######## block 1 ########
### Clock network drawn from the DEF, block 1

Scale bar: 20 um.
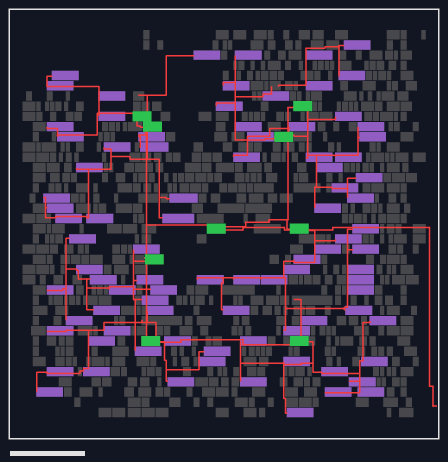

--- config.mk ---
export PLATFORM = sky130hd
export DESIGN_NAME = cva6_ptw_sv32_lite
export DESIGN_NICKNAME = d
export VERILOG_FILES = /design/src/rtl/cva6_ptw_sv32_pkg.sv /design/src/rtl/cva6_ptw_pte_check.sv /design/src/rtl/cva6_ptw_sv32_lite.sv
export SDC_FILE = /design/constraint.sdc
export NUM_CORES = 1
export LEC_CHECK = 0
export CAP_MARGIN = 20
export CORE_MARGIN = 3
export CORE_UTILIZATION = 36
export CTS_BUF_LIST = sky130_fd_sc_hd__clkbuf_4 sky130_fd_sc_hd__clkbuf_8
export DETAILED_ROUTE_END_ITERATION = 10
export PLACE_DENSITY = 0.72
export SYNTH_ARGS = -nofsm -noshare
export SYNTH_HDL_FRONTEND = slang
export SYNTH_HIERARCHICAL = 1
export SYNTH_SLANG_ARGS = --single-unit
export TNS_END_PERCENT = 30
--- constraint.sdc ---
create_clock -name clk_i -period 1.95 [get_ports clk_i]
set_input_delay 0.39 -clock clk_i [delete_from_list [all_inputs] [get_ports clk_i]]
set_output_delay 0.39 -clock clk_i [all_outputs]
set_load 0.01 [all_outputs]
--- src/rtl/cva6_ptw_sv32_pkg.sv ---
// Shared types and constants for the Sv32 page-table walker: walker states,
// the Sv32 PTE layout and the 63-bit TLB update packet.
package cva6_ptw_sv32_pkg;

  localparam int PTE_SIZE   = 4;
  localparam int PAGE_SHIFT = 12;

  typedef enum logic [2:0] {
    IDLE,
    L1_REQ,
    L1_WAIT,
    L0_REQ,
    L0_WAIT,
    UPDATE,
    FAULT
  } state_e;

  typedef struct packed {
    logic [11:0] ppn1;
    logic [9:0]  ppn0;
    logic [1:0]  rsw;
    logic        d;
    logic        a;
    logic        g;
    logic        u;
    logic        x;
    logic        w;
    logic        r;
    logic        v;
  } pte_t;

  typedef struct packed {
    logic        valid;
    logic        is_4m;
    logic [19:0] vpn;
    logic [8:0]  asid;
    logic [31:0] content;
  } tlb_update_t;

  // Byte address of entry idx in the page-table page numbered ppn.
  function automatic logic [33:0] pte_addr(logic [21:0] ppn, logic [9:0] idx);
    return (34'(ppn) << PAGE_SHIFT) + (34'(idx) << $clog2(PTE_SIZE));
  endfunction

endpackage

--- src/rtl/cva6_ptw_pte_check.sv ---
// Combinational Sv32 PTE classification, shared by both walk levels.
module cva6_ptw_pte_check
  import cva6_ptw_sv32_pkg::*;
(
  input  logic [31:0] pte,
  output logic        invalid,
  output logic        leaf,
  output logic        misaligned
);

  pte_t p;
  logic unused_bits;

  assign p           = pte_t'(pte);
  assign invalid     = !p.v || (!p.r && p.w);
  assign leaf        = p.r || p.x;
  // Only meaningful at level 1: a superpage must have ppn0 == 0.
  assign misaligned  = leaf && (p.ppn0 != '0);
  assign unused_bits = ^{p.ppn1, p.rsw, p.d, p.a, p.g, p.u};

endmodule

--- src/rtl/cva6_ptw_sv32_lite.sv ---
// Sv32 two-level page-table walker feeding cva6_tlb_sv32 update_i.
// Optional perf counters (walk_cnt_o/fault_cnt_o) under CVA6_PTW_PERF_CNT_EN.
module cva6_ptw_sv32_lite
  import cva6_ptw_sv32_pkg::*;
#(
  parameter int ASID_WIDTH = 9,
  parameter int PLEN       = 34
) (
  input  logic                  clk_i,
  input  logic                  rst_i,
  input  logic [21:0]           satp_ppn_i,
  input  logic                  miss_valid_i,
  output logic                  miss_ready_o,
  input  logic [31:0]           miss_vaddr_i,
  input  logic [ASID_WIDTH-1:0] miss_asid_i,
  input  logic                  flush_i,
  output logic                  mem_req_o,
  output logic [PLEN-1:0]       mem_addr_o,
  input  logic                  mem_gnt_i,
  input  logic                  mem_rvalid_i,
  input  logic [31:0]           mem_rdata_i,
  output logic [62:0]           tlb_update_o,
  output logic                  walk_error_o,
  output logic                  busy_o
`ifdef CVA6_PTW_PERF_CNT_EN
  ,
  output logic [31:0]           walk_cnt_o,
  output logic [31:0]           fault_cnt_o
`endif
);

  state_e                state_q, state_d;
  logic [19:0]           vpn_q;
  logic [ASID_WIDTH-1:0] asid_q;
  logic [21:0]           ppn_q;
  logic [31:0]           pte_q;
  logic                  is_4m_q;
  logic                  kill_q;
  logic                  kill;
  logic                  pte_invalid, pte_leaf, pte_misaligned;

  assign kill = kill_q | flush_i;

  cva6_ptw_pte_check u_pte_check (
    .pte        (mem_rdata_i),
    .invalid    (pte_invalid),
    .leaf       (pte_leaf),
    .misaligned (pte_misaligned)
  );

  always_ff @(posedge clk_i) begin
    if (rst_i) state_q <= IDLE;
    else       state_q <= state_d;
  end

  always_comb begin
    state_d = state_q;
    unique case (state_q)
      IDLE:    if (miss_valid_i) state_d = L1_REQ;
      L1_REQ:  if (mem_gnt_i) state_d = L1_WAIT;
      L1_WAIT: if (mem_rvalid_i) begin
        if (kill)                              state_d = IDLE;
        else if (pte_invalid || pte_misaligned) state_d = FAULT;
        else if (pte_leaf)                     state_d = UPDATE;
        else                                   state_d = L0_REQ;
      end
      L0_REQ:  if (mem_gnt_i) state_d = L0_WAIT;
      L0_WAIT: if (mem_rvalid_i) begin
        if (kill)                         state_d = IDLE;
        else if (pte_invalid || !pte_leaf) state_d = FAULT;
        else                              state_d = UPDATE;
      end
      UPDATE:  state_d = IDLE;
      FAULT:   state_d = IDLE;
      default: state_d = IDLE;
    endcase
  end

  // A flush during a walk only marks it killed; the outstanding read still
  // has to drain before returning to IDLE.
  always_ff @(posedge clk_i) begin
    if (rst_i) begin
      vpn_q   <= '0;
      asid_q  <= '0;
      ppn_q   <= '0;
      pte_q   <= '0;
      is_4m_q <= 1'b0;
      kill_q  <= 1'b0;
    end else begin
      if (state_d == IDLE) kill_q <= 1'b0;
      else if (flush_i && (state_q inside {L1_REQ, L1_WAIT, L0_REQ, L0_WAIT})) kill_q <= 1'b1;

      if (state_q == IDLE && miss_valid_i) begin
        vpn_q  <= miss_vaddr_i[31:12];
        asid_q <= miss_asid_i;
        ppn_q  <= satp_ppn_i;
      end else if (state_q == L1_WAIT && mem_rvalid_i) begin
        pte_q   <= mem_rdata_i;
        ppn_q   <= mem_rdata_i[31:10];
        is_4m_q <= 1'b1;
      end else if (state_q == L0_WAIT && mem_rvalid_i) begin
        pte_q   <= mem_rdata_i;
        is_4m_q <= 1'b0;
      end
    end
  end

  always_comb begin
    miss_ready_o = 1'b0;
    busy_o       = 1'b1;
    mem_req_o    = 1'b0;
    mem_addr_o   = '0;
    tlb_update_o = '0;
    walk_error_o = 1'b0;
    unique case (state_q)
      IDLE: begin
        miss_ready_o = 1'b1;
        busy_o       = 1'b0;
      end
      L1_REQ: begin
        mem_req_o  = 1'b1;
        mem_addr_o = PLEN'(pte_addr(ppn_q, vpn_q[19:10]));
      end
      L0_REQ: begin
        mem_req_o  = 1'b1;
        mem_addr_o = PLEN'(pte_addr(ppn_q, vpn_q[9:0]));
      end
      UPDATE: tlb_update_o = tlb_update_t'{valid: 1'b1, is_4m: is_4m_q, vpn: vpn_q,
                                           asid: 9'(asid_q), content: pte_q};
      FAULT:  walk_error_o = 1'b1;
      default: ;
    endcase
  end

`ifdef CVA6_PTW_PERF_CNT_EN
  always_ff @(posedge clk_i) begin
    if (rst_i) begin
      walk_cnt_o  <= '0;
      fault_cnt_o <= '0;
    end else begin
      if (state_q == UPDATE) walk_cnt_o  <= walk_cnt_o + 32'd1;
      if (state_q == FAULT)  fault_cnt_o <= fault_cnt_o + 32'd1;
    end
  end
`endif

endmodule

######## block 2 ########
--- config.mk ---
export PLATFORM = sky130hd
export DESIGN_NAME = booth_mul_issue
export DESIGN_NICKNAME = d
export VERILOG_FILES = /design/src/rtl/booth_mul_issue.sv
export SDC_FILE = /design/constraint.sdc
export NUM_CORES = 1
export LEC_CHECK = 0
export CAP_MARGIN = 0
export CORE_AREA = 2 2 292 294
export CTS_BUF_LIST = sky130_fd_sc_hd__clkbuf_4
export CTS_CLUSTER_SIZE = 40
export DETAILED_ROUTE_END_ITERATION = 10
export DIE_AREA = 0 0 294 296
export SLEW_MARGIN = 5
export SYNTH_ARGS = -nofsm -noshare
export SYNTH_HDL_FRONTEND = slang
export SYNTH_SLANG_ARGS = --single-unit
--- constraint.sdc ---
create_clock -name clk -period 6.5 [get_ports clk]
set_input_delay 1.3 -clock clk [delete_from_list [all_inputs] [get_ports clk]]
set_output_delay 1.3 -clock clk [all_outputs]
set_load 0.01 [all_outputs]
--- src/rtl/booth_mul_issue.sv ---
// Issue/return front-end for the registered Booth multiplier: request FIFO, operand hold regs, result hold.
// Optional zero-operand short-cut enabled by defining BOOTH_ISSUE_ZERO_BYPASS_EN.
module booth_mul_issue #(
    parameter int N     = 64,
    parameter int DEPTH = 4,
    parameter int TAG_W = 4
) (
    input  logic                     clk,
    input  logic                     reset,
    input  logic                     in_valid,
    output logic                     in_ready,
    input  logic [N-1:0]             in_a,
    input  logic [N-1:0]             in_b,
    input  logic [TAG_W-1:0]         in_tag,
    output logic [N-1:0]             mul_multiplicand,
    output logic [N-1:0]             mul_multiplier,
    input  logic [2*N-1:0]           mul_product,
    output logic                     out_valid,
    input  logic                     out_ready,
    output logic [2*N-1:0]           out_product,
    output logic [TAG_W-1:0]         out_tag,
    output logic [$clog2(DEPTH):0]   fifo_count
);
    // state | meaning
    // IDLE  | nothing in flight, waiting for a queued request
    // ISSUE | operands held on mul_*, multiplier samples at the coming edge
    // WAIT  | mul_product valid, captured at the coming edge
    // HOLD  | result presented until out_ready
    localparam int PW = $clog2(DEPTH);
    localparam int CW = PW + 1;

    localparam logic [1:0] S_IDLE  = 2'd0;
    localparam logic [1:0] S_ISSUE = 2'd1;
    localparam logic [1:0] S_WAIT  = 2'd2;
    localparam logic [1:0] S_HOLD  = 2'd3;

    logic [1:0]       state_q, state_d;
    logic [N-1:0]     a_mem_q [DEPTH];
    logic [N-1:0]     a_mem_d [DEPTH];
    logic [N-1:0]     b_mem_q [DEPTH];
    logic [N-1:0]     b_mem_d [DEPTH];
    logic [TAG_W-1:0] t_mem_q [DEPTH];
    logic [TAG_W-1:0] t_mem_d [DEPTH];
    logic [PW-1:0]    wr_ptr_q, wr_ptr_d;
    logic [PW-1:0]    rd_ptr_q, rd_ptr_d;
    logic [CW-1:0]    count_q, count_d;
    logic [N-1:0]     mul_a_q, mul_a_d;
    logic [N-1:0]     mul_b_q, mul_b_d;
    logic [TAG_W-1:0] tag_q, tag_d;
    logic             out_valid_q, out_valid_d;
    logic [2*N-1:0]   out_product_q, out_product_d;
    logic [TAG_W-1:0] out_tag_q, out_tag_d;
`ifdef BOOTH_ISSUE_ZERO_BYPASS_EN
    logic             zero_q, zero_d;
`endif
    logic             push;
    logic             load;

    assign in_ready         = (count_q != CW'(DEPTH));
    assign mul_multiplicand = mul_a_q;
    assign mul_multiplier   = mul_b_q;
    assign out_valid        = out_valid_q;
    assign out_product      = out_product_q;
    assign out_tag          = out_tag_q;
    assign fifo_count       = count_q;

    always_comb begin
        a_mem_d       = a_mem_q;
        b_mem_d       = b_mem_q;
        t_mem_d       = t_mem_q;
        wr_ptr_d      = wr_ptr_q;
        rd_ptr_d      = rd_ptr_q;
        state_d       = state_q;
        mul_a_d       = mul_a_q;
        mul_b_d       = mul_b_q;
        tag_d         = tag_q;
        out_valid_d   = out_valid_q;
        out_product_d = out_product_q;
        out_tag_d     = out_tag_q;
`ifdef BOOTH_ISSUE_ZERO_BYPASS_EN
        zero_d        = zero_q;
`endif
        load          = 1'b0;
        push          = in_valid && in_ready;

        if (push) begin
            a_mem_d[wr_ptr_q] = in_a;
            b_mem_d[wr_ptr_q] = in_b;
            t_mem_d[wr_ptr_q] = in_tag;
            wr_ptr_d          = wr_ptr_q + 1'b1;
        end

        case (state_q)
            S_IDLE:  load = (count_q != '0);
            S_ISSUE: state_d = S_WAIT;
            S_WAIT: begin
`ifdef BOOTH_ISSUE_ZERO_BYPASS_EN
                out_product_d = zero_q ? '0 : mul_product;
`else
                out_product_d = mul_product;
`endif
                out_tag_d   = tag_q;
                out_valid_d = 1'b1;
                state_d     = S_HOLD;
            end
            S_HOLD: begin
                if (out_ready) begin
                    out_valid_d = 1'b0;
                    load        = (count_q != '0);
                    state_d     = S_IDLE;
                end
            end
            default: state_d = S_IDLE;
        endcase

        if (load) begin
            rd_ptr_d = rd_ptr_q + 1'b1;
            tag_d    = t_mem_q[rd_ptr_q];
`ifdef BOOTH_ISSUE_ZERO_BYPASS_EN
            // Zero operand: skip the multiplier, WAIT then substitutes a zero product.
            if (a_mem_q[rd_ptr_q] == '0 || b_mem_q[rd_ptr_q] == '0) begin
                zero_d  = 1'b1;
                state_d = S_WAIT;
            end else begin
                zero_d  = 1'b0;
                mul_a_d = a_mem_q[rd_ptr_q];
                mul_b_d = b_mem_q[rd_ptr_q];
                state_d = S_ISSUE;
            end
`else
            mul_a_d = a_mem_q[rd_ptr_q];
            mul_b_d = b_mem_q[rd_ptr_q];
            state_d = S_ISSUE;
`endif
        end

        case ({push, load})
            2'b10:   count_d = count_q + CW'(1);
            2'b01:   count_d = count_q - CW'(1);
            default: count_d = count_q;
        endcase
    end

    always_ff @(posedge clk or negedge reset) begin
        if (!reset) begin
            for (int i = 0; i < DEPTH; i++) begin
                a_mem_q[i] <= '0;
                b_mem_q[i] <= '0;
                t_mem_q[i] <= '0;
            end
            wr_ptr_q      <= '0;
            rd_ptr_q      <= '0;
            count_q       <= '0;
            state_q       <= S_IDLE;
            mul_a_q       <= '0;
            mul_b_q       <= '0;
            tag_q         <= '0;
            out_valid_q   <= 1'b0;
            out_product_q <= '0;
            out_tag_q     <= '0;
`ifdef BOOTH_ISSUE_ZERO_BYPASS_EN
            zero_q        <= 1'b0;
`endif
        end else begin
            a_mem_q       <= a_mem_d;
            b_mem_q       <= b_mem_d;
            t_mem_q       <= t_mem_d;
            wr_ptr_q      <= wr_ptr_d;
            rd_ptr_q      <= rd_ptr_d;
            count_q       <= count_d;
            state_q       <= state_d;
            mul_a_q       <= mul_a_d;
            mul_b_q       <= mul_b_d;
            tag_q         <= tag_d;
            out_valid_q   <= out_valid_d;
            out_product_q <= out_product_d;
            out_tag_q     <= out_tag_d;
`ifdef BOOTH_ISSUE_ZERO_BYPASS_EN
            zero_q        <= zero_d;
`endif
        end
    end

endmodule

######## block 3 ########
===== config.mk =====
export PLATFORM = sky130hd
export DESIGN_NAME = enc_formatter
export DESIGN_NICKNAME = d
export VERILOG_FILES = /design/src/rtl/enc_formatter.sv
export SDC_FILE = /design/constraint.sdc
export NUM_CORES = 2
export LEC_CHECK = 0
export CAP_MARGIN = 10
export CORE_MARGIN = 4
export CORE_UTILIZATION = 35
export DETAILED_ROUTE_END_ITERATION = 10
export SLEW_MARGIN = 15
export SYNTH_ARGS = -nofsm -noshare
export SYNTH_HDL_FRONTEND = slang
export SYNTH_SLANG_ARGS = --single-unit
export TNS_END_PERCENT = 100

===== constraint.sdc =====
create_clock -name clk -period 13.22 [get_ports clk]
set_clock_uncertainty 0.15 [all_clocks]
set_input_delay 2.644 -clock clk [delete_from_list [all_inputs] [get_ports clk]]
set_output_delay 2.644 -clock clk [all_outputs]
set_load 0.1 [all_outputs]

===== src/rtl/enc_formatter.sv =====
// Input framer for enc_processor: buffers whole messages, then plays each out as HAL, FUL x FUL_NUM, PAR x RS_PAR_LEN.
// Define FOR_LAST_CHK_EN to check in_last framing on the write side (sticky for_err).
module enc_formatter #(
    parameter int RS_MES_LEN  = 239,
    parameter int RS_PAR_LEN  = 16,
    parameter int ENC_SYM_NUM = 16,
    parameter int EGF_ORDER   = 8,
    localparam int HLF_NUM    = RS_MES_LEN % ENC_SYM_NUM,
    localparam int HLF_W      = ((HLF_NUM > 0) ? HLF_NUM : 1) * EGF_ORDER,
    localparam int BEAT_W     = ENC_SYM_NUM * EGF_ORDER
) (
    input  logic              clk,
    input  logic              rst,
    input  logic [BEAT_W-1:0] in_data,
    input  logic              in_valid,
    output logic              in_ready,
    input  logic              in_last,
    output logic [1:0]        for_phase,
    output logic [HLF_W-1:0]  for_half_data,
    output logic [BEAT_W-1:0] for_full_data,
    output logic              for_sof,
    output logic              for_eof,
    output logic              for_err
);

    localparam int FUL_NUM   = RS_MES_LEN / ENC_SYM_NUM;
    localparam int MES_BEATS = FUL_NUM + 1;
    localparam int BUF_DEPTH = 2 * MES_BEATS;
    localparam int CNT_MAX   = ((FUL_NUM > RS_PAR_LEN) ? FUL_NUM : RS_PAR_LEN) - 1;
    localparam int CNT_W     = (CNT_MAX > 0) ? $clog2(CNT_MAX + 1) : 1;
    localparam int PTR_W     = $clog2(BUF_DEPTH);
    localparam int OCC_W     = $clog2(BUF_DEPTH + 1);

    localparam logic [CNT_W-1:0] FUL_LAST = CNT_W'(FUL_NUM - 1);
    localparam logic [CNT_W-1:0] PAR_LAST = CNT_W'(RS_PAR_LEN - 1);
    localparam logic [PTR_W-1:0] PTR_LAST = PTR_W'(BUF_DEPTH - 1);
    localparam logic [OCC_W-1:0] OCC_MES  = OCC_W'(MES_BEATS);
    localparam logic [OCC_W-1:0] OCC_FULL = OCC_W'(BUF_DEPTH);

    if (HLF_NUM == 0) begin : g_hlf_chk
        $error("enc_formatter: RS_MES_LEN must leave a non-empty half beat");
    end

    typedef enum logic [1:0] {
        FOR_IDL = 2'd0,
        FOR_HAL = 2'd1,
        FOR_FUL = 2'd2,
        FOR_PAR = 2'd3
    } for_phase_e;

    for_phase_e        state_q, state_d;
    logic [CNT_W-1:0]  cnt_q, cnt_d;
    logic [BEAT_W-1:0] mem [BUF_DEPTH];
    logic [PTR_W-1:0]  wr_ptr_q, wr_ptr_d, rd_ptr_q, rd_ptr_d;
    logic [OCC_W-1:0]  occ_q, occ_d;
    logic [HLF_W-1:0]  half_q, half_d;
    logic [BEAT_W-1:0] full_q, full_d;
    logic              sof_q, sof_d, eof_q, eof_d, err_q, err_d;
    logic              accept, pop, msg_rdy;

    assign in_ready = (occ_q < OCC_FULL);
    assign accept   = in_valid & in_ready;
    assign msg_rdy  = (occ_q >= OCC_MES);

    // NOTE: the beat store has no reset; pointers and occupancy alone say which entries are live.
    always_ff @(posedge clk) begin
        if (accept) mem[wr_ptr_q] <= in_data;
    end

    // NOTE: sequential state uses non-blocking assignments so every register samples pre-edge values.
    always_ff @(posedge clk or posedge rst) begin
        if (rst) begin
            state_q <= FOR_IDL;
            cnt_q   <= '0;
        end else begin
            state_q <= state_d;
            cnt_q   <= cnt_d;
        end
    end

    // NOTE: every combinational output is defaulted first so no latch can be inferred.
    always_comb begin
        state_d = state_q;
        cnt_d   = cnt_q;
        unique case (state_q)
            FOR_IDL: if (msg_rdy) state_d = FOR_HAL;
            FOR_HAL: begin
                cnt_d   = '0;
                state_d = (FUL_NUM == 0) ? FOR_PAR : FOR_FUL;
            end
            FOR_FUL: begin
                if (cnt_q == FUL_LAST) begin
                    state_d = FOR_PAR;
                    cnt_d   = '0;
                end else begin
                    cnt_d = cnt_q + CNT_W'(1);
                end
            end
            FOR_PAR: begin
                if (cnt_q == PAR_LAST) begin
                    state_d = msg_rdy ? FOR_HAL : FOR_IDL;
                    cnt_d   = '0;
                end else begin
                    cnt_d = cnt_q + CNT_W'(1);
                end
            end
            default: state_d = FOR_IDL;
        endcase
    end

    // Outputs are computed for the phase being entered so phase and data move on the same edge.
    always_comb begin
        pop    = (state_d == FOR_HAL) || (state_d == FOR_FUL);
        half_d = '0;
        full_d = '0;
        if (state_d == FOR_HAL) half_d = mem[rd_ptr_q][HLF_W-1:0];
        if (state_d == FOR_FUL) full_d = mem[rd_ptr_q];
        sof_d    = (state_d == FOR_HAL);
        eof_d    = (state_d == FOR_PAR) && (cnt_d == PAR_LAST);
        rd_ptr_d = rd_ptr_q;
        wr_ptr_d = wr_ptr_q;
        if (pop)    rd_ptr_d = (rd_ptr_q == PTR_LAST) ? '0 : rd_ptr_q + PTR_W'(1);
        if (accept) wr_ptr_d = (wr_ptr_q == PTR_LAST) ? '0 : wr_ptr_q + PTR_W'(1);
        occ_d = occ_q + OCC_W'(accept) - OCC_W'(pop);
    end

`ifdef FOR_LAST_CHK_EN
    localparam int WB_W = (MES_BEATS > 1) ? $clog2(MES_BEATS) : 1;
    localparam logic [WB_W-1:0] WB_LAST = WB_W'(MES_BEATS - 1);

    logic [WB_W-1:0] wbeat_q, wbeat_d;
    logic            beat_final;

    // in_last must coincide exactly with the final beat; any in_last restarts the beat count.
    always_comb begin
        beat_final = (wbeat_q == WB_LAST);
        err_d      = err_q | (accept & (in_last ^ beat_final));
        wbeat_d    = wbeat_q;
        if (accept) wbeat_d = (in_last | beat_final) ? '0 : wbeat_q + WB_W'(1);
    end

    always_ff @(posedge clk or posedge rst) begin
        if (rst) wbeat_q <= '0;
        else     wbeat_q <= wbeat_d;
    end
`else
    logic unused_last;
    assign unused_last = in_last;
    assign err_d       = 1'b0;
`endif

    always_ff @(posedge clk or posedge rst) begin
        if (rst) begin
            wr_ptr_q <= '0;
            rd_ptr_q <= '0;
            occ_q    <= '0;
            half_q   <= '0;
            full_q   <= '0;
            sof_q    <= 1'b0;
            eof_q    <= 1'b0;
            err_q    <= 1'b0;
        end else begin
            wr_ptr_q <= wr_ptr_d;
            rd_ptr_q <= rd_ptr_d;
            occ_q    <= occ_d;
            half_q   <= half_d;
            full_q   <= full_d;
            sof_q    <= sof_d;
            eof_q    <= eof_d;
            err_q    <= err_d;
        end
    end

    assign for_phase     = state_q;
    assign for_half_data = half_q;
    assign for_full_data = full_q;
    assign for_sof       = sof_q;
    assign for_eof       = eof_q;
    assign for_err       = err_q;

endmodule


######## block 4 ########
`config.mk`:
```
export PLATFORM = sky130hd
export DESIGN_NAME = color_priority_sched
export DESIGN_NICKNAME = d
export VERILOG_FILES = /design/src/rtl/color_priority_sched.sv
export SDC_FILE = /design/constraint.sdc
export NUM_CORES = 1
export LEC_CHECK = 0
export CORE_AREA = 8 8 73 75
export DETAILED_ROUTE_END_ITERATION = 10
export DIE_AREA = 0 0 81 83
export PLACE_DENSITY = 0.8
export SETUP_SLACK_MARGIN = 0.05
export SLEW_MARGIN = 20
export SYNTH_ARGS = -nofsm -noshare
export SYNTH_HDL_FRONTEND = slang
export SYNTH_SLANG_ARGS = --single-unit
export TNS_END_PERCENT = 20
```
`constraint.sdc`:
```
create_clock -name clk -period 4.1 [get_ports clk]
set_input_delay 0.615 -clock clk [delete_from_list [all_inputs] [get_ports clk]]
set_output_delay 0.615 -clock clk [all_outputs]
set_load 0.005 [all_outputs]
```
`src/rtl/color_priority_sched.sv`:
```
// Per-pixel color scheduler: holds the TIA color/priority registers,
// arbitrates each pixel's object hit flags by TIA priority rules and
// emits one 7-bit color index per pixel through a single output register
// with a valid/ready handshake.
module color_priority_sched #(
  parameter int HALF_X = 80,
  parameter int XW     = 8
) (
  input  logic          clk,
  input  logic          reset,      // asynchronous, active-low
  input  logic          wr_en,
  input  logic [2:0]    wr_addr,
  input  logic [7:0]    wr_data,
  input  logic          in_valid,
  output logic          in_ready,
  input  logic [XW-1:0] pixel_x,
  input  logic          blank,
  input  logic          p0,
  input  logic          m0,
  input  logic          p1,
  input  logic          m1,
  input  logic          pf,
  input  logic          bl,
  output logic [6:0]    color,
  output logic          out_valid,
  input  logic          out_ready
);

  localparam logic [XW-1:0] HALF_X_V = XW'(HALF_X);

  localparam logic [2:0] ADDR_COLUP0 = 3'd0;
  localparam logic [2:0] ADDR_COLUP1 = 3'd1;
  localparam logic [2:0] ADDR_COLUPF = 3'd2;
  localparam logic [2:0] ADDR_COLUBK = 3'd3;
  localparam logic [2:0] ADDR_CTRLPF = 3'd4;

  logic [6:0] colup0, colup1, colupf, colubk;
  logic       score, pfp;
  logic [6:0] pfc;
  logic [6:0] next_color;
  logic       accept;

  // The output register may be refilled whenever it is empty or draining.
  assign in_ready = out_ready | ~out_valid;
  assign accept   = in_valid & in_ready;

  // Register file writes; a pixel accepted on the same edge still sees the old values.
  always_ff @(posedge clk or negedge reset) begin
    if (!reset) begin
      // NOTE: sequential state uses non-blocking assignments so every register
      // samples pre-edge values, which is what gives writes their "old value
      // for the same-cycle pixel" behaviour.
      colup0 <= '0;
      colup1 <= '0;
      colupf <= '0;
      colubk <= '0;
      score  <= 1'b0;
      pfp    <= 1'b0;
    end else if (wr_en) begin
      case (wr_addr)
        ADDR_COLUP0: colup0 <= wr_data[7:1];
        ADDR_COLUP1: colup1 <= wr_data[7:1];
        ADDR_COLUPF: colupf <= wr_data[7:1];
        ADDR_COLUBK: colubk <= wr_data[7:1];
        ADDR_CTRLPF: begin
          score <= wr_data[1];
          pfp   <= wr_data[2];
        end
        default: ;  // addresses 5-7 are ignored
      endcase
    end
  end

  // Priority arbitration of the hit flags for the pixel being offered.
  always_comb begin
    // NOTE: every combinationally assigned signal gets a default first so no
    // path through the block can leave it unassigned and infer a latch.
    pfc        = colupf;
    next_color = colubk;
    // Score mode colors the playfield with the player color of each half;
    // playfield priority overrides score mode.
    if (score && !pfp) begin
      pfc = (pixel_x < HALF_X_V) ? colup0 : colup1;
    end
    if (blank) begin
      next_color = 7'd0;
    end else if (pfp) begin
      if (pf || bl)      next_color = colupf;
      else if (p0 || m0) next_color = colup0;
      else if (p1 || m1) next_color = colup1;
    end else begin
      if (p0 || m0)      next_color = colup0;
      else if (p1 || m1) next_color = colup1;
      else if (pf)       next_color = pfc;
      else if (bl)       next_color = colupf;
    end
  end

  // Single-entry output stage: load on accept, drop valid once drained.
  always_ff @(posedge clk or negedge reset) begin
    if (!reset) begin
      color     <= 7'd0;
      out_valid <= 1'b0;
    end else if (accept) begin
      color     <= next_color;
      out_valid <= 1'b1;
    end else if (out_ready) begin
      out_valid <= 1'b0;
    end
  end

endmodule

```

==> gallery <==
Routed metal, one colour a layer.
panel A
Scale bar: 100 um.
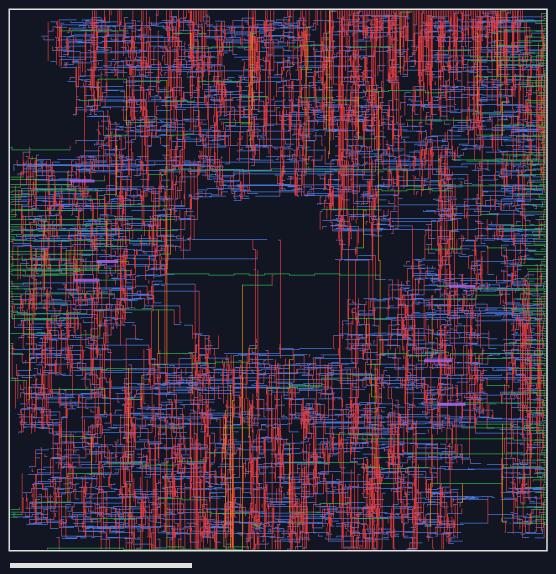
panel B
Scale bar: 20 um.
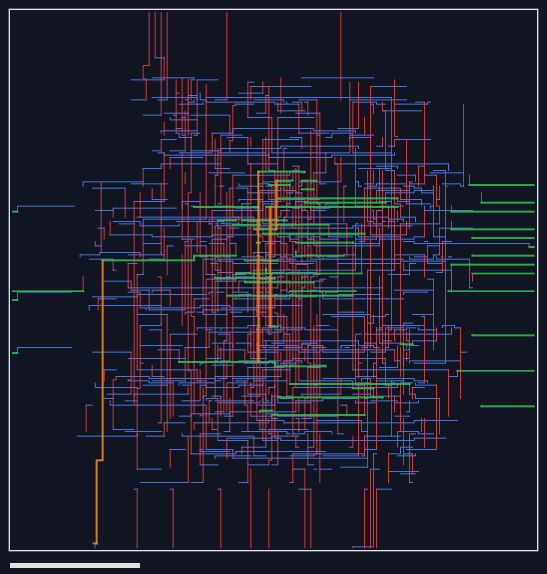
panel C
Scale bar: 200 um.
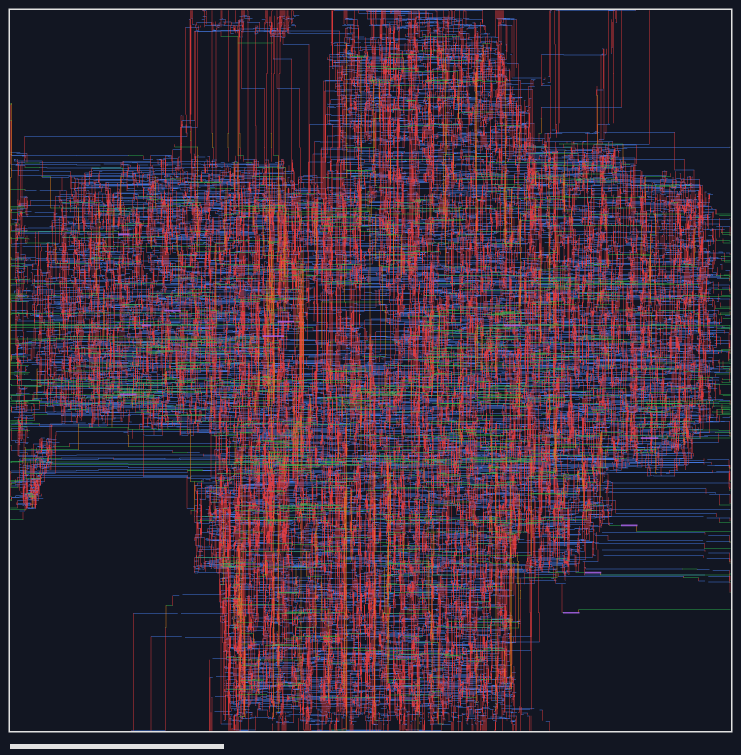
panel D
Scale bar: 20 um.
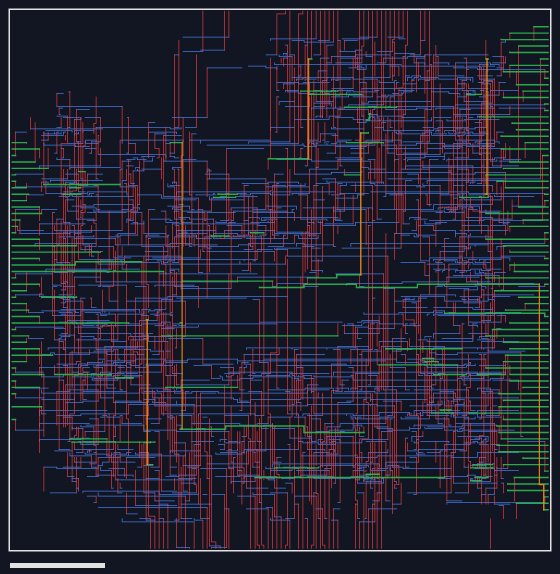
Panel B is block 4.
Panel C is block 3.
Panel A is block 2.
Panel D is block 1.

### Supply network, block 1

Scale bar: 20 um. Pins as bars on the die edge.
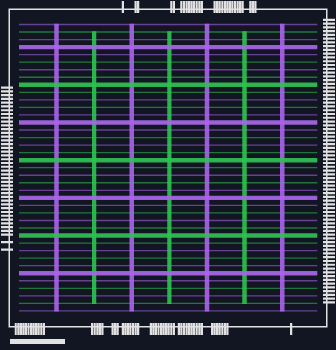
- purple: VSS
- green: VDD
- met4 straps: 7
- met1 rails: 39
highest ir drop seen on vdd: 0.000349 V
vertical extent of the die: 114 um
core region area: 11100 um^2
width of the chip: 114 um

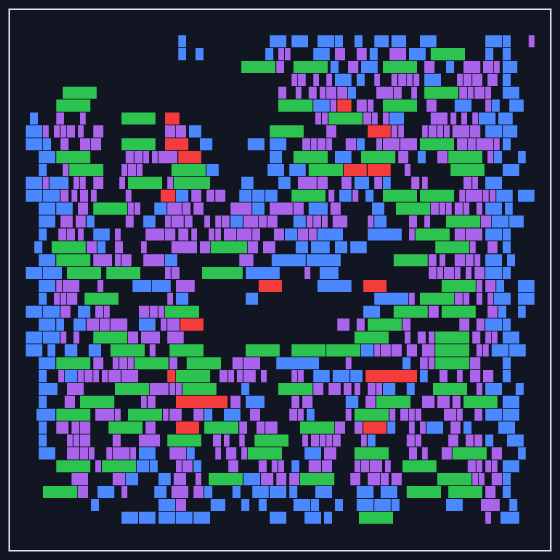
*Placement by cell class, block 1*
- purple: combinational and other logic (cells 413)
- blue: other buffers and delay cells (cells 235)
- red: clock drivers and dummy loads (cells 16)
- green: flops (cells 88)
num rows: 38
sequential fraction of total cell area: 0.277

## Picture notes: 'Clock network drawn from the DEF' of block 1
- purple: flip-flops (count 88)
- green: clock drivers (count 9)
- red: clock wires (length 1140 um)
- flops lie: all over the die
clock skew after layout: 0.00645 ns
power of the clock network: 0.00145 W
part of the total power dissipated in the clock network: 0.339
Insertion Delay late pin: 0.36 ns

==> impl_results.html, block 1 <==
<h3>Run summary</h3>
<table>
<tr><th>Metric</th><th>Value</th></tr>
<tr><th colspan="2">Critical path</th></tr>
<tr><td>Capturing instance or port of the critical path</td><td>tlb_update_o[7]</td></tr>
<tr><td>Cell with the largest stage delay on the worst path</td><td>dfxtp_2</td></tr>
<tr><td>Type of element capturing the critical path</td><td>output pin</td></tr>
<tr><td>Cell Chain, Critical Path</td><td>nor2b_4 -&gt; buf_4 -&gt; buf_4 -&gt; and3_1 -&gt; clkdlybuf4s15_2</td></tr>
<tr><td>Data required time at the worst endpoint</td><td>1.56 ns</td></tr>
<tr><td>Worst r2r dst</td><td>ppn_q[19]</td></tr>
<tr><td>Worst reg-to-reg setup slack</td><td>0.14 ns</td></tr>
<tr><th colspan="2">Placement</th></tr>
<tr><td>Final GP Congestion</td><td>0.881</td></tr>
<tr><td>Placed Instances</td><td>870</td></tr>
<tr><th colspan="2">Final timing</th></tr>
<tr><td>Final period demand of the worst path</td><td>1.99 ns</td></tr>
<tr><td>Period utilisation layout</td><td>1.02</td></tr>
<tr><td>Setup slack after layout</td><td>-0.0430 ns</td></tr>
<tr><td>Number of hold-slack violations in the final timing report</td><td>0</td></tr>
<tr><td>RSZ-0062 raised after global routing</td><td>true</td></tr>
<tr><td>Count of final setup violators</td><td>16</td></tr>
<tr><th colspan="2">Power</th></tr>
<tr><td>Pint</td><td>0.00310 W</td></tr>
<tr><td>Net load switching power</td><td>0.00118 W</td></tr>
<tr><td>Power drawn by the combinational cells</td><td>0.000853 W</td></tr>
<tr><th colspan="2">Run status</th></tr>
<tr><td>Failing checks</td><td>negative setup slack</td></tr>
<tr><td>Status</td><td>complete, but fails checks</td></tr>
<tr><th colspan="2">Synth</th></tr>
<tr><td>Cell area after technology mapping</td><td>4200 um^2</td></tr>
<tr><th colspan="2">Layout</th></tr>
<tr><td>Inverter count</td><td>5</td></tr>
<tr><td>Multi-input gate count</td><td>408</td></tr>
<tr><td>Number of non-clock buffers</td><td>235</td></tr>
<tr><td>Area of combinational cells with multiple inputs</td><td>2230 um^2</td></tr>
<tr><td>Fraction of layout instances using a drive strength above 1</td><td>0.229</td></tr>
<tr><td>Clock network area share</td><td>0.0359</td></tr>
<tr><td>Share of the final layout cell area in multi-input gates</td><td>0.349</td></tr>
<tr><td>Biggest area consumer among cell classes</td><td>combinational gates</td></tr>
<tr><th colspan="2">Drt</th></tr>
<tr><td>TritonRoute pass-1 iters</td><td>5</td></tr>
<tr><td>Met2 wire length</td><td>6970 um</td></tr>
<tr><th colspan="2">CTS</th></tr>
<tr><td>Number of levels the H-tree was split into</td><td>3</td></tr>
<tr><td>CTS Buffer Depth</td><td>2</td></tr>
<tr><th colspan="2">Worst hold path</th></tr>
<tr><td>Endpoint of the worst hold path</td><td>state_q[0]</td></tr>
</table>
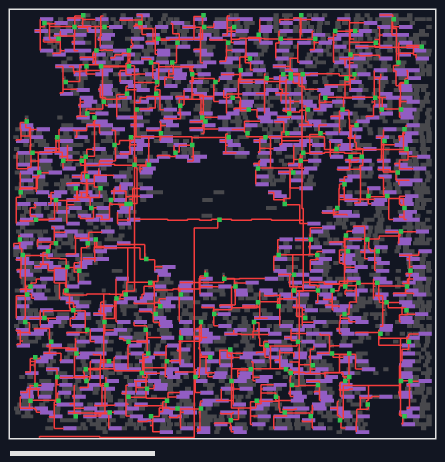
*Clock network drawn from the DEF, block 2*
Scale bar: 100 um.
- purple: flip-flops (count 802)
- red: clock wires (length 11500 um)
- green: clock drivers (count 215)
- flops lie: all over the die
power of the clock network: 0.00450 W
part of the total power dissipated in the clock network: 0.200
Insertion Delay late pin: 1.07 ns
clock skew after layout: 0.0739 ns

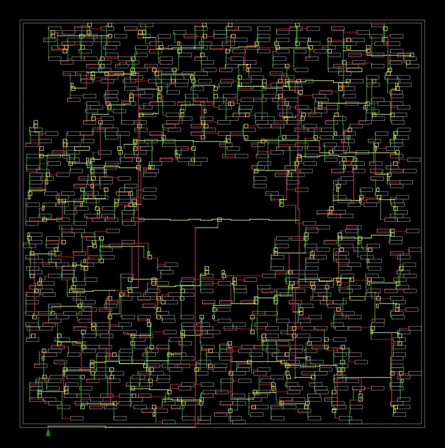
*The clock network, block 2*
layout sequential cell count: 802
Inserted Clock Buffers: 215
CTS Sinks: 802
clock buffers: 318

==> impl_results.html, block 2 <==
<h3>Run summary</h3>
<table>
<tr><th>Metric</th><th>Value</th></tr>
<tr><th colspan="2">Drt</th></tr>
<tr><td>Detailed route wirelength on metal3</td><td>5180 um</td></tr>
<tr><td>Wl on met1</td><td>32200 um</td></tr>
<tr><th colspan="2">GRT</th></tr>
<tr><td>Global routing usage on met1</td><td>0.217</td></tr>
<tr><td>Number of global-route vias before repair</td><td>21100</td></tr>
<tr><th colspan="2">Power</th></tr>
<tr><td>Power drawn by the combinational cells</td><td>0.00912 W</td></tr>
<tr><td>Power Density</td><td>535 nW/um^2</td></tr>
<tr><td>Sum of internal, switching and leakage power</td><td>0.0225 W</td></tr>
<tr><td>Highest ir drop seen on vdd</td><td>0.000260 V</td></tr>
<tr><td>Power attributed to sequential cells</td><td>0.00892 W</td></tr>
<tr><th colspan="2">Run status</th></tr>
<tr><td>Status</td><td>completed</td></tr>
<tr><th colspan="2">Synth</th></tr>
<tr><td>Yosys warnings</td><td>0</td></tr>
<tr><td>Ao+oa area frac</td><td>0.000824</td></tr>
<tr><td>Unique cell types</td><td>26</td></tr>
<tr><td>Top post-synthesis cells by count</td><td>802 x dfrtp_1, 475 x mux2_2, 320 x mux2_1, 132 x mux4_2, 35 x buf_2</td></tr>
<tr><td>Post-synthesis share of cell area spent on xor and xnor gates</td><td>0.00157</td></tr>
<tr><th colspan="2">Layout</th></tr>
<tr><td>Final non-filler cell total</td><td>3793</td></tr>
<tr><td>Clock network area share</td><td>0.0662</td></tr>
<tr><th colspan="2">Die</th></tr>
<tr><td>Vertical extent of the die</td><td>296 um</td></tr>
<tr><th colspan="2">Final timing</th></tr>
<tr><td>Number of hold-slack violations in the final timing report</td><td>0</td></tr>
<tr><td>Setup TNS</td><td>0 ns</td></tr>
<tr><td>Count of final setup violators</td><td>0</td></tr>
<tr><td>Slew of the pin with the lowest slew margin</td><td>1.36 ns</td></tr>
<tr><td>Worst slew slack as a fraction of its limit</td><td>0.0909</td></tr>
<tr><th colspan="2">Critical path</th></tr>
<tr><td>Data required time at the worst endpoint</td><td>5.20 ns</td></tr>
<tr><td>Type of element launching the critical path</td><td>register</td></tr>
<tr><td>Crit. path cell count</td><td>2</td></tr>
<tr><th colspan="2">Job</th></tr>
<tr><td>Number of logged tool warnings</td><td>50</td></tr>
<tr><th colspan="2">Placement</th></tr>
<tr><td>Placed wire-length estimate</td><td>50600 um</td></tr>
</table>
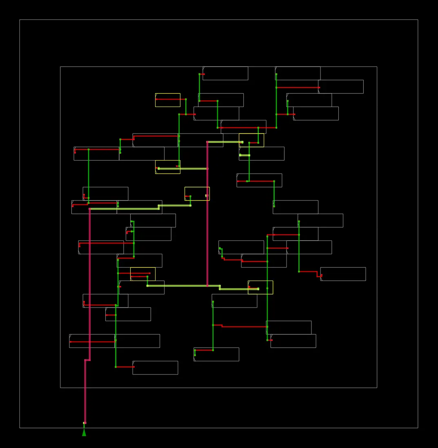
*The clock network, block 4*
power of the clock network: 0.000250 W
clock buffers: 6
Insertion Delay late pin: 0.28 ns
clock skew after layout: 0.00305 ns

==> impl_results.html, block 4 <==
<h3>Run summary</h3>
<table>
<tr><th>Metric</th><th>Value</th></tr>
<tr><th colspan="2">CTS</th></tr>
<tr><td>Number of buffers added to fix hold violations after cts</td><td>0</td></tr>
<tr><td>CTS Buffer Depth</td><td>2</td></tr>
<tr><td>Number of buffers added for setup after CTS</td><td>0</td></tr>
<tr><th colspan="2">Drt</th></tr>
<tr><td>Average wire per cell in the routed design</td><td>19.1 um</td></tr>
<tr><th colspan="2">Layout</th></tr>
<tr><td>Most frequently placed logic cell in the final layout</td><td>dfrtp_1</td></tr>
<tr><td>Clock network area share</td><td>0.0307</td></tr>
<tr><td>Area of combinational cells with multiple inputs</td><td>1210 um^2</td></tr>
<tr><td>Number of diodes added for antenna fixing</td><td>0</td></tr>
<tr><th colspan="2">Critical path</th></tr>
<tr><td>R2R cell count</td><td>5</td></tr>
<tr><td>Crit Path Class</td><td>in -&gt; out</td></tr>
<tr><th colspan="2">Synth</th></tr>
<tr><td>Synth top cell by count</td><td>dfrtp_1</td></tr>
<tr><td>Yosys warnings</td><td>0</td></tr>
<tr><td>MUX share of area</td><td>0.180</td></tr>
<tr><td>Instance tally after logic synthesis</td><td>206</td></tr>
<tr><td>Cell area after technology mapping</td><td>2270 um^2</td></tr>
<tr><td>Post-synthesis cell type with the largest combined area</td><td>dfrtp_1</td></tr>
<tr><th colspan="2">Final timing</th></tr>
<tr><td>Final period demand of the worst path</td><td>2.35 ns</td></tr>
<tr><th colspan="2">Run status</th></tr>
<tr><td>Status</td><td>completed</td></tr>
<tr><th colspan="2">Power</th></tr>
<tr><td>Net load switching power</td><td>0.000334 W</td></tr>
<tr><td>Relative contribution of combinational cells to total power</td><td>0.262</td></tr>
<tr><td>Lkg Pwr</td><td>1.04 nW</td></tr>
<tr><th colspan="2">GRT</th></tr>
<tr><td>Number of global-route vias before repair</td><td>1827</td></tr>
</table>
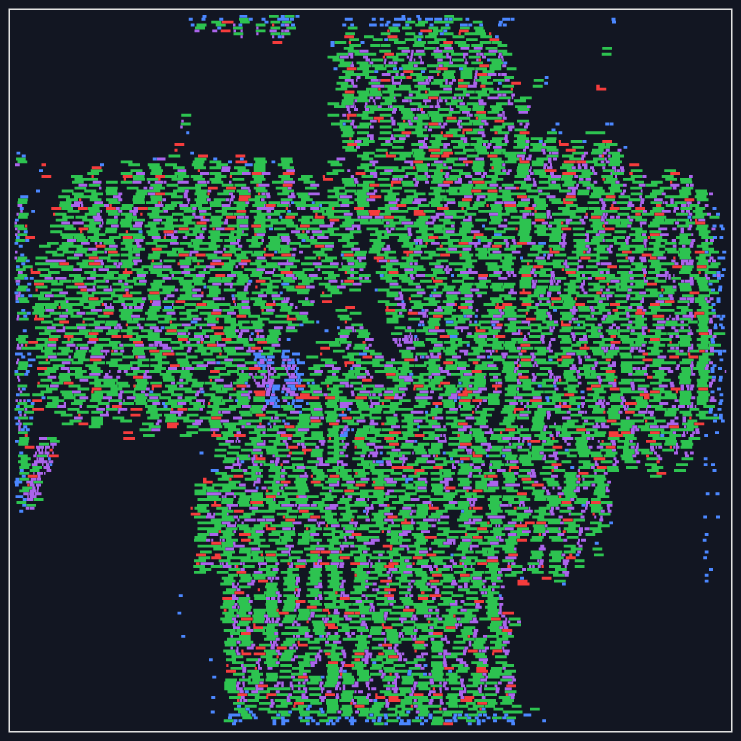
*Placement by cell class, block 3*
- red: clock drivers and dummy loads (cells 778)
- purple: combinational and other logic (cells 3009)
- blue: other buffers and delay cells (cells 524)
- green: flops (cells 4111)
Layout Cell Area excl Fill: 179000 um^2
num rows: 244
final core area utilization: 0.406
core region area: 441000 um^2

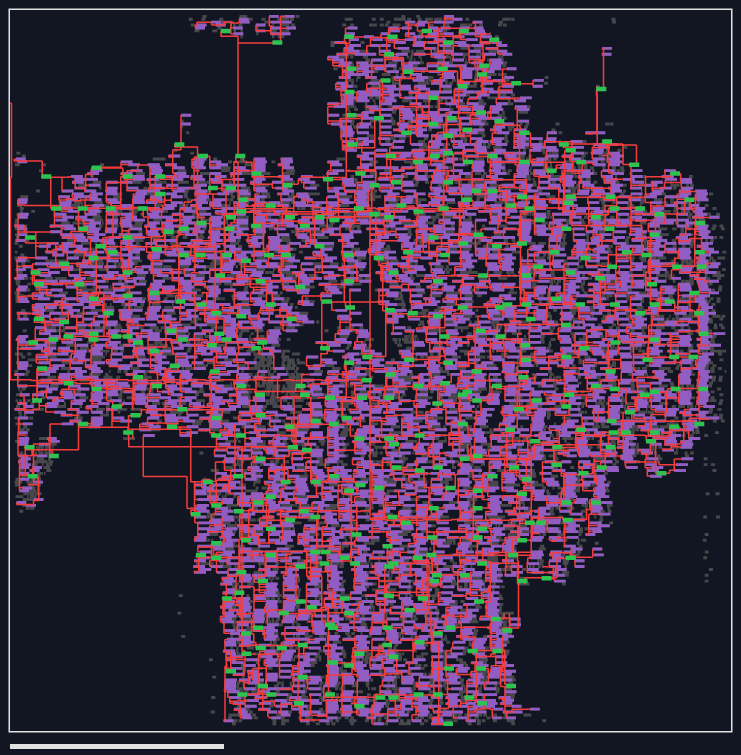
*Clock network drawn from the DEF, block 3*
Scale bar: 200 um.
- green: clock drivers (count 414)
- red: clock wires (length 46.1 mm)
- purple: flip-flops (count 4111)
- routed clock nets: 415
part of the total power dissipated in the clock network: 0.302
power of the clock network: 0.0115 W
Insertion Delay late pin: 1.00 ns

==> impl_results.html, block 3 <==
<h3>Run summary</h3>
<table>
<tr><th>Metric</th><th>Value</th></tr>
<tr><th colspan="2">Drt</th></tr>
<tr><td>Highest routed layer</td><td>met5</td></tr>
<tr><td>TritonRoute pass-1 iters</td><td>6</td></tr>
<tr><th colspan="2">Synth</th></tr>
<tr><td>Post-synthesis share of cell area spent on and, or, nand and nor gates</td><td>0.0158</td></tr>
<tr><td>Cell area after technology mapping</td><td>155000 um^2</td></tr>
<tr><td>Unique cell types</td><td>58</td></tr>
<tr><td>Post-synth tally of flip-flops with integrated enable</td><td>3840</td></tr>
<tr><th colspan="2">Critical path</th></tr>
<tr><td>Worst reg-to-reg setup slack</td><td>7.68 ns</td></tr>
<tr><td>R2R cell count</td><td>8</td></tr>
<tr><td>Origin of the critical flop-to-flop path</td><td>rd_ptr_q[1]</td></tr>
<tr><td>Endpoint arrival time on the critical path</td><td>6.57 ns</td></tr>
<tr><td>Type of element launching the critical path</td><td>input port</td></tr>
<tr><th colspan="2">Placement</th></tr>
<tr><td>Pre-CTS worst setup slack</td><td>6.15 ns</td></tr>
<tr><th colspan="2">GRT</th></tr>
<tr><td>Met3 global-route usage</td><td>0.0289</td></tr>
<tr><td>Gr usage total</td><td>0.175</td></tr>
<tr><td>GR peak layer</td><td>met2</td></tr>
<tr><th colspan="2">Final timing</th></tr>
<tr><td>Number of hold-slack violations in the final timing report</td><td>0</td></tr>
<tr><td>Setup TNS</td><td>0 ns</td></tr>
<tr><th colspan="2">CTS</th></tr>
<tr><td>Resized cells post-CTS</td><td>0</td></tr>
<tr><td>CTS Sinks</td><td>4111</td></tr>
<tr><td>CTS Root Buffer Type</td><td>clkbuf_16</td></tr>
<tr><th colspan="2">Layout</th></tr>
<tr><td>Biggest area consumer among cell classes</td><td>sequential cells</td></tr>
<tr><td>Layout sequential cell count</td><td>4111</td></tr>
<tr><th colspan="2">Power</th></tr>
<tr><td>Switching power share of the total</td><td>0.332</td></tr>
<tr><td>Power attributed to sequential cells</td><td>0.0155 W</td></tr>
<tr><th colspan="2">Die</th></tr>
<tr><td>Tap cells</td><td>5904</td></tr>
<tr><th colspan="2">Run status</th></tr>
<tr><td>Status</td><td>completed</td></tr>
</table>

######## block 5 ########
### Supply network, block 5

Scale bar: 20 um. Pins as bars on the die edge.
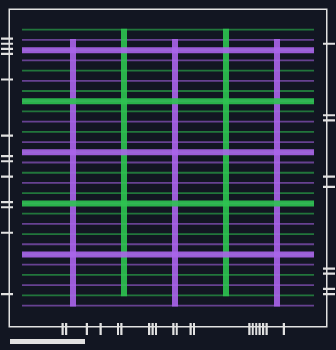

**src/rtl/spike_pkg.sv**
```systemverilog
// spike_pkg: shared types, constants and helpers for the spike output collector.
package spike_pkg;

  // Width of the saturating lost-spike counter.
  localparam int DROP_W = 16;

  // Geometry of the default build (4 columns, 16-bit timestamps).
  localparam int DEFAULT_ADDR_W = 2;
  localparam int DEFAULT_TS_W   = 16;

  // Column address width; a single column still needs one address bit.
  function automatic int addr_width(input int num_cols);
    return (num_cols > 1) ? $clog2(num_cols) : 1;
  endfunction

  // One queued spike: source column and capture time (default geometry).
  typedef struct packed {
    logic [DEFAULT_ADDR_W-1:0] addr;
    logic [DEFAULT_TS_W-1:0]   timestamp;
  } spike_entry_t;

endpackage

```
**src/rtl/spike_output_collector_if.sv**
```systemverilog
// spike_output_collector_if: output word stream (valid/ready) plus drop counter.
interface spike_output_collector_if
  import spike_pkg::*;
#(
  parameter int ADDR_W   = 2,
  parameter int TS_WIDTH = 16
);
  logic                out_valid;
  logic                out_ready;
  logic [ADDR_W-1:0]   out_addr;
  logic [TS_WIDTH-1:0] out_timestamp;
  logic [DROP_W-1:0]   drop_count;

  // Collector side produces words; consumer side accepts them.
  modport master (output out_valid, output out_addr, output out_timestamp,
                  output drop_count, input out_ready);
  modport slave  (input out_valid, input out_addr, input out_timestamp,
                  input drop_count, output out_ready);
endinterface

```
**src/rtl/spike_fifo.sv**
```systemverilog
// spike_fifo: first-word-fall-through FIFO of spike entries. A push while
// full is accepted when a pop happens in the same cycle.
module spike_fifo
  import spike_pkg::*;
#(
  parameter type entry_t = spike_entry_t,
  parameter int  DEPTH   = 8
) (
  input  logic   clk,
  input  logic   reset,
  input  logic   push,
  input  entry_t push_data,
  input  logic   pop,
  output entry_t pop_data,
  output logic   full,
  output logic   empty
);
  localparam int PW = $clog2(DEPTH);
  localparam int CW = PW + 1;

  entry_t        mem [DEPTH];
  logic [PW-1:0] wr_ptr_reg;
  logic [PW-1:0] rd_ptr_reg;
  logic [CW-1:0] count_reg;
  logic          do_push;
  logic          do_pop;

  assign full     = (count_reg == CW'(DEPTH));
  assign empty    = (count_reg == '0);
  assign do_pop   = pop && !empty;
  assign do_push  = push && (!full || do_pop);
  assign pop_data = mem[rd_ptr_reg];

  // Storage array: written on accepted pushes, never reset.
  always_ff @(posedge clk) begin
    if (do_push) mem[wr_ptr_reg] <= push_data;
  end

  // Pointers and occupancy; power-of-two depth lets pointers wrap naturally.
  always_ff @(posedge clk or posedge reset) begin
    if (reset) begin
      wr_ptr_reg <= '0;
      rd_ptr_reg <= '0;
      count_reg  <= '0;
    end else begin
      if (do_push) wr_ptr_reg <= wr_ptr_reg + PW'(1);
      if (do_pop)  rd_ptr_reg <= rd_ptr_reg + PW'(1);
      if (do_push && !do_pop)      count_reg <= count_reg + CW'(1);
      else if (!do_push && do_pop) count_reg <= count_reg - CW'(1);
    end
  end
endmodule

```
**src/rtl/spike_output_collector.sv**
```systemverilog
// spike_output_collector: per-column pending flags, round-robin arbiter into
// an output FIFO, saturating drop counter.
// Optional feature macro SPIKE_TIMESTAMP_EN: builds the free-running timestamp
// counter and per-column capture registers; otherwise only addresses are queued
// and out_timestamp is tied to zero.
module spike_output_collector
  import spike_pkg::*;
#(
  parameter int NUM_COLS   = 4,
  parameter int FIFO_DEPTH = 8,
  parameter int TS_WIDTH   = 16
) (
  input  logic                     clk,
  input  logic                     reset,
  input  logic [NUM_COLS-1:0]      col_spike,
  spike_output_collector_if.master out_if
);
  localparam int AW = addr_width(NUM_COLS);

`ifdef SPIKE_TIMESTAMP_EN
  typedef struct packed {
    logic [AW-1:0]       addr;
    logic [TS_WIDTH-1:0] timestamp;
  } entry_t;
`else
  typedef struct packed {
    logic [AW-1:0] addr;
  } entry_t;
`endif

  logic [NUM_COLS-1:0] pending_reg;
  logic [AW-1:0]       rr_ptr_reg;
  logic [DROP_W-1:0]   drop_count_reg;
  logic [NUM_COLS-1:0] grant_vec;
  logic [NUM_COLS-1:0] accept_vec;
  logic [NUM_COLS-1:0] drop_vec;
  logic                grant_valid;
  logic [AW-1:0]       grant_idx;
  logic [AW-1:0]       scan_idx;
  logic [AW:0]         drop_n;
  logic [DROP_W:0]     drop_sum;
  logic                fifo_full;
  logic                fifo_empty;
  logic                fifo_pop;
  logic                stall;
  entry_t              push_entry;
  entry_t              pop_entry;

`ifdef SPIKE_TIMESTAMP_EN
  logic [TS_WIDTH-1:0] ts_reg;
  logic [TS_WIDTH-1:0] ts_latch_reg [NUM_COLS];

  // Free-running capture time, wraps from all-ones to zero.
  always_ff @(posedge clk or posedge reset) begin
    if (reset) ts_reg <= '0;
    else       ts_reg <= ts_reg + TS_WIDTH'(1);
  end

  // Capture time only for accepted pulses; a dropped pulse keeps the older stamp.
  always_ff @(posedge clk or posedge reset) begin
    if (reset) begin
      for (int i = 0; i < NUM_COLS; i++) ts_latch_reg[i] <= '0;
    end else begin
      for (int i = 0; i < NUM_COLS; i++)
        if (accept_vec[i]) ts_latch_reg[i] <= ts_reg;
    end
  end
`endif

  // A pop frees a slot in the same cycle, so only full-and-not-popping stalls.
  assign fifo_pop = !fifo_empty && out_if.out_ready;
  assign stall    = fifo_full && !fifo_pop;

  // Round-robin search starting at the column after the last grant.
  always_comb begin
    grant_valid = 1'b0;
    grant_idx   = '0;
    scan_idx    = rr_ptr_reg;
    for (int i = 0; i < NUM_COLS; i++) begin
      if (!stall && !grant_valid && pending_reg[scan_idx]) begin
        grant_valid = 1'b1;
        grant_idx   = scan_idx;
      end
      scan_idx = (scan_idx == AW'(NUM_COLS - 1)) ? '0 : scan_idx + AW'(1);
    end
  end

  // Per column: a pulse is taken if the slot is free or being granted now.
  for (genvar gi = 0; gi < NUM_COLS; gi++) begin : g_col
    assign grant_vec[gi]  = grant_valid && (grant_idx == AW'(gi));
    assign accept_vec[gi] = col_spike[gi] && (!pending_reg[gi] || grant_vec[gi]);
    assign drop_vec[gi]   = col_spike[gi] && pending_reg[gi] && !grant_vec[gi];
  end

  // Count columns losing a pulse this cycle and form the saturating sum.
  always_comb begin
    drop_n = '0;
    for (int i = 0; i < NUM_COLS; i++) drop_n = drop_n + (AW + 1)'(drop_vec[i]);
    drop_sum = {1'b0, drop_count_reg} + (DROP_W + 1)'(drop_n);
  end

  // Pending flags: grant clears, accepted pulse sets (set wins over clear).
  always_ff @(posedge clk or posedge reset) begin
    if (reset) pending_reg <= '0;
    else       pending_reg <= (pending_reg & ~grant_vec) | accept_vec;
  end

  // Arbiter pointer moves past each granted column.
  always_ff @(posedge clk or posedge reset) begin
    if (reset)            rr_ptr_reg <= '0;
    else if (grant_valid) rr_ptr_reg <= (grant_idx == AW'(NUM_COLS - 1)) ? '0 : grant_idx + AW'(1);
  end

  // Lost-spike counter sticks at all-ones.
  always_ff @(posedge clk or posedge reset) begin
    if (reset) drop_count_reg <= '0;
    else       drop_count_reg <= drop_sum[DROP_W] ? '1 : drop_sum[DROP_W-1:0];
  end

  // Entry pushed on grant: column plus its captured time.
  always_comb begin
    push_entry      = '0;
    push_entry.addr = grant_idx;
`ifdef SPIKE_TIMESTAMP_EN
    push_entry.timestamp = ts_latch_reg[grant_idx];
`endif
  end

  spike_fifo #(
    .entry_t (entry_t),
    .DEPTH   (FIFO_DEPTH)
  ) u_fifo (
    .clk       (clk),
    .reset     (reset),
    .push      (grant_valid),
    .push_data (push_entry),
    .pop       (fifo_pop),
    .pop_data  (pop_entry),
    .full      (fifo_full),
    .empty     (fifo_empty)
  );

  // Outputs read zero whenever nothing is queued (including right after reset).
  assign out_if.out_valid  = !fifo_empty;
  assign out_if.out_addr   = fifo_empty ? '0 : pop_entry.addr;
  assign out_if.drop_count = drop_count_reg;
`ifdef SPIKE_TIMESTAMP_EN
  assign out_if.out_timestamp = fifo_empty ? '0 : pop_entry.timestamp;
`else
  assign out_if.out_timestamp = {TS_WIDTH{1'b0}};
`endif
endmodule

```
**src/flat_wrapper.sv**
```systemverilog
// flat-port wrapper written by rule: the top's interface ports become plain ports
module spike_output_collector_flat import spike_pkg::*;
#(
  parameter int NUM_COLS   = 4,
  parameter int FIFO_DEPTH = 8,
  parameter int TS_WIDTH   = 16
)
  (clk, reset, col_spike, out_if_out_valid, out_if_out_addr, out_if_out_timestamp, out_if_drop_count, out_if_out_ready);
  spike_output_collector_if #(.TS_WIDTH(TS_WIDTH)) out_if_i ();
  input  logic clk;
  input  logic reset;
  input  logic [NUM_COLS-1:0] col_spike;
  output wire logic [$bits(out_if_i.out_valid)-1:0] out_if_out_valid;
  output wire logic [$bits(out_if_i.out_addr)-1:0] out_if_out_addr;
  output wire logic [$bits(out_if_i.out_timestamp)-1:0] out_if_out_timestamp;
  output wire logic [$bits(out_if_i.drop_count)-1:0] out_if_drop_count;
  input wire logic [$bits(out_if_i.out_ready)-1:0] out_if_out_ready;
  assign out_if_out_valid = out_if_i.out_valid;
  assign out_if_out_addr = out_if_i.out_addr;
  assign out_if_out_timestamp = out_if_i.out_timestamp;
  assign out_if_drop_count = out_if_i.drop_count;
  assign out_if_i.out_ready = out_if_out_ready;
  spike_output_collector #(.NUM_COLS(NUM_COLS), .FIFO_DEPTH(FIFO_DEPTH), .TS_WIDTH(TS_WIDTH)) u_core (.clk(clk), .reset(reset), .col_spike(col_spike), .out_if(out_if_i));
endmodule
```
**config.mk**
```make
export PLATFORM = sky130hd
export DESIGN_NAME = spike_output_collector_flat
export DESIGN_NICKNAME = d
export VERILOG_FILES = /design/src/rtl/spike_pkg.sv /design/src/rtl/spike_output_collector_if.sv /design/src/rtl/spike_fifo.sv /design/src/rtl/spike_output_collector.sv /design/src/flat_wrapper.sv
export SDC_FILE = /design/constraint.sdc
export NUM_CORES = 1
export LEC_CHECK = 0
export CAP_MARGIN = 20
export CELL_PAD_IN_SITES_DETAIL_PLACEMENT = 1
export CELL_PAD_IN_SITES_GLOBAL_PLACEMENT = 1
export CORE_MARGIN = 3
export CORE_UTILIZATION = 46
export DETAILED_ROUTE_END_ITERATION = 8
export PLACE_DENSITY_LB_ADDON = 0.1
export RECOVER_POWER = 25
export SKIP_LAST_GASP = 1
export SYNTH_ARGS = -nofsm -noshare
export SYNTH_HDL_FRONTEND = slang
export SYNTH_SLANG_ARGS = --single-unit
export TNS_END_PERCENT = 1
```
**constraint.sdc**
```tcl
create_clock -name clk -period 9.2 [get_ports clk]
set_input_delay 1.84 -clock clk [delete_from_list [all_inputs] [get_ports clk]]
set_output_delay 1.84 -clock clk [all_outputs]
set_load 0.01 [all_outputs]
```
######## block 6 ########
$ cat src/rtl/pipe_controller.sv
// Control unit for the 5-stage MIPS pipeline: ID decode, per-stage control registers,
// load-use stall, branch/jump redirect and invalid-instruction trap with EPC/cause capture.
module pipe_controller #(
    parameter int unsigned        PC_W           = 32,
    parameter logic [PC_W-1:0]    EXC_VECTOR     = 32'h0000_0080,
    parameter int unsigned        CAUSE_W        = 5,
    parameter logic [CAUSE_W-1:0] CAUSE_RI       = 5'd10,
    parameter bit                 LOAD_USE_STALL = 1'b1
) (
    input  logic               clk,
    input  logic               reset,
    input  logic [31:0]        inst_id,
    input  logic [PC_W-1:0]    pc_id,
    input  logic               id_valid,
    input  logic               zero_ex,
    input  logic               exc_ack,
    output logic               stall,
    output logic               flush_if_id,
    output logic [1:0]         pc_src,
    output logic [3:0]         ex_alu_ctrl,
    output logic [1:0]         ex_alu_a_src,
    output logic [1:0]         ex_alu_b_src,
    output logic               ex_extend,
    output logic               mem_write,
    output logic               wb_reg_write,
    output logic [1:0]         wb_data_src,
    output logic [1:0]         wb_dest_src,
    output logic [PC_W-1:0]    epc,
    output logic [CAUSE_W-1:0] cause,
    output logic               exc_pending
);

    localparam logic [3:0] AluAdd = 4'b0000, AluSub = 4'b0001, AluAnd = 4'b0010,
                           AluOr  = 4'b0011, AluSll = 4'b0100, AluSrl = 4'b0101,
                           AluSra = 4'b0110, AluLui = 4'b0111, AluSlt = 4'b1000;

    typedef struct packed {
        logic [3:0] alu_ctrl;
        logic [1:0] alu_a_src;
        logic [1:0] alu_b_src;
        logic       extend;
        logic       mem_write;
        logic       reg_write;
        logic [1:0] data_src;
        logic [1:0] dest_src;
        logic       is_load;
        logic       is_branch;
        logic       bne;
        logic [4:0] rt;
    } idex_t;

    typedef struct packed {
        logic       reg_write;
        logic [1:0] data_src;
        logic [1:0] dest_src;
    } wb_t;

    if (EXC_VECTOR[1:0] != 2'b00) begin : g_vector_check
        $error("EXC_VECTOR must be word aligned");
    end

    idex_t              idex_q, idex_d, dec;
    logic               exmem_mem_write_q;
    wb_t                exmem_wb_q, memwb_q;
    logic [PC_W-1:0]    epc_q, epc_d;
    logic [CAUSE_W-1:0] cause_q, cause_d;
    logic               pend_q, pend_d;
    logic               dec_invalid, dec_jump, dec_uses_rt;
    logic               branch_taken, trap, load_use;
    logic [5:0]         opcode, funct;

    assign opcode = inst_id[31:26];
    assign funct  = inst_id[5:0];

    // Selects: A 00 rs / 01 shamt; B 00 rt / 01 imm; data 00 alu / 01 lw / 10 lb / 11 pc+8.
    always_comb begin
        dec         = '0;
        dec.rt      = inst_id[20:16];
        dec_invalid = 1'b0;
        dec_jump    = 1'b0;
        dec_uses_rt = 1'b0;
        if (inst_id != 32'd0) begin
            case (opcode)
                6'h00: begin
                    dec_uses_rt   = 1'b1;
                    dec.reg_write = 1'b1;
                    case (funct)
                        6'h20: dec.alu_ctrl = AluAdd;
                        6'h22: dec.alu_ctrl = AluSub;
                        6'h24: dec.alu_ctrl = AluAnd;
                        6'h25: dec.alu_ctrl = AluOr;
                        6'h2A: dec.alu_ctrl = AluSlt;
                        6'h00: begin dec.alu_ctrl = AluSll; dec.alu_a_src = 2'b01; end
                        6'h02: begin dec.alu_ctrl = AluSrl; dec.alu_a_src = 2'b01; end
                        6'h03: begin dec.alu_ctrl = AluSra; dec.alu_a_src = 2'b01; end
                        6'h08: begin dec.reg_write = 1'b0; dec_jump = 1'b1; end
                        default: begin dec.reg_write = 1'b0; dec_invalid = 1'b1; end
                    endcase
                end
                6'h02: dec_jump = 1'b1;
                6'h03: begin
                    dec_jump      = 1'b1;
                    dec.reg_write = 1'b1;
                    dec.data_src  = 2'b11;
                    dec.dest_src  = 2'b10;
                end
                6'h04, 6'h05: begin
                    dec_uses_rt   = 1'b1;
                    dec.alu_ctrl  = AluSub;
                    dec.extend    = 1'b1;
                    dec.is_branch = 1'b1;
                    dec.bne       = opcode[0];
                end
                6'h08, 6'h0A, 6'h0C, 6'h0D, 6'h0F, 6'h20, 6'h23: begin
                    dec.alu_b_src = 2'b01;
                    dec.reg_write = 1'b1;
                    dec.dest_src  = 2'b01;
                    case (opcode)
                        6'h0A:   begin dec.alu_ctrl = AluSlt; dec.extend = 1'b1; end
                        6'h0C:   dec.alu_ctrl = AluAnd;
                        6'h0D:   dec.alu_ctrl = AluOr;
                        6'h0F:   dec.alu_ctrl = AluLui;
                        6'h20:   begin dec.extend = 1'b1; dec.is_load = 1'b1; dec.data_src = 2'b10; end
                        6'h23:   begin dec.extend = 1'b1; dec.is_load = 1'b1; dec.data_src = 2'b01; end
                        default: dec.extend = 1'b1;
                    endcase
                end
                6'h2B: begin
                    dec_uses_rt   = 1'b1;
                    dec.alu_b_src = 2'b01;
                    dec.extend    = 1'b1;
                    dec.mem_write = 1'b1;
                end
                default: dec_invalid = 1'b1;
            endcase
        end
    end

    assign branch_taken = idex_q.is_branch & (zero_ex ^ idex_q.bne);
    assign trap         = id_valid & dec_invalid & ~pend_q & ~branch_taken;
    // Invalid instructions never stall: they either trap or become a bubble.
    assign load_use = LOAD_USE_STALL & id_valid & ~dec_invalid & idex_q.is_load &
                      (idex_q.rt != 5'd0) &
                      ((idex_q.rt == inst_id[25:21]) |
                       ((idex_q.rt == inst_id[20:16]) & dec_uses_rt));

    always_comb begin
        stall       = 1'b0;
        flush_if_id = 1'b0;
        pc_src      = 2'b00;
        idex_d      = '0;
        if (reset) begin
            idex_d = '0;
        end else if (branch_taken) begin
            pc_src      = 2'b01;
            flush_if_id = 1'b1;
        end else if (trap) begin
            pc_src      = 2'b11;
            flush_if_id = 1'b1;
        end else if (load_use) begin
            stall = 1'b1;
        end else if (id_valid && !dec_invalid) begin
            idex_d = dec;
            if (dec_jump) begin
                pc_src      = 2'b10;
                flush_if_id = 1'b1;
            end
        end
    end

    always_comb begin
        epc_d   = epc_q;
        cause_d = cause_q;
        pend_d  = pend_q;
        if (trap) begin
            epc_d   = pc_id;
            cause_d = CAUSE_RI;
            pend_d  = 1'b1;
        end else if (exc_ack) begin
            pend_d = 1'b0;
        end
    end

    always_ff @(posedge clk) begin
        if (reset) begin
            idex_q            <= '0;
            exmem_mem_write_q <= 1'b0;
            exmem_wb_q        <= '0;
            memwb_q           <= '0;
            epc_q             <= '0;
            cause_q           <= '0;
            pend_q            <= 1'b0;
        end else begin
            idex_q            <= idex_d;
            exmem_mem_write_q <= idex_q.mem_write;
            exmem_wb_q        <= '{reg_write: idex_q.reg_write, data_src: idex_q.data_src,
                                   dest_src: idex_q.dest_src};
            memwb_q           <= exmem_wb_q;
            epc_q             <= epc_d;
            cause_q           <= cause_d;
            pend_q            <= pend_d;
        end
    end

    assign ex_alu_ctrl  = idex_q.alu_ctrl;
    assign ex_alu_a_src = idex_q.alu_a_src;
    assign ex_alu_b_src = idex_q.alu_b_src;
    assign ex_extend    = idex_q.extend;
    assign mem_write    = exmem_mem_write_q;
    assign wb_reg_write = memwb_q.reg_write;
    assign wb_data_src  = memwb_q.data_src;
    assign wb_dest_src  = memwb_q.dest_src;
    assign epc          = epc_q;
    assign cause        = cause_q;
    assign exc_pending  = pend_q;

endmodule

$ cat config.mk
export PLATFORM = sky130hd
export DESIGN_NAME = pipe_controller
export DESIGN_NICKNAME = d
export VERILOG_FILES = /design/src/rtl/pipe_controller.sv
export SDC_FILE = /design/constraint.sdc
export NUM_CORES = 1
export LEC_CHECK = 0
export ABC_AREA = 0
export CAP_MARGIN = 20
export CORE_ASPECT_RATIO = 0.8
export CORE_MARGIN = 2
export CORE_UTILIZATION = 42
export DETAILED_ROUTE_END_ITERATION = 12
export PLACE_DENSITY = 0.85
export SYNTH_ARGS = -nofsm -noshare
export SYNTH_HDL_FRONTEND = slang
export SYNTH_SLANG_ARGS = --single-unit
$ cat constraint.sdc
create_clock -name clk -period 2.97 [get_ports clk]
set_input_delay 0.594 -clock clk [delete_from_list [all_inputs] [get_ports clk]]
set_output_delay 0.594 -clock clk [all_outputs]
set_load 0.01 [all_outputs]
######## block 7 ########
File: src/rtl/tl_ul_arbiter_pkg.sv
// Shared TL-UL field widths, opcode constants, bundle structs and FSM encoding
// for the two-master TL-UL arbiter.
package tl_ul_arbiter_pkg;

    localparam int TL_A_WIDTH_OPCODE  = 3;
    localparam int TL_A_WIDTH_PARAM   = 3;
    localparam int TL_A_WIDTH_SIZE    = 2;
    localparam int TL_A_WIDTH_SOURCE  = 8;
    localparam int TL_A_WIDTH_ADDRESS = 32;
    localparam int TL_A_WIDTH_MASK    = 4;
    localparam int TL_A_WIDTH_DATA    = 32;

    localparam int TL_D_WIDTH_OPCODE  = 3;
    localparam int TL_D_WIDTH_PARAM   = 2;
    localparam int TL_D_WIDTH_SIZE    = 2;
    localparam int TL_D_WIDTH_SOURCE  = 8;
    localparam int TL_D_WIDTH_SINK    = 1;
    localparam int TL_D_WIDTH_DATA    = 32;

    localparam logic [TL_A_WIDTH_OPCODE-1:0] TL_OP_GET         = 3'd4;
    localparam logic [TL_A_WIDTH_OPCODE-1:0] TL_OP_PUT_FULL    = 3'd0;
    localparam logic [TL_A_WIDTH_OPCODE-1:0] TL_OP_PUT_PARTIAL = 3'd1;
    localparam logic [TL_D_WIDTH_OPCODE-1:0] TL_OP_ACK         = 3'd0;
    localparam logic [TL_D_WIDTH_OPCODE-1:0] TL_OP_ACK_DATA    = 3'd1;

    typedef enum logic [1:0] {
        TL_ARB_IDLE   = 2'd0,
        TL_ARB_A_SEND = 2'd1,
        TL_ARB_D_WAIT = 2'd2
    } tl_arb_state_e;

    typedef struct packed {
        logic [TL_A_WIDTH_OPCODE-1:0]  opcode;
        logic [TL_A_WIDTH_PARAM-1:0]   param;
        logic [TL_A_WIDTH_SIZE-1:0]    size;
        logic [TL_A_WIDTH_SOURCE-1:0]  source;
        logic [TL_A_WIDTH_ADDRESS-1:0] address;
        logic [TL_A_WIDTH_MASK-1:0]    mask;
        logic [TL_A_WIDTH_DATA-1:0]    data;
        logic                          corrupt;
    } tl_a_t;

    typedef struct packed {
        logic [TL_D_WIDTH_OPCODE-1:0] opcode;
        logic [TL_D_WIDTH_PARAM-1:0]  param;
        logic [TL_D_WIDTH_SIZE-1:0]   size;
        logic [TL_D_WIDTH_SOURCE-1:0] source;
        logic [TL_D_WIDTH_SINK-1:0]   sink;
        logic                         denied;
        logic [TL_D_WIDTH_DATA-1:0]   data;
        logic                         corrupt;
    } tl_d_t;

    function automatic logic is_put(input logic [TL_A_WIDTH_OPCODE-1:0] opcode);
        return (opcode == TL_OP_PUT_FULL) || (opcode == TL_OP_PUT_PARTIAL);
    endfunction

endpackage

File: src/rtl/tl_ul_arbiter_rr_pick.sv
// Combinational two-way round-robin select: on a tie the master not granted
// last time wins; a lone requester always wins.
module tl_arb_rr_pick (
    input  logic [1:0] req,
    input  logic       last,
    output logic       gnt_idx,
    output logic       any
);

    assign any     = |req;
    assign gnt_idx = (&req) ? ~last : req[1];

endmodule

File: src/rtl/tl_ul_arbiter.sv
// Two-master TL-UL arbiter with a single outstanding transaction and
// round-robin grant. Optional D-response watchdog: define TL_ARB_TIMEOUT_EN.
module tl_ul_arbiter
    import tl_ul_arbiter_pkg::*;
#(
    parameter int TIMEOUT = 256
) (
    input  logic                          clk,
    input  logic                          rst,

    input  logic [TL_A_WIDTH_OPCODE-1:0]  arb_i_m0_tl_a_opcode,
    input  logic [TL_A_WIDTH_PARAM-1:0]   arb_i_m0_tl_a_param,
    input  logic [TL_A_WIDTH_SIZE-1:0]    arb_i_m0_tl_a_size,
    input  logic [TL_A_WIDTH_SOURCE-1:0]  arb_i_m0_tl_a_source,
    input  logic [TL_A_WIDTH_ADDRESS-1:0] arb_i_m0_tl_a_address,
    input  logic [TL_A_WIDTH_MASK-1:0]    arb_i_m0_tl_a_mask,
    input  logic [TL_A_WIDTH_DATA-1:0]    arb_i_m0_tl_a_data,
    input  logic                          arb_i_m0_tl_a_corrupt,
    input  logic                          arb_i_m0_tl_a_valid,
    output logic                          arb_o_m0_tl_a_ready,
    output logic [TL_D_WIDTH_OPCODE-1:0]  arb_o_m0_tl_d_opcode,
    output logic [TL_D_WIDTH_PARAM-1:0]   arb_o_m0_tl_d_param,
    output logic [TL_D_WIDTH_SIZE-1:0]    arb_o_m0_tl_d_size,
    output logic [TL_D_WIDTH_SOURCE-1:0]  arb_o_m0_tl_d_source,
    output logic [TL_D_WIDTH_SINK-1:0]    arb_o_m0_tl_d_sink,
    output logic                          arb_o_m0_tl_d_denied,
    output logic [TL_D_WIDTH_DATA-1:0]    arb_o_m0_tl_d_data,
    output logic                          arb_o_m0_tl_d_corrupt,
    output logic                          arb_o_m0_tl_d_valid,
    input  logic                          arb_i_m0_tl_d_ready,

    input  logic [TL_A_WIDTH_OPCODE-1:0]  arb_i_m1_tl_a_opcode,
    input  logic [TL_A_WIDTH_PARAM-1:0]   arb_i_m1_tl_a_param,
    input  logic [TL_A_WIDTH_SIZE-1:0]    arb_i_m1_tl_a_size,
    input  logic [TL_A_WIDTH_SOURCE-1:0]  arb_i_m1_tl_a_source,
    input  logic [TL_A_WIDTH_ADDRESS-1:0] arb_i_m1_tl_a_address,
    input  logic [TL_A_WIDTH_MASK-1:0]    arb_i_m1_tl_a_mask,
    input  logic [TL_A_WIDTH_DATA-1:0]    arb_i_m1_tl_a_data,
    input  logic                          arb_i_m1_tl_a_corrupt,
    input  logic                          arb_i_m1_tl_a_valid,
    output logic                          arb_o_m1_tl_a_ready,
    output logic [TL_D_WIDTH_OPCODE-1:0]  arb_o_m1_tl_d_opcode,
    output logic [TL_D_WIDTH_PARAM-1:0]   arb_o_m1_tl_d_param,
    output logic [TL_D_WIDTH_SIZE-1:0]    arb_o_m1_tl_d_size,
    output logic [TL_D_WIDTH_SOURCE-1:0]  arb_o_m1_tl_d_source,
    output logic [TL_D_WIDTH_SINK-1:0]    arb_o_m1_tl_d_sink,
    output logic                          arb_o_m1_tl_d_denied,
    output logic [TL_D_WIDTH_DATA-1:0]    arb_o_m1_tl_d_data,
    output logic                          arb_o_m1_tl_d_corrupt,
    output logic                          arb_o_m1_tl_d_valid,
    input  logic                          arb_i_m1_tl_d_ready,

    output logic [TL_A_WIDTH_OPCODE-1:0]  arb_o_tl_a_opcode,
    output logic [TL_A_WIDTH_PARAM-1:0]   arb_o_tl_a_param,
    output logic [TL_A_WIDTH_SIZE-1:0]    arb_o_tl_a_size,
    output logic [TL_A_WIDTH_SOURCE-1:0]  arb_o_tl_a_source,
    output logic [TL_A_WIDTH_ADDRESS-1:0] arb_o_tl_a_address,
    output logic [TL_A_WIDTH_MASK-1:0]    arb_o_tl_a_mask,
    output logic [TL_A_WIDTH_DATA-1:0]    arb_o_tl_a_data,
    output logic                          arb_o_tl_a_corrupt,
    output logic                          arb_o_tl_a_valid,
    input  logic                          arb_i_tl_a_ready,
    input  logic [TL_D_WIDTH_OPCODE-1:0]  arb_i_tl_d_opcode,
    input  logic [TL_D_WIDTH_PARAM-1:0]   arb_i_tl_d_param,
    input  logic [TL_D_WIDTH_SIZE-1:0]    arb_i_tl_d_size,
    input  logic [TL_D_WIDTH_SOURCE-1:0]  arb_i_tl_d_source,
    input  logic [TL_D_WIDTH_SINK-1:0]    arb_i_tl_d_sink,
    input  logic                          arb_i_tl_d_denied,
    input  logic [TL_D_WIDTH_DATA-1:0]    arb_i_tl_d_data,
    input  logic                          arb_i_tl_d_corrupt,
    input  logic                          arb_i_tl_d_valid,
    output logic                          arb_o_tl_d_ready
);

    tl_arb_state_e state_q;
    logic          grant_q;
    logic          last_q;

    tl_a_t      m_a [2];
    logic [1:0] m_a_valid;
    logic [1:0] m_d_ready;
    tl_a_t      sel_a;
    tl_d_t      d_bus;
    tl_d_t      d_out;
    logic       pick_idx;
    logic       pick_any;
    logic       timed_out;
    logic       d_valid_src;
    logic       a_fire;
    logic       d_done;

    assign m_a[0] = '{arb_i_m0_tl_a_opcode, arb_i_m0_tl_a_param, arb_i_m0_tl_a_size,
                      arb_i_m0_tl_a_source, arb_i_m0_tl_a_address, arb_i_m0_tl_a_mask,
                      arb_i_m0_tl_a_data, arb_i_m0_tl_a_corrupt};
    assign m_a[1] = '{arb_i_m1_tl_a_opcode, arb_i_m1_tl_a_param, arb_i_m1_tl_a_size,
                      arb_i_m1_tl_a_source, arb_i_m1_tl_a_address, arb_i_m1_tl_a_mask,
                      arb_i_m1_tl_a_data, arb_i_m1_tl_a_corrupt};
    assign d_bus  = '{arb_i_tl_d_opcode, arb_i_tl_d_param, arb_i_tl_d_size,
                      arb_i_tl_d_source, arb_i_tl_d_sink, arb_i_tl_d_denied,
                      arb_i_tl_d_data, arb_i_tl_d_corrupt};

    assign m_a_valid = {arb_i_m1_tl_a_valid, arb_i_m0_tl_a_valid};
    assign m_d_ready = {arb_i_m1_tl_d_ready, arb_i_m0_tl_d_ready};

    tl_arb_rr_pick u_pick (
        .req     (m_a_valid),
        .last    (last_q),
        .gnt_idx (pick_idx),
        .any     (pick_any)
    );

    // Downstream A is a pure mux of the granted master; valid never looks at a_ready.
    assign sel_a              = m_a[grant_q];
    assign arb_o_tl_a_opcode  = sel_a.opcode;
    assign arb_o_tl_a_param   = sel_a.param;
    assign arb_o_tl_a_size    = sel_a.size;
    assign arb_o_tl_a_source  = sel_a.source;
    assign arb_o_tl_a_address = sel_a.address;
    assign arb_o_tl_a_mask    = sel_a.mask;
    assign arb_o_tl_a_data    = sel_a.data;
    assign arb_o_tl_a_corrupt = sel_a.corrupt;
    assign arb_o_tl_a_valid   = (state_q == TL_ARB_A_SEND) && m_a_valid[grant_q];

    assign arb_o_m0_tl_a_ready = (state_q == TL_ARB_A_SEND) && !grant_q && arb_i_tl_a_ready;
    assign arb_o_m1_tl_a_ready = (state_q == TL_ARB_A_SEND) &&  grant_q && arb_i_tl_a_ready;

    assign a_fire = arb_o_tl_a_valid && arb_i_tl_a_ready;

`ifdef TL_ARB_TIMEOUT_EN
    logic [15:0]                   wd_cnt_q;
    logic [TL_A_WIDTH_OPCODE-1:0]  a_opcode_q;
    logic [TL_A_WIDTH_SOURCE-1:0]  a_source_q;

    assign timed_out = (state_q == TL_ARB_D_WAIT) && (wd_cnt_q == 16'(TIMEOUT));

    always_ff @(posedge clk or negedge rst) begin
        if (!rst) begin
            wd_cnt_q   <= '0;
            a_opcode_q <= '0;
            a_source_q <= '0;
        end else if (a_fire) begin
            wd_cnt_q   <= '0;
            a_opcode_q <= sel_a.opcode;
            a_source_q <= sel_a.source;
        end else if ((state_q == TL_ARB_D_WAIT) && !timed_out) begin
            wd_cnt_q   <= wd_cnt_q + 16'd1;
        end
    end

    // NOTE: d_out gets a full default before the override so no latch is inferred.
    always_comb begin
        d_out = d_bus;
        if (timed_out) begin
            d_out.opcode  = is_put(a_opcode_q) ? TL_OP_ACK : TL_OP_ACK_DATA;
            d_out.param   = '0;
            d_out.size    = '0;
            d_out.source  = a_source_q;
            d_out.sink    = '0;
            d_out.denied  = 1'b1;
            d_out.data    = '0;
            d_out.corrupt = 1'b0;
        end
    end
`else
    assign timed_out = 1'b0;
    assign d_out     = d_bus;
`endif

    // The synthesized timeout beat stalls the real D channel until IDLE drains it.
    assign d_valid_src      = timed_out || arb_i_tl_d_valid;
    assign d_done           = (state_q == TL_ARB_D_WAIT) && d_valid_src && m_d_ready[grant_q];
    assign arb_o_tl_d_ready = (state_q == TL_ARB_IDLE) ||
                              ((state_q == TL_ARB_D_WAIT) && !timed_out && m_d_ready[grant_q]);

    assign arb_o_m0_tl_d_valid = (state_q == TL_ARB_D_WAIT) && !grant_q && d_valid_src;
    assign arb_o_m1_tl_d_valid = (state_q == TL_ARB_D_WAIT) &&  grant_q && d_valid_src;

    assign {arb_o_m0_tl_d_opcode, arb_o_m0_tl_d_param, arb_o_m0_tl_d_size,
            arb_o_m0_tl_d_source, arb_o_m0_tl_d_sink, arb_o_m0_tl_d_denied,
            arb_o_m0_tl_d_data, arb_o_m0_tl_d_corrupt} = d_out;
    assign {arb_o_m1_tl_d_opcode, arb_o_m1_tl_d_param, arb_o_m1_tl_d_size,
            arb_o_m1_tl_d_source, arb_o_m1_tl_d_sink, arb_o_m1_tl_d_denied,
            arb_o_m1_tl_d_data, arb_o_m1_tl_d_corrupt} = d_out;

    // NOTE: state registers use non-blocking assignments so every flop samples pre-edge values.
    always_ff @(posedge clk or negedge rst) begin
        if (!rst) begin
            state_q <= TL_ARB_IDLE;
            grant_q <= 1'b0;
            last_q  <= 1'b1;
        end else begin
            case (state_q)
                TL_ARB_IDLE: begin
                    if (pick_any) begin
                        grant_q <= pick_idx;
                        state_q <= TL_ARB_A_SEND;
                    end
                end
                TL_ARB_A_SEND: begin
                    if (a_fire) state_q <= TL_ARB_D_WAIT;
                end
                TL_ARB_D_WAIT: begin
                    if (d_done) begin
                        last_q  <= grant_q;
                        state_q <= TL_ARB_IDLE;
                    end
                end
                default: state_q <= TL_ARB_IDLE;
            endcase
        end
    end

endmodule

File: config.mk
export PLATFORM = sky130hd
export DESIGN_NAME = tl_ul_arbiter
export DESIGN_NICKNAME = d
export VERILOG_FILES = /design/src/rtl/tl_ul_arbiter_pkg.sv /design/src/rtl/tl_ul_arbiter_rr_pick.sv /design/src/rtl/tl_ul_arbiter.sv
export SDC_FILE = /design/constraint.sdc
export NUM_CORES = 1
export LEC_CHECK = 0
export CAP_MARGIN = 15
export CELL_PAD_IN_SITES_DETAIL_PLACEMENT = 0
export CELL_PAD_IN_SITES_GLOBAL_PLACEMENT = 1
export CORE_AREA = 2 2 161 163
export CTS_BUF_LIST = sky130_fd_sc_hd__clkbuf_16
export CTS_CLUSTER_SIZE = 24
export DETAILED_ROUTE_END_ITERATION = 8
export DIE_AREA = 0 0 163 165
export PLACE_DENSITY_LB_ADDON = 0.15
export SKIP_CTS_REPAIR_TIMING = 1
export SLEW_MARGIN = 10
export SYNTH_ARGS = -nofsm -noshare
export SYNTH_HDL_FRONTEND = slang
export SYNTH_HIERARCHICAL = 1
export SYNTH_SLANG_ARGS = --single-unit
export TNS_END_PERCENT = 5
File: constraint.sdc
create_clock -name clk -period 3 [get_ports clk]
set_clock_uncertainty 0.05 [all_clocks]
set_input_delay 0.6 -clock clk [delete_from_list [all_inputs] [get_ports clk]]
set_output_delay 0.6 -clock clk [all_outputs]
set_load 0.01 [all_outputs]

==> screenshots <==
Routed metal, one colour a layer.
Plate I
Scale bar: 50 um.
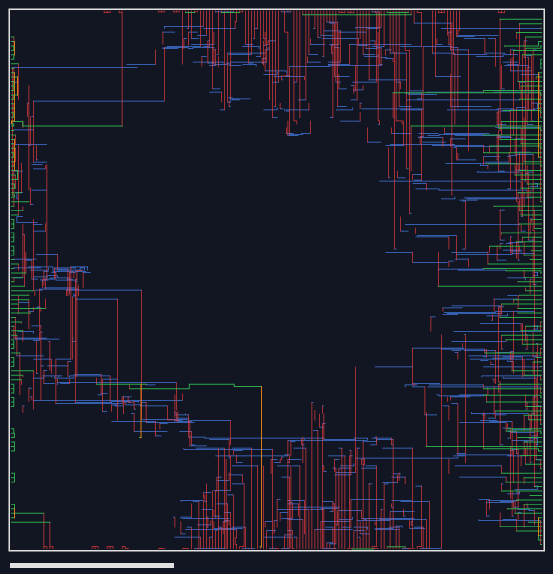
Plate II
Scale bar: 20 um.
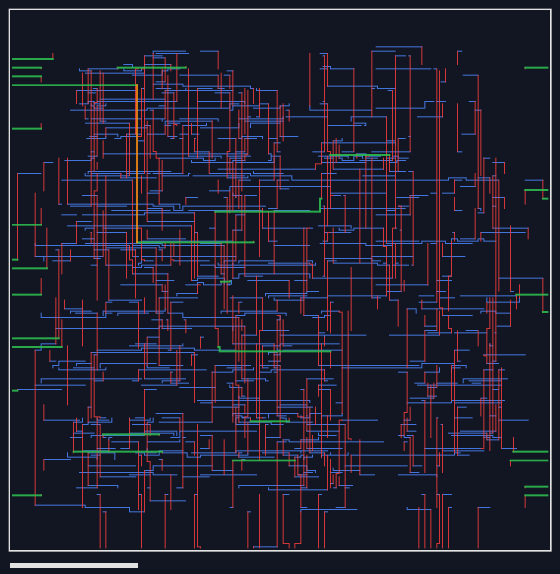
Plate III
Scale bar: 20 um.
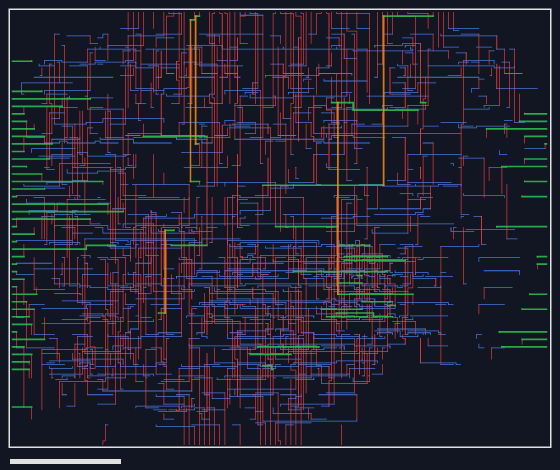
- least wire: Plate II
For block 5, see Plate II.
For block 7, see Plate I.
For block 6, see Plate III.

### The clock network, block 6

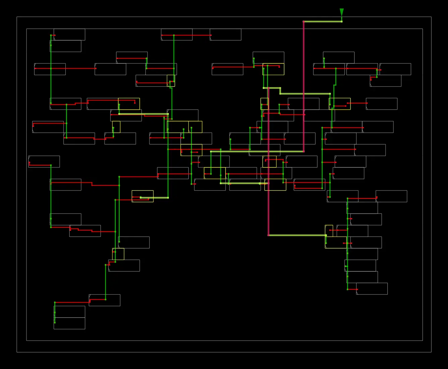
clock skew after layout: 0.0126 ns
Inserted Clock Buffers: 9
clock buffers: 9

==> impl_results.html, block 6 <==
<h3>Run summary</h3>
<table>
<tr><th>Metric</th><th>Value</th></tr>
<tr><th colspan="2">Run status</th></tr>
<tr><td>Status</td><td>completed</td></tr>
<tr><th colspan="2">Critical path</th></tr>
<tr><td>R2R cell count</td><td>7</td></tr>
<tr><td>Launch point of the critical path</td><td>inst_id[27]</td></tr>
<tr><th colspan="2">GRT</th></tr>
<tr><td>Number of antenna violations at the first check in global routing</td><td>0</td></tr>
<tr><th colspan="2">Power</th></tr>
<tr><td>Leading power group</td><td>sequential cells</td></tr>
<tr><td>Share of total power in sequential cells</td><td>0.465</td></tr>
<tr><td>Power of the clock network</td><td>0.000650 W</td></tr>
<tr><th colspan="2">Layout</th></tr>
<tr><td>Flop area</td><td>1320 um^2</td></tr>
<tr><td>Layout Cell Area excl Fill</td><td>4720 um^2</td></tr>
<tr><td>Buffering overhead</td><td>0.337</td></tr>
<tr><td>Max reg flops</td><td>32</td></tr>
<tr><td>Number of inserted filler cells in the final layout</td><td>558</td></tr>
<tr><th colspan="2">Final timing</th></tr>
<tr><td>Final period demand of the worst path</td><td>2.93 ns</td></tr>
<tr><td>WHS</td><td>0.439 ns</td></tr>
<tr><th colspan="2">Drt</th></tr>
<tr><td>Aggregate routed wire length</td><td>7930 um</td></tr>
<tr><td>Iter 0 DRT Violations</td><td>117</td></tr>
<tr><td>Detailed route wirelength on metal3</td><td>494 um</td></tr>
<tr><th colspan="2">Die</th></tr>
<tr><td>Count of boundary I/O pins</td><td>126</td></tr>
<tr><th colspan="2">Synth</th></tr>
<tr><td>Yosys warnings</td><td>0</td></tr>
<tr><td>Post-synth tally of flip-flops with integrated enable</td><td>0</td></tr>
<tr><td>Yosys stat cell total</td><td>328</td></tr>
<tr><td>Cell area after technology mapping</td><td>2950 um^2</td></tr>
<tr><th colspan="2">Placement</th></tr>
<tr><td>Placed Instances</td><td>559</td></tr>
<tr><th colspan="2">CTS</th></tr>
<tr><td>Clock tree from TritonCTS</td><td>done</td></tr>
<tr><td>Number of buffers added to fix hold violations after cts</td><td>0</td></tr>
</table>
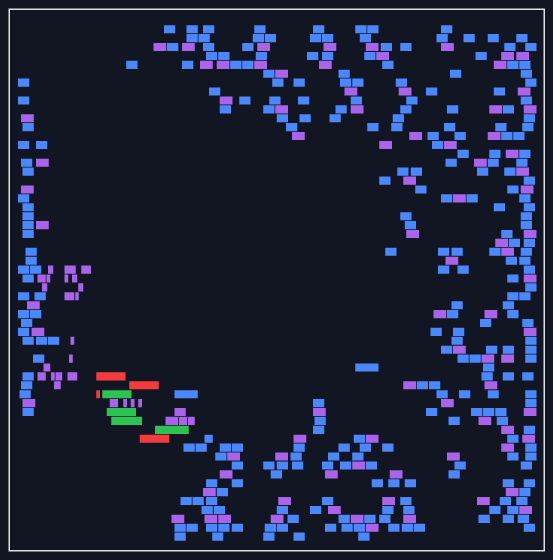
*Placement by cell class, block 7*
- green: flops (cells 4)
- blue: other buffers and delay cells (cells 271)
- red: clock drivers and dummy loads (cells 4)
- purple: combinational and other logic (cells 112)
Layout Cell Area excl Fill: 4450 um^2
core region area: 25000 um^2

==> impl_results.html, block 7 <==
<h3>Run summary</h3>
<table>
<tr><th>Metric</th><th>Value</th></tr>
<tr><th colspan="2">Synth</th></tr>
<tr><td>Top post-synthesis cells by area</td><td>mux2_2 46%, buf_4 36%, buf_6 4.8%, dfrtp_1 3.6%, dfstp_2 1.3%</td></tr>
<tr><td>Yosys stat cell total</td><td>228</td></tr>
<tr><td>Yosys warnings</td><td>6</td></tr>
<tr><td>MUX share of area</td><td>0.473</td></tr>
<tr><th colspan="2">Critical path</th></tr>
<tr><td>Worst path buffer plus inverter count</td><td>2</td></tr>
<tr><td>Top Family by Delay on Critical Path</td><td>buffers and inverters</td></tr>
<tr><td>Cell with the largest stage delay on the worst path</td><td>dfrtp_4</td></tr>
<tr><td>Worst-path maximum fanout</td><td>18</td></tr>
<tr><th colspan="2">Drt</th></tr>
<tr><td>DRT antenna net count</td><td>0</td></tr>
<tr><td>Iter 0 DRT Violations</td><td>24</td></tr>
<tr><th colspan="2">GRT</th></tr>
<tr><td>Global-route wire length before repair</td><td>13700 um</td></tr>
<tr><th colspan="2">Run status</th></tr>
<tr><td>Status</td><td>completed</td></tr>
<tr><th colspan="2">Placement</th></tr>
<tr><td>Placed wire-length estimate</td><td>8830 um</td></tr>
<tr><td>Port Buffers</td><td>268</td></tr>
<tr><th colspan="2">CTS</th></tr>
<tr><td>Insertion Delay late pin</td><td>0.23 ns</td></tr>
<tr><td>CTS Root Buffer Type</td><td>clkbuf_16</td></tr>
<tr><th colspan="2">Power</th></tr>
<tr><td>Highest ir drop seen on vdd</td><td>0.000219 V</td></tr>
<tr><td>Relative contribution of combinational cells to total power</td><td>0.847</td></tr>
<tr><th colspan="2">Layout</th></tr>
<tr><td>Most frequently placed logic cell in the final layout</td><td>clkdlybuf4s50_1</td></tr>
<tr><td>Largest registers ranked by flip-flop count</td><td>state_q: 2 flops, grant_q: 1 flops, last_q: 1 flops</td></tr>
</table>
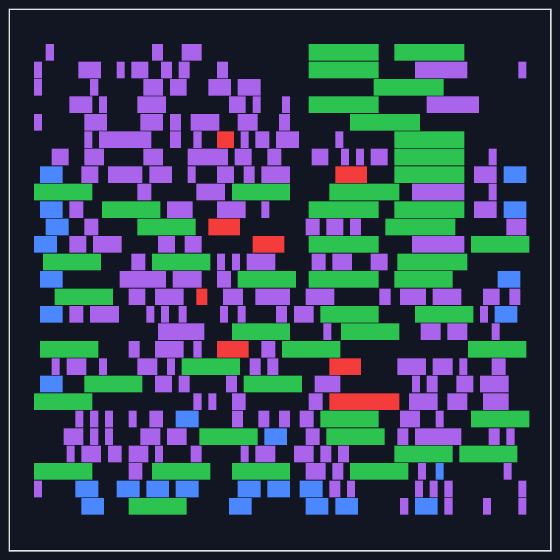
*Placement by cell class, block 5*
- purple: combinational and other logic (cells 191)
- blue: other buffers and delay cells (cells 26)
- green: flops (cells 48)
- red: clock drivers and dummy loads (cells 8)
Layout Cell Area excl Fill: 3140 um^2
num rows: 27
final core area utilization: 0.549
sequential fraction of total cell area: 0.409
core region area: 5710 um^2

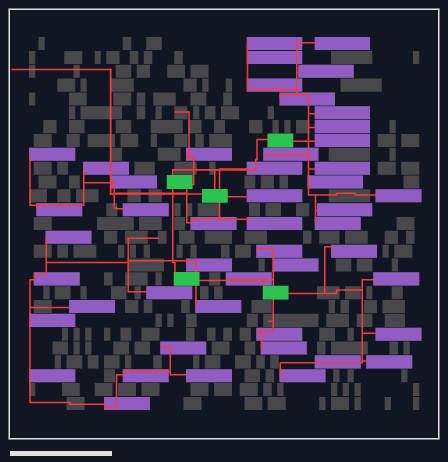
*Clock network drawn from the DEF, block 5*
Scale bar: 20 um.
- purple: flip-flops (count 48)
- red: clock wires (length 607 um)
- green: clock drivers (count 5)
- routed clock nets: 6
clock skew after layout: 0.00972 ns
part of the total power dissipated in the clock network: 0.120
Insertion Delay late pin: 0.30 ns

About 'Supply network' of block 5:
- purple: VSS
- green: VDD
- met1 rails: 28
- met5 straps: 5
- rows: 27
- met4 straps: 5
vertical extent of the die: 84.1 um
highest ir drop seen on vdd: 0.000198 V
width of the chip: 84.1 um

==> impl_results.html, block 5 <==
<h3>Run summary</h3>
<table>
<tr><th>Metric</th><th>Value</th></tr>
<tr><th colspan="2">Drt</th></tr>
<tr><td>Met2 wire length</td><td>2520 um</td></tr>
<tr><td>Detailed route wirelength on metal3</td><td>218 um</td></tr>
<tr><td>Average wire per cell in the routed design</td><td>15.4 um</td></tr>
<tr><th colspan="2">Synth</th></tr>
<tr><td>Ao+oa area frac</td><td>0.0949</td></tr>
<tr><td>Post-synthesis share of cell area spent on xor and xnor gates</td><td>0.0530</td></tr>
<tr><td>Yosys stat cell total</td><td>249</td></tr>
<tr><td>Post-synthesis share of cell area spent on and, or, nand and nor gates</td><td>0.133</td></tr>
<tr><td>Predominant post-synthesis flop cell</td><td>dfrtp_1</td></tr>
<tr><td>Instance tally after logic synthesis</td><td>249</td></tr>
<tr><th colspan="2">Job</th></tr>
<tr><td>Tally of max-capacitance violations</td><td>1</td></tr>
<tr><td>Number of logged tool warnings</td><td>29</td></tr>
<tr><th colspan="2">Run status</th></tr>
<tr><td>Status</td><td>complete, but fails checks</td></tr>
<tr><td>Failing checks</td><td>max-capacitance violations, max-slew violations</td></tr>
<tr><th colspan="2">Layout</th></tr>
<tr><td>Multi-input gate count</td><td>179</td></tr>
<tr><td>Clock buffers</td><td>5</td></tr>
<tr><td>Biggest area consumer among cell classes</td><td>combinational gates</td></tr>
<tr><td>Share of the final layout cell area in multi-input gates</td><td>0.432</td></tr>
<tr><th colspan="2">Power</th></tr>
<tr><td>Power drawn by the combinational cells</td><td>0.000687 W</td></tr>
<tr><td>Power attributed to sequential cells</td><td>0.000430 W</td></tr>
<tr><td>Lkg Pwr</td><td>1.41 nW</td></tr>
<tr><td>Pint</td><td>0.000758 W</td></tr>
<tr><th colspan="2">CTS</th></tr>
<tr><td>Number of levels the H-tree was split into</td><td>2</td></tr>
<tr><td>Number of buffers added for setup after CTS</td><td>0</td></tr>
<tr><th colspan="2">Critical path</th></tr>
<tr><td>R2R cell count</td><td>19</td></tr>
<tr><td>Longest individual stage delay on the worst path</td><td>0.81 ns</td></tr>
<tr><td>Type of element launching the critical path</td><td>input port</td></tr>
<tr><th colspan="2">Final timing</th></tr>
<tr><td>Final slew viol count</td><td>33</td></tr>
<tr><th colspan="2">Placement</th></tr>
<tr><td>Port Buffers</td><td>25</td></tr>
<tr><th colspan="2">GRT</th></tr>
<tr><td>Met2 Resource Use GR</td><td>0.259</td></tr>
<tr><th colspan="2">Worst hold path</th></tr>
<tr><td>Class of the most critical hold timing path</td><td>reg -&gt; reg</td></tr>
</table>

######## block 8 ########
### Clock network drawn from the DEF, block 8

Scale bar: 100 um.
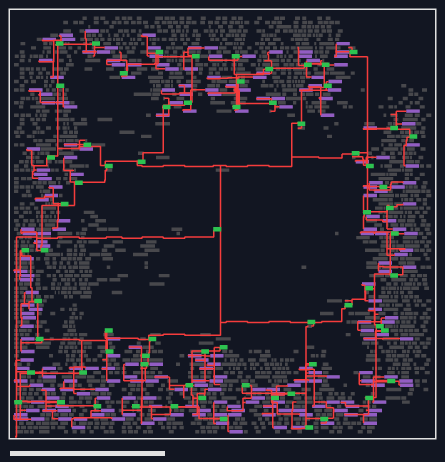

[config.mk]
export PLATFORM = sky130hd
export DESIGN_NAME = operand_stage
export DESIGN_NICKNAME = d
export VERILOG_FILES = /design/src/rtl/operand_stage_pkg.sv /design/src/rtl/operand_stage_bypass_mux.sv /design/src/rtl/operand_stage.sv
export SDC_FILE = /design/constraint.sdc
export NUM_CORES = 1
export LEC_CHECK = 0
export CORE_AREA = 2 2 272 274
export CTS_BUF_LIST = sky130_fd_sc_hd__clkbuf_8
export CTS_CLUSTER_DIAMETER = 30
export DETAILED_ROUTE_END_ITERATION = 12
export DIE_AREA = 0 0 274 276
export SETUP_SLACK_MARGIN = 0.15
export SYNTH_ARGS = -nofsm -noshare
export SYNTH_HDL_FRONTEND = slang
export SYNTH_SLANG_ARGS = --single-unit
[constraint.sdc]
create_clock -name clk -period 2.1 [get_ports clk]
set_clock_uncertainty 0.15 [all_clocks]
set_input_delay 0.21 -clock clk [delete_from_list [all_inputs] [get_ports clk]]
set_output_delay 0.21 -clock clk [all_outputs]
set_load 0.02 [all_outputs]
[src/rtl/operand_stage_pkg.sv]
// Shared types for the operand-fetch stage: machine word, register address,
// bypass source selector and the registered operand bundle handed to execute.
package operand_stage_pkg;

   localparam int XLEN      = 64;
   localparam int CTL_W_MAX = 32;

   typedef logic [XLEN-1:0] word_t;
   typedef logic [4:0]      creg_addr_t;

   typedef enum logic [1:0] {
      FWD_RF  = 2'd0,
      FWD_WB  = 2'd1,
      FWD_MEM = 2'd2,
      FWD_EX  = 2'd3
   } fwd_src_t;

   // The ctl field is sized for the widest bundle; narrower bundles use the low bits.
   typedef struct packed {
      word_t                 pc;
      logic [CTL_W_MAX-1:0]  ctl;
      creg_addr_t            rd;
      word_t                 src1;
      word_t                 src2;
   } operand_out_t;

   // Increment that sticks at all-ones instead of wrapping.
   function automatic logic [31:0] sat_inc(input logic [31:0] value);
      return (value == 32'hFFFF_FFFF) ? value : value + 32'd1;
   endfunction

endpackage

[src/rtl/operand_stage_bypass_mux.sv]
// Resolves one source operand: picks EX, MEM, WB or regfile data (in that
// priority), forces x0 to zero, and flags a load-use dependency that must stall.
module bypass_mux
   import operand_stage_pkg::*;
(
   input  creg_addr_t addr,
   input  word_t      rf_data,
   input  logic       ex_we,
   input  creg_addr_t ex_rd,
   input  word_t      ex_data,
   input  logic       ex_is_load,
   input  logic       mem_we,
   input  creg_addr_t mem_rd,
   input  word_t      mem_data,
   input  logic       mem_busy,
   input  logic       wb_we,
   input  creg_addr_t wb_wa,
   input  word_t      wb_wd,
   output word_t      data,
   output logic       stall,
   output fwd_src_t   src
);

   logic nonzero;
   logic ex_hit;
   logic mem_hit;
   logic wb_hit;

   // Match each producing stage against the source and select the youngest producer.
   always_comb begin
      nonzero = (addr != 5'd0);
      ex_hit  = nonzero & ex_we  & (ex_rd  == addr);
      mem_hit = nonzero & mem_we & (mem_rd == addr);
      wb_hit  = nonzero & wb_we  & (wb_wa  == addr);
      stall   = (ex_hit & ex_is_load) | (mem_hit & mem_busy);
      data    = '0;
      src     = FWD_RF;
      if (!nonzero) begin
         data = '0;
         src  = FWD_RF;
      end else if (ex_hit) begin
         data = ex_data;
         src  = FWD_EX;
      end else if (mem_hit) begin
         data = mem_data;
         src  = FWD_MEM;
      end else if (wb_hit) begin
         data = wb_wd;
         src  = FWD_WB;
      end else begin
         data = rf_data;
         src  = FWD_RF;
      end
   end

endmodule

[src/rtl/operand_stage.sv]
// Issue/operand-fetch stage: reads the regfile, merges EX/MEM/WB bypasses,
// stalls on load-use hazards and holds operands in a one-entry valid/ready
// register feeding execute. Optional macro OPERAND_STAGE_PERF_EN adds
// saturating stall-cycle and forwarding-hit counters.
module operand_stage
   import operand_stage_pkg::*;
#(
   parameter int CTL_W = 32
)
(
   input  logic             clk,
   input  logic             reset,
   input  logic             flush,
   input  logic             in_valid,
   output logic             in_ready,
   input  word_t            in_pc,
   input  logic [CTL_W-1:0] in_ctl,
   input  creg_addr_t       in_rs1,
   input  creg_addr_t       in_rs2,
   input  creg_addr_t       in_rd,
   output creg_addr_t       rf_ra1,
   output creg_addr_t       rf_ra2,
   input  word_t            rf_rd1,
   input  word_t            rf_rd2,
   input  logic             ex_we,
   input  creg_addr_t       ex_rd,
   input  word_t            ex_data,
   input  logic             ex_is_load,
   input  logic             mem_we,
   input  creg_addr_t       mem_rd,
   input  word_t            mem_data,
   input  logic             mem_busy,
   input  logic             wb_we,
   input  creg_addr_t       wb_wa,
   input  word_t            wb_wd,
   output logic             out_valid,
   input  logic             out_ready,
   output word_t            out_pc,
   output logic [CTL_W-1:0] out_ctl,
   output creg_addr_t       out_rd,
   output word_t            out_src1,
   output word_t            out_src2
`ifdef OPERAND_STAGE_PERF_EN
   ,
   output logic [31:0]      perf_stall_cycles,
   output logic [31:0]      perf_fwd_hits
`endif
);

   word_t        src1_data;
   word_t        src2_data;
   logic         src1_stall;
   logic         src2_stall;
   fwd_src_t     src1_sel;
   fwd_src_t     src2_sel;
   logic         hazard;
   logic         accept;
   operand_out_t stage_d;
   operand_out_t stage_q;

   assign rf_ra1 = in_rs1;
   assign rf_ra2 = in_rs2;

   bypass_mux u_mux1 (
      .addr       (in_rs1),
      .rf_data    (rf_rd1),
      .ex_we      (ex_we),
      .ex_rd      (ex_rd),
      .ex_data    (ex_data),
      .ex_is_load (ex_is_load),
      .mem_we     (mem_we),
      .mem_rd     (mem_rd),
      .mem_data   (mem_data),
      .mem_busy   (mem_busy),
      .wb_we      (wb_we),
      .wb_wa      (wb_wa),
      .wb_wd      (wb_wd),
      .data       (src1_data),
      .stall      (src1_stall),
      .src        (src1_sel)
   );

   bypass_mux u_mux2 (
      .addr       (in_rs2),
      .rf_data    (rf_rd2),
      .ex_we      (ex_we),
      .ex_rd      (ex_rd),
      .ex_data    (ex_data),
      .ex_is_load (ex_is_load),
      .mem_we     (mem_we),
      .mem_rd     (mem_rd),
      .mem_data   (mem_data),
      .mem_busy   (mem_busy),
      .wb_we      (wb_we),
      .wb_wa      (wb_wa),
      .wb_wd      (wb_wd),
      .data       (src2_data),
      .stall      (src2_stall),
      .src        (src2_sel)
   );

   // Handshake: flush and load-use hazards block acceptance; otherwise accept when the register drains.
   always_comb begin
      hazard   = in_valid & (src1_stall | src2_stall);
      in_ready = !flush & !hazard & (!out_valid | out_ready);
      accept   = in_valid & in_ready;
   end

   // Assemble the bundle that will be captured on accept.
   always_comb begin
      stage_d                  = '0;
      stage_d.pc               = in_pc;
      stage_d.ctl[CTL_W-1:0]   = in_ctl;
      stage_d.rd               = in_rd;
      stage_d.src1             = src1_data;
      stage_d.src2             = src2_data;
   end

   // Pipeline register: flush squashes, accept loads, a consumed entry drains, otherwise hold.
   always_ff @(posedge clk or negedge reset) begin
      if (!reset) begin
         out_valid <= 1'b0;
         stage_q   <= '0;
      end else if (flush) begin
         out_valid <= 1'b0;
      end else if (accept) begin
         out_valid <= 1'b1;
         stage_q   <= stage_d;
      end else if (out_ready) begin
         out_valid <= 1'b0;
      end
   end

   assign out_pc   = stage_q.pc;
   assign out_ctl  = stage_q.ctl[CTL_W-1:0];
   assign out_rd   = stage_q.rd;
   assign out_src1 = stage_q.src1;
   assign out_src2 = stage_q.src2;

`ifdef OPERAND_STAGE_PERF_EN
   logic fwd_used;

   assign fwd_used = (src1_sel != FWD_RF) | (src2_sel != FWD_RF);

   // Saturating counters of hazard cycles and of accepted instructions that took a bypass.
   always_ff @(posedge clk or negedge reset) begin
      if (!reset) begin
         perf_stall_cycles <= '0;
         perf_fwd_hits     <= '0;
      end else begin
         if (hazard) begin
            perf_stall_cycles <= sat_inc(perf_stall_cycles);
         end
         if (accept && fwd_used) begin
            perf_fwd_hits <= sat_inc(perf_fwd_hits);
         end
      end
   end
`else
   logic [3:0] unused_fwd_sel;

   assign unused_fwd_sel = {src1_sel, src2_sel};
`endif

endmodule
######## block 9 ########
### src/rtl/shift_ser4.sv
// Parallel-in, serial-out transmitter: one-word holding slot feeding an LSB-first
// shifter with optional forced idle gap between frames.
module shift_ser4 #(
  parameter int unsigned WIDTH = 4,
  parameter int unsigned GAP   = 0
) (
  input  logic             clock,
  input  logic             reset,
  input  logic [WIDTH-1:0] Par_in,
  input  logic             Load_valid,
  output logic             Load_ready,
  output logic             Data_out,
  output logic             Frame_valid,
  output logic             Frame_last
);

  localparam int unsigned BCW = $clog2(WIDTH);
  localparam int unsigned GCW = (GAP > 0) ? $clog2(GAP + 1) : 1;
  localparam logic [BCW-1:0] LAST_BIT = BCW'(WIDTH - 1);

  typedef enum logic [1:0] {
    ST_IDLE  = 2'd0,
    ST_SHIFT = 2'd1,
    ST_GAP   = 2'd2
  } state_t;

  state_t           r_state;
  logic [WIDTH-1:0] r_hold;
  logic             r_hold_full;
  logic [WIDTH-1:0] r_sreg;
  logic [BCW-1:0]   r_bcnt;
  logic [GCW-1:0]   r_gcnt;
  logic             r_data_out;
  logic             r_frame_valid;
  logic             r_frame_last;

  state_t           w_state;
  logic [WIDTH-1:0] w_hold;
  logic             w_hold_full;
  logic [WIDTH-1:0] w_sreg;
  logic [BCW-1:0]   w_bcnt;
  logic [GCW-1:0]   w_gcnt;
  logic             w_take;
  logic             w_data_out;
  logic             w_frame_valid;
  logic             w_frame_last;

  // Next-state, hold-slot and output logic; outputs derive from next-state values
  always_comb begin
    w_state     = r_state;
    w_hold      = r_hold;
    w_hold_full = r_hold_full;
    w_sreg      = r_sreg;
    w_bcnt      = r_bcnt;
    w_gcnt      = r_gcnt;
    w_take      = 1'b0;

    case (r_state)
      ST_IDLE: begin
        w_take = r_hold_full;
      end
      ST_SHIFT: begin
        w_sreg = r_sreg >> 1;
        w_bcnt = r_bcnt + BCW'(1);
        if (r_bcnt == LAST_BIT) begin
          if (GAP > 0) begin
            w_state = ST_GAP;
            w_gcnt  = GCW'(GAP - 1);
          end else if (r_hold_full) begin
            w_take = 1'b1;
          end else begin
            w_state = ST_IDLE;
          end
        end
      end
      ST_GAP: begin
        if (r_gcnt == '0) begin
          if (r_hold_full) begin
            w_take = 1'b1;
          end else begin
            w_state = ST_IDLE;
          end
        end else begin
          w_gcnt = r_gcnt - GCW'(1);
        end
      end
      default: begin
        w_state = ST_IDLE;
      end
    endcase

    // Transfer and accept are mutually exclusive: accept needs an empty slot
    if (w_take) begin
      w_state     = ST_SHIFT;
      w_sreg      = r_hold;
      w_bcnt      = '0;
      w_hold_full = 1'b0;
    end else if (Load_valid && !r_hold_full) begin
      w_hold      = Par_in;
      w_hold_full = 1'b1;
    end

    w_frame_valid = (w_state == ST_SHIFT);
    w_data_out    = w_frame_valid & w_sreg[0];
    w_frame_last  = w_frame_valid && (w_bcnt == LAST_BIT);
  end

  always_ff @(posedge clock or negedge reset) begin
    if (!reset) begin
      r_state       <= ST_IDLE;
      r_hold        <= '0;
      r_hold_full   <= 1'b0;
      r_sreg        <= '0;
      r_bcnt        <= '0;
      r_gcnt        <= '0;
      r_data_out    <= 1'b0;
      r_frame_valid <= 1'b0;
      r_frame_last  <= 1'b0;
    end else begin
      r_state       <= w_state;
      r_hold        <= w_hold;
      r_hold_full   <= w_hold_full;
      r_sreg        <= w_sreg;
      r_bcnt        <= w_bcnt;
      r_gcnt        <= w_gcnt;
      r_data_out    <= w_data_out;
      r_frame_valid <= w_frame_valid;
      r_frame_last  <= w_frame_last;
    end
  end

  assign Load_ready  = ~r_hold_full;
  assign Data_out    = r_data_out;
  assign Frame_valid = r_frame_valid;
  assign Frame_last  = r_frame_last;

endmodule
### config.mk
export PLATFORM = sky130hd
export DESIGN_NAME = shift_ser4
export DESIGN_NICKNAME = d
export VERILOG_FILES = /design/src/rtl/shift_ser4.sv
export SDC_FILE = /design/constraint.sdc
export NUM_CORES = 1
export LEC_CHECK = 0
export CAP_MARGIN = 10
export CORE_UTILIZATION = 50
export DETAILED_ROUTE_END_ITERATION = 8
export PLACE_DENSITY = 0.75
export SETUP_SLACK_MARGIN = 0.15
export SKIP_CTS_REPAIR_TIMING = 1
export SYNTH_ARGS = -nofsm -noshare
export SYNTH_HDL_FRONTEND = slang
export SYNTH_SLANG_ARGS = --single-unit
### constraint.sdc
create_clock -name clock -period 2.4 [get_ports clock]
set_clock_uncertainty 0.1 [all_clocks]
set_input_delay 0.48 -clock clock [delete_from_list [all_inputs] [get_ports clock]]
set_output_delay 0.48 -clock clock [all_outputs]
set_load 0.01 [all_outputs]
######## block 10 ########
`config.mk`:
```
export PLATFORM = sky130hd
export DESIGN_NAME = mac_array_flat
export DESIGN_NICKNAME = d
export VERILOG_FILES = /design/src/rtl/mac_array_if.sv /design/src/rtl/mac_array.sv /design/src/flat_wrapper.sv
export SDC_FILE = /design/constraint.sdc
export NUM_CORES = 1
export LEC_CHECK = 0
export ABC_AREA = 1
export CORE_MARGIN = 1.5
export CORE_UTILIZATION = 66
export DETAILED_ROUTE_END_ITERATION = 12
export PLACE_DENSITY = 0.92
export RECOVER_POWER = 100
export SLEW_MARGIN = 10
export SYNTH_ARGS = -nofsm -noshare
export SYNTH_HDL_FRONTEND = slang
export SYNTH_SLANG_ARGS = --single-unit
```
`constraint.sdc`:
```
create_clock -name clk -period 21.2 [get_ports clk]
set_clock_uncertainty 0.15 [all_clocks]
set_input_delay 4.24 -clock clk [delete_from_list [all_inputs] [get_ports clk]]
set_output_delay 4.24 -clock clk [all_outputs]
set_load 0.02 [all_outputs]
```
`src/rtl/mac_array_if.sv`:
```
// Term/result bundle between the fetch logic, the MAC lanes and the requantise stage.
// The master drives operands and control; the slave (the MAC array) returns results.
interface mac_array_if #(
    parameter int WIDTH         = 8,
    parameter int LANES         = 4,
    parameter int ACCUMULATIONS = 3,
    parameter int OUT_WIDTH     = 2 * WIDTH + $clog2(ACCUMULATIONS) + 1
);
    localparam int TC_WIDTH = $clog2(ACCUMULATIONS) + 1;

    logic                       clear;
    logic                       in_valid;
    logic [LANES*WIDTH-1:0]     a;
    logic [LANES*WIDTH-1:0]     b;
    logic                       out_valid;
    logic [LANES*OUT_WIDTH-1:0] out;
    logic [LANES-1:0]           overflow;
    logic [TC_WIDTH-1:0]        term_count;

    modport master (
        output clear, in_valid, a, b,
        input  out_valid, out, overflow, term_count
    );

    modport slave (
        input  clear, in_valid, a, b,
        output out_valid, out, overflow, term_count
    );
endinterface

```
`src/rtl/mac_array.sv`:
```
// LANES parallel multiply-accumulate lanes sharing one term counter: a product register
// stage feeds an accumulator that emits a saturated dot product every ACCUMULATIONS terms.
module mac_array #(
    parameter int WIDTH         = 8,
    parameter int LANES         = 4,
    parameter int ACCUMULATIONS = 3,
    parameter int SIGNED        = 0,
    parameter int OUT_WIDTH     = 2 * WIDTH + $clog2(ACCUMULATIONS) + 1
) (
    input  logic        clk,
    input  logic        reset,
    mac_array_if.slave  bus
);
    localparam int PW = 2 * WIDTH;
    localparam int AW = 2 * WIDTH + $clog2(ACCUMULATIONS) + 1;
    localparam int TW = $clog2(ACCUMULATIONS) + 1;
    localparam int EW = ((AW > OUT_WIDTH) ? AW : OUT_WIDTH) + 1;
    localparam logic [TW-1:0] LAST_TERM = TW'(ACCUMULATIONS - 1);

    logic [TW-1:0]              term_count_q, term_count_d;
    logic [LANES-1:0][PW-1:0]   p_q, p_d;
    logic                       p_valid_q, p_valid_d;
    logic                       p_last_q, p_last_d;
    logic [LANES-1:0][AW-1:0]   acc_q, acc_d;
    logic [LANES*OUT_WIDTH-1:0] out_q, out_d;
    logic                       out_valid_q, out_valid_d;
    logic [LANES-1:0]           overflow_q, overflow_d;
    logic [AW-1:0]              sum;
    logic [OUT_WIDTH:0]         sat_res;

    // Doubling the operand width before multiplying makes the low 2*WIDTH bits of the
    // product correct for both signed and unsigned operands.
    function automatic logic [PW-1:0] extend_operand(input logic [WIDTH-1:0] x);
        return {{WIDTH{(SIGNED != 0) & x[WIDTH-1]}}, x};
    endfunction

    // Returns {overflow, clamped value}; widening to EW keeps the slices legal even
    // when OUT_WIDTH is at least as wide as the accumulator.
    function automatic logic [OUT_WIDTH:0] saturate(input logic [AW-1:0] s);
        logic [EW-1:0]        se;
        logic                 ovf;
        logic [OUT_WIDTH-1:0] v;
        se = {{(EW-AW){(SIGNED != 0) & s[AW-1]}}, s};
        if (SIGNED != 0) begin
            ovf = !((&se[EW-1:OUT_WIDTH-1]) | ~(|se[EW-1:OUT_WIDTH-1]));
            if (ovf) begin
                v = se[EW-1] ? {1'b1, {(OUT_WIDTH-1){1'b0}}} : {1'b0, {(OUT_WIDTH-1){1'b1}}};
            end else begin
                v = se[OUT_WIDTH-1:0];
            end
        end else begin
            ovf = |se[EW-1:OUT_WIDTH];
            v   = ovf ? '1 : se[OUT_WIDTH-1:0];
        end
        return {ovf, v};
    endfunction

    always_comb begin
        term_count_d = term_count_q;
        p_d          = p_q;
        p_valid_d    = 1'b0;
        p_last_d     = p_last_q;
        acc_d        = acc_q;
        out_d        = out_q;
        out_valid_d  = 1'b0;
        overflow_d   = overflow_q;
        sum          = '0;
        sat_res      = '0;

        // Clear beats both the incoming term and a finished sum already in stage 2.
        if (bus.clear) begin
            term_count_d = '0;
            acc_d        = '0;
            p_last_d     = 1'b0;
        end else begin
            if (bus.in_valid) begin
                p_valid_d    = 1'b1;
                p_last_d     = (term_count_q == LAST_TERM);
                term_count_d = (term_count_q == LAST_TERM) ? '0 : term_count_q + TW'(1);
                for (int i = 0; i < LANES; i++) begin
                    p_d[i] = extend_operand(bus.a[i*WIDTH +: WIDTH]) *
                             extend_operand(bus.b[i*WIDTH +: WIDTH]);
                end
            end
            if (p_valid_q) begin
                for (int i = 0; i < LANES; i++) begin
                    sum = acc_q[i] + {{(AW-PW){(SIGNED != 0) & p_q[i][PW-1]}}, p_q[i]};
                    if (p_last_q) begin
                        sat_res                          = saturate(sum);
                        out_d[i*OUT_WIDTH +: OUT_WIDTH] = sat_res[OUT_WIDTH-1:0];
                        overflow_d[i]                    = sat_res[OUT_WIDTH];
                        acc_d[i]                         = '0;
                    end else begin
                        acc_d[i] = sum;
                    end
                end
                out_valid_d = p_last_q;
            end
        end
    end

    always_ff @(posedge clk or posedge reset) begin
        if (reset) begin
            term_count_q <= '0;
            p_q          <= '0;
            p_valid_q    <= 1'b0;
            p_last_q     <= 1'b0;
            acc_q        <= '0;
            out_q        <= '0;
            out_valid_q  <= 1'b0;
            overflow_q   <= '0;
        end else begin
            term_count_q <= term_count_d;
            p_q          <= p_d;
            p_valid_q    <= p_valid_d;
            p_last_q     <= p_last_d;
            acc_q        <= acc_d;
            out_q        <= out_d;
            out_valid_q  <= out_valid_d;
            overflow_q   <= overflow_d;
        end
    end

    assign bus.out_valid  = out_valid_q;
    assign bus.out        = out_q;
    assign bus.overflow   = overflow_q;
    assign bus.term_count = term_count_q;
endmodule
```
`src/flat_wrapper.sv`:
```
// flat-port wrapper written by rule: the top's interface ports become plain ports
module mac_array_flat 
#(
    parameter int WIDTH         = 8,
    parameter int LANES         = 4,
    parameter int ACCUMULATIONS = 3,
    parameter int SIGNED        = 0,
    parameter int OUT_WIDTH     = 2 * WIDTH + $clog2(ACCUMULATIONS) + 1
)
  (clk, reset, bus_clear, bus_in_valid, bus_a, bus_b, bus_out_valid, bus_out, bus_overflow, bus_term_count);
  mac_array_if #(.WIDTH(WIDTH), .LANES(LANES), .ACCUMULATIONS(ACCUMULATIONS), .OUT_WIDTH(OUT_WIDTH)) bus_i ();
  input  logic clk;
  input  logic reset;
  input wire logic [$bits(bus_i.clear)-1:0] bus_clear;
  input wire logic [$bits(bus_i.in_valid)-1:0] bus_in_valid;
  input wire logic [$bits(bus_i.a)-1:0] bus_a;
  input wire logic [$bits(bus_i.b)-1:0] bus_b;
  output wire logic [$bits(bus_i.out_valid)-1:0] bus_out_valid;
  output wire logic [$bits(bus_i.out)-1:0] bus_out;
  output wire logic [$bits(bus_i.overflow)-1:0] bus_overflow;
  output wire logic [$bits(bus_i.term_count)-1:0] bus_term_count;
  assign bus_i.clear = bus_clear;
  assign bus_i.in_valid = bus_in_valid;
  assign bus_i.a = bus_a;
  assign bus_i.b = bus_b;
  assign bus_out_valid = bus_i.out_valid;
  assign bus_out = bus_i.out;
  assign bus_overflow = bus_i.overflow;
  assign bus_term_count = bus_i.term_count;
  mac_array #(.WIDTH(WIDTH), .LANES(LANES), .ACCUMULATIONS(ACCUMULATIONS), .SIGNED(SIGNED), .OUT_WIDTH(OUT_WIDTH)) u_core (.clk(clk), .reset(reset), .bus(bus_i));
endmodule
```
######## block 11 ########
File: config.mk
export PLATFORM = sky130hd
export DESIGN_NAME = register_file
export DESIGN_NICKNAME = d
export VERILOG_FILES = /design/src/rtl/register_file.sv
export SDC_FILE = /design/constraint.sdc
export NUM_CORES = 1
export LEC_CHECK = 0
export ABC_AREA = 1
export CORE_MARGIN = 4
export CORE_UTILIZATION = 53
export CTS_BUF_LIST = sky130_fd_sc_hd__clkbuf_16
export DETAILED_ROUTE_END_ITERATION = 8
export PLACE_DENSITY = 0.77
export SETUP_SLACK_MARGIN = 0.4
export SLEW_MARGIN = 20
export SYNTH_ARGS = -nofsm -noshare
export SYNTH_HDL_FRONTEND = slang
export SYNTH_SLANG_ARGS = --single-unit
File: constraint.sdc
create_clock -name clk -period 1.4 [get_ports clk]
set_input_delay 0.28 -clock clk [delete_from_list [all_inputs] [get_ports clk]]
set_output_delay 0.28 -clock clk [all_outputs]
set_load 0.05 [all_outputs]
File: src/rtl/register_file.sv
// Register bank: one write port, two registered read ports with
// write-first bypass, optional hard-wired zero entry and read-valid flags.
module register_file #(
    parameter int WIDTH    = 16,
    parameter int ADDR_W   = 3,
    parameter int ZERO_REG = 0
) (
    input  logic              clk,
    input  logic              rst,
    input  logic              write_en,
    input  logic [ADDR_W-1:0] write_addr,
    input  logic [WIDTH-1:0]  write_port1,
    input  logic              read_en1,
    input  logic [ADDR_W-1:0] read_addr1,
    input  logic              read_en2,
    input  logic [ADDR_W-1:0] read_addr2,
    output logic [WIDTH-1:0]  read_port1,
    output logic [WIDTH-1:0]  read_port2,
    output logic              read_valid1,
    output logic              read_valid2
);

    localparam int DEPTH = 2 ** ADDR_W;
    localparam bit HAS_ZERO = (ZERO_REG != 0);

    logic [WIDTH-1:0] mem_q [DEPTH];
    logic [WIDTH-1:0] rd1_q, rd1_d;
    logic [WIDTH-1:0] rd2_q, rd2_d;
    logic             v1_q, v1_d;
    logic             v2_q, v2_d;
    logic             wr_ok;
    logic             zero1, zero2;

    assign wr_ok = write_en && !(HAS_ZERO && write_addr == '0);
    assign zero1 = HAS_ZERO && read_addr1 == '0;
    assign zero2 = HAS_ZERO && read_addr2 == '0;

    // Zero entry wins over bypass, bypass wins over stored data.
    always_comb begin
        rd1_d = rd1_q;
        rd2_d = rd2_q;
        v1_d  = read_en1;
        v2_d  = read_en2;
        if (read_en1) begin
            if (zero1)
                rd1_d = '0;
            else if (write_en && write_addr == read_addr1)
                rd1_d = write_port1;
            else
                rd1_d = mem_q[read_addr1];
        end
        if (read_en2) begin
            if (zero2)
                rd2_d = '0;
            else if (write_en && write_addr == read_addr2)
                rd2_d = write_port1;
            else
                rd2_d = mem_q[read_addr2];
        end
    end

    always_ff @(posedge clk) begin
        if (rst) begin
            mem_q <= '{default: '0};
            rd1_q <= '0;
            rd2_q <= '0;
            v1_q  <= 1'b0;
            v2_q  <= 1'b0;
        end else begin
            if (wr_ok)
                mem_q[write_addr] <= write_port1;
            rd1_q <= rd1_d;
            rd2_q <= rd2_d;
            v1_q  <= v1_d;
            v2_q  <= v2_d;
        end
    end

    assign read_port1  = rd1_q;
    assign read_port2  = rd2_q;
    assign read_valid1 = v1_q;
    assign read_valid2 = v2_q;

endmodule

######## block 12 ########
$ cat src/rtl/adder_mul_seq.sv
// Sequential unsigned shift-and-add multiplier controller.
// Drives an external shared 16-bit adder one partial product per clock.
module adder_mul_seq #(
  parameter int unsigned WIDTH = 8,
  parameter int unsigned CW    = 4
) (
  input  logic               clk,
  input  logic               rst,
  input  logic               start,
  input  logic [WIDTH-1:0]   op_a,
  input  logic [WIDTH-1:0]   op_b,
  output logic [15:0]        add_a,
  output logic [15:0]        add_b,
  output logic               add_ci,
  input  logic [15:0]        add_s,
  output logic               busy,
  output logic               done,
  output logic [2*WIDTH-1:0] product
);

  localparam int unsigned AW = 16;
  localparam int unsigned PW = 2 * WIDTH;

  typedef enum logic [1:0] {
    S_IDLE = 2'd0,
    S_RUN  = 2'd1,
    S_DONE = 2'd2
  } state_e;

  state_e           state_q, state_d;
  logic [AW-1:0]    acc_q, acc_d;
  logic [AW-1:0]    mcand_q, mcand_d;
  logic [WIDTH-1:0] mplier_q, mplier_d;
  logic [CW-1:0]    count_q, count_d;
  logic [PW-1:0]    product_q, product_d;
  logic             busy_q, busy_d;
  logic             done_q, done_d;
  logic [AW-1:0]    add_a_q, add_a_d;
  logic [AW-1:0]    add_b_q, add_b_d;

  // State and datapath registers
  always_ff @(posedge clk) begin
    if (rst) begin
      state_q   <= S_IDLE;
      acc_q     <= '0;
      mcand_q   <= '0;
      mplier_q  <= '0;
      count_q   <= '0;
      product_q <= '0;
      busy_q    <= 1'b0;
      done_q    <= 1'b0;
      add_a_q   <= '0;
      add_b_q   <= '0;
    end else begin
      state_q   <= state_d;
      acc_q     <= acc_d;
      mcand_q   <= mcand_d;
      mplier_q  <= mplier_d;
      count_q   <= count_d;
      product_q <= product_d;
      busy_q    <= busy_d;
      done_q    <= done_d;
      add_a_q   <= add_a_d;
      add_b_q   <= add_b_d;
    end
  end

  // Next-state logic
  always_comb begin
    state_d = state_q;
    case (state_q)
      S_IDLE:  if (start) state_d = S_RUN;
      S_RUN:   if (count_q == CW'(WIDTH - 1)) state_d = S_DONE;
      S_DONE:  state_d = S_IDLE;
      default: state_d = S_IDLE;
    endcase
  end

  // Datapath updates and registered outputs; adder inputs are quiet outside RUN
  always_comb begin
    acc_d     = acc_q;
    mcand_d   = mcand_q;
    mplier_d  = mplier_q;
    count_d   = count_q;
    product_d = product_q;
    case (state_q)
      S_IDLE: begin
        if (start) begin
          acc_d    = '0;
          mcand_d  = AW'(op_a);
          mplier_d = op_b;
          count_d  = '0;
        end
      end
      S_RUN: begin
        acc_d    = add_s;
        mcand_d  = mcand_q << 1;
        mplier_d = mplier_q >> 1;
        count_d  = count_q + CW'(1);
      end
      S_DONE:  product_d = acc_q[PW-1:0];
      default: ;
    endcase

    busy_d  = (state_d != S_IDLE);
    done_d  = (state_d == S_DONE);
    add_a_d = (state_d == S_RUN) ? acc_d : '0;
    add_b_d = ((state_d == S_RUN) && mplier_d[0]) ? mcand_d : '0;
  end

  assign add_a   = add_a_q;
  assign add_b   = add_b_q;
  assign add_ci  = 1'b0;
  assign busy    = busy_q;
  assign done    = done_q;
  assign product = product_q;

endmodule

$ cat config.mk
export PLATFORM = sky130hd
export DESIGN_NAME = adder_mul_seq
export DESIGN_NICKNAME = d
export VERILOG_FILES = /design/src/rtl/adder_mul_seq.sv
export SDC_FILE = /design/constraint.sdc
export NUM_CORES = 1
export LEC_CHECK = 0
export CAP_MARGIN = 20
export CORE_MARGIN = 10
export CORE_UTILIZATION = 47
export DETAILED_ROUTE_END_ITERATION = 8
export PLACE_DENSITY = 0.78
export SYNTH_ARGS = -nofsm -noshare
export SYNTH_HDL_FRONTEND = slang
export SYNTH_SLANG_ARGS = --single-unit
export TNS_END_PERCENT = 5
$ cat constraint.sdc
create_clock -name clk -period 2.2 [get_ports clk]
set_clock_uncertainty 0.1 [all_clocks]
set_input_delay 0.55 -clock clk [delete_from_list [all_inputs] [get_ports clk]]
set_output_delay 0.55 -clock clk [all_outputs]
set_load 0.03 [all_outputs]

==> screenshots <==
Placement by cell class.
shot_01.png
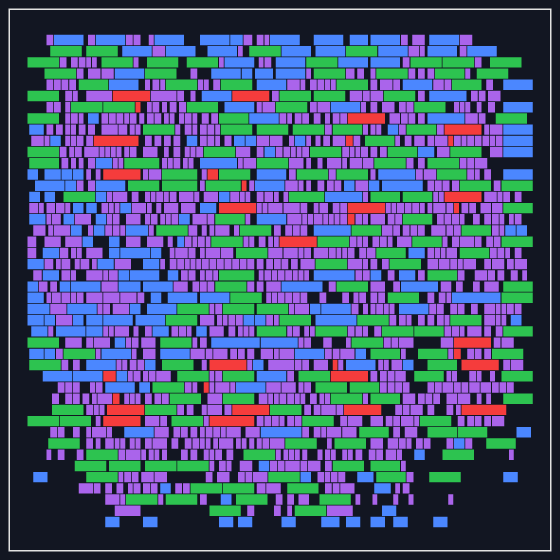
shot_02.png
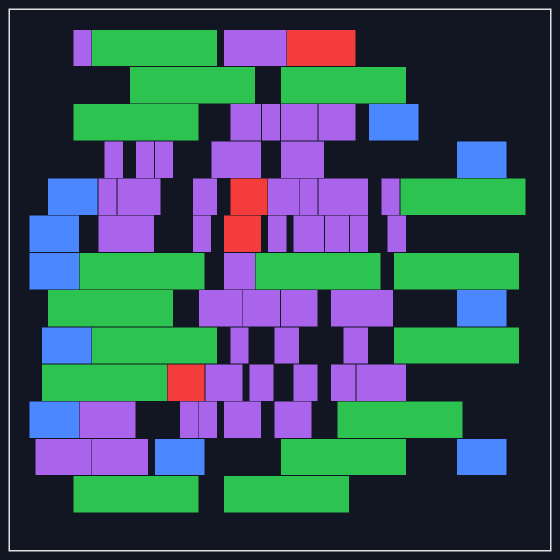
shot_03.png
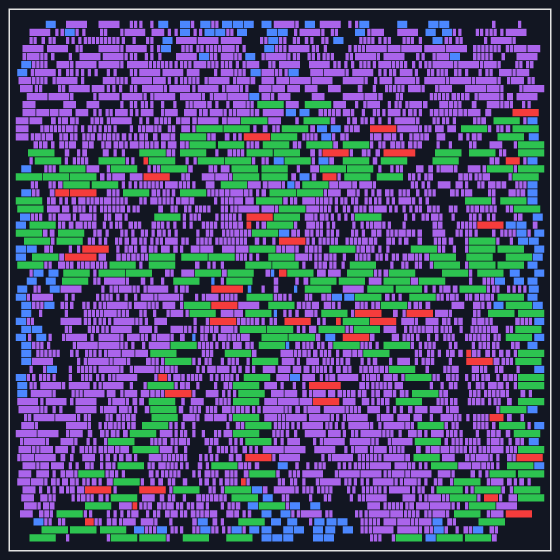
shot_04.png
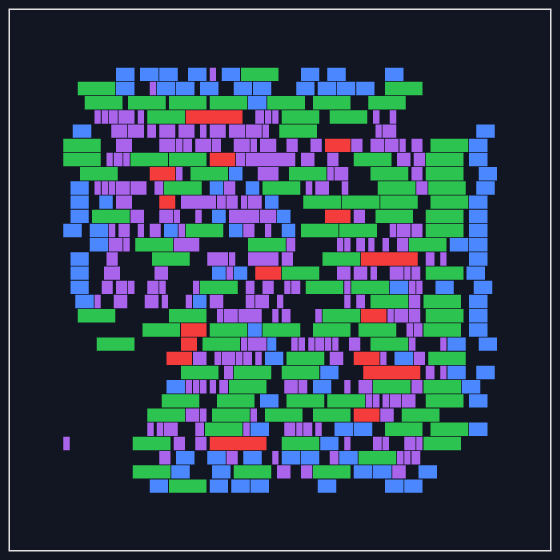
shot_05.png
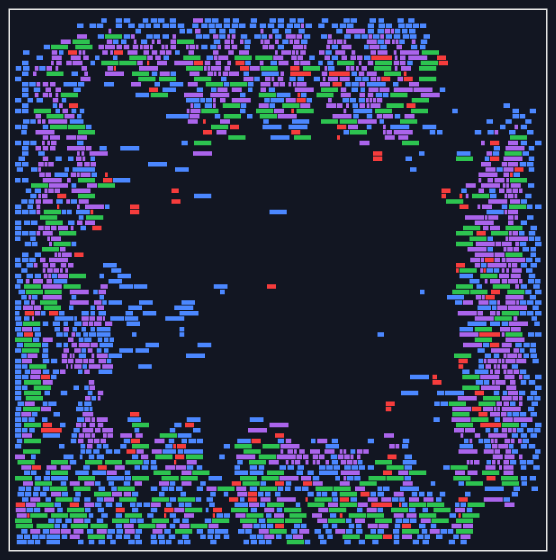
- block 11 = shot_01.png
- block 8 = shot_05.png
- block 12 = shot_04.png
- block 9 = shot_02.png
- block 10 = shot_03.png
The one with the lowest utilization is shot_05.png.
The one with the fewest cells is shot_02.png.

Key to shot_02.png:
- red: clock drivers and dummy loads (cells 4)
- blue: other buffers and delay cells (cells 10)
- green: flops (cells 16)
- purple: combinational and other logic (cells 45)

### Supply network, block 11

Scale bar: 50 um. Pins as bars on the die edge.
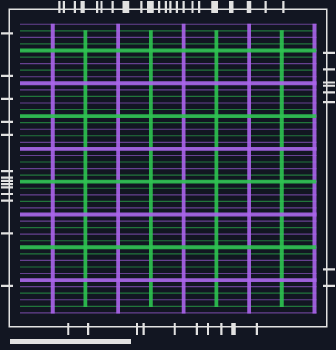
- purple: VSS
- green: VDD
- rows: 44
- signal pins: 64
- met4 straps: 9
width of the chip: 131 um
core region area: 14700 um^2

==> impl_results.html, block 11 <==
<h3>Run summary</h3>
<table>
<tr><th>Metric</th><th>Value</th></tr>
<tr><th colspan="2">Run status</th></tr>
<tr><td>Status</td><td>complete, but fails checks</td></tr>
<tr><td>Failing checks</td><td>design-rule violations</td></tr>
<tr><th colspan="2">Synth</th></tr>
<tr><td>Synth logic family</td><td>simple AND/OR/NAND/NOR gates</td></tr>
<tr><th colspan="2">Critical path</th></tr>
<tr><td>Origin of the critical flop-to-flop path</td><td>mem_q[59]</td></tr>
<tr><td>Crit. path cell count</td><td>1</td></tr>
<tr><td>Worst reg-to-reg setup slack</td><td>0.19 ns</td></tr>
<tr><th colspan="2">Final timing</th></tr>
<tr><td>Final period demand of the worst path</td><td>1.24 ns</td></tr>
<tr><td>Setup TNS</td><td>0 ns</td></tr>
<tr><td>Final slew viol count</td><td>0</td></tr>
<tr><td>RSZ-0062 raised after global routing</td><td>true</td></tr>
<tr><th colspan="2">Drt</th></tr>
<tr><td>DRC</td><td>12</td></tr>
<tr><td>Routed vias/inst</td><td>6.94</td></tr>
<tr><td>TritonRoute pass-1 iters</td><td>9</td></tr>
<tr><th colspan="2">GRT</th></tr>
<tr><td>Number of antenna violations at the first check in global routing</td><td>0</td></tr>
<tr><th colspan="2">Die</th></tr>
<tr><td>Tap cells</td><td>184</td></tr>
<tr><th colspan="2">CTS</th></tr>
<tr><td>Inserted Clock Buffers</td><td>17</td></tr>
<tr><th colspan="2">Layout</th></tr>
<tr><td>Number of diodes added for antenna fixing</td><td>0</td></tr>
<tr><td>Inverter count</td><td>85</td></tr>
<tr><td>Layout Cell Area excl Fill</td><td>12000 um^2</td></tr>
<tr><td>Sequential fraction of total cell area</td><td>0.283</td></tr>
<tr><th colspan="2">Placement</th></tr>
<tr><td>Placed Instances</td><td>1451</td></tr>
<tr><th colspan="2">Power</th></tr>
<tr><td>Power Density</td><td>1040 nW/um^2</td></tr>
</table>
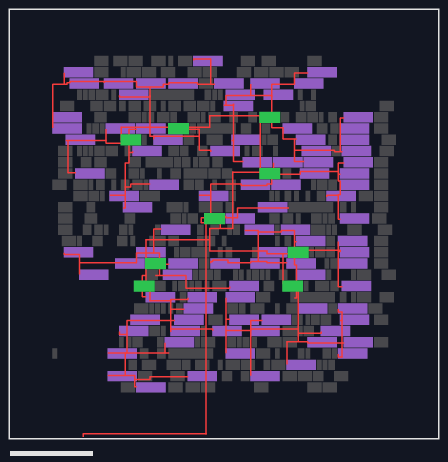
*Clock network drawn from the DEF, block 12*
Scale bar: 20 um.
- red: clock wires (length 948 um)
- purple: flip-flops (count 95)
- green: clock drivers (count 9)
- routed clock nets: 10
power of the clock network: 0.00149 W
Insertion Delay late pin: 0.35 ns
part of the total power dissipated in the clock network: 0.412

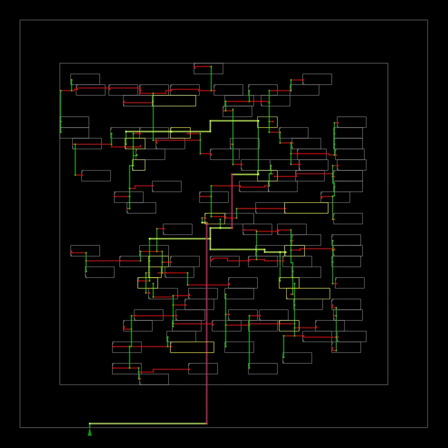
*The clock network, block 12*
layout sequential cell count: 95
CTS Sinks: 95
clock buffers: 10

==> impl_results.html, block 12 <==
<h3>Run summary</h3>
<table>
<tr><th>Metric</th><th>Value</th></tr>
<tr><th colspan="2">Run status</th></tr>
<tr><td>Status</td><td>completed</td></tr>
<tr><th colspan="2">Layout</th></tr>
<tr><td>Area growth from synthesis to layout</td><td>37.5%</td></tr>
<tr><th colspan="2">Job</th></tr>
<tr><td>Tally of max-capacitance violations</td><td>0</td></tr>
<tr><th colspan="2">Placement</th></tr>
<tr><td>Pre-CTS worst setup slack</td><td>0.000703 ns</td></tr>
<tr><td>Placed Instances</td><td>508</td></tr>
<tr><td>Placed wire-length estimate</td><td>5370 um</td></tr>
<tr><th colspan="2">CTS</th></tr>
<tr><td>CTS Root Buffer Type</td><td>clkbuf_8</td></tr>
<tr><td>Number of levels the H-tree was split into</td><td>3</td></tr>
<tr><th colspan="2">Synth</th></tr>
<tr><td>Yosys warnings</td><td>0</td></tr>
<tr><td>Post-synthesis adder-cell area fraction</td><td>0.00382</td></tr>
<tr><td>Cell area after technology mapping</td><td>3270 um^2</td></tr>
<tr><td>Post-synthesis cell type with the largest combined area</td><td>dfxtp_1</td></tr>
<tr><th colspan="2">Drt</th></tr>
<tr><td>DRC</td><td>0</td></tr>
<tr><td>Met2 wire length</td><td>3900 um</td></tr>
<tr><th colspan="2">Power</th></tr>
<tr><td>Pint</td><td>0.00283 W</td></tr>
<tr><td>Leading power group</td><td>sequential cells</td></tr>
<tr><td>Relative contribution of combinational cells to total power</td><td>0.091</td></tr>
<tr><th colspan="2">Die</th></tr>
<tr><td>Vertical extent of the die</td><td>103 um</td></tr>
<tr><td>Initial Util</td><td>0.482</td></tr>
<tr><th colspan="2">GRT</th></tr>
<tr><td>Met2 Resource Use GR</td><td>0.251</td></tr>
<tr><td>Number of global-route vias before repair</td><td>2616</td></tr>
<tr><th colspan="2">Worst hold path</th></tr>
<tr><td>Worst hold stages</td><td>2</td></tr>
<tr><th colspan="2">Final timing</th></tr>
<tr><td>Worst slew slack as a fraction of its limit</td><td>0.558</td></tr>
<tr><td>Number of hold-slack violations in the final timing report</td><td>0</td></tr>
<tr><td>Setup slack after layout</td><td>0.162 ns</td></tr>
<tr><td>Final period demand of the worst path</td><td>2.04 ns</td></tr>
<tr><th colspan="2">Critical path</th></tr>
<tr><td>R2R cell count</td><td>5</td></tr>
</table>
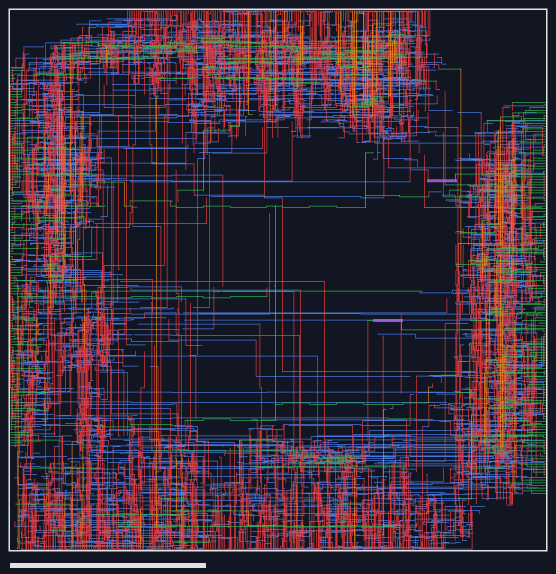
*Routed metal, one colour a layer, block 8*
Scale bar: 100 um.
- red: metal 2 (wire length 39.3 mm)
- purple: metal 5 (wire length 27.6 um)
- blue: metal 1 (wire length 32.8 mm)
- green: metal 3 (wire length 6940 um)
- orange: metal 4 (wire length 3860 um)
average wire per cell in the routed design: 27.5 um
aggregate routed wire length: 82900 um
gr usage total: 0.199
total via count after detailed routing: 15000

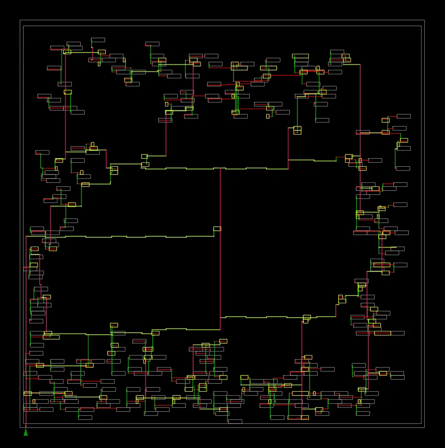
*The clock network, block 8*
clock buffers: 81
Inserted Clock Buffers: 68

Notes on 'Clock network drawn from the DEF' of block 8 above:
- green: clock drivers (count 68)
- red: clock wires (length 4720 um)
- purple: flip-flops (count 230)
- routed clock nets: 69
Insertion Delay late pin: 0.62 ns
part of the total power dissipated in the clock network: 0.341
power of the clock network: 0.00691 W

==> impl_results.html, block 8 <==
<h3>Run summary</h3>
<table>
<tr><th>Metric</th><th>Value</th></tr>
<tr><th colspan="2">Synth</th></tr>
<tr><td>Largest type area fraction</td><td>0.453</td></tr>
<tr><td>Ao+oa area frac</td><td>0.319</td></tr>
<tr><td>MUX share of area</td><td>0.107</td></tr>
<tr><th colspan="2">Layout</th></tr>
<tr><td>Final non-filler cell total</td><td>3020</td></tr>
<tr><th colspan="2">Final timing</th></tr>
<tr><td>Worst slew slack as a fraction of its limit</td><td>0.650</td></tr>
<tr><td>Count of final setup violators</td><td>13</td></tr>
<tr><td>Setup slack after layout</td><td>-0.0670 ns</td></tr>
<tr><td>WHS</td><td>0.0735 ns</td></tr>
<tr><th colspan="2">Drt</th></tr>
<tr><td>DRT antenna net count</td><td>0</td></tr>
<tr><td>Met2 wire length</td><td>39300 um</td></tr>
<tr><th colspan="2">Placement</th></tr>
<tr><td>Pre-CTS worst setup slack</td><td>-1.13 ns</td></tr>
<tr><th colspan="2">Power</th></tr>
<tr><td>Power attributed to sequential cells</td><td>0.00606 W</td></tr>
<tr><th colspan="2">Job</th></tr>
<tr><td>Tally of max-capacitance violations</td><td>0</td></tr>
<tr><th colspan="2">Die</th></tr>
<tr><td>Num rows</td><td>99</td></tr>
<tr><th colspan="2">Run status</th></tr>
<tr><td>Status</td><td>complete, but fails checks</td></tr>
<tr><td>Failing checks</td><td>negative setup slack</td></tr>
<tr><th colspan="2">Critical path</th></tr>
<tr><td>Cell with the largest stage delay on the worst path</td><td>or4_4</td></tr>
</table>
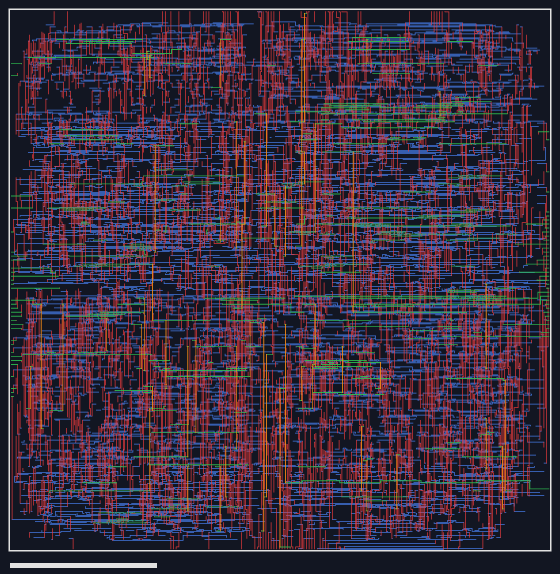
*Routed metal, one colour a layer, block 10*
Scale bar: 50 um.
- green: metal 3 (wire length 3150 um)
- red: metal 2 (wire length 25.4 mm)
- orange: metal 4 (wire length 1340 um)
- blue: metal 1 (wire length 23.1 mm)
gr usage total: 0.324
average wire per cell in the routed design: 15.0 um
aggregate routed wire length: 53000 um

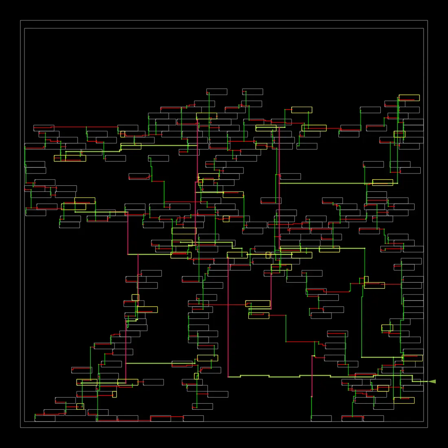
*The clock network, block 10*
CTS Sinks: 222
layout sequential cell count: 222
clock buffers: 30
power of the clock network: 0.000464 W

==> impl_results.html, block 10 <==
<h3>Run summary</h3>
<table>
<tr><th>Metric</th><th>Value</th></tr>
<tr><th colspan="2">Synth</th></tr>
<tr><td>Top post-synthesis cells by count</td><td>1092 x nand2_1, 598 x inv_1, 222 x dfrtp_1, 208 x ha_1</td></tr>
<tr><td>Post-synthesis share of cell area spent on and, or, nand and nor gates</td><td>0.281</td></tr>
<tr><td>Synth top cell by count</td><td>nand2_1</td></tr>
<tr><th colspan="2">GRT</th></tr>
<tr><td>Pin count of the biggest net entering global routing</td><td>109</td></tr>
<tr><td>Number of antenna violations at the first check in global routing</td><td>1</td></tr>
<tr><th colspan="2">Final timing</th></tr>
<tr><td>Count of final setup violators</td><td>0</td></tr>
<tr><td>Final slew viol count</td><td>505</td></tr>
<tr><th colspan="2">CTS</th></tr>
<tr><td>CTS Root Buffer Type</td><td>clkbuf_16</td></tr>
<tr><th colspan="2">Critical path</th></tr>
<tr><td>Data required time at the worst endpoint</td><td>21.24 ns</td></tr>
<tr><td>Launch point of the critical path</td><td>reset</td></tr>
<tr><td>Crit Path Class</td><td>in -&gt; async</td></tr>
<tr><td>R2R cell count</td><td>4</td></tr>
<tr><th colspan="2">Drt</th></tr>
<tr><td>Wl on met1</td><td>23100 um</td></tr>
<tr><th colspan="2">Job</th></tr>
<tr><td>Tally of max-capacitance violations</td><td>10</td></tr>
<tr><th colspan="2">Run status</th></tr>
<tr><td>Failing checks</td><td>max-capacitance violations, max-slew violations</td></tr>
<tr><td>Status</td><td>complete, but fails checks</td></tr>
<tr><th colspan="2">Layout</th></tr>
<tr><td>Net count of the finished layout</td><td>3536</td></tr>
</table>
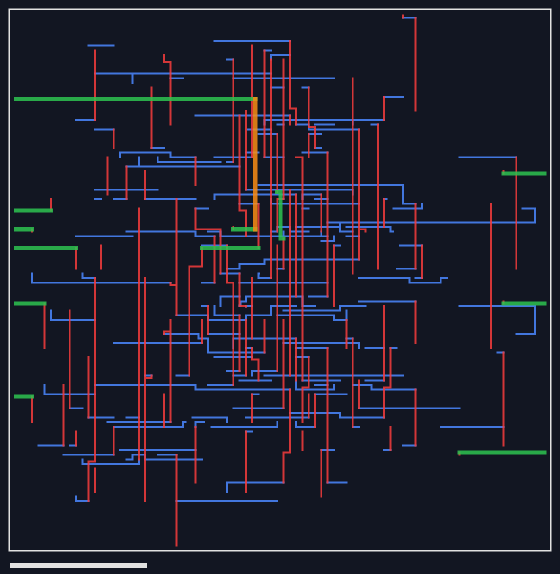
*Routed metal, one colour a layer, block 9*
Scale bar: 10 um.
- orange: metal 4 (wire length 9.50 um)
- red: metal 2 (wire length 506 um)
- green: metal 3 (wire length 50.5 um)
- blue: metal 1 (wire length 489 um)
gr usage total: 0.179
aggregate routed wire length: 1050 um
total via count after detailed routing: 476

==> impl_results.html, block 9 <==
<h3>Run summary</h3>
<table>
<tr><th>Metric</th><th>Value</th></tr>
<tr><th colspan="2">Run status</th></tr>
<tr><td>Status</td><td>completed</td></tr>
<tr><th colspan="2">Synth</th></tr>
<tr><td>Synth Area per Inst</td><td>11.3 um^2</td></tr>
<tr><td>Yosys stat chip area</td><td>703 um^2</td></tr>
<tr><td>Yosys stat cell total</td><td>62</td></tr>
<tr><td>Top post-synthesis cells by count</td><td>16 x dfrtp_1, 5 x nor2_1, 4 x inv_1, 4 x mux2_1, 4 x nand2_1</td></tr>
<tr><td>Instance tally after logic synthesis</td><td>62</td></tr>
<tr><th colspan="2">CTS</th></tr>
<tr><td>Inserted Clock Buffers</td><td>3</td></tr>
<tr><td>Insertion Delay late pin</td><td>0.28 ns</td></tr>
<tr><td>CTS Buffer Depth</td><td>2</td></tr>
<tr><th colspan="2">Power</th></tr>
<tr><td>Part of the total power dissipated in the clock network</td><td>0.172</td></tr>
<tr><td>Power drawn by the combinational cells</td><td>0.000365 W</td></tr>
<tr><th colspan="2">Critical path</th></tr>
<tr><td>Top Family by Delay on Critical Path</td><td>buffers and inverters</td></tr>
<tr><td>Worst reg-to-reg setup slack</td><td>0.92 ns</td></tr>
<tr><th colspan="2">Layout</th></tr>
<tr><td>Area of combinational cells with multiple inputs</td><td>277 um^2</td></tr>
<tr><td>Net count of the finished layout</td><td>84</td></tr>
<tr><th colspan="2">Drt</th></tr>
<tr><td>Detailed route wirelength on metal3</td><td>50 um</td></tr>
<tr><td>Highest routed layer</td><td>met4</td></tr>
<tr><td>Wl on met1</td><td>488 um</td></tr>
<tr><td>Iter 0 DRT Violations</td><td>9</td></tr>
<tr><th colspan="2">GRT</th></tr>
<tr><td>Met3 global-route usage</td><td>0.0511</td></tr>
<tr><th colspan="2">Worst hold path</th></tr>
<tr><td>Hold path startpoint</td><td>r_hold[3]</td></tr>
<tr><th colspan="2">Final timing</th></tr>
<tr><td>Final period demand of the worst path</td><td>2.02 ns</td></tr>
</table>

######## block 13 ########
### config.mk
export PLATFORM = sky130hd
export DESIGN_NAME = string_reader
export DESIGN_NICKNAME = d
export VERILOG_FILES = /design/src/rtl/string_reader.sv
export SDC_FILE = /design/constraint.sdc
export NUM_CORES = 1
export LEC_CHECK = 0
export ABC_AREA = 1
export CAP_MARGIN = 20
export CORE_MARGIN = 2
export CORE_UTILIZATION = 50
export DETAILED_ROUTE_END_ITERATION = 8
export PLACE_DENSITY_LB_ADDON = 0.12
export SLEW_MARGIN = 40
export SYNTH_ARGS = -nofsm -noshare
export SYNTH_HDL_FRONTEND = slang
export SYNTH_SLANG_ARGS = --single-unit
### constraint.sdc
create_clock -name clk_i -period 2 [get_ports clk_i]
set_input_delay 0.4 -clock clk_i [delete_from_list [all_inputs] [get_ports clk_i]]
set_output_delay 0.4 -clock clk_i [all_outputs]
set_load 0.01 [all_outputs]
### src/rtl/string_reader.sv
// string_reader: streams a null-terminated string from a synchronous ROM, one character per valid/ready handshake.
// Define STRING_READER_WRAP_EN to let addr_o wrap past the top of memory instead of truncating there.
module string_reader #(
  parameter int AW = 4,
  parameter int DW = 8
) (
  input  logic          clk_i,
  input  logic          rst_ni,
  input  logic          start_i,
  input  logic [AW-1:0] start_addr_i,
  output logic [AW-1:0] addr_o,
  input  logic [DW-1:0] data_i,
  output logic [DW-1:0] char_o,
  output logic          valid_o,
  input  logic          ready_i,
  output logic          busy_o,
  output logic          done_o,
  output logic          trunc_o
);

  typedef enum logic [2:0] {IDLE, ADDR, DATA, SEND, DONE} state_t;

  localparam logic [AW:0]   COUNT_MAX = {1'b1, {AW{1'b0}}};
  localparam logic [AW-1:0] ADDR_LAST = '1;

  state_t        state_reg, state_next;
  logic [AW-1:0] addr_reg, addr_next;
  logic [DW-1:0] char_reg, char_next;
  logic          valid_reg, valid_next;
  logic          done_reg, done_next;
  logic          trunc_reg, trunc_next;
  logic [AW:0]   count_reg, count_next;
  logic [AW:0]   count_inc;
  logic [AW-1:0] addr_inc;
  logic          last_char;

  assign count_inc = count_reg + 1'b1;
  assign addr_inc  = addr_reg + 1'b1;

  // The count limit stops a wrapping read of a null-free memory after one full pass.
`ifdef STRING_READER_WRAP_EN
  assign last_char = (count_inc == COUNT_MAX);
`else
  assign last_char = (count_inc == COUNT_MAX) || (addr_reg == ADDR_LAST);
`endif

  always_ff @(posedge clk_i or negedge rst_ni) begin
    if (!rst_ni) begin
      state_reg <= IDLE;
      addr_reg  <= '0;
      char_reg  <= '0;
      valid_reg <= 1'b0;
      done_reg  <= 1'b0;
      trunc_reg <= 1'b0;
      count_reg <= '0;
    end else begin
      state_reg <= state_next;
      addr_reg  <= addr_next;
      char_reg  <= char_next;
      valid_reg <= valid_next;
      done_reg  <= done_next;
      trunc_reg <= trunc_next;
      count_reg <= count_next;
    end
  end

  always_comb begin
    state_next = state_reg;
    addr_next  = addr_reg;
    char_next  = char_reg;
    valid_next = valid_reg;
    count_next = count_reg;
    done_next  = 1'b0;
    trunc_next = 1'b0;
    case (state_reg)
      IDLE: begin
        if (start_i) begin
          addr_next  = start_addr_i;
          count_next = '0;
          state_next = ADDR;
        end
      end
      ADDR: state_next = DATA;
      DATA: begin
        if (data_i == '0) begin
          done_next  = 1'b1;
          state_next = DONE;
        end else begin
          char_next  = data_i;
          valid_next = 1'b1;
          state_next = SEND;
        end
      end
      SEND: begin
        if (valid_reg && ready_i) begin
          valid_next = 1'b0;
          addr_next  = addr_inc;
          count_next = count_inc;
          if (last_char) begin
            done_next  = 1'b1;
            trunc_next = 1'b1;
            state_next = DONE;
          end else begin
            state_next = ADDR;
          end
        end
      end
      DONE:    state_next = IDLE;
      default: state_next = IDLE;
    endcase
  end

  assign addr_o  = addr_reg;
  assign char_o  = char_reg;
  assign valid_o = valid_reg;
  assign done_o  = done_reg;
  assign trunc_o = trunc_reg;
  assign busy_o  = (state_reg != IDLE);

endmodule
######## block 14 ########
<file path="src/rtl/note_sequencer.sv">
// note_sequencer: plays a 16-entry note table (tone, note code, duration in beats)
// into the note display decoder inputs, with start/pause/stop/loop control.
// Ports: clk, rst_n (async, active-low); wr_en/wr_addr/wr_data write the table;
//   len = last step played, loop = wrap after len; start/stop are pulses, pause is a level;
//   tom/nota = current note, note_on/busy = playing or paused, step = current index,
//   done = one-cycle pulse at the end of a non-looping sequence.
module note_sequencer #(
  parameter int TICKS_PER_BEAT = 4,
  parameter int SEQ_DEPTH      = 16
) (
  input  logic       clk,
  input  logic       rst_n,
  input  logic       wr_en,
  input  logic [3:0] wr_addr,
  input  logic [5:0] wr_data,
  input  logic [3:0] len,
  input  logic       loop,
  input  logic       start,
  input  logic       pause,
  input  logic       stop,
  output logic       tom,
  output logic [2:0] nota,
  output logic       note_on,
  output logic [3:0] step,
  output logic       busy,
  output logic       done
);

  localparam int TW = (TICKS_PER_BEAT > 1) ? $clog2(TICKS_PER_BEAT) : 1;
  localparam logic [TW-1:0] TICK_MAX = TW'(TICKS_PER_BEAT - 1);

  typedef enum logic [1:0] {IDLE, PLAY, PAUSE} state_t;

  state_t          state, state_nxt;
  logic [5:0]      mem [SEQ_DEPTH];
  logic [TW-1:0]   tick, tick_nxt;
  logic [1:0]      beat, beat_nxt;
  logic [1:0]      dur, dur_nxt;
  logic            tom_nxt;
  logic [2:0]      nota_nxt;
  logic [3:0]      step_nxt;
  logic            done_nxt;
  logic            load;
  logic [3:0]      load_addr;
  logic            note_end;

  assign note_on  = (state != IDLE);
  assign busy     = (state != IDLE);
  assign note_end = (tick == TICK_MAX) && (beat == dur);

  // Table storage. Reads below see the pre-edge contents, so a note that
  // starts on the same edge as a write to its entry latches the old value.
  always_ff @(posedge clk or negedge rst_n) begin
    if (!rst_n) begin
      for (int i = 0; i < SEQ_DEPTH; i++) mem[i] <= 6'b000000;
    end else if (wr_en) begin
      mem[wr_addr] <= wr_data;
    end
  end

  always_ff @(posedge clk or negedge rst_n) begin
    if (!rst_n) begin
      state <= IDLE;
      tick  <= '0;
      beat  <= 2'd0;
      dur   <= 2'd0;
      tom   <= 1'b0;
      nota  <= 3'd0;
      step  <= 4'd0;
      done  <= 1'b0;
    end else begin
      state <= state_nxt;
      tick  <= tick_nxt;
      beat  <= beat_nxt;
      dur   <= dur_nxt;
      tom   <= tom_nxt;
      nota  <= nota_nxt;
      step  <= step_nxt;
      done  <= done_nxt;
    end
  end

  always_comb begin
    state_nxt = state;
    tick_nxt  = tick;
    beat_nxt  = beat;
    dur_nxt   = dur;
    tom_nxt   = tom;
    nota_nxt  = nota;
    step_nxt  = step;
    done_nxt  = 1'b0;
    load      = 1'b0;
    load_addr = 4'd0;

    if (stop) begin
      state_nxt = IDLE;
      tick_nxt  = '0;
      beat_nxt  = 2'd0;
      dur_nxt   = 2'd0;
      tom_nxt   = 1'b0;
      nota_nxt  = 3'd0;
      step_nxt  = 4'd0;
    end else if (start) begin
      // Restart wins over pause, from any state.
      state_nxt = PLAY;
      tick_nxt  = '0;
      beat_nxt  = 2'd0;
      step_nxt  = 4'd0;
      load      = 1'b1;
      load_addr = 4'd0;
    end else if (state != IDLE) begin
      if (pause) begin
        // Counters and outputs simply hold; the note is stretched.
        state_nxt = PAUSE;
      end else begin
        // The edge leaving PAUSE also counts, so each edge sampled with
        // pause=1 adds exactly one cycle to the note.
        state_nxt = PLAY;
        if (note_end) begin
          tick_nxt = '0;
          beat_nxt = 2'd0;
          // len below step (lowered mid-play) is treated as end of sequence.
          if (step < len) begin
            step_nxt  = step + 4'd1;
            load      = 1'b1;
            load_addr = step + 4'd1;
          end else if (loop) begin
            step_nxt  = 4'd0;
            load      = 1'b1;
            load_addr = 4'd0;
          end else begin
            state_nxt = IDLE;
            dur_nxt   = 2'd0;
            tom_nxt   = 1'b0;
            nota_nxt  = 3'd0;
            step_nxt  = 4'd0;
            done_nxt  = 1'b1;
          end
        end else if (tick == TICK_MAX) begin
          tick_nxt = '0;
          beat_nxt = beat + 2'd1;
        end else begin
          tick_nxt = tick + TW'(1);
        end
      end
    end

    if (load) begin
      dur_nxt  = mem[load_addr][5:4];
      tom_nxt  = mem[load_addr][3];
      nota_nxt = mem[load_addr][2:0];
    end
  end

endmodule

</file>
<file path="config.mk">
export PLATFORM = sky130hd
export DESIGN_NAME = note_sequencer
export DESIGN_NICKNAME = d
export VERILOG_FILES = /design/src/rtl/note_sequencer.sv
export SDC_FILE = /design/constraint.sdc
export NUM_CORES = 1
export LEC_CHECK = 0
export CAP_MARGIN = 20
export CORE_ASPECT_RATIO = 1.1
export CORE_MARGIN = 1.5
export CORE_UTILIZATION = 45
export DETAILED_ROUTE_END_ITERATION = 10
export GPL_TIMING_DRIVEN = 1
export HOLD_SLACK_MARGIN = 0.03
export PLACE_DENSITY_LB_ADDON = 0.15
export SLEW_MARGIN = 20
export SYNTH_ARGS = -nofsm -noshare
export SYNTH_HDL_FRONTEND = slang
export SYNTH_SLANG_ARGS = --single-unit
</file>
<file path="constraint.sdc">
create_clock -name clk -period 2.3 [get_ports clk]
set_clock_uncertainty 0.2 [all_clocks]
set_input_delay 0.46 -clock clk [delete_from_list [all_inputs] [get_ports clk]]
set_output_delay 0.46 -clock clk [all_outputs]
set_load 0.005 [all_outputs]
</file>
######## block 15 ########
$ cat src/rtl/dpd_digit_streamer_if.sv
// dpd_digit_streamer_if
//   Groups the declet input channel and the BCD digit output channel of
//   dpd_digit_streamer.
//   master : environment side (drives declets, accepts digits)
//   slave  : streamer side (accepts declets, drives digits)
//   in_valid/in_ready/in_declet/in_last/in_lz : declet channel
//   out_valid/out_ready/out_digit/out_last    : digit channel
interface dpd_digit_streamer_if;
  logic       in_valid;
  logic       in_ready;
  logic [9:0] in_declet;
  logic       in_last;
  logic       in_lz;
  logic       out_valid;
  logic       out_ready;
  logic [3:0] out_digit;
  logic       out_last;

  modport master (
    output in_valid, in_declet, in_last, in_lz, out_ready,
    input  in_ready, out_valid, out_digit, out_last
  );

  modport slave (
    input  in_valid, in_declet, in_last, in_lz, out_ready,
    output in_ready, out_valid, out_digit, out_last
  );
endinterface

$ cat src/rtl/dpd_digit_streamer.sv
// dpd_digit_streamer
//   Buffers 10-bit DPD declets in a small FIFO, unpacks each into three BCD
//   digits and streams them out most significant first, with optional
//   per-frame leading-zero suppression.
//   clk   : clock, all state on rising edge
//   rst_n : synchronous active-low reset
//   bus   : slave side of dpd_digit_streamer_if (declet in, digit out)
module dpd_digit_streamer #(
  parameter int FIFO_DEPTH = 2
) (
  input logic                 clk,
  input logic                 rst_n,
  dpd_digit_streamer_if.slave bus
);
  localparam int AW = $clog2(FIFO_DEPTH);
  localparam int CW = $clog2(FIFO_DEPTH) + 1;
  localparam logic [CW-1:0] FULL_COUNT = CW'(FIFO_DEPTH);

  // Unpack stage: empty, or presenting one of the three digits.
  typedef enum logic [1:0] {
    ST_EMPTY = 2'd0,
    ST_D2    = 2'd1,
    ST_D1    = 2'd2,
    ST_D0    = 2'd3
  } stage_t;

  // DPD declet {p,q,r,s,t,u,v,w,x,y} -> {d2,d1,d0}. Every code is legal.
  function automatic logic [11:0] dpd_decode(input logic [9:0] code);
    logic p, q, r, s, t, u, v, w, x, y;
    logic [11:0] d;
    {p, q, r, s, t, u, v, w, x, y} = code;
    d = 12'h000;
    casez ({v, w, x, s, t})
      5'b0????: d = {1'b0, p, q, r, 1'b0, s, t, u, 1'b0, w, x, y};
      5'b100??: d = {1'b0, p, q, r, 1'b0, s, t, u, 3'b100, y};
      5'b101??: d = {1'b0, p, q, r, 3'b100, u, 1'b0, s, t, y};
      5'b110??: d = {3'b100, r, 1'b0, s, t, u, 1'b0, p, q, y};
      5'b11100: d = {3'b100, r, 3'b100, u, 1'b0, p, q, y};
      5'b11101: d = {3'b100, r, 1'b0, p, q, u, 3'b100, y};
      5'b11110: d = {1'b0, p, q, r, 3'b100, u, 3'b100, y};
      5'b11111: d = {3'b100, r, 3'b100, u, 3'b100, y};
      default:  d = 12'h000;
    endcase
    return d;
  endfunction

  // Digit currently presented by a stage state.
  function automatic logic [3:0] select_digit(input stage_t st, input logic [3:0] d2,
                                              input logic [3:0] d1, input logic [3:0] d0);
    logic [3:0] dig;
    case (st)
      ST_D2:   dig = d2;
      ST_D1:   dig = d1;
      ST_D0:   dig = d0;
      default: dig = 4'd0;
    endcase
    return dig;
  endfunction

  // A presented zero is swallowed while still leading in an lz frame,
  // except the final digit of the frame so an all-zero frame still shows 0.
  function automatic logic suppress(input stage_t st, input logic lz, input logic lead,
                                    input logic [3:0] dig, input logic last);
    return (st != ST_EMPTY) && lz && lead && (dig == 4'd0) && !((st == ST_D0) && last);
  endfunction

  // ---------------- declet FIFO: {lz, last, declet} ----------------
  logic [11:0]   mem_r [FIFO_DEPTH];
  logic [AW-1:0] wr_ptr_r;
  logic [AW-1:0] rd_ptr_r;
  logic [CW-1:0] count_r;
  logic          push_s;
  logic          pop_s;
  logic          fifo_empty_s;
  logic [11:0]   head_s;

  assign fifo_empty_s = (count_r == {CW{1'b0}});
  assign bus.in_ready = (count_r != FULL_COUNT);
  assign push_s       = bus.in_valid && bus.in_ready;
  assign head_s       = mem_r[rd_ptr_r];

  // FIFO storage, pointers and occupancy count.
  always_ff @(posedge clk) begin
    if (!rst_n) begin
      for (int i = 0; i < FIFO_DEPTH; i++) mem_r[i] <= 12'h000;
      wr_ptr_r <= {AW{1'b0}};
      rd_ptr_r <= {AW{1'b0}};
      count_r  <= {CW{1'b0}};
    end else begin
      if (push_s) begin
        mem_r[wr_ptr_r] <= {bus.in_lz, bus.in_last, bus.in_declet};
        wr_ptr_r        <= wr_ptr_r + AW'(1);
      end
      if (pop_s) begin
        rd_ptr_r <= rd_ptr_r + AW'(1);
      end
      case ({push_s, pop_s})
        2'b10:   count_r <= count_r + CW'(1);
        2'b01:   count_r <= count_r - CW'(1);
        default: count_r <= count_r;
      endcase
    end
  end

  // ---------------- unpack stage ----------------
  stage_t     state_r, state_nxt_s;
  logic [3:0] d2_r, d1_r, d0_r;
  logic [3:0] d2_nxt_s, d1_nxt_s, d0_nxt_s;
  logic       last_r, last_nxt_s;
  logic       lz_r, lz_nxt_s;
  logic       lead_r, lead_nxt_s;
  logic       out_valid_r, out_valid_nxt_s;
  logic [3:0] out_digit_r, out_digit_nxt_s;
  logic       out_last_r, out_last_nxt_s;
  logic       skip_s, fire_s, advance_s, done_s;

  assign skip_s    = suppress(state_r, lz_r, lead_r,
                              select_digit(state_r, d2_r, d1_r, d0_r), last_r);
  assign fire_s    = out_valid_r && bus.out_ready;
  assign advance_s = fire_s || skip_s;
  assign done_s    = advance_s && (state_r == ST_D0);
  // Refill as the final digit leaves so consecutive declets run back to back.
  assign pop_s     = !fifo_empty_s && ((state_r == ST_EMPTY) || done_s);

  // Next stage contents and lead flag.
  always_comb begin
    state_nxt_s = state_r;
    d2_nxt_s    = d2_r;
    d1_nxt_s    = d1_r;
    d0_nxt_s    = d0_r;
    last_nxt_s  = last_r;
    lz_nxt_s    = lz_r;
    lead_nxt_s  = lead_r;
    if (pop_s) begin
      state_nxt_s                      = ST_D2;
      {d2_nxt_s, d1_nxt_s, d0_nxt_s}   = dpd_decode(head_s[9:0]);
      last_nxt_s                       = head_s[10];
      lz_nxt_s                         = head_s[11];
    end else if (done_s) begin
      state_nxt_s = ST_EMPTY;
    end else if (advance_s) begin
      case (state_r)
        ST_D2:   state_nxt_s = ST_D1;
        ST_D1:   state_nxt_s = ST_D0;
        default: state_nxt_s = state_r;
      endcase
    end else begin
      state_nxt_s = state_r;
    end
    if (fire_s && out_last_r) begin
      lead_nxt_s = 1'b1;
    end else if (fire_s) begin
      lead_nxt_s = 1'b0;
    end else begin
      lead_nxt_s = lead_r;
    end
  end

  // Output values derived from the next stage contents, so they can be registered.
  always_comb begin
    out_digit_nxt_s = select_digit(state_nxt_s, d2_nxt_s, d1_nxt_s, d0_nxt_s);
    out_valid_nxt_s = (state_nxt_s != ST_EMPTY) &&
                      !suppress(state_nxt_s, lz_nxt_s, lead_nxt_s, out_digit_nxt_s, last_nxt_s);
    out_last_nxt_s  = (state_nxt_s == ST_D0) && last_nxt_s;
  end

  // Stage state register and registered outputs.
  always_ff @(posedge clk) begin
    if (!rst_n) begin
      state_r     <= ST_EMPTY;
      d2_r        <= 4'd0;
      d1_r        <= 4'd0;
      d0_r        <= 4'd0;
      last_r      <= 1'b0;
      lz_r        <= 1'b0;
      lead_r      <= 1'b1;
      out_valid_r <= 1'b0;
      out_digit_r <= 4'd0;
      out_last_r  <= 1'b0;
    end else begin
      state_r     <= state_nxt_s;
      d2_r        <= d2_nxt_s;
      d1_r        <= d1_nxt_s;
      d0_r        <= d0_nxt_s;
      last_r      <= last_nxt_s;
      lz_r        <= lz_nxt_s;
      lead_r      <= lead_nxt_s;
      out_valid_r <= out_valid_nxt_s;
      out_digit_r <= out_digit_nxt_s;
      out_last_r  <= out_last_nxt_s;
    end
  end

  assign bus.out_valid = out_valid_r;
  assign bus.out_digit = out_digit_r;
  assign bus.out_last  = out_last_r;
endmodule

$ cat src/flat_wrapper.sv
// flat-port wrapper written by rule: the top's interface ports become plain ports
module dpd_digit_streamer_flat 
#(
  parameter int FIFO_DEPTH = 2
)
  (clk, rst_n, bus_in_valid, bus_in_declet, bus_in_last, bus_in_lz, bus_out_ready, bus_in_ready, bus_out_valid, bus_out_digit, bus_out_last);
  dpd_digit_streamer_if bus_i ();
  input logic clk;
  input logic rst_n;
  input wire logic [$bits(bus_i.in_valid)-1:0] bus_in_valid;
  input wire logic [$bits(bus_i.in_declet)-1:0] bus_in_declet;
  input wire logic [$bits(bus_i.in_last)-1:0] bus_in_last;
  input wire logic [$bits(bus_i.in_lz)-1:0] bus_in_lz;
  input wire logic [$bits(bus_i.out_ready)-1:0] bus_out_ready;
  output wire logic [$bits(bus_i.in_ready)-1:0] bus_in_ready;
  output wire logic [$bits(bus_i.out_valid)-1:0] bus_out_valid;
  output wire logic [$bits(bus_i.out_digit)-1:0] bus_out_digit;
  output wire logic [$bits(bus_i.out_last)-1:0] bus_out_last;
  assign bus_i.in_valid = bus_in_valid;
  assign bus_i.in_declet = bus_in_declet;
  assign bus_i.in_last = bus_in_last;
  assign bus_i.in_lz = bus_in_lz;
  assign bus_i.out_ready = bus_out_ready;
  assign bus_in_ready = bus_i.in_ready;
  assign bus_out_valid = bus_i.out_valid;
  assign bus_out_digit = bus_i.out_digit;
  assign bus_out_last = bus_i.out_last;
  dpd_digit_streamer #(.FIFO_DEPTH(FIFO_DEPTH)) u_core (.clk(clk), .rst_n(rst_n), .bus(bus_i));
endmodule
$ cat config.mk
export PLATFORM = sky130hd
export DESIGN_NAME = dpd_digit_streamer_flat
export DESIGN_NICKNAME = d
export VERILOG_FILES = /design/src/rtl/dpd_digit_streamer_if.sv /design/src/rtl/dpd_digit_streamer.sv /design/src/flat_wrapper.sv
export SDC_FILE = /design/constraint.sdc
export NUM_CORES = 1
export LEC_CHECK = 0
export CAP_MARGIN = 20
export CORE_MARGIN = 2
export CORE_UTILIZATION = 50
export CTS_BUF_LIST = sky130_fd_sc_hd__clkbuf_8
export DETAILED_ROUTE_END_ITERATION = 7
export PLACE_DENSITY = 0.71
export SLEW_MARGIN = 40
export SYNTH_ARGS = -nofsm -noshare
export SYNTH_HDL_FRONTEND = slang
export SYNTH_SLANG_ARGS = --single-unit
$ cat constraint.sdc
create_clock -name clk -period 3.5 [get_ports clk]
set_input_delay 0.7 -clock clk [delete_from_list [all_inputs] [get_ports clk]]
set_output_delay 0.7 -clock clk [all_outputs]
set_load 0.05 [all_outputs]
######## block 16 ########
<file path="src/rtl/pipe_hazard_ctrl.sv">
// Pipeline sequencer for the 5-stage core: start-up, load-use stall, jump flush, dmem freeze, halt drain.
// Optional performance counters are enabled with `define PERF_CNT_EN.
module pipe_hazard_ctrl #(
  parameter int unsigned DRAIN_CYCLES = 3,
  parameter int unsigned CNT_W        = 32
) (
  input  logic       clk,
  input  logic       rst_n,
  input  logic [4:0] id_rs1,
  input  logic [4:0] id_rs2,
  input  logic       id_use_rs1,
  input  logic       id_use_rs2,
  input  logic       id_halt,
  input  logic [4:0] ex_rd,
  input  logic       ex_reg_wr,
  input  logic       ex_mem_to_reg,
  input  logic       ex_jump_taken,
  input  logic [4:0] mem_rd,
  input  logic [4:0] wb_rd,
  input  logic       mem_reg_wr,
  input  logic       wb_reg_wr,
  input  logic       dmem_busy,
  output logic       pc_en,
  output logic       ifid_en,
  output logic       pipe_en,
  output logic       ifid_flush,
  output logic       idex_flush,
  output logic [1:0] fwd_a,
  output logic [1:0] fwd_b,
  output logic       halted
`ifdef PERF_CNT_EN
  ,
  output logic [CNT_W-1:0] stall_cnt,
  output logic [CNT_W-1:0] flush_cnt,
  output logic [CNT_W-1:0] freeze_cnt
`endif
);

  localparam int unsigned DC_W = (DRAIN_CYCLES > 1) ? $clog2(DRAIN_CYCLES) : 1;
  localparam logic [DC_W-1:0] DRAIN_LAST = DC_W'(DRAIN_CYCLES - 1);

  if (DRAIN_CYCLES < 1 || CNT_W < 1) begin : g_param_chk
    $error("pipe_hazard_ctrl: DRAIN_CYCLES and CNT_W must be at least 1");
  end

  typedef enum logic [1:0] {ST_START, ST_RUN, ST_DRAIN, ST_HALTED} state_e;

  state_e          state_q, state_d;
  logic [DC_W-1:0] drain_cnt_q, drain_cnt_d;
  logic            halted_q, halted_d;
  logic            load_use;
  logic [1:0]      fwd_a_raw, fwd_b_raw;

  // Forward select for one EX source: the youngest writer (MEM) wins over WB; x0 never forwards.
  function automatic logic [1:0] fwd_sel(input logic [4:0] rs,
                                         input logic [4:0] m_rd, input logic m_wr,
                                         input logic [4:0] w_rd, input logic w_wr);
    if (m_wr && (m_rd != 5'd0) && (m_rd == rs))      return 2'd1;
    else if (w_wr && (w_rd != 5'd0) && (w_rd == rs)) return 2'd2;
    else                                             return 2'd0;
  endfunction

  assign fwd_a_raw = fwd_sel(id_rs1, mem_rd, mem_reg_wr, wb_rd, wb_reg_wr);
  assign fwd_b_raw = fwd_sel(id_rs2, mem_rd, mem_reg_wr, wb_rd, wb_reg_wr);

  assign load_use = ex_mem_to_reg && ex_reg_wr && (ex_rd != 5'd0) &&
                    ((id_use_rs1 && (id_rs1 == ex_rd)) || (id_use_rs2 && (id_rs2 == ex_rd)));

`ifdef PERF_CNT_EN
  logic             stall_inc, flush_inc, freeze_inc;
  logic [CNT_W-1:0] stall_cnt_q, flush_cnt_q, freeze_cnt_q;
  logic [CNT_W-1:0] stall_cnt_d, flush_cnt_d, freeze_cnt_d;
`endif

  // Next state and stage controls; enables respond to the current cycle's hazards.
  always_comb begin
    state_d     = state_q;
    drain_cnt_d = drain_cnt_q;
    halted_d    = halted_q;
    pc_en       = 1'b0;
    ifid_en     = 1'b0;
    pipe_en     = 1'b0;
    ifid_flush  = 1'b0;
    idex_flush  = 1'b0;
    fwd_a       = fwd_a_raw;
    fwd_b       = fwd_b_raw;
`ifdef PERF_CNT_EN
    stall_inc   = 1'b0;
    flush_inc   = 1'b0;
    freeze_inc  = 1'b0;
`endif
    unique case (state_q)
      ST_START: begin
        ifid_flush = 1'b1;
        idex_flush = 1'b1;
        fwd_a      = 2'd0;
        fwd_b      = 2'd0;
        state_d    = ST_RUN;
      end
      ST_RUN: begin
        if (dmem_busy) begin
`ifdef PERF_CNT_EN
          freeze_inc = 1'b1;
`endif
        end else if (ex_jump_taken) begin
          pc_en      = 1'b1;
          ifid_en    = 1'b1;
          pipe_en    = 1'b1;
          ifid_flush = 1'b1;
          idex_flush = 1'b1;
`ifdef PERF_CNT_EN
          flush_inc  = 1'b1;
`endif
        end else if (load_use) begin
          pipe_en    = 1'b1;
          idex_flush = 1'b1;
`ifdef PERF_CNT_EN
          stall_inc  = 1'b1;
`endif
        end else if (id_halt) begin
          pipe_en     = 1'b1;
          state_d     = ST_DRAIN;
          drain_cnt_d = '0;
        end else begin
          pc_en   = 1'b1;
          ifid_en = 1'b1;
          pipe_en = 1'b1;
        end
      end
      ST_DRAIN: begin
        pipe_en    = !dmem_busy;
        ifid_flush = 1'b1;
        if (!dmem_busy) begin
          if (drain_cnt_q == DRAIN_LAST) begin
            state_d  = ST_HALTED;
            halted_d = 1'b1;
          end else begin
            drain_cnt_d = drain_cnt_q + DC_W'(1);
          end
        end
      end
      ST_HALTED: begin
        halted_d = 1'b1;
      end
      default: state_d = ST_START;
    endcase
  end

  always_ff @(posedge clk or negedge rst_n) begin
    if (!rst_n) begin
      state_q     <= ST_START;
      drain_cnt_q <= '0;
      halted_q    <= 1'b0;
    end else begin
      state_q     <= state_d;
      drain_cnt_q <= drain_cnt_d;
      halted_q    <= halted_d;
    end
  end

  assign halted = halted_q;

`ifdef PERF_CNT_EN
  // Saturating event counters; they only move in RUN so they are frozen once halted.
  always_comb begin
    stall_cnt_d  = (stall_inc  && (stall_cnt_q  != '1)) ? stall_cnt_q  + CNT_W'(1) : stall_cnt_q;
    flush_cnt_d  = (flush_inc  && (flush_cnt_q  != '1)) ? flush_cnt_q  + CNT_W'(1) : flush_cnt_q;
    freeze_cnt_d = (freeze_inc && (freeze_cnt_q != '1)) ? freeze_cnt_q + CNT_W'(1) : freeze_cnt_q;
  end

  always_ff @(posedge clk or negedge rst_n) begin
    if (!rst_n) begin
      stall_cnt_q  <= '0;
      flush_cnt_q  <= '0;
      freeze_cnt_q <= '0;
    end else begin
      stall_cnt_q  <= stall_cnt_d;
      flush_cnt_q  <= flush_cnt_d;
      freeze_cnt_q <= freeze_cnt_d;
    end
  end

  assign stall_cnt  = stall_cnt_q;
  assign flush_cnt  = flush_cnt_q;
  assign freeze_cnt = freeze_cnt_q;
`endif

endmodule

</file>
<file path="config.mk">
export PLATFORM = sky130hd
export DESIGN_NAME = pipe_hazard_ctrl
export DESIGN_NICKNAME = d
export VERILOG_FILES = /design/src/rtl/pipe_hazard_ctrl.sv
export SDC_FILE = /design/constraint.sdc
export NUM_CORES = 1
export LEC_CHECK = 0
export ABC_AREA = 1
export CAP_MARGIN = 20
export CELL_PAD_IN_SITES_DETAIL_PLACEMENT = 0
export CELL_PAD_IN_SITES_GLOBAL_PLACEMENT = 1
export CORE_MARGIN = 1
export CORE_UTILIZATION = 45
export CTS_BUF_LIST = sky130_fd_sc_hd__clkbuf_8
export CTS_CLUSTER_SIZE = 14
export DETAILED_ROUTE_END_ITERATION = 10
export DONT_BUFFER_PORTS = 1
export PLACE_DENSITY_LB_ADDON = 0.1
export SLEW_MARGIN = 20
export SYNTH_ARGS = -nofsm -noshare
export SYNTH_HDL_FRONTEND = slang
export SYNTH_SLANG_ARGS = --single-unit
</file>
<file path="constraint.sdc">
create_clock -name clk -period 4.1 [get_ports clk]
set_input_delay 1.23 -clock clk [delete_from_list [all_inputs] [get_ports clk]]
set_output_delay 1.23 -clock clk [all_outputs]
set_load 0.03 [all_outputs]
</file>

==> gallery <==
Placement by cell class.
picture 1
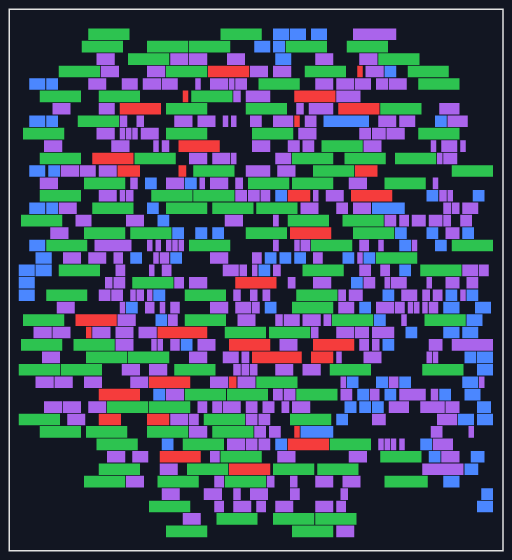
picture 2
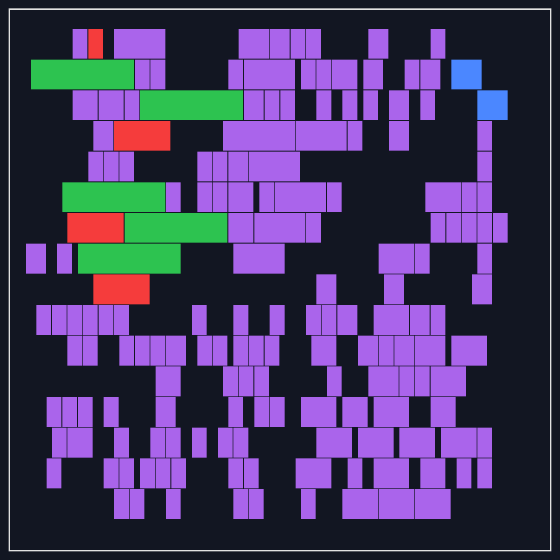
picture 3
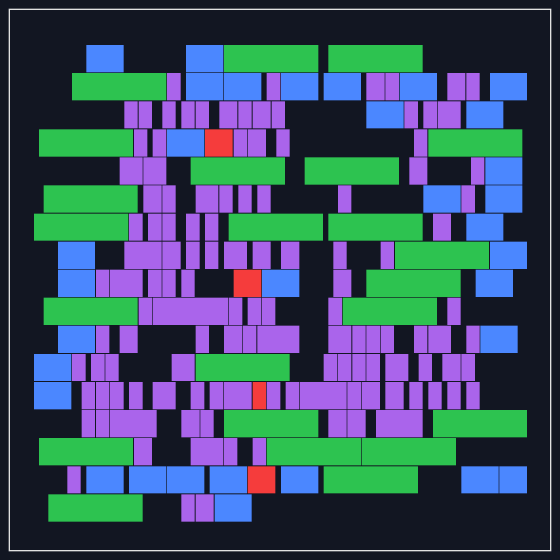
picture 4
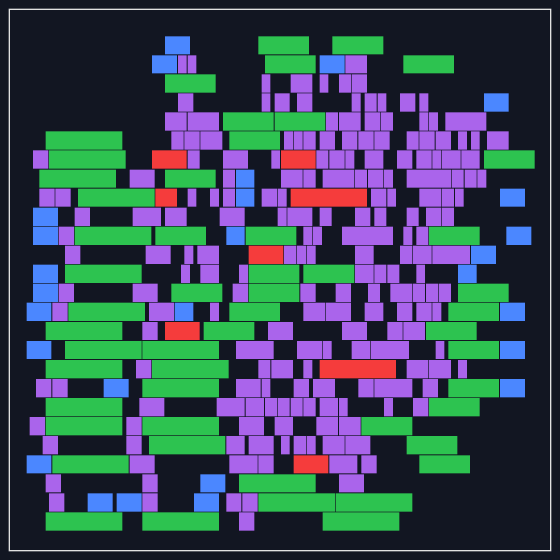
| picture | from |
|---|---|
| picture 2 | block 16 |
| picture 1 | block 14 |
| picture 4 | block 15 |
| picture 3 | block 13 |

### Clock network drawn from the DEF, block 13

Scale bar: 20 um.
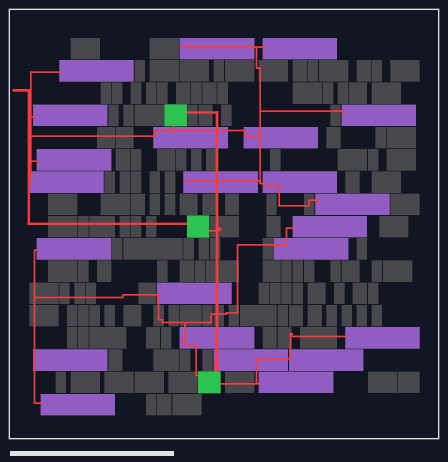
- red: clock wires (length 293 um)
- purple: flip-flops (count 23)
- green: clock drivers (count 3)
- flops lie: all over the die
Insertion Delay late pin: 0.31 ns
power of the clock network: 0.000217 W
clock skew after layout: 0.00172 ns
part of the total power dissipated in the clock network: 0.102

==> impl_results.html, block 13 <==
<h3>Run summary</h3>
<table>
<tr><th>Metric</th><th>Value</th></tr>
<tr><th colspan="2">Run status</th></tr>
<tr><td>Status</td><td>completed</td></tr>
<tr><th colspan="2">Final timing</th></tr>
<tr><td>Setup slack after layout</td><td>0.135 ns</td></tr>
<tr><td>Number of hold-slack violations in the final timing report</td><td>0</td></tr>
<tr><th colspan="2">Critical path</th></tr>
<tr><td>Origin of the critical flop-to-flop path</td><td>count_reg[0]</td></tr>
<tr><td>Cell Chain, Critical Path</td><td>nor2_2 -&gt; nand2_2 -&gt; clkdlybuf4s50_1</td></tr>
<tr><td>Cell with the largest stage delay on the worst path</td><td>clkdlybuf4s50_1</td></tr>
<tr><th colspan="2">Synth</th></tr>
<tr><td>Largest type area fraction</td><td>0.493</td></tr>
<tr><td>Top post-synthesis cells by area</td><td>dfrtp_1 49%, nand2_1 17%, inv_1 5.1%, nand3_1 4.3%, ha_1 3.2%</td></tr>
<tr><td>Unique cell types</td><td>23</td></tr>
<tr><td>Synth logic family</td><td>simple AND/OR/NAND/NOR gates</td></tr>
<tr><td>Yosys warnings</td><td>0</td></tr>
<tr><th colspan="2">Drt</th></tr>
<tr><td>Wl on met1</td><td>1140 um</td></tr>
<tr><td>TritonRoute pass-1 iters</td><td>4</td></tr>
<tr><td>Average wire per cell in the routed design</td><td>11.5 um</td></tr>
<tr><th colspan="2">Layout</th></tr>
<tr><td>Biggest area consumer among cell classes</td><td>sequential cells</td></tr>
<tr><td>Final core area utilization</td><td>0.694</td></tr>
<tr><td>Number of diodes added for antenna fixing</td><td>0</td></tr>
<tr><td>Fraction of layout instances using a drive strength above 1</td><td>0.0994</td></tr>
<tr><td>Multi-input gate count</td><td>101</td></tr>
<tr><td>Net count of the finished layout</td><td>201</td></tr>
<tr><th colspan="2">Power</th></tr>
<tr><td>Share of total power in sequential cells</td><td>0.368</td></tr>
<tr><td>Sum of internal, switching and leakage power</td><td>0.00213 W</td></tr>
<tr><td>Power drawn by the combinational cells</td><td>0.00113 W</td></tr>
<tr><td>Net load switching power</td><td>0.000897 W</td></tr>
<tr><td>Switching power share of the total</td><td>0.421</td></tr>
<tr><th colspan="2">CTS</th></tr>
<tr><td>Number of buffers added to fix hold violations after cts</td><td>0</td></tr>
<tr><td>Number of buffers added for setup after CTS</td><td>0</td></tr>
<tr><th colspan="2">GRT</th></tr>
<tr><td>GR peak layer</td><td>met2</td></tr>
<tr><th colspan="2">Die</th></tr>
<tr><td>Core region area</td><td>2210 um^2</td></tr>
</table>
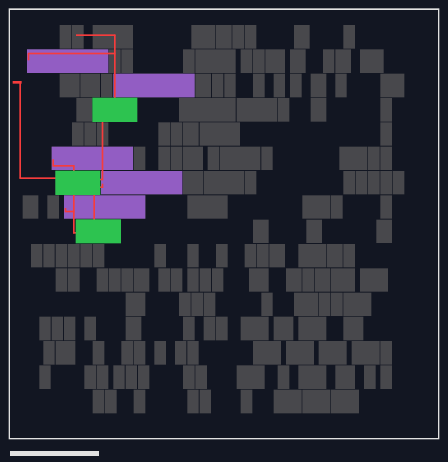
*Clock network drawn from the DEF, block 16*
Scale bar: 10 um.
- red: clock wires (length 75.4 um)
- purple: flip-flops (count 5)
- green: clock drivers (count 3)
- routed clock nets: 4
clock skew after layout: 0.00317 ns
Insertion Delay late pin: 0.22 ns
part of the total power dissipated in the clock network: 0.180
power of the clock network: 0.0000865 W

==> impl_results.html, block 16 <==
<h3>Run summary</h3>
<table>
<tr><th>Metric</th><th>Value</th></tr>
<tr><th colspan="2">Placement</th></tr>
<tr><td>Placed Instances</td><td>193</td></tr>
<tr><td>Area of placed instances</td><td>988 um^2</td></tr>
<tr><td>Final GP Congestion</td><td>0.850</td></tr>
<tr><th colspan="2">Worst hold path</th></tr>
<tr><td>Hold path startpoint</td><td>drain_cnt_q[1]</td></tr>
<tr><th colspan="2">Synth</th></tr>
<tr><td>MUX share of area</td><td>0</td></tr>
<tr><td>Post-synth tally of flip-flops with integrated enable</td><td>0</td></tr>
<tr><td>Post-synth regs</td><td>5</td></tr>
<tr><td>Sequential share of the synthesized area</td><td>0.132</td></tr>
<tr><td>Post-synthesis share of cell area spent on xor and xnor gates</td><td>0.148</td></tr>
<tr><td>Predominant post-synthesis flop cell</td><td>dfrtp_1</td></tr>
<tr><td>Yosys warnings</td><td>0</td></tr>
<tr><td>Floorplan net count</td><td>207</td></tr>
<tr><th colspan="2">Final timing</th></tr>
<tr><td>WHS</td><td>0.497 ns</td></tr>
<tr><td>Setup TNS</td><td>0 ns</td></tr>
<tr><th colspan="2">Layout</th></tr>
<tr><td>Clock network area share</td><td>0.0436</td></tr>
<tr><td>Number of diodes added for antenna fixing</td><td>0</td></tr>
<tr><td>Clock buffers</td><td>3</td></tr>
<tr><td>Buffering overhead</td><td>0.0145</td></tr>
<tr><td>Final non-filler cell total</td><td>197</td></tr>
<tr><td>Top Layout Cells</td><td>49 x nand2_1, 25 x nor2_1, 21 x inv_1</td></tr>
<tr><td>Sequential fraction of total cell area</td><td>0.121</td></tr>
<tr><th colspan="2">GRT</th></tr>
<tr><td>GR peak layer</td><td>met2</td></tr>
<tr><td>Gr usage total</td><td>0.210</td></tr>
<tr><th colspan="2">Critical path</th></tr>
<tr><td>Endpoint arrival time on the critical path</td><td>2.19 ns</td></tr>
<tr><td>R2R cell count</td><td>8</td></tr>
<tr><td>Top Family by Delay on Critical Path</td><td>simple AND/OR/NAND/NOR gates</td></tr>
<tr><th colspan="2">Drt</th></tr>
<tr><td>Met2 wire length</td><td>1040 um</td></tr>
<tr><td>Average wire per cell in the routed design</td><td>12.0 um</td></tr>
<tr><td>Wl on met1</td><td>1160 um</td></tr>
<tr><td>Highest routed layer</td><td>met3</td></tr>
<tr><th colspan="2">Die</th></tr>
<tr><td>Total die size</td><td>2290 um^2</td></tr>
<tr><td>Vertical extent of the die</td><td>47.9 um</td></tr>
<tr><td>Initial Util</td><td>0.483</td></tr>
<tr><th colspan="2">Power</th></tr>
<tr><td>Share of total power in sequential cells</td><td>0.177</td></tr>
<tr><th colspan="2">Run status</th></tr>
<tr><td>Status</td><td>completed</td></tr>
<tr><th colspan="2">CTS</th></tr>
<tr><td>Clock transition at the registers of the reported paths</td><td>0.04 ns</td></tr>
</table>
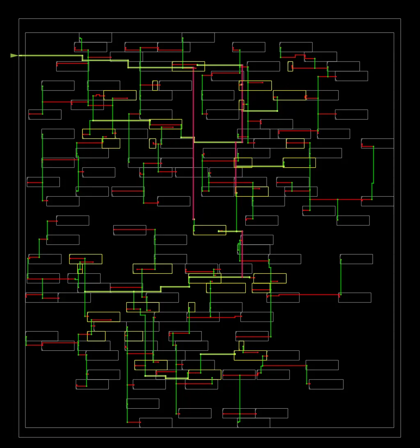
*The clock network, block 14*
CTS Sinks: 113
layout sequential cell count: 113

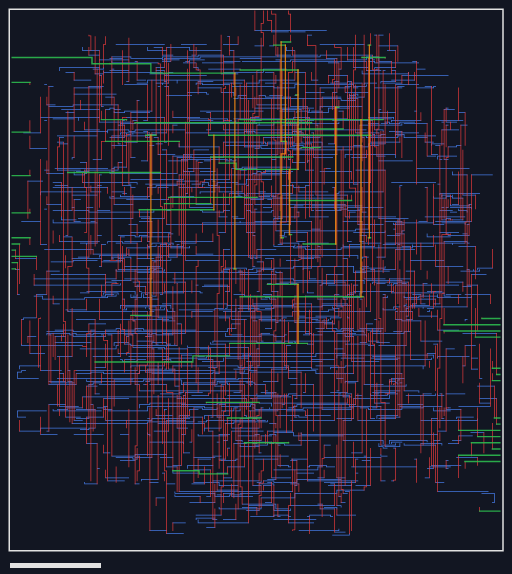
*Routed metal, one colour a layer, block 14*
Scale bar: 20 um.
- red: metal 2 (wire length 6640 um)
- orange: metal 4 (wire length 323 um)
- blue: metal 1 (wire length 6070 um)
- green: metal 3 (wire length 582 um)
total via count after detailed routing: 3837
gr usage total: 0.234

==> impl_results.html, block 14 <==
<h3>Run summary</h3>
<table>
<tr><th>Metric</th><th>Value</th></tr>
<tr><th colspan="2">Run status</th></tr>
<tr><td>Status</td><td>complete, but fails checks</td></tr>
<tr><td>Failing checks</td><td>negative setup slack</td></tr>
<tr><th colspan="2">Drt</th></tr>
<tr><td>DRC</td><td>0</td></tr>
<tr><th colspan="2">CTS</th></tr>
<tr><td>Number of levels the H-tree was split into</td><td>4</td></tr>
<tr><th colspan="2">Final timing</th></tr>
<tr><td>Count of final setup violators</td><td>6</td></tr>
<tr><td>Setup slack after layout</td><td>-0.235 ns</td></tr>
<tr><td>Setup TNS</td><td>-1.05 ns</td></tr>
<tr><th colspan="2">Critical path</th></tr>
<tr><td>Crit. path cell count</td><td>8</td></tr>
<tr><td>Cell with the largest stage delay on the worst path</td><td>or4b_4</td></tr>
<tr><th colspan="2">Layout</th></tr>
<tr><td>Net count of the finished layout</td><td>559</td></tr>
<tr><td>Final core area utilization</td><td>0.604</td></tr>
<tr><th colspan="2">Die</th></tr>
<tr><td>Count of boundary I/O pins</td><td>32</td></tr>
<tr><th colspan="2">GRT</th></tr>
<tr><td>Global-route wire length before repair</td><td>22200 um</td></tr>
<tr><td>Pin count of the biggest net entering global routing</td><td>63</td></tr>
<tr><th colspan="2">Job</th></tr>
<tr><td>Number of logged tool warnings</td><td>30</td></tr>
<tr><th colspan="2">Placement</th></tr>
<tr><td>Placed wire-length estimate</td><td>9200 um</td></tr>
<tr><th colspan="2">Power</th></tr>
<tr><td>Power drawn by the combinational cells</td><td>0.000767 W</td></tr>
<tr><td>Pint</td><td>0.00463 W</td></tr>
<tr><th colspan="2">Worst hold path</th></tr>
<tr><td>Hold path startpoint</td><td>mem[75]</td></tr>
<tr><th colspan="2">Synth</th></tr>
<tr><td>Yosys warnings</td><td>0</td></tr>
</table>
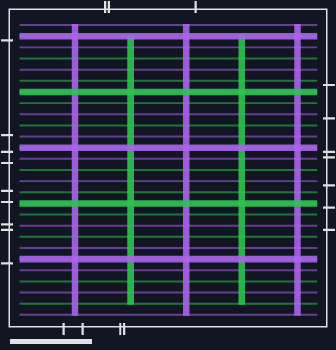
*Supply network, block 15*
Scale bar: 20 um. Pins as bars on the die edge.
- green: VDD
- purple: VSS
- met5 straps: 5
- rows: 26
- met4 straps: 5
- signal pins: 23
- met1 rails: 27
width of the chip: 77.1 um
vertical extent of the die: 77.1 um
highest ir drop seen on vdd: 0.000355 V
core region area: 5140 um^2

==> impl_results.html, block 15 <==
<h3>Run summary</h3>
<table>
<tr><th>Metric</th><th>Value</th></tr>
<tr><th colspan="2">Run status</th></tr>
<tr><td>Status</td><td>completed</td></tr>
<tr><th colspan="2">Synth</th></tr>
<tr><td>Predominant post-synthesis flop cell</td><td>dfxtp_1</td></tr>
<tr><td>Synth Area per Inst</td><td>10.1 um^2</td></tr>
<tr><td>Post-synthesis share of cell area spent on xor and xnor gates</td><td>0.0164</td></tr>
<tr><td>Yosys warnings</td><td>0</td></tr>
<tr><th colspan="2">Layout</th></tr>
<tr><td>Net count of the finished layout</td><td>303</td></tr>
<tr><td>Clock network area share</td><td>0.0445</td></tr>
<tr><td>Fraction of layout instances using a drive strength above 1</td><td>0.115</td></tr>
<tr><td>Final core area utilization</td><td>0.602</td></tr>
<tr><td>Number of inserted filler cells in the final layout</td><td>460</td></tr>
<tr><td>Biggest area consumer among cell classes</td><td>combinational gates</td></tr>
<tr><th colspan="2">GRT</th></tr>
<tr><td>Number of global-route vias before repair</td><td>1891</td></tr>
<tr><td>Number of antenna violations at the first check in global routing</td><td>0</td></tr>
<tr><th colspan="2">Critical path</th></tr>
<tr><td>Type of element launching the critical path</td><td>register</td></tr>
<tr><td>Cell with the largest stage delay on the worst path</td><td>dfxtp_1</td></tr>
<tr><th colspan="2">CTS</th></tr>
<tr><td>Resized cells post-CTS</td><td>0</td></tr>
<tr><td>CTS Sinks</td><td>52</td></tr>
<tr><td>Clock transition at the registers of the reported paths</td><td>0.10 ns</td></tr>
<tr><th colspan="2">Drt</th></tr>
<tr><td>Average wire per cell in the routed design</td><td>15.1 um</td></tr>
<tr><th colspan="2">Die</th></tr>
<tr><td>Tap cells</td><td>70</td></tr>
<tr><td>Count of boundary I/O pins</td><td>23</td></tr>
<tr><th colspan="2">Power</th></tr>
<tr><td>Leading power group</td><td>combinational cells</td></tr>
<tr><th colspan="2">Placement</th></tr>
<tr><td>Area of placed instances</td><td>2960 um^2</td></tr>
<tr><td>Placed Instances</td><td>349</td></tr>
</table>

######## block 17 ########
### The clock network, block 17

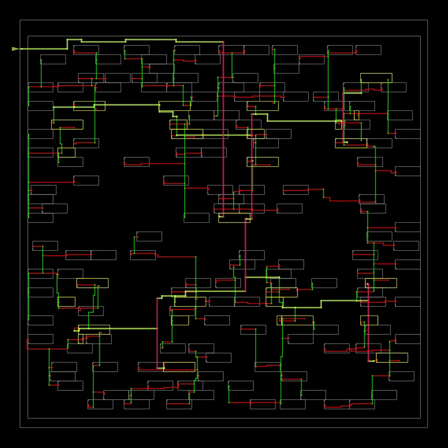

--- config.mk ---
export PLATFORM = sky130hd
export DESIGN_NAME = cw_div_meter
export DESIGN_NICKNAME = d
export VERILOG_FILES = /design/src/rtl/cw_div_pkg.sv /design/src/rtl/cw_edge_detect.sv /design/src/rtl/cw_div_meter.sv
export SDC_FILE = /design/constraint.sdc
export NUM_CORES = 1
export LEC_CHECK = 0
export ABC_AREA = 1
export CORE_MARGIN = 2
export CORE_UTILIZATION = 58
export CTS_CLUSTER_DIAMETER = 150
export DETAILED_ROUTE_END_ITERATION = 10
export GPL_TIMING_DRIVEN = 0
export MAX_ROUTING_LAYER = met4
export PLACE_DENSITY_LB_ADDON = 0.08
export REMOVE_ABC_BUFFERS = 1
export SYNTH_ARGS = -nofsm -noshare
export SYNTH_HDL_FRONTEND = slang
export SYNTH_SLANG_ARGS = --single-unit
--- constraint.sdc ---
create_clock -name i_Clk -period 2.7 [get_ports i_Clk]
set_input_delay 0.54 -clock i_Clk [delete_from_list [all_inputs] [get_ports i_Clk]]
set_output_delay 0.54 -clock i_Clk [all_outputs]
set_load 0.02 [all_outputs]
--- src/rtl/cw_div_pkg.sv ---
// Shared definitions for the clock-ratio meter: FSM state encoding,
// the legal LOCK_CNT range and the default counter width.
package cw_div_pkg;

  // Measurement FSM states.
  typedef enum logic [1:0] {
    ST_IDLE = 2'd0,
    ST_ARM  = 2'd1,
    ST_MEAS = 2'd2
  } meter_state_e;

  // Default width of period / high-time counters.
  localparam int WIDE_DEFAULT = 32;

  // The lock run counter is 4 bits wide, so the lock depth must fit in it.
  localparam int RUN_W        = 4;
  localparam int LOCK_CNT_MIN = 2;
  localparam int LOCK_CNT_MAX = 15;

endpackage

--- src/rtl/cw_edge_detect.sv ---
// Sampling front end for the measured clock: optional two-flop synchronizer
// followed by the sample register s and its delayed copy, plus rising-edge
// detection. Build option: CW_DIV_METER_SYNC_EN adds the synchronizer so the
// input may be asynchronous to i_Clk (two extra cycles of detection latency).
module cw_edge_detect (
  input  logic i_Clk,
  input  logic i_Rst_n,
  input  logic i_Sig,
  output logic o_S,
  output logic o_Rise
);

  logic sig_in;
  logic s_q;
  logic s_dly_q;

`ifdef CW_DIV_METER_SYNC_EN
  logic [1:0] sync_q;

  // Two-flop synchronizer for an input from a foreign clock domain.
  always_ff @(posedge i_Clk) begin
    if (!i_Rst_n) begin
      sync_q <= 2'b00;
    end else begin
      sync_q <= {sync_q[0], i_Sig};
    end
  end

  assign sig_in = sync_q[1];
`else
  // Input is produced from i_Clk already; a single sample register suffices.
  assign sig_in = i_Sig;
`endif

  // Sample register and its one-cycle-delayed copy for edge detection.
  always_ff @(posedge i_Clk) begin
    if (!i_Rst_n) begin
      s_q     <= 1'b0;
      s_dly_q <= 1'b0;
    end else begin
      s_q     <= sig_in;
      s_dly_q <= s_q;
    end
  end

  assign o_S    = s_q;
  assign o_Rise = s_q & ~s_dly_q;

endmodule

--- src/rtl/cw_div_meter.sv ---
// Clock-ratio meter: measures the period and high time (in i_Clk cycles) of
// a divided clock, reports each capture with a one-cycle o_Valid pulse, flags
// lock after LOCK_CNT consecutive equal periods and a sticky timeout when the
// input stops toggling. Build option: CW_DIV_METER_SYNC_EN (see cw_edge_detect).
module cw_div_meter
  import cw_div_pkg::*;
#(
  parameter int WIDE     = WIDE_DEFAULT,
  parameter int LOCK_CNT = 4
) (
  input  logic            i_Clk,
  input  logic            i_Rst_n,
  input  logic            i_Enable,
  input  logic            i_Sig,
  output logic [WIDE-1:0] o_Div,
  output logic [WIDE-1:0] o_High,
  output logic            o_Valid,
  output logic            o_Lock,
  output logic            o_Timeout
);

  // Reject lock depths that the 4-bit run counter cannot represent.
  generate
    if ((LOCK_CNT < LOCK_CNT_MIN) || (LOCK_CNT > LOCK_CNT_MAX)) begin : g_bad_lock_cnt
      $error("cw_div_meter: LOCK_CNT out of range");
    end
  endgenerate

  localparam logic [WIDE-1:0]  CNT_ONES = '1;
  localparam logic [WIDE-1:0]  CNT_ONE  = {{(WIDE-1){1'b0}}, 1'b1};
  localparam logic [RUN_W-1:0] LOCK_V   = RUN_W'(LOCK_CNT);
  localparam logic [RUN_W-1:0] RUN_ONE  = {{(RUN_W-1){1'b0}}, 1'b1};

  logic s;
  logic rise;

  meter_state_e     state_q, state_d;
  logic [WIDE-1:0]  cnt_q,   cnt_d;
  logic [WIDE-1:0]  hcnt_q,  hcnt_d;
  logic [WIDE-1:0]  div_q,   div_d;
  logic [WIDE-1:0]  high_q,  high_d;
  logic             valid_q, valid_d;
  logic             lock_q,  lock_d;
  logic             tmo_q,   tmo_d;
  logic [RUN_W-1:0] run_q,   run_d;
  // Set between ARM exit and the first capture: that capture has no
  // previous period of this run to compare against.
  logic             first_q, first_d;

  cw_edge_detect u_edge (
    .i_Clk   (i_Clk),
    .i_Rst_n (i_Rst_n),
    .i_Sig   (i_Sig),
    .o_S     (s),
    .o_Rise  (rise)
  );

  // Next-state and output logic of the measurement FSM.
  always_comb begin
    state_d = state_q;
    cnt_d   = cnt_q;
    hcnt_d  = hcnt_q;
    div_d   = div_q;
    high_d  = high_q;
    valid_d = 1'b0;
    lock_d  = lock_q;
    tmo_d   = tmo_q;
    run_d   = run_q;
    first_d = first_q;

    if (!i_Enable) begin
      // Disabling drops all status but keeps the last measurement visible.
      state_d = ST_IDLE;
      cnt_d   = '0;
      hcnt_d  = '0;
      lock_d  = 1'b0;
      tmo_d   = 1'b0;
      run_d   = '0;
      first_d = 1'b0;
    end else begin
      unique case (state_q)
        ST_IDLE: begin
          cnt_d   = '0;
          hcnt_d  = '0;
          state_d = ST_ARM;
        end

        ST_ARM: begin
          if (rise) begin
            // First edge only opens the measurement window.
            cnt_d   = CNT_ONE;
            hcnt_d  = CNT_ONE;
            first_d = 1'b1;
            state_d = ST_MEAS;
          end else if (cnt_q == CNT_ONES) begin
            // No edge at all: report and re-arm with a fresh window.
            tmo_d  = 1'b1;
            lock_d = 1'b0;
            run_d  = '0;
            cnt_d  = '0;
            hcnt_d = '0;
          end else begin
            cnt_d = cnt_q + CNT_ONE;
          end
        end

        ST_MEAS: begin
          if (rise) begin
            // Capture the finished period; the edge also starts the next one.
            div_d   = cnt_q;
            high_d  = hcnt_q;
            valid_d = 1'b1;
            tmo_d   = 1'b0;
            cnt_d   = CNT_ONE;
            hcnt_d  = CNT_ONE;
            first_d = 1'b0;
            if (first_q) begin
              run_d = RUN_ONE;
            end else if (cnt_q == div_q) begin
              run_d = (run_q >= LOCK_V) ? LOCK_V : run_q + RUN_ONE;
            end else begin
              run_d = RUN_ONE;
            end
            lock_d = (run_d == LOCK_V);
          end else if (cnt_q == CNT_ONES) begin
            tmo_d   = 1'b1;
            lock_d  = 1'b0;
            run_d   = '0;
            cnt_d   = '0;
            hcnt_d  = '0;
            state_d = ST_ARM;
          end else begin
            cnt_d = (cnt_q == CNT_ONES) ? cnt_q : cnt_q + CNT_ONE;
            if (s && (hcnt_q != CNT_ONES)) begin
              hcnt_d = hcnt_q + CNT_ONE;
            end
          end
        end

        default: begin
          state_d = ST_IDLE;
        end
      endcase
    end
  end

  // State and output registers.
  always_ff @(posedge i_Clk) begin
    if (!i_Rst_n) begin
      state_q <= ST_IDLE;
      cnt_q   <= '0;
      hcnt_q  <= '0;
      div_q   <= '0;
      high_q  <= '0;
      valid_q <= 1'b0;
      lock_q  <= 1'b0;
      tmo_q   <= 1'b0;
      run_q   <= '0;
      first_q <= 1'b0;
    end else begin
      state_q <= state_d;
      cnt_q   <= cnt_d;
      hcnt_q  <= hcnt_d;
      div_q   <= div_d;
      high_q  <= high_d;
      valid_q <= valid_d;
      lock_q  <= lock_d;
      tmo_q   <= tmo_d;
      run_q   <= run_d;
      first_q <= first_d;
    end
  end

  assign o_Div     = div_q;
  assign o_High    = high_q;
  assign o_Valid   = valid_q;
  assign o_Lock    = lock_q;
  assign o_Timeout = tmo_q;

endmodule

######## block 18 ########
File: src/rtl/fire_event_confirm.sv
// rtl/fire_event_confirm.sv - debounce fire events, latch the alarm, emit one event record per confirmation
// Optional feature macro: FIRE_EVT_COUNT_EN adds the EvtCount confirmation counter and port.
module fire_event_confirm #(
  parameter int CONFIRM_CNT = 4,
  parameter int CLEAR_CNT   = 8
`ifdef FIRE_EVT_COUNT_EN
  , parameter int CNT_W     = 8
`endif
) (
  input  logic             clk,
  input  logic             rst_n,
  input  logic             SampleEn,
  input  logic             EventIn,
  input  logic [2:0]       FlagIn,
  input  logic             Ack,
  input  logic             EvtReady,
  output logic             Alarm,
  output logic             Warning,
  output logic             EvtValid,
  output logic [2:0]       EvtFlags,
  output logic             Overrun,
  output logic [1:0]       State
`ifdef FIRE_EVT_COUNT_EN
  , output logic [CNT_W-1:0] EvtCount
`endif
);

  localparam int MAX_CNT = (CONFIRM_CNT > CLEAR_CNT) ? CONFIRM_CNT : CLEAR_CNT;
  localparam int CW      = $clog2(MAX_CNT) + 1;
  localparam logic [CW-1:0] CONFIRM_V = CW'(CONFIRM_CNT);
  localparam logic [CW-1:0] CLEAR_V   = CW'(CLEAR_CNT);
  localparam logic [CW-1:0] ONE_V     = CW'(1);

  typedef enum logic [1:0] {
    S_IDLE     = 2'd0,
    S_SUSPECT  = 2'd1,
    S_ALARM    = 2'd2,
    S_CLEARING = 2'd3
  } state_e;

  state_e        state_q, state_d;
  logic [CW-1:0] run_q, run_d;
  logic [CW-1:0] quiet_q, quiet_d;
  logic          ack_seen_q, ack_seen_d;
  logic          alarm_q, alarm_d;
  logic          warning_q, warning_d;
  logic          evt_valid_q, evt_valid_d;
  logic [2:0]    evt_flags_q, evt_flags_d;
  logic          overrun_q, overrun_d;
  logic          confirm;
  logic          exit_clr;
`ifdef FIRE_EVT_COUNT_EN
  logic [CNT_W-1:0] evt_count_q, evt_count_d;
`endif

  // Next-state: debounce FSM, alarm latch, warning, and event record handshake
  always_comb begin
    state_d     = state_q;
    run_d       = run_q;
    quiet_d     = quiet_q;
    ack_seen_d  = ack_seen_q;
    alarm_d     = alarm_q;
    evt_valid_d = evt_valid_q;
    evt_flags_d = evt_flags_q;
    overrun_d   = overrun_q;
    confirm     = 1'b0;
    // Clearing exit only needs the quiet window plus an ack; it ignores the sample strobe.
    exit_clr    = (state_q == S_CLEARING) && (quiet_q == CLEAR_V) && (ack_seen_q || Ack);

    case (state_q)
      S_IDLE: begin
        if (SampleEn && EventIn) begin
          run_d = ONE_V;
          if (CONFIRM_V == ONE_V) begin
            state_d = S_ALARM;
            confirm = 1'b1;
          end else begin
            state_d = S_SUSPECT;
          end
        end
      end
      S_SUSPECT: begin
        if (SampleEn) begin
          if (EventIn) begin
            run_d = run_q + ONE_V;
            if (run_q + ONE_V == CONFIRM_V) begin
              state_d = S_ALARM;
              confirm = 1'b1;
            end
          end else begin
            run_d   = '0;
            state_d = S_IDLE;
          end
        end
      end
      S_ALARM: begin
        if (SampleEn && !EventIn) begin
          state_d = S_CLEARING;
          quiet_d = ONE_V;
        end
      end
      S_CLEARING: begin
        if (exit_clr) begin
          state_d = S_IDLE;
          run_d   = '0;
          quiet_d = '0;
        end else if (SampleEn) begin
          if (EventIn) begin
            state_d = S_ALARM;
            quiet_d = '0;
          end else if (quiet_q != CLEAR_V) begin
            quiet_d = quiet_q + ONE_V;
          end
        end
      end
      default: state_d = S_IDLE;
    endcase

    if (exit_clr) begin
      ack_seen_d = 1'b0;
    end else if (Ack && (state_q == S_ALARM || state_q == S_CLEARING)) begin
      ack_seen_d = 1'b1;
    end

    if (confirm) alarm_d = 1'b1;
    if (exit_clr) alarm_d = 1'b0;

    warning_d = SampleEn ? (FlagIn != 3'b000) : warning_q;
    if (alarm_d) warning_d = 1'b0;

    // A confirm that lands while the old record is still unaccepted overwrites it.
    if (confirm) begin
      if (evt_valid_q && !EvtReady) overrun_d = 1'b1;
      evt_valid_d = 1'b1;
      evt_flags_d = FlagIn;
    end else if (evt_valid_q && EvtReady) begin
      evt_valid_d = 1'b0;
    end

`ifdef FIRE_EVT_COUNT_EN
    evt_count_d = evt_count_q;
    if (confirm && (evt_count_q != {CNT_W{1'b1}})) evt_count_d = evt_count_q + 1'b1;
`endif
  end

  // State and output registers with asynchronous active-low reset
  always_ff @(posedge clk or negedge rst_n) begin
    if (!rst_n) begin
      state_q     <= S_IDLE;
      run_q       <= '0;
      quiet_q     <= '0;
      ack_seen_q  <= 1'b0;
      alarm_q     <= 1'b0;
      warning_q   <= 1'b0;
      evt_valid_q <= 1'b0;
      evt_flags_q <= 3'b000;
      overrun_q   <= 1'b0;
`ifdef FIRE_EVT_COUNT_EN
      evt_count_q <= '0;
`endif
    end else begin
      state_q     <= state_d;
      run_q       <= run_d;
      quiet_q     <= quiet_d;
      ack_seen_q  <= ack_seen_d;
      alarm_q     <= alarm_d;
      warning_q   <= warning_d;
      evt_valid_q <= evt_valid_d;
      evt_flags_q <= evt_flags_d;
      overrun_q   <= overrun_d;
`ifdef FIRE_EVT_COUNT_EN
      evt_count_q <= evt_count_d;
`endif
    end
  end

  assign Alarm    = alarm_q;
  assign Warning  = warning_q;
  assign EvtValid = evt_valid_q;
  assign EvtFlags = evt_flags_q;
  assign Overrun  = overrun_q;
  assign State    = state_q;
`ifdef FIRE_EVT_COUNT_EN
  assign EvtCount = evt_count_q;
`endif

endmodule
File: config.mk
export PLATFORM = sky130hd
export DESIGN_NAME = fire_event_confirm
export DESIGN_NICKNAME = d
export VERILOG_FILES = /design/src/rtl/fire_event_confirm.sv
export SDC_FILE = /design/constraint.sdc
export NUM_CORES = 1
export LEC_CHECK = 0
export ABC_AREA = 1
export CAP_MARGIN = 30
export CORE_ASPECT_RATIO = 0.7
export CORE_MARGIN = 1
export CORE_UTILIZATION = 56
export DETAILED_ROUTE_END_ITERATION = 10
export PLACE_DENSITY_LB_ADDON = 0.08
export SYNTH_ARGS = -nofsm -noshare
export SYNTH_HDL_FRONTEND = slang
export SYNTH_SLANG_ARGS = --single-unit
File: constraint.sdc
create_clock -name clk -period 3.1 [get_ports clk]
set_input_delay 0.31 -clock clk [delete_from_list [all_inputs] [get_ports clk]]
set_output_delay 0.31 -clock clk [all_outputs]
set_load 0.01 [all_outputs]
### Routed metal, one colour a layer, block 17

Scale bar: 20 um.
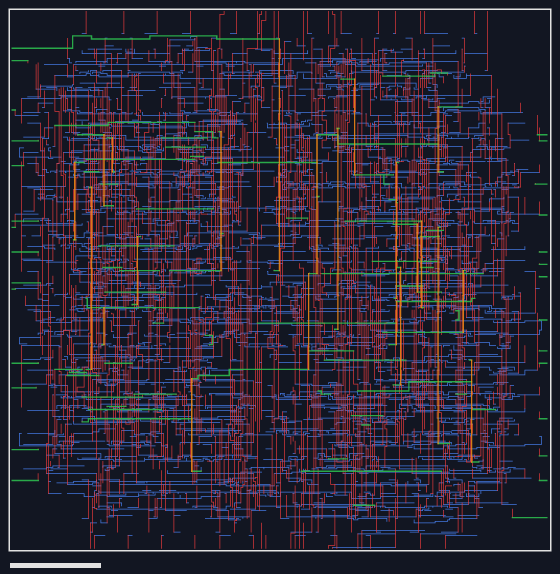
- green: metal 3 (wire length 862 um)
- blue: metal 1 (wire length 8200 um)
- red: metal 2 (wire length 9510 um)
- orange: metal 4 (wire length 520 um)
gr usage total: 0.283
total via count after detailed routing: 7410

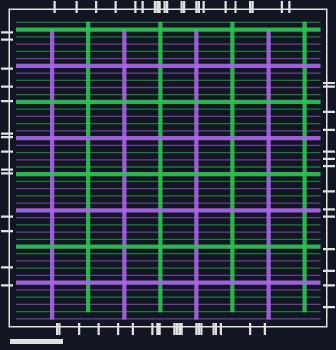
*Supply network, block 17*
Scale bar: 20 um. Pins as bars on the die edge.
- green: VDD
- purple: VSS
- signal pins: 71
- rows: 41
core region area: 12800 um^2
width of the chip: 119 um
vertical extent of the die: 119 um

## Picture notes: 'The clock network' of block 17
clock buffers: 27
Insertion Delay late pin: 0.43 ns
Inserted Clock Buffers: 17

==> impl_results.html, block 17 <==
<h3>Run summary</h3>
<table>
<tr><th>Metric</th><th>Value</th></tr>
<tr><th colspan="2">Placement</th></tr>
<tr><td>Area of placed instances</td><td>8360 um^2</td></tr>
<tr><td>Pre-CTS worst setup slack</td><td>-0.722 ns</td></tr>
<tr><td>Placed Instances</td><td>1344</td></tr>
<tr><th colspan="2">Worst hold path</th></tr>
<tr><td>Worst hold stages</td><td>2</td></tr>
<tr><th colspan="2">CTS</th></tr>
<tr><td>Number of buffers added for setup after CTS</td><td>0</td></tr>
<tr><td>CTS Sinks</td><td>140</td></tr>
<tr><th colspan="2">Critical path</th></tr>
<tr><td>Launch point of the critical path</td><td>cnt_q[0]</td></tr>
<tr><td>Origin of the critical flop-to-flop path</td><td>cnt_q[0]</td></tr>
<tr><td>R2R cell count</td><td>12</td></tr>
<tr><td>Cell Chain, Critical Path</td><td>ha_1 -&gt; nand2_1 -&gt; nor2_2 -&gt; nand2_4 -&gt; nor2_8 -&gt; nand2_4 -&gt; nand2_4 -&gt; nor2_2 -&gt; o21ai_0 -&gt; nand2_1 -&gt; nand2_1 -&gt; nor2_1</td></tr>
<tr><th colspan="2">Synth</th></tr>
<tr><td>Top post-synthesis cells by area</td><td>dfxtp_1 37%, nand2_1 14%, a21oi_1 8.1%, nand3_1 6.1%, inv_1 5.9%</td></tr>
<tr><td>Sequential share of the synthesized area</td><td>0.366</td></tr>
<tr><td>MUX share of area</td><td>0</td></tr>
<tr><td>Post-synth tally of flip-flops with integrated enable</td><td>0</td></tr>
<tr><td>Synth top cell by count</td><td>nand2_1</td></tr>
<tr><th colspan="2">Layout</th></tr>
<tr><td>Sequential fraction of total cell area</td><td>0.314</td></tr>
<tr><td>Final core area utilization</td><td>0.699</td></tr>
<tr><td>Biggest area consumer among cell classes</td><td>combinational gates</td></tr>
<tr><td>Layout Cell Area excl Fill</td><td>8920 um^2</td></tr>
<tr><td>Multi-input gate count</td><td>829</td></tr>
<tr><th colspan="2">Final timing</th></tr>
<tr><td>Slew of the pin with the lowest slew margin</td><td>0.842 ns</td></tr>
<tr><td>WHS</td><td>0.450 ns</td></tr>
<tr><td>Count of final setup violators</td><td>0</td></tr>
<tr><td>Final slew viol count</td><td>0</td></tr>
<tr><td>Final period demand of the worst path</td><td>2.48 ns</td></tr>
<tr><td>RSZ-0062 raised after global routing</td><td>false</td></tr>
<tr><th colspan="2">GRT</th></tr>
<tr><td>Global-route wire length before repair</td><td>32000 um</td></tr>
<tr><th colspan="2">Power</th></tr>
<tr><td>Power of the clock network</td><td>0.00215 W</td></tr>
<tr><th colspan="2">Drt</th></tr>
<tr><td>DRT antenna net count</td><td>0</td></tr>
<tr><th colspan="2">Run status</th></tr>
<tr><td>Status</td><td>completed</td></tr>
<tr><th colspan="2">Die</th></tr>
<tr><td>Tap cells</td><td>172</td></tr>
</table>
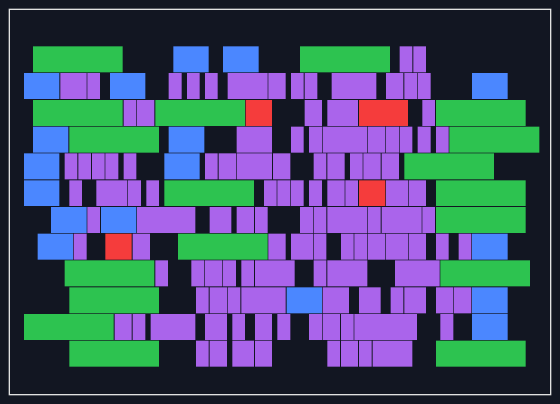
*Placement by cell class, block 18*
- green: flops (cells 18)
- blue: other buffers and delay cells (cells 17)
- purple: combinational and other logic (cells 117)
- red: clock drivers and dummy loads (cells 4)
num rows: 12
Layout Cell Area excl Fill: 1320 um^2
sequential fraction of total cell area: 0.341

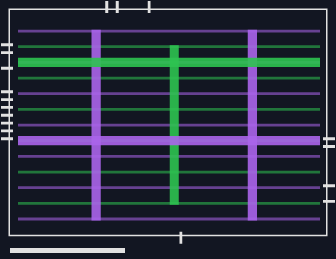
*Supply network, block 18*
Scale bar: 20 um. Pins as bars on the die edge.
- green: VDD
- purple: VSS
- met4 straps: 3
- met1 rails: 13
- rows: 12
- signal pins: 18
width of the chip: 54.9 um
highest ir drop seen on vdd: 0.000635 V

==> impl_results.html, block 18 <==
<h3>Run summary</h3>
<table>
<tr><th>Metric</th><th>Value</th></tr>
<tr><th colspan="2">Layout</th></tr>
<tr><td>Fraction of layout instances using a drive strength above 1</td><td>0.147</td></tr>
<tr><td>Area growth from synthesis to layout</td><td>20.5%</td></tr>
<tr><td>Area of combinational cells with multiple inputs</td><td>557 um^2</td></tr>
<tr><th colspan="2">Job</th></tr>
<tr><td>Number of logged tool warnings</td><td>28</td></tr>
<tr><th colspan="2">Critical path</th></tr>
<tr><td>Type of element capturing the critical path</td><td>output pin</td></tr>
<tr><td>Origin of the critical flop-to-flop path</td><td>State[1]</td></tr>
<tr><td>Capturing instance or port of the critical path</td><td>State[1]</td></tr>
<tr><td>Launch point of the critical path</td><td>State[1]</td></tr>
<tr><th colspan="2">Synth</th></tr>
<tr><td>Ao+oa area frac</td><td>0.104</td></tr>
<tr><td>Largest type area fraction</td><td>0.411</td></tr>
<tr><td>Top post-synthesis cells by count</td><td>39 x nand2_1, 18 x dfrtp_1, 16 x inv_1, 12 x nand3_1, 6 x o21ai_1</td></tr>
<tr><th colspan="2">Placement</th></tr>
<tr><td>Placed wire-length estimate</td><td>1770 um</td></tr>
<tr><th colspan="2">Drt</th></tr>
<tr><td>Average wire per cell in the routed design</td><td>13.4 um</td></tr>
<tr><td>Aggregate routed wire length</td><td>2370 um</td></tr>
<tr><td>TritonRoute pass-1 iters</td><td>4</td></tr>
<tr><td>Iter 0 DRT Violations</td><td>33</td></tr>
<tr><th colspan="2">CTS</th></tr>
<tr><td>Number of buffers added for setup after CTS</td><td>0</td></tr>
<tr><td>CTS Sinks</td><td>18</td></tr>
<tr><td>Clock transition at the registers of the reported paths</td><td>0.10 ns</td></tr>
<tr><th colspan="2">Run status</th></tr>
<tr><td>Status</td><td>completed</td></tr>
<tr><th colspan="2">Power</th></tr>
<tr><td>Sum of internal, switching and leakage power</td><td>0.000906 W</td></tr>
<tr><td>Relative contribution of combinational cells to total power</td><td>0.436</td></tr>
<tr><td>Power of the clock network</td><td>0.000145 W</td></tr>
<tr><th colspan="2">Final timing</th></tr>
<tr><td>Number of hold-slack violations in the final timing report</td><td>0</td></tr>
<tr><td>Clock skew after layout</td><td>0.00476 ns</td></tr>
<tr><th colspan="2">Die</th></tr>
<tr><td>Count of boundary I/O pins</td><td>18</td></tr>
</table>

######## block 19 ########
### Placement by cell class, block 19

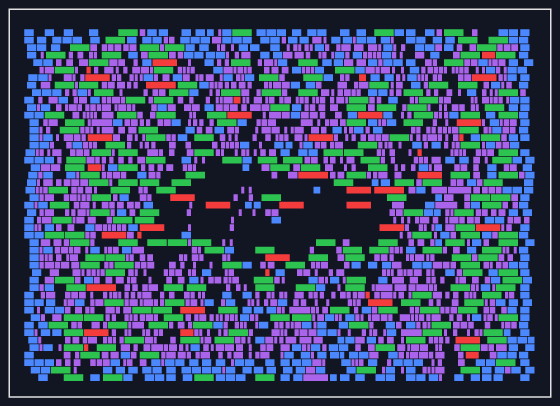

File: config.mk
export PLATFORM = sky130hd
export DESIGN_NAME = fetch_dreg
export DESIGN_NICKNAME = d
export VERILOG_FILES = /design/src/rtl/y86_pkg.sv /design/src/rtl/fetch_align.sv /design/src/rtl/fetch_dreg.sv
export SDC_FILE = /design/constraint.sdc
export NUM_CORES = 1
export LEC_CHECK = 0
export CORE_ASPECT_RATIO = 0.7
export CORE_MARGIN = 5
export CORE_UTILIZATION = 49
export DETAILED_ROUTE_END_ITERATION = 7
export GPL_ROUTABILITY_DRIVEN = 0
export PLACE_DENSITY = 0.84
export SLEW_MARGIN = 0
export SYNTH_ARGS = -nofsm -noshare
export SYNTH_HDL_FRONTEND = slang
export SYNTH_HIERARCHICAL = 1
export SYNTH_SLANG_ARGS = --single-unit
File: constraint.sdc
create_clock -name clk -period 10.35 [get_ports clk]
set_clock_uncertainty 0.1 [all_clocks]
set_input_delay 1.5525 -clock clk [delete_from_list [all_inputs] [get_ports clk]]
set_output_delay 1.5525 -clock clk [all_outputs]
set_load 0.005 [all_outputs]
File: src/rtl/y86_pkg.sv
// Shared Y86-64 encodings used by the fetch/decode/write-back stages.
package y86_pkg;

  localparam logic [3:0] I_HALT   = 4'h0;
  localparam logic [3:0] I_NOP    = 4'h1;
  localparam logic [3:0] I_CMOV   = 4'h2;
  localparam logic [3:0] I_IRMOV  = 4'h3;
  localparam logic [3:0] I_RMMOV  = 4'h4;
  localparam logic [3:0] I_MRMOV  = 4'h5;
  localparam logic [3:0] I_OP     = 4'h6;
  localparam logic [3:0] I_JXX    = 4'h7;
  localparam logic [3:0] I_CALL   = 4'h8;
  localparam logic [3:0] I_RET    = 4'h9;
  localparam logic [3:0] I_PUSH   = 4'hA;
  localparam logic [3:0] I_POP    = 4'hB;

  localparam logic [2:0] STAT_AOK = 3'b001;
  localparam logic [2:0] STAT_HLT = 3'b010;
  localparam logic [2:0] STAT_ADR = 3'b011;
  localparam logic [2:0] STAT_INS = 3'b100;

  localparam logic [3:0] RNONE    = 4'hF;

  typedef struct packed {
    logic [2:0]  stat;
    logic [3:0]  icode;
    logic [3:0]  ifun;
    logic [3:0]  ra;
    logic [3:0]  rb;
    logic [63:0] valc;
    logic [63:0] valp;
  } d_reg_t;

  localparam d_reg_t NOP_BUBBLE = '{
    stat:  STAT_AOK,
    icode: I_NOP,
    ifun:  4'h0,
    ra:    RNONE,
    rb:    RNONE,
    valc:  64'd0,
    valp:  64'd0
  };

  function automatic logic needs_regids(input logic [3:0] icode);
    unique case (icode)
      I_CMOV, I_IRMOV, I_RMMOV, I_MRMOV, I_OP, I_PUSH, I_POP: needs_regids = 1'b1;
      default:                                                needs_regids = 1'b0;
    endcase
  endfunction

  function automatic logic needs_valc(input logic [3:0] icode);
    unique case (icode)
      I_IRMOV, I_RMMOV, I_MRMOV, I_JXX, I_CALL: needs_valc = 1'b1;
      default:                                  needs_valc = 1'b0;
    endcase
  endfunction

endpackage

File: src/rtl/fetch_align.sv
// Splits the 10 fetched bytes into instruction fields and computes the fall-through PC.
module fetch_align
  import y86_pkg::*;
(
  input  logic [79:0] imem_bytes,
  input  logic [63:0] f_pc,
  output logic [3:0]  icode,
  output logic [3:0]  ifun,
  output logic [3:0]  rA,
  output logic [3:0]  rB,
  output logic [63:0] valC,
  output logic [63:0] valP,
  output logic        need_regids,
  output logic        need_valC
);

  always_comb begin
    icode       = imem_bytes[7:4];
    ifun        = imem_bytes[3:0];
    need_regids = needs_regids(icode);
    need_valC   = needs_valc(icode);

    rA = RNONE;
    rB = RNONE;
    if (need_regids) begin
      rA = imem_bytes[15:12];
      rB = imem_bytes[11:8];
    end

    // Constant is little-endian and starts right after the register byte, if any.
    valC = 64'd0;
    if (need_valC) begin
      valC = need_regids ? imem_bytes[79:16] : imem_bytes[71:8];
    end

    valP = f_pc + 64'd1 + {63'd0, need_regids} + (need_valC ? 64'd8 : 64'd0);
  end

endmodule

File: src/rtl/fetch_dreg.sv
// Y86-64 fetch stage: PC selection, predicted-PC register and the D pipeline register.
module fetch_dreg
  import y86_pkg::*;
#(
  parameter logic [63:0] RESET_PC = 64'd0
) (
  input  logic        clk,
  input  logic        reset_n,
  output logic [63:0] imem_addr,
  input  logic [79:0] imem_bytes,
  input  logic        imem_error,
  input  logic [3:0]  M_icode,
  input  logic        M_Cnd,
  input  logic [63:0] M_valA,
  input  logic [3:0]  W_icode,
  input  logic [63:0] W_valM,
  input  logic        F_stall,
  input  logic        D_stall,
  input  logic        D_bubble,
  output logic [2:0]  f_stat,
  output logic [2:0]  D_stat,
  output logic [3:0]  D_icode,
  output logic [3:0]  D_ifun,
  output logic [3:0]  D_rA,
  output logic [3:0]  D_rB,
  output logic [63:0] D_valC,
  output logic [63:0] D_valP
);

  logic [63:0] pred_pc_q, pred_pc_d;
  logic [63:0] f_pc;
  logic [79:0] align_bytes;
  logic [3:0]  raw_icode;
  logic [3:0]  icode, ifun, ra, rb;
  logic [63:0] valc, valp;
  logic        need_regids, need_valc;
  logic        take_valc;
  d_reg_t      d_q, d_d;

  always_comb begin
    if (M_icode == I_JXX && !M_Cnd) begin
      f_pc = M_valA;
    end else if (W_icode == I_RET) begin
      f_pc = W_valM;
    end else begin
      f_pc = pred_pc_q;
    end
  end

  assign imem_addr = f_pc;
  assign raw_icode = imem_bytes[7:4];

  // A faulting fetch is decoded as a plain nop so downstream fields stay benign.
  assign align_bytes = imem_error ? {imem_bytes[79:8], I_NOP, 4'h0} : imem_bytes;

  fetch_align u_align (
    .imem_bytes  (align_bytes),
    .f_pc        (f_pc),
    .icode       (icode),
    .ifun        (ifun),
    .rA          (ra),
    .rB          (rb),
    .valC        (valc),
    .valP        (valp),
    .need_regids (need_regids),
    .need_valC   (need_valc)
  );

  always_comb begin
    if (imem_error) begin
      f_stat = STAT_ADR;
    end else if (raw_icode > I_POP) begin
      f_stat = STAT_INS;
    end else if (raw_icode == I_HALT) begin
      f_stat = STAT_HLT;
    end else begin
      f_stat = STAT_AOK;
    end
  end

  // jXX and call are the only valC-carrying forms without a register byte.
  assign take_valc = need_valc && !need_regids && (icode == I_JXX || icode == I_CALL);

  always_comb begin
    pred_pc_d = pred_pc_q;
    if (!F_stall) begin
      pred_pc_d = take_valc ? valc : valp;
    end
  end

  always_ff @(posedge clk) begin
    if (!reset_n) begin
      pred_pc_q <= RESET_PC;
    end else begin
      pred_pc_q <= pred_pc_d;
    end
  end

  // Stall has priority over bubble when both are requested.
  always_comb begin
    d_d = d_q;
    if (!D_stall) begin
      if (D_bubble) begin
        d_d = NOP_BUBBLE;
      end else begin
        d_d.stat  = f_stat;
        d_d.icode = icode;
        d_d.ifun  = ifun;
        d_d.ra    = ra;
        d_d.rb    = rb;
        d_d.valc  = valc;
        d_d.valp  = valp;
      end
    end
  end

  always_ff @(posedge clk) begin
    if (!reset_n) begin
      d_q <= NOP_BUBBLE;
    end else begin
      d_q <= d_d;
    end
  end

  assign D_stat  = d_q.stat;
  assign D_icode = d_q.icode;
  assign D_ifun  = d_q.ifun;
  assign D_rA    = d_q.ra;
  assign D_rB    = d_q.rb;
  assign D_valC  = d_q.valc;
  assign D_valP  = d_q.valp;

endmodule

######## block 20 ########
[src/rtl/spypath_sweep_ctrl.sv]
// Spy-path sweep controller: precharge/fire each masked path `trials` times and count early-vs-golden mismatches.
// Optional macro SPYCTRL_ABORT_EN adds an `abort` input that cancels a running sweep.
module spypath_sweep_ctrl #(
  parameter int NUM_PATHS     = 4,
  parameter int SETTLE_CYCLES = 8,
  parameter int CAPTURE_DLY   = 1
) (
  input  logic                 clk,
  input  logic                 rst,
`ifdef SPYCTRL_ABORT_EN
  input  logic                 abort,
`endif
  input  logic                 start,
  input  logic [NUM_PATHS-1:0] path_mask,
  input  logic [7:0]           trials,
  output logic [NUM_PATHS-1:0] launch,
  input  logic [NUM_PATHS-1:0] path_result,
  output logic                 busy,
  output logic                 res_valid,
  input  logic                 res_ready,
  output logic [3:0]           res_path,
  output logic [7:0]           res_fails,
  output logic                 done
);
  localparam int IW = (NUM_PATHS > 1) ? $clog2(NUM_PATHS) : 1;

  typedef enum logic [2:0] {S_IDLE, S_PRE, S_FIRE, S_CMP, S_REPORT, S_NEXT} state_t;

  state_t               r_state, w_nstate;
  logic [NUM_PATHS-1:0] r_sync1, r_sync2, r_mask;
  logic [7:0]           r_trials, r_trial, r_fails, r_cnt;
  logic [IW-1:0]        r_sel, w_first, w_next;
  logic                 w_next_any, r_done, r_early;
  logic [1:0]           r_stb_e, r_stb_g;
  logic                 w_abort, w_phase_end, w_stb_e, w_stb_g, w_sel_res, w_early_now, w_inc;

`ifdef SPYCTRL_ABORT_EN
  assign w_abort = abort && (r_state != S_IDLE);
`else
  assign w_abort = 1'b0;
`endif

  assign w_phase_end = (r_cnt == 8'(SETTLE_CYCLES - 1));
  assign w_stb_e     = (r_state == S_FIRE) && (r_cnt == 8'(CAPTURE_DLY));
  assign w_stb_g     = (r_state == S_FIRE) && w_phase_end;
  assign w_sel_res   = r_sync2[r_sel];
  // Strobes trail the synchronizer by two cycles, so each sample reflects path_result
  // at its nominal fire cycle; the golden compare resolves one cycle after CMP.
  assign w_early_now = r_stb_e[1] ? w_sel_res : r_early;
  assign w_inc       = r_stb_g[1] && (w_early_now != w_sel_res);

  always_comb begin
    w_first    = '0;
    w_next     = '0;
    w_next_any = 1'b0;
    for (int i = NUM_PATHS - 1; i >= 0; i--)
      if (path_mask[i]) w_first = IW'(i);
    for (int i = NUM_PATHS - 1; i >= 0; i--)
      if (r_mask[i] && (i > int'(r_sel))) begin
        w_next     = IW'(i);
        w_next_any = 1'b1;
      end
  end

  always_ff @(posedge clk or posedge rst)
    if (rst) r_state <= S_IDLE;
    else     r_state <= w_nstate;

  always_comb begin
    w_nstate = r_state;
    case (r_state)
      S_IDLE:   if (start && (|path_mask) && (trials != 8'd0)) w_nstate = S_PRE;
      S_PRE:    if (w_phase_end) w_nstate = S_FIRE;
      S_FIRE:   if (w_phase_end) w_nstate = S_CMP;
      S_CMP:    w_nstate = ((r_trial + 8'd1) < r_trials) ? S_PRE : S_REPORT;
      S_REPORT: if (res_ready) w_nstate = S_NEXT;
      S_NEXT:   w_nstate = w_next_any ? S_PRE : S_IDLE;
      default:  w_nstate = S_IDLE;
    endcase
    if (w_abort) w_nstate = S_IDLE;
  end

  always_ff @(posedge clk or posedge rst) begin
    if (rst) begin
      r_sync1  <= '0;
      r_sync2  <= '0;
      r_mask   <= '0;
      r_trials <= '0;
      r_trial  <= '0;
      r_fails  <= '0;
      r_cnt    <= '0;
      r_sel    <= '0;
      r_done   <= 1'b0;
      r_early  <= 1'b0;
      r_stb_e  <= '0;
      r_stb_g  <= '0;
    end else begin
      r_sync1 <= path_result;
      r_sync2 <= r_sync1;
      r_done  <= 1'b0;
      r_stb_e <= {r_stb_e[0], w_stb_e};
      r_stb_g <= {r_stb_g[0], w_stb_g};
      if (r_stb_e[1]) r_early <= w_sel_res;
      if (w_inc) r_fails <= r_fails + 8'd1;
      if ((r_state == S_PRE) || (r_state == S_FIRE))
        r_cnt <= w_phase_end ? 8'd0 : r_cnt + 8'd1;
      else
        r_cnt <= 8'd0;
      case (r_state)
        S_IDLE: if (start) begin
          if ((path_mask == '0) || (trials == 8'd0)) begin
            r_done <= 1'b1;
          end else begin
            r_mask   <= path_mask;
            r_trials <= trials;
            r_sel    <= w_first;
            r_trial  <= 8'd0;
            r_fails  <= 8'd0;
          end
        end
        S_CMP: r_trial <= r_trial + 8'd1;
        S_NEXT: if (w_next_any) begin
          r_sel   <= w_next;
          r_trial <= 8'd0;
          r_fails <= 8'd0;
        end else begin
          r_done <= 1'b1;
        end
        default: ;
      endcase
      if (w_abort) begin
        r_done  <= 1'b1;
        r_stb_e <= '0;
        r_stb_g <= '0;
      end
    end
  end

  always_comb begin
    launch = '0;
    if ((r_state == S_FIRE) && !w_abort) launch[r_sel] = 1'b1;
  end

  assign busy      = (r_state != S_IDLE);
  assign res_valid = (r_state == S_REPORT) && !w_abort;
  assign res_path  = 4'(r_sel);
  assign res_fails = r_fails + 8'(w_inc);
  assign done      = r_done;

endmodule

[config.mk]
export PLATFORM = sky130hd
export DESIGN_NAME = spypath_sweep_ctrl
export DESIGN_NICKNAME = d
export VERILOG_FILES = /design/src/rtl/spypath_sweep_ctrl.sv
export SDC_FILE = /design/constraint.sdc
export NUM_CORES = 1
export LEC_CHECK = 0
export CAP_MARGIN = 0
export CORE_UTILIZATION = 49
export CTS_CLUSTER_DIAMETER = 100
export CTS_CLUSTER_SIZE = 10
export DETAILED_ROUTE_END_ITERATION = 10
export PLACE_DENSITY = 0.73
export SKIP_CTS_REPAIR_TIMING = 1
export SYNTH_ARGS = -nofsm -noshare
export SYNTH_HDL_FRONTEND = slang
export SYNTH_SLANG_ARGS = --single-unit
[constraint.sdc]
create_clock -name clk -period 2.35 [get_ports clk]
set_input_delay 0.47 -clock clk [delete_from_list [all_inputs] [get_ports clk]]
set_output_delay 0.47 -clock clk [all_outputs]
set_load 0.02 [all_outputs]
### Routed metal, one colour a layer, block 20

Scale bar: 20 um.
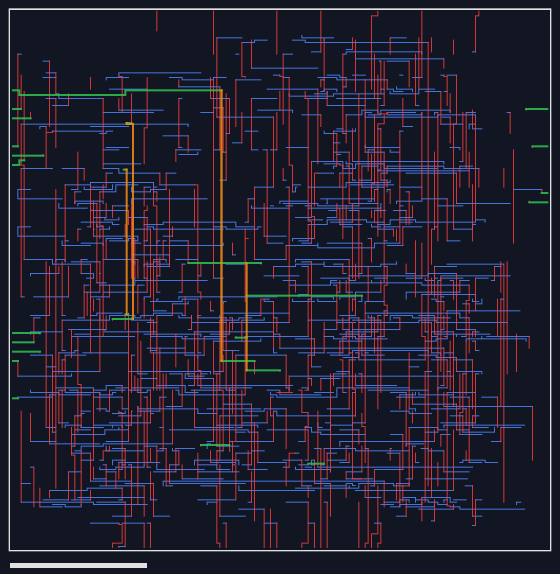
- orange: metal 4 (wire length 106 um)
- blue: metal 1 (wire length 2720 um)
- red: metal 2 (wire length 2850 um)
- green: metal 3 (wire length 113 um)
gr usage total: 0.208
average wire per cell in the routed design: 13.6 um
aggregate routed wire length: 5790 um
total via count after detailed routing: 2296

==> impl_results.html, block 20 <==
<h3>Run summary</h3>
<table>
<tr><th>Metric</th><th>Value</th></tr>
<tr><th colspan="2">Run status</th></tr>
<tr><td>Status</td><td>complete, but fails checks</td></tr>
<tr><td>Failing checks</td><td>negative setup slack</td></tr>
<tr><th colspan="2">Drt</th></tr>
<tr><td>TritonRoute pass-1 iters</td><td>5</td></tr>
<tr><td>Wl on met1</td><td>2720 um</td></tr>
<tr><th colspan="2">Final timing</th></tr>
<tr><td>Count of final setup violators</td><td>7</td></tr>
<tr><td>Setup slack after layout</td><td>-0.357 ns</td></tr>
<tr><td>Clock skew after layout</td><td>0.00605 ns</td></tr>
<tr><td>Period utilisation layout</td><td>1.15</td></tr>
<tr><td>Number of hold-slack violations in the final timing report</td><td>0</td></tr>
<tr><th colspan="2">Layout</th></tr>
<tr><td>Net count of the finished layout</td><td>385</td></tr>
<tr><td>Multi-input gate count</td><td>205</td></tr>
<tr><td>Final core area utilization</td><td>0.693</td></tr>
<tr><td>Area growth from synthesis to layout</td><td>34.0%</td></tr>
<tr><td>Flop area</td><td>1350 um^2</td></tr>
<tr><th colspan="2">GRT</th></tr>
<tr><td>Pin count of the biggest net entering global routing</td><td>24</td></tr>
<tr><td>Global-route wire length before repair</td><td>10000 um</td></tr>
<tr><td>GR peak layer</td><td>met2</td></tr>
<tr><th colspan="2">Synth</th></tr>
<tr><td>Post-synthesis adder-cell area fraction</td><td>0.0564</td></tr>
<tr><td>Yosys stat cell total</td><td>286</td></tr>
<tr><td>Post-synth regs</td><td>54</td></tr>
<tr><td>Unique cell types</td><td>54</td></tr>
<tr><td>Yosys warnings</td><td>0</td></tr>
<tr><td>Cell area after technology mapping</td><td>2880 um^2</td></tr>
<tr><td>Ao+oa area frac</td><td>0.136</td></tr>
<tr><th colspan="2">Critical path</th></tr>
<tr><td>Launch point of the critical path</td><td>r_sel[0]</td></tr>
<tr><td>Endpoint arrival time on the critical path</td><td>2.24 ns</td></tr>
<tr><td>Capturing instance or port of the critical path</td><td>res_fails[4]</td></tr>
<tr><td>Worst path buffer plus inverter count</td><td>1</td></tr>
<tr><td>Cell with the largest stage delay on the worst path</td><td>mux4_2</td></tr>
<tr><th colspan="2">Power</th></tr>
<tr><td>Pint</td><td>0.00205 W</td></tr>
<tr><td>Power of the clock network</td><td>0.000546 W</td></tr>
<tr><td>Lkg Pwr</td><td>1.80 nW</td></tr>
<tr><th colspan="2">CTS</th></tr>
<tr><td>CTS Buffer Depth</td><td>2</td></tr>
<tr><td>Clock transition at the registers of the reported paths</td><td>0.10 ns</td></tr>
<tr><th colspan="2">Placement</th></tr>
<tr><td>Area of placed instances</td><td>3680 um^2</td></tr>
<tr><th colspan="2">Worst hold path</th></tr>
<tr><td>Hold path startpoint</td><td>r_stb_g[0]</td></tr>
<tr><th colspan="2">Die</th></tr>
<tr><td>Num rows</td><td>27</td></tr>
<tr><td>Core region area</td><td>5570 um^2</td></tr>
</table>
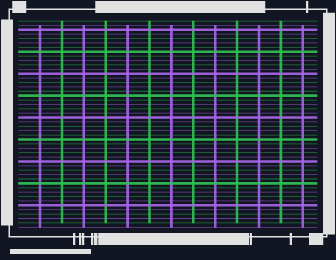
*Supply network, block 19*
Scale bar: 50 um. Pins as bars on the die edge.
- green: VDD
- purple: VSS
- met5 straps: 9
- rows: 47
- met4 straps: 13
- signal pins: 437
width of the chip: 196 um
core region area: 23700 um^2
highest ir drop seen on vdd: 0.000111 V
vertical extent of the die: 140 um

## Picture notes: 'Placement by cell class' of block 19
- blue: other buffers and delay cells (cells 449)
- purple: combinational and other logic (cells 1189)
- green: flops (cells 211)
- red: clock drivers and dummy loads (cells 40)
final core area utilization: 0.714
num rows: 47
Layout Cell Area excl Fill: 16900 um^2

==> impl_results.html, block 19 <==
<h3>Run summary</h3>
<table>
<tr><th>Metric</th><th>Value</th></tr>
<tr><th colspan="2">Run status</th></tr>
<tr><td>Status</td><td>completed</td></tr>
<tr><th colspan="2">Critical path</th></tr>
<tr><td>Origin of the critical flop-to-flop path</td><td>pred_pc_q[0]</td></tr>
<tr><td>Worst path buffer plus inverter count</td><td>4</td></tr>
<tr><td>Top Family by Delay on Critical Path</td><td>buffers and inverters</td></tr>
<tr><td>Data required time at the worst endpoint</td><td>8.70 ns</td></tr>
<tr><td>Worst-path maximum fanout</td><td>33</td></tr>
<tr><th colspan="2">Placement</th></tr>
<tr><td>Placed Instances</td><td>2167</td></tr>
<tr><th colspan="2">Job</th></tr>
<tr><td>Number of logged tool warnings</td><td>28</td></tr>
<tr><td>Tally of max-capacitance violations</td><td>0</td></tr>
<tr><th colspan="2">Final timing</th></tr>
<tr><td>Number of hold-slack violations in the final timing report</td><td>0</td></tr>
<tr><td>Setup slack after layout</td><td>3.82 ns</td></tr>
<tr><td>Period utilisation layout</td><td>0.631</td></tr>
<tr><td>Worst slew slack as a fraction of its limit</td><td>0.187</td></tr>
<tr><td>WHS</td><td>0.385 ns</td></tr>
<tr><th colspan="2">Layout</th></tr>
<tr><td>Buffering overhead</td><td>0.263</td></tr>
<tr><th colspan="2">Worst hold path</th></tr>
<tr><td>Endpoint of the worst hold path</td><td>D_rA[2]</td></tr>
<tr><th colspan="2">GRT</th></tr>
<tr><td>GRT overflow</td><td>0</td></tr>
<tr><td>Number of antenna violations at the first check in global routing</td><td>0</td></tr>
<tr><td>Met3 global-route usage</td><td>0.0917</td></tr>
<tr><th colspan="2">Synth</th></tr>
<tr><td>Sequential share of the synthesized area</td><td>0.356</td></tr>
<tr><td>Top post-synthesis cells by area</td><td>dfxtp_1 36%, a21oi_1 11%, a22oi_1 8.7%, nor2b_1 7.7%, nand2_1 7.4%</td></tr>
<tr><td>Synth logic family</td><td>simple AND/OR/NAND/NOR gates</td></tr>
<tr><td>Yosys warnings</td><td>6</td></tr>
<tr><th colspan="2">CTS</th></tr>
<tr><td>Number of buffers added to fix hold violations after cts</td><td>0</td></tr>
<tr><td>Clock transition at the registers of the reported paths</td><td>0.06 ns</td></tr>
<tr><th colspan="2">Power</th></tr>
<tr><td>Sum of internal, switching and leakage power</td><td>0.00223 W</td></tr>
<tr><td>Part of the total power dissipated in the clock network</td><td>0.397</td></tr>
<tr><td>Leading power group</td><td>clock</td></tr>
<tr><th colspan="2">Drt</th></tr>
<tr><td>Total via count after detailed routing</td><td>13400</td></tr>
</table>

######## block 21 ########
### Supply network, block 21

Scale bar: 20 um. Pins as bars on the die edge.
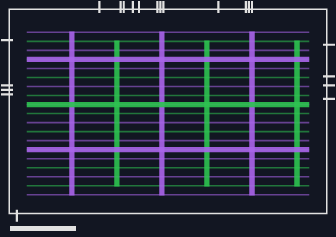
**src/rtl/brew_sequencer.sv**
```systemverilog
// brew_sequencer
// Table-driven beverage sequencer. A latched recipe runs through the
// HEAT -> COFFEE -> MILK -> FOAM phases. Each phase lasts a per-recipe number
// of seconds, and a phase whose duration is zero is skipped. The run ends with
// a DONE hold before the sequencer returns to IDLE. The 1 s time base is an
// internal tick enable derived from clk; no derived clock is generated.
//
// Optional feature macro: BREW_PAUSE_EN
//   When defined, pause freezes the tick counter, secs_left and the phase
//   while a brew phase is active. When undefined, the pause pin is ignored.
module brew_sequencer #(
  parameter int NUM_RECIPES = 4,
  parameter int SEL_W       = $clog2(NUM_RECIPES),
  parameter int TICK_DIV    = 50_000_000,
  parameter int PHASE_W     = 4,
  parameter int DONE_HOLD   = 5,
  parameter logic [NUM_RECIPES*4*PHASE_W-1:0] RECIPE_TBL =
    (NUM_RECIPES*4*PHASE_W)'(64'h0604_2333_0423_0053)
) (
  input  logic               clk,
  input  logic               reset,
  input  logic               start,
  input  logic               cancel,
  input  logic [SEL_W-1:0]   recipe_sel,
  input  logic               pause,
  output logic [2:0]         phase,
  output logic [SEL_W-1:0]   recipe,
  output logic [PHASE_W-1:0] secs_left,
  output logic               busy,
  output logic               done,
  output logic               done_pulse,
  output logic               err_pulse,
  output logic               abort_pulse
);

  localparam int CNT_W = $clog2(TICK_DIV);
  localparam int NSEL  = 2 ** SEL_W;

  typedef enum logic [2:0] {
    PH_IDLE   = 3'd0,
    PH_HEAT   = 3'd1,
    PH_COFFEE = 3'd2,
    PH_MILK   = 3'd3,
    PH_FOAM   = 3'd4,
    PH_DONE   = 3'd5
  } phase_e;

  // One recipe row: slot 0 = HEAT ... slot 3 = FOAM.
  typedef logic [3:0][PHASE_W-1:0] durs_t;

  // The table is zero-extended to every encodable selector value. Rows past
  // NUM_RECIPES then read as all-zero and are never reachable, because an
  // out-of-range selector is rejected before it is latched.
  localparam logic [NSEL-1:0][3:0][PHASE_W-1:0] TBL_EXT =
    (NSEL*4*PHASE_W)'(RECIPE_TBL);

  // Marks which selector encodings name a real recipe.
  function automatic logic [NSEL-1:0] sel_ok_mask();
    logic [NSEL-1:0] m;
    m = {NSEL{1'b0}};
    for (int i = 0; i < NSEL; i++) begin
      m[i] = (i < NUM_RECIPES);
    end
    return m;
  endfunction

  localparam logic [NSEL-1:0] SEL_OK = sel_ok_mask();

  // Returns the first phase at or after from_slot that has a non-zero
  // duration, or DONE when no such phase remains. The loop runs downward so
  // that the lowest qualifying slot is the one that sticks.
  function automatic phase_e pick_phase(input durs_t d, input logic [2:0] from_slot);
    phase_e ph;
    ph = PH_DONE;
    for (int i = 3; i >= 0; i--) begin
      if ((3'(i) >= from_slot) && (d[i[1:0]] != {PHASE_W{1'b0}})) begin
        ph = phase_e'(3'(i) + 3'd1);
      end
    end
    return ph;
  endfunction

  // Seconds loaded when the sequencer enters phase ph.
  function automatic logic [PHASE_W-1:0] load_secs(input durs_t d, input phase_e ph);
    logic [PHASE_W-1:0] s;
    case (ph)
      PH_HEAT:   s = d[2'd0];
      PH_COFFEE: s = d[2'd1];
      PH_MILK:   s = d[2'd2];
      PH_FOAM:   s = d[2'd3];
      PH_DONE:   s = PHASE_W'(DONE_HOLD);
      default:   s = {PHASE_W{1'b0}};
    endcase
    return s;
  endfunction

  phase_e             phase_r, phase_n;
  logic [SEL_W-1:0]   recipe_r, recipe_n;
  logic [PHASE_W-1:0] secs_r, secs_n;
  logic               busy_r, busy_n;
  logic               done_r, done_n;
  logic               done_pulse_r, done_pulse_n;
  logic               err_pulse_r, err_pulse_n;
  logic               abort_pulse_r, abort_pulse_n;
  logic [CNT_W-1:0]   cnt_r;

  durs_t  sel_durs_s;
  durs_t  cur_durs_s;
  phase_e first_ph_s;
  phase_e next_ph_s;
  logic   sel_valid_s;
  logic   accept_s;
  logic   tick_raw_s;
  logic   tick_s;
  logic   pause_hold_s;

  assign sel_durs_s  = TBL_EXT[recipe_sel];
  assign cur_durs_s  = TBL_EXT[recipe_r];
  assign sel_valid_s = SEL_OK[recipe_sel];
  assign first_ph_s  = pick_phase(sel_durs_s, 3'd0);
  // An active phase code c (1..4) resumes the search at slot c, i.e. the
  // slot right after its own.
  assign next_ph_s   = pick_phase(cur_durs_s, phase_r);

  assign accept_s    = (phase_r == PH_IDLE) && start && !cancel && sel_valid_s;
  assign tick_raw_s  = (cnt_r == CNT_W'(TICK_DIV - 1));
  assign tick_s      = tick_raw_s && !pause_hold_s;

`ifdef BREW_PAUSE_EN
  assign pause_hold_s = busy_r && pause;
`else
  // The pause pin is kept for pin compatibility but has no effect in this
  // build.
  assign pause_hold_s = pause & 1'b0;
`endif

  // 1 s time base. The count restarts on accept so that the first second of
  // a brew is a full second.
  always_ff @(posedge clk) begin
    if (reset) begin
      cnt_r <= {CNT_W{1'b0}};
    end else if (accept_s) begin
      cnt_r <= {CNT_W{1'b0}};
    end else if (pause_hold_s) begin
      cnt_r <= cnt_r;
    end else if (tick_raw_s) begin
      cnt_r <= {CNT_W{1'b0}};
    end else begin
      cnt_r <= cnt_r + CNT_W'(1);
    end
  end

  // Next-state, countdown and pulse generation.
  always_comb begin
    phase_n       = phase_r;
    recipe_n      = recipe_r;
    secs_n        = secs_r;
    err_pulse_n   = 1'b0;
    abort_pulse_n = 1'b0;
    case (phase_r)
      PH_IDLE: begin
        if (start && !cancel) begin
          if (sel_valid_s) begin
            recipe_n = recipe_sel;
            phase_n  = first_ph_s;
            secs_n   = load_secs(sel_durs_s, first_ph_s);
          end else begin
            err_pulse_n = 1'b1;
          end
        end else begin
          phase_n = PH_IDLE;
        end
      end
      PH_HEAT, PH_COFFEE, PH_MILK, PH_FOAM: begin
        if (cancel) begin
          phase_n       = PH_IDLE;
          secs_n        = {PHASE_W{1'b0}};
          abort_pulse_n = 1'b1;
        end else if (tick_s) begin
          if (secs_r <= PHASE_W'(1)) begin
            phase_n = next_ph_s;
            secs_n  = load_secs(cur_durs_s, next_ph_s);
          end else begin
            secs_n = secs_r - PHASE_W'(1);
          end
        end else begin
          secs_n = secs_r;
        end
      end
      PH_DONE: begin
        if (cancel) begin
          phase_n = PH_IDLE;
          secs_n  = {PHASE_W{1'b0}};
        end else if (tick_s) begin
          if (secs_r <= PHASE_W'(1)) begin
            phase_n = PH_IDLE;
            secs_n  = {PHASE_W{1'b0}};
          end else begin
            secs_n = secs_r - PHASE_W'(1);
          end
        end else begin
          secs_n = secs_r;
        end
      end
      default: begin
        phase_n = PH_IDLE;
        secs_n  = {PHASE_W{1'b0}};
      end
    endcase

    busy_n       = (phase_n == PH_HEAT) || (phase_n == PH_COFFEE) ||
                   (phase_n == PH_MILK) || (phase_n == PH_FOAM);
    done_n       = (phase_n == PH_DONE);
    done_pulse_n = (phase_n == PH_DONE) && (phase_r != PH_DONE);
  end

  // State and output registers.
  always_ff @(posedge clk) begin
    if (reset) begin
      phase_r       <= PH_IDLE;
      recipe_r      <= {SEL_W{1'b0}};
      secs_r        <= {PHASE_W{1'b0}};
      busy_r        <= 1'b0;
      done_r        <= 1'b0;
      done_pulse_r  <= 1'b0;
      err_pulse_r   <= 1'b0;
      abort_pulse_r <= 1'b0;
    end else begin
      phase_r       <= phase_n;
      recipe_r      <= recipe_n;
      secs_r        <= secs_n;
      busy_r        <= busy_n;
      done_r        <= done_n;
      done_pulse_r  <= done_pulse_n;
      err_pulse_r   <= err_pulse_n;
      abort_pulse_r <= abort_pulse_n;
    end
  end

  assign phase       = phase_r;
  assign recipe      = recipe_r;
  assign secs_left   = secs_r;
  assign busy        = busy_r;
  assign done        = done_r;
  assign done_pulse  = done_pulse_r;
  assign err_pulse   = err_pulse_r;
  assign abort_pulse = abort_pulse_r;

endmodule

```
**config.mk**
```make
export PLATFORM = sky130hd
export DESIGN_NAME = brew_sequencer
export DESIGN_NICKNAME = d
export VERILOG_FILES = /design/src/rtl/brew_sequencer.sv
export SDC_FILE = /design/constraint.sdc
export NUM_CORES = 1
export LEC_CHECK = 0
export ABC_AREA = 1
export ABC_CLOCK_PERIOD_IN_PS = 2750
export CAP_MARGIN = 20
export CORE_ASPECT_RATIO = 0.6
export CORE_MARGIN = 5
export CORE_UTILIZATION = 55
export CTS_BUF_LIST = sky130_fd_sc_hd__clkbuf_8
export CTS_CLUSTER_SIZE = 16
export DETAILED_ROUTE_END_ITERATION = 8
export PLACE_DENSITY = 0.77
export SETUP_SLACK_MARGIN = 0.02
export SLEW_MARGIN = 25
export SYNTH_ARGS = -nofsm -noshare
export SYNTH_HDL_FRONTEND = slang
export SYNTH_SLANG_ARGS = --single-unit
```
**constraint.sdc**
```tcl
create_clock -name clk -period 2.75 [get_ports clk]
set_input_delay 0.4125 -clock clk [delete_from_list [all_inputs] [get_ports clk]]
set_output_delay 0.4125 -clock clk [all_outputs]
set_load 0.03 [all_outputs]
```
==> impl_results.html <==
<h3>Run summary</h3>
<table>
<tr><th>Metric</th><th>Value</th></tr>
<tr><th colspan="2">Run status</th></tr>
<tr><td>Status</td><td>completed</td></tr>
<tr><th colspan="2">Synth</th></tr>
<tr><td>Post-synth regs</td><td>39</td></tr>
<tr><td>Top post-synthesis cells by area</td><td>dfxtp_1 33%, nand2_1 12%, inv_1 6.6%, nor2_1 6.1%, a21oi_1 5.2%</td></tr>
<tr><td>Post-synthesis cell type with the largest combined area</td><td>dfxtp_1</td></tr>
<tr><td>Predominant post-synthesis flop cell</td><td>dfxtp_1</td></tr>
<tr><td>Post-synthesis share of cell area spent on xor and xnor gates</td><td>0.0146</td></tr>
<tr><td>MUX share of area</td><td>0</td></tr>
<tr><td>Post-synthesis share of cell area spent on and, or, nand and nor gates</td><td>0.403</td></tr>
<tr><th colspan="2">Critical path</th></tr>
<tr><td>Type of element capturing the critical path</td><td>register</td></tr>
<tr><td>Cell Chain, Critical Path</td><td>inv_1 -&gt; ha_1 -&gt; nor2_1 -&gt; nand2_1 -&gt; nand2_1 -&gt; nor2_1 -&gt; o21ai_0 -&gt; o21ai_0 -&gt; o21ai_0 -&gt; nand2_1 -&gt; nand2_1 -&gt; a21oi_1</td></tr>
<tr><td>Longest individual stage delay on the worst path</td><td>0.41 ns</td></tr>
<tr><td>Most common cell type on the critical path</td><td>nand2_1</td></tr>
<tr><td>Worst r2r dst</td><td>secs_left[0]</td></tr>
<tr><th colspan="2">Layout</th></tr>
<tr><td>Final non-filler cell total</td><td>428</td></tr>
<tr><td>Sequential fraction of total cell area</td><td>0.286</td></tr>
<tr><td>Top Layout Cells</td><td>74 x nand2_1, 42 x inv_1, 39 x nor2_1, 39 x dfxtp_1, 25 x a21oi_1</td></tr>
<tr><td>Net count of the finished layout</td><td>380</td></tr>
<tr><td>Biggest area consumer among cell classes</td><td>combinational gates</td></tr>
<tr><th colspan="2">Power</th></tr>
<tr><td>Power attributed to sequential cells</td><td>0.000588 W</td></tr>
<tr><td>Pint</td><td>0.000921 W</td></tr>
<tr><th colspan="2">Die</th></tr>
<tr><td>Num rows</td><td>18</td></tr>
<tr><td>Core region area</td><td>4170 um^2</td></tr>
<tr><th colspan="2">Drt</th></tr>
<tr><td>TritonRoute pass-1 iters</td><td>5</td></tr>
<tr><td>DRT antenna net count</td><td>0</td></tr>
<tr><td>Met2 wire length</td><td>2060 um</td></tr>
<tr><th colspan="2">GRT</th></tr>
<tr><td>Number of antenna violations at the first check in global routing</td><td>0</td></tr>
<tr><td>GRT overflow</td><td>0</td></tr>
<tr><th colspan="2">Final timing</th></tr>
<tr><td>Final slew viol count</td><td>0</td></tr>
<tr><td>Period utilisation layout</td><td>0.716</td></tr>
<tr><th colspan="2">CTS</th></tr>
<tr><td>Number of levels the H-tree was split into</td><td>2</td></tr>
<tr><td>CTS Root Buffer Type</td><td>clkbuf_8</td></tr>
<tr><th colspan="2">Placement</th></tr>
<tr><td>Final GP Congestion</td><td>0.884</td></tr>
</table>
## Picture notes: 'Supply network' of block 21
- green: VDD
- purple: VSS
- met5 straps: 3
- met4 straps: 6
- rows: 18
- met1 rails: 19
- signal pins: 21
width of the chip: 95.2 um
highest ir drop seen on vdd: 0.000361 V



==> layout pictures side by side <==
Supply network.
image #1
Scale bar: 50 um. Pins as bars on the die edge.
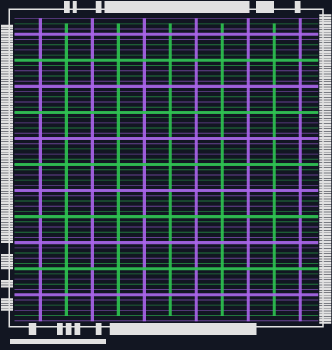
image #2
Scale bar: 100 um. Pins as bars on the die edge.
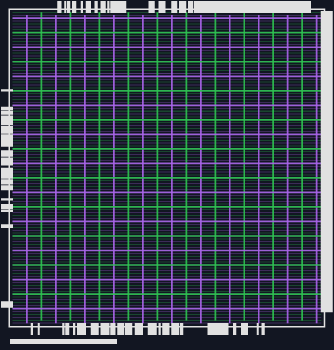
image #3
Scale bar: 20 um. Pins as bars on the die edge.
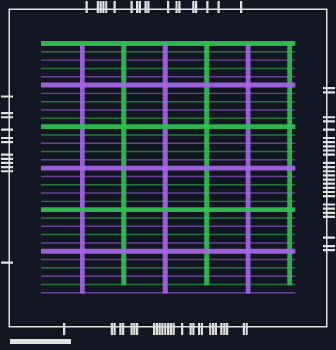
image #4
Scale bar: 10 um. Pins as bars on the die edge.
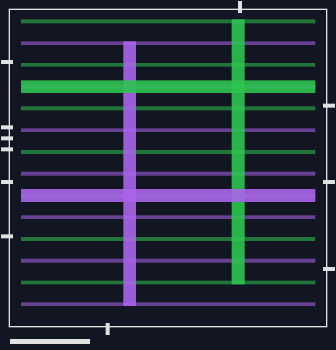
image #5
Scale bar: 20 um. Pins as bars on the die edge.
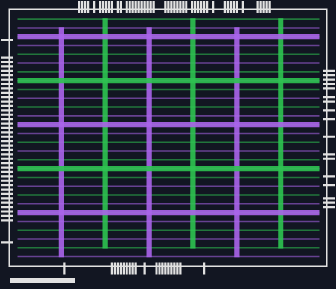
image #6
Scale bar: 50 um. Pins as bars on the die edge.
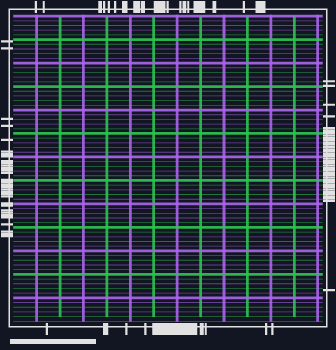
Image #6 is block 10.
Image #2 is block 2.
Image #4 is block 9.
Image #1 is block 7.
Image #5 is block 6.
Image #3 is block 12.

Key to image #1:
- green: VDD
- purple: VSS
- signal pins: 419
- met1 rails: 59


==> notes/layouts.md <==
Pictures saved along the way, in no particular order.

Supply network.
(a)
Scale bar: 100 um. Pins as bars on the die edge.
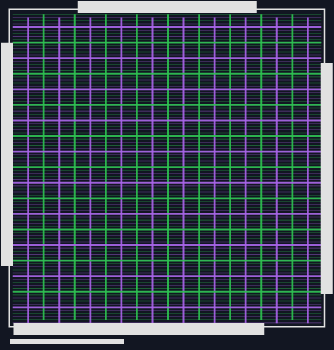
(b)
Scale bar: 20 um. Pins as bars on the die edge.
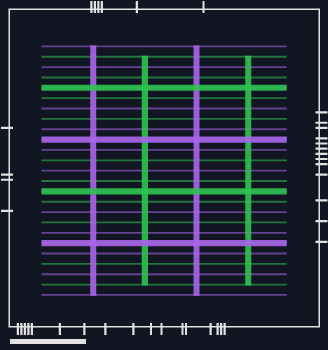
(c)
Scale bar: 20 um. Pins as bars on the die edge.
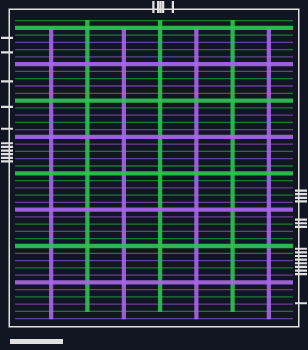
(d)
Scale bar: 200 um. Pins as bars on the die edge.
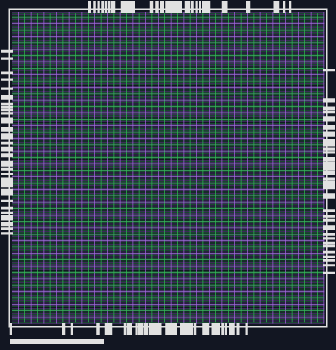
(e)
Scale bar: 20 um. Pins as bars on the die edge.
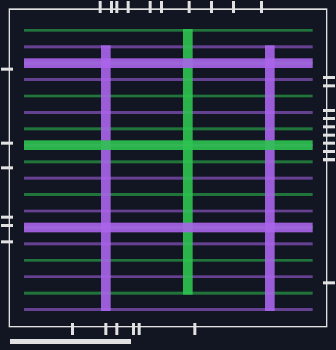
(f)
Scale bar: 20 um. Pins as bars on the die edge.
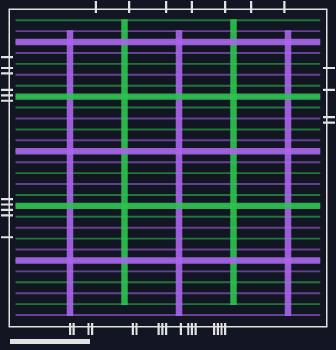
| picture | from |
|---|---|
| (b) | block 4 |
| (f) | block 20 |
| (e) | block 13 |
| (c) | block 14 |
| (a) | block 8 |
| (d) | block 3 |
Of these, largest die: (d)

Power figures rest on the tool's default switching activity, not on a simulated workload.
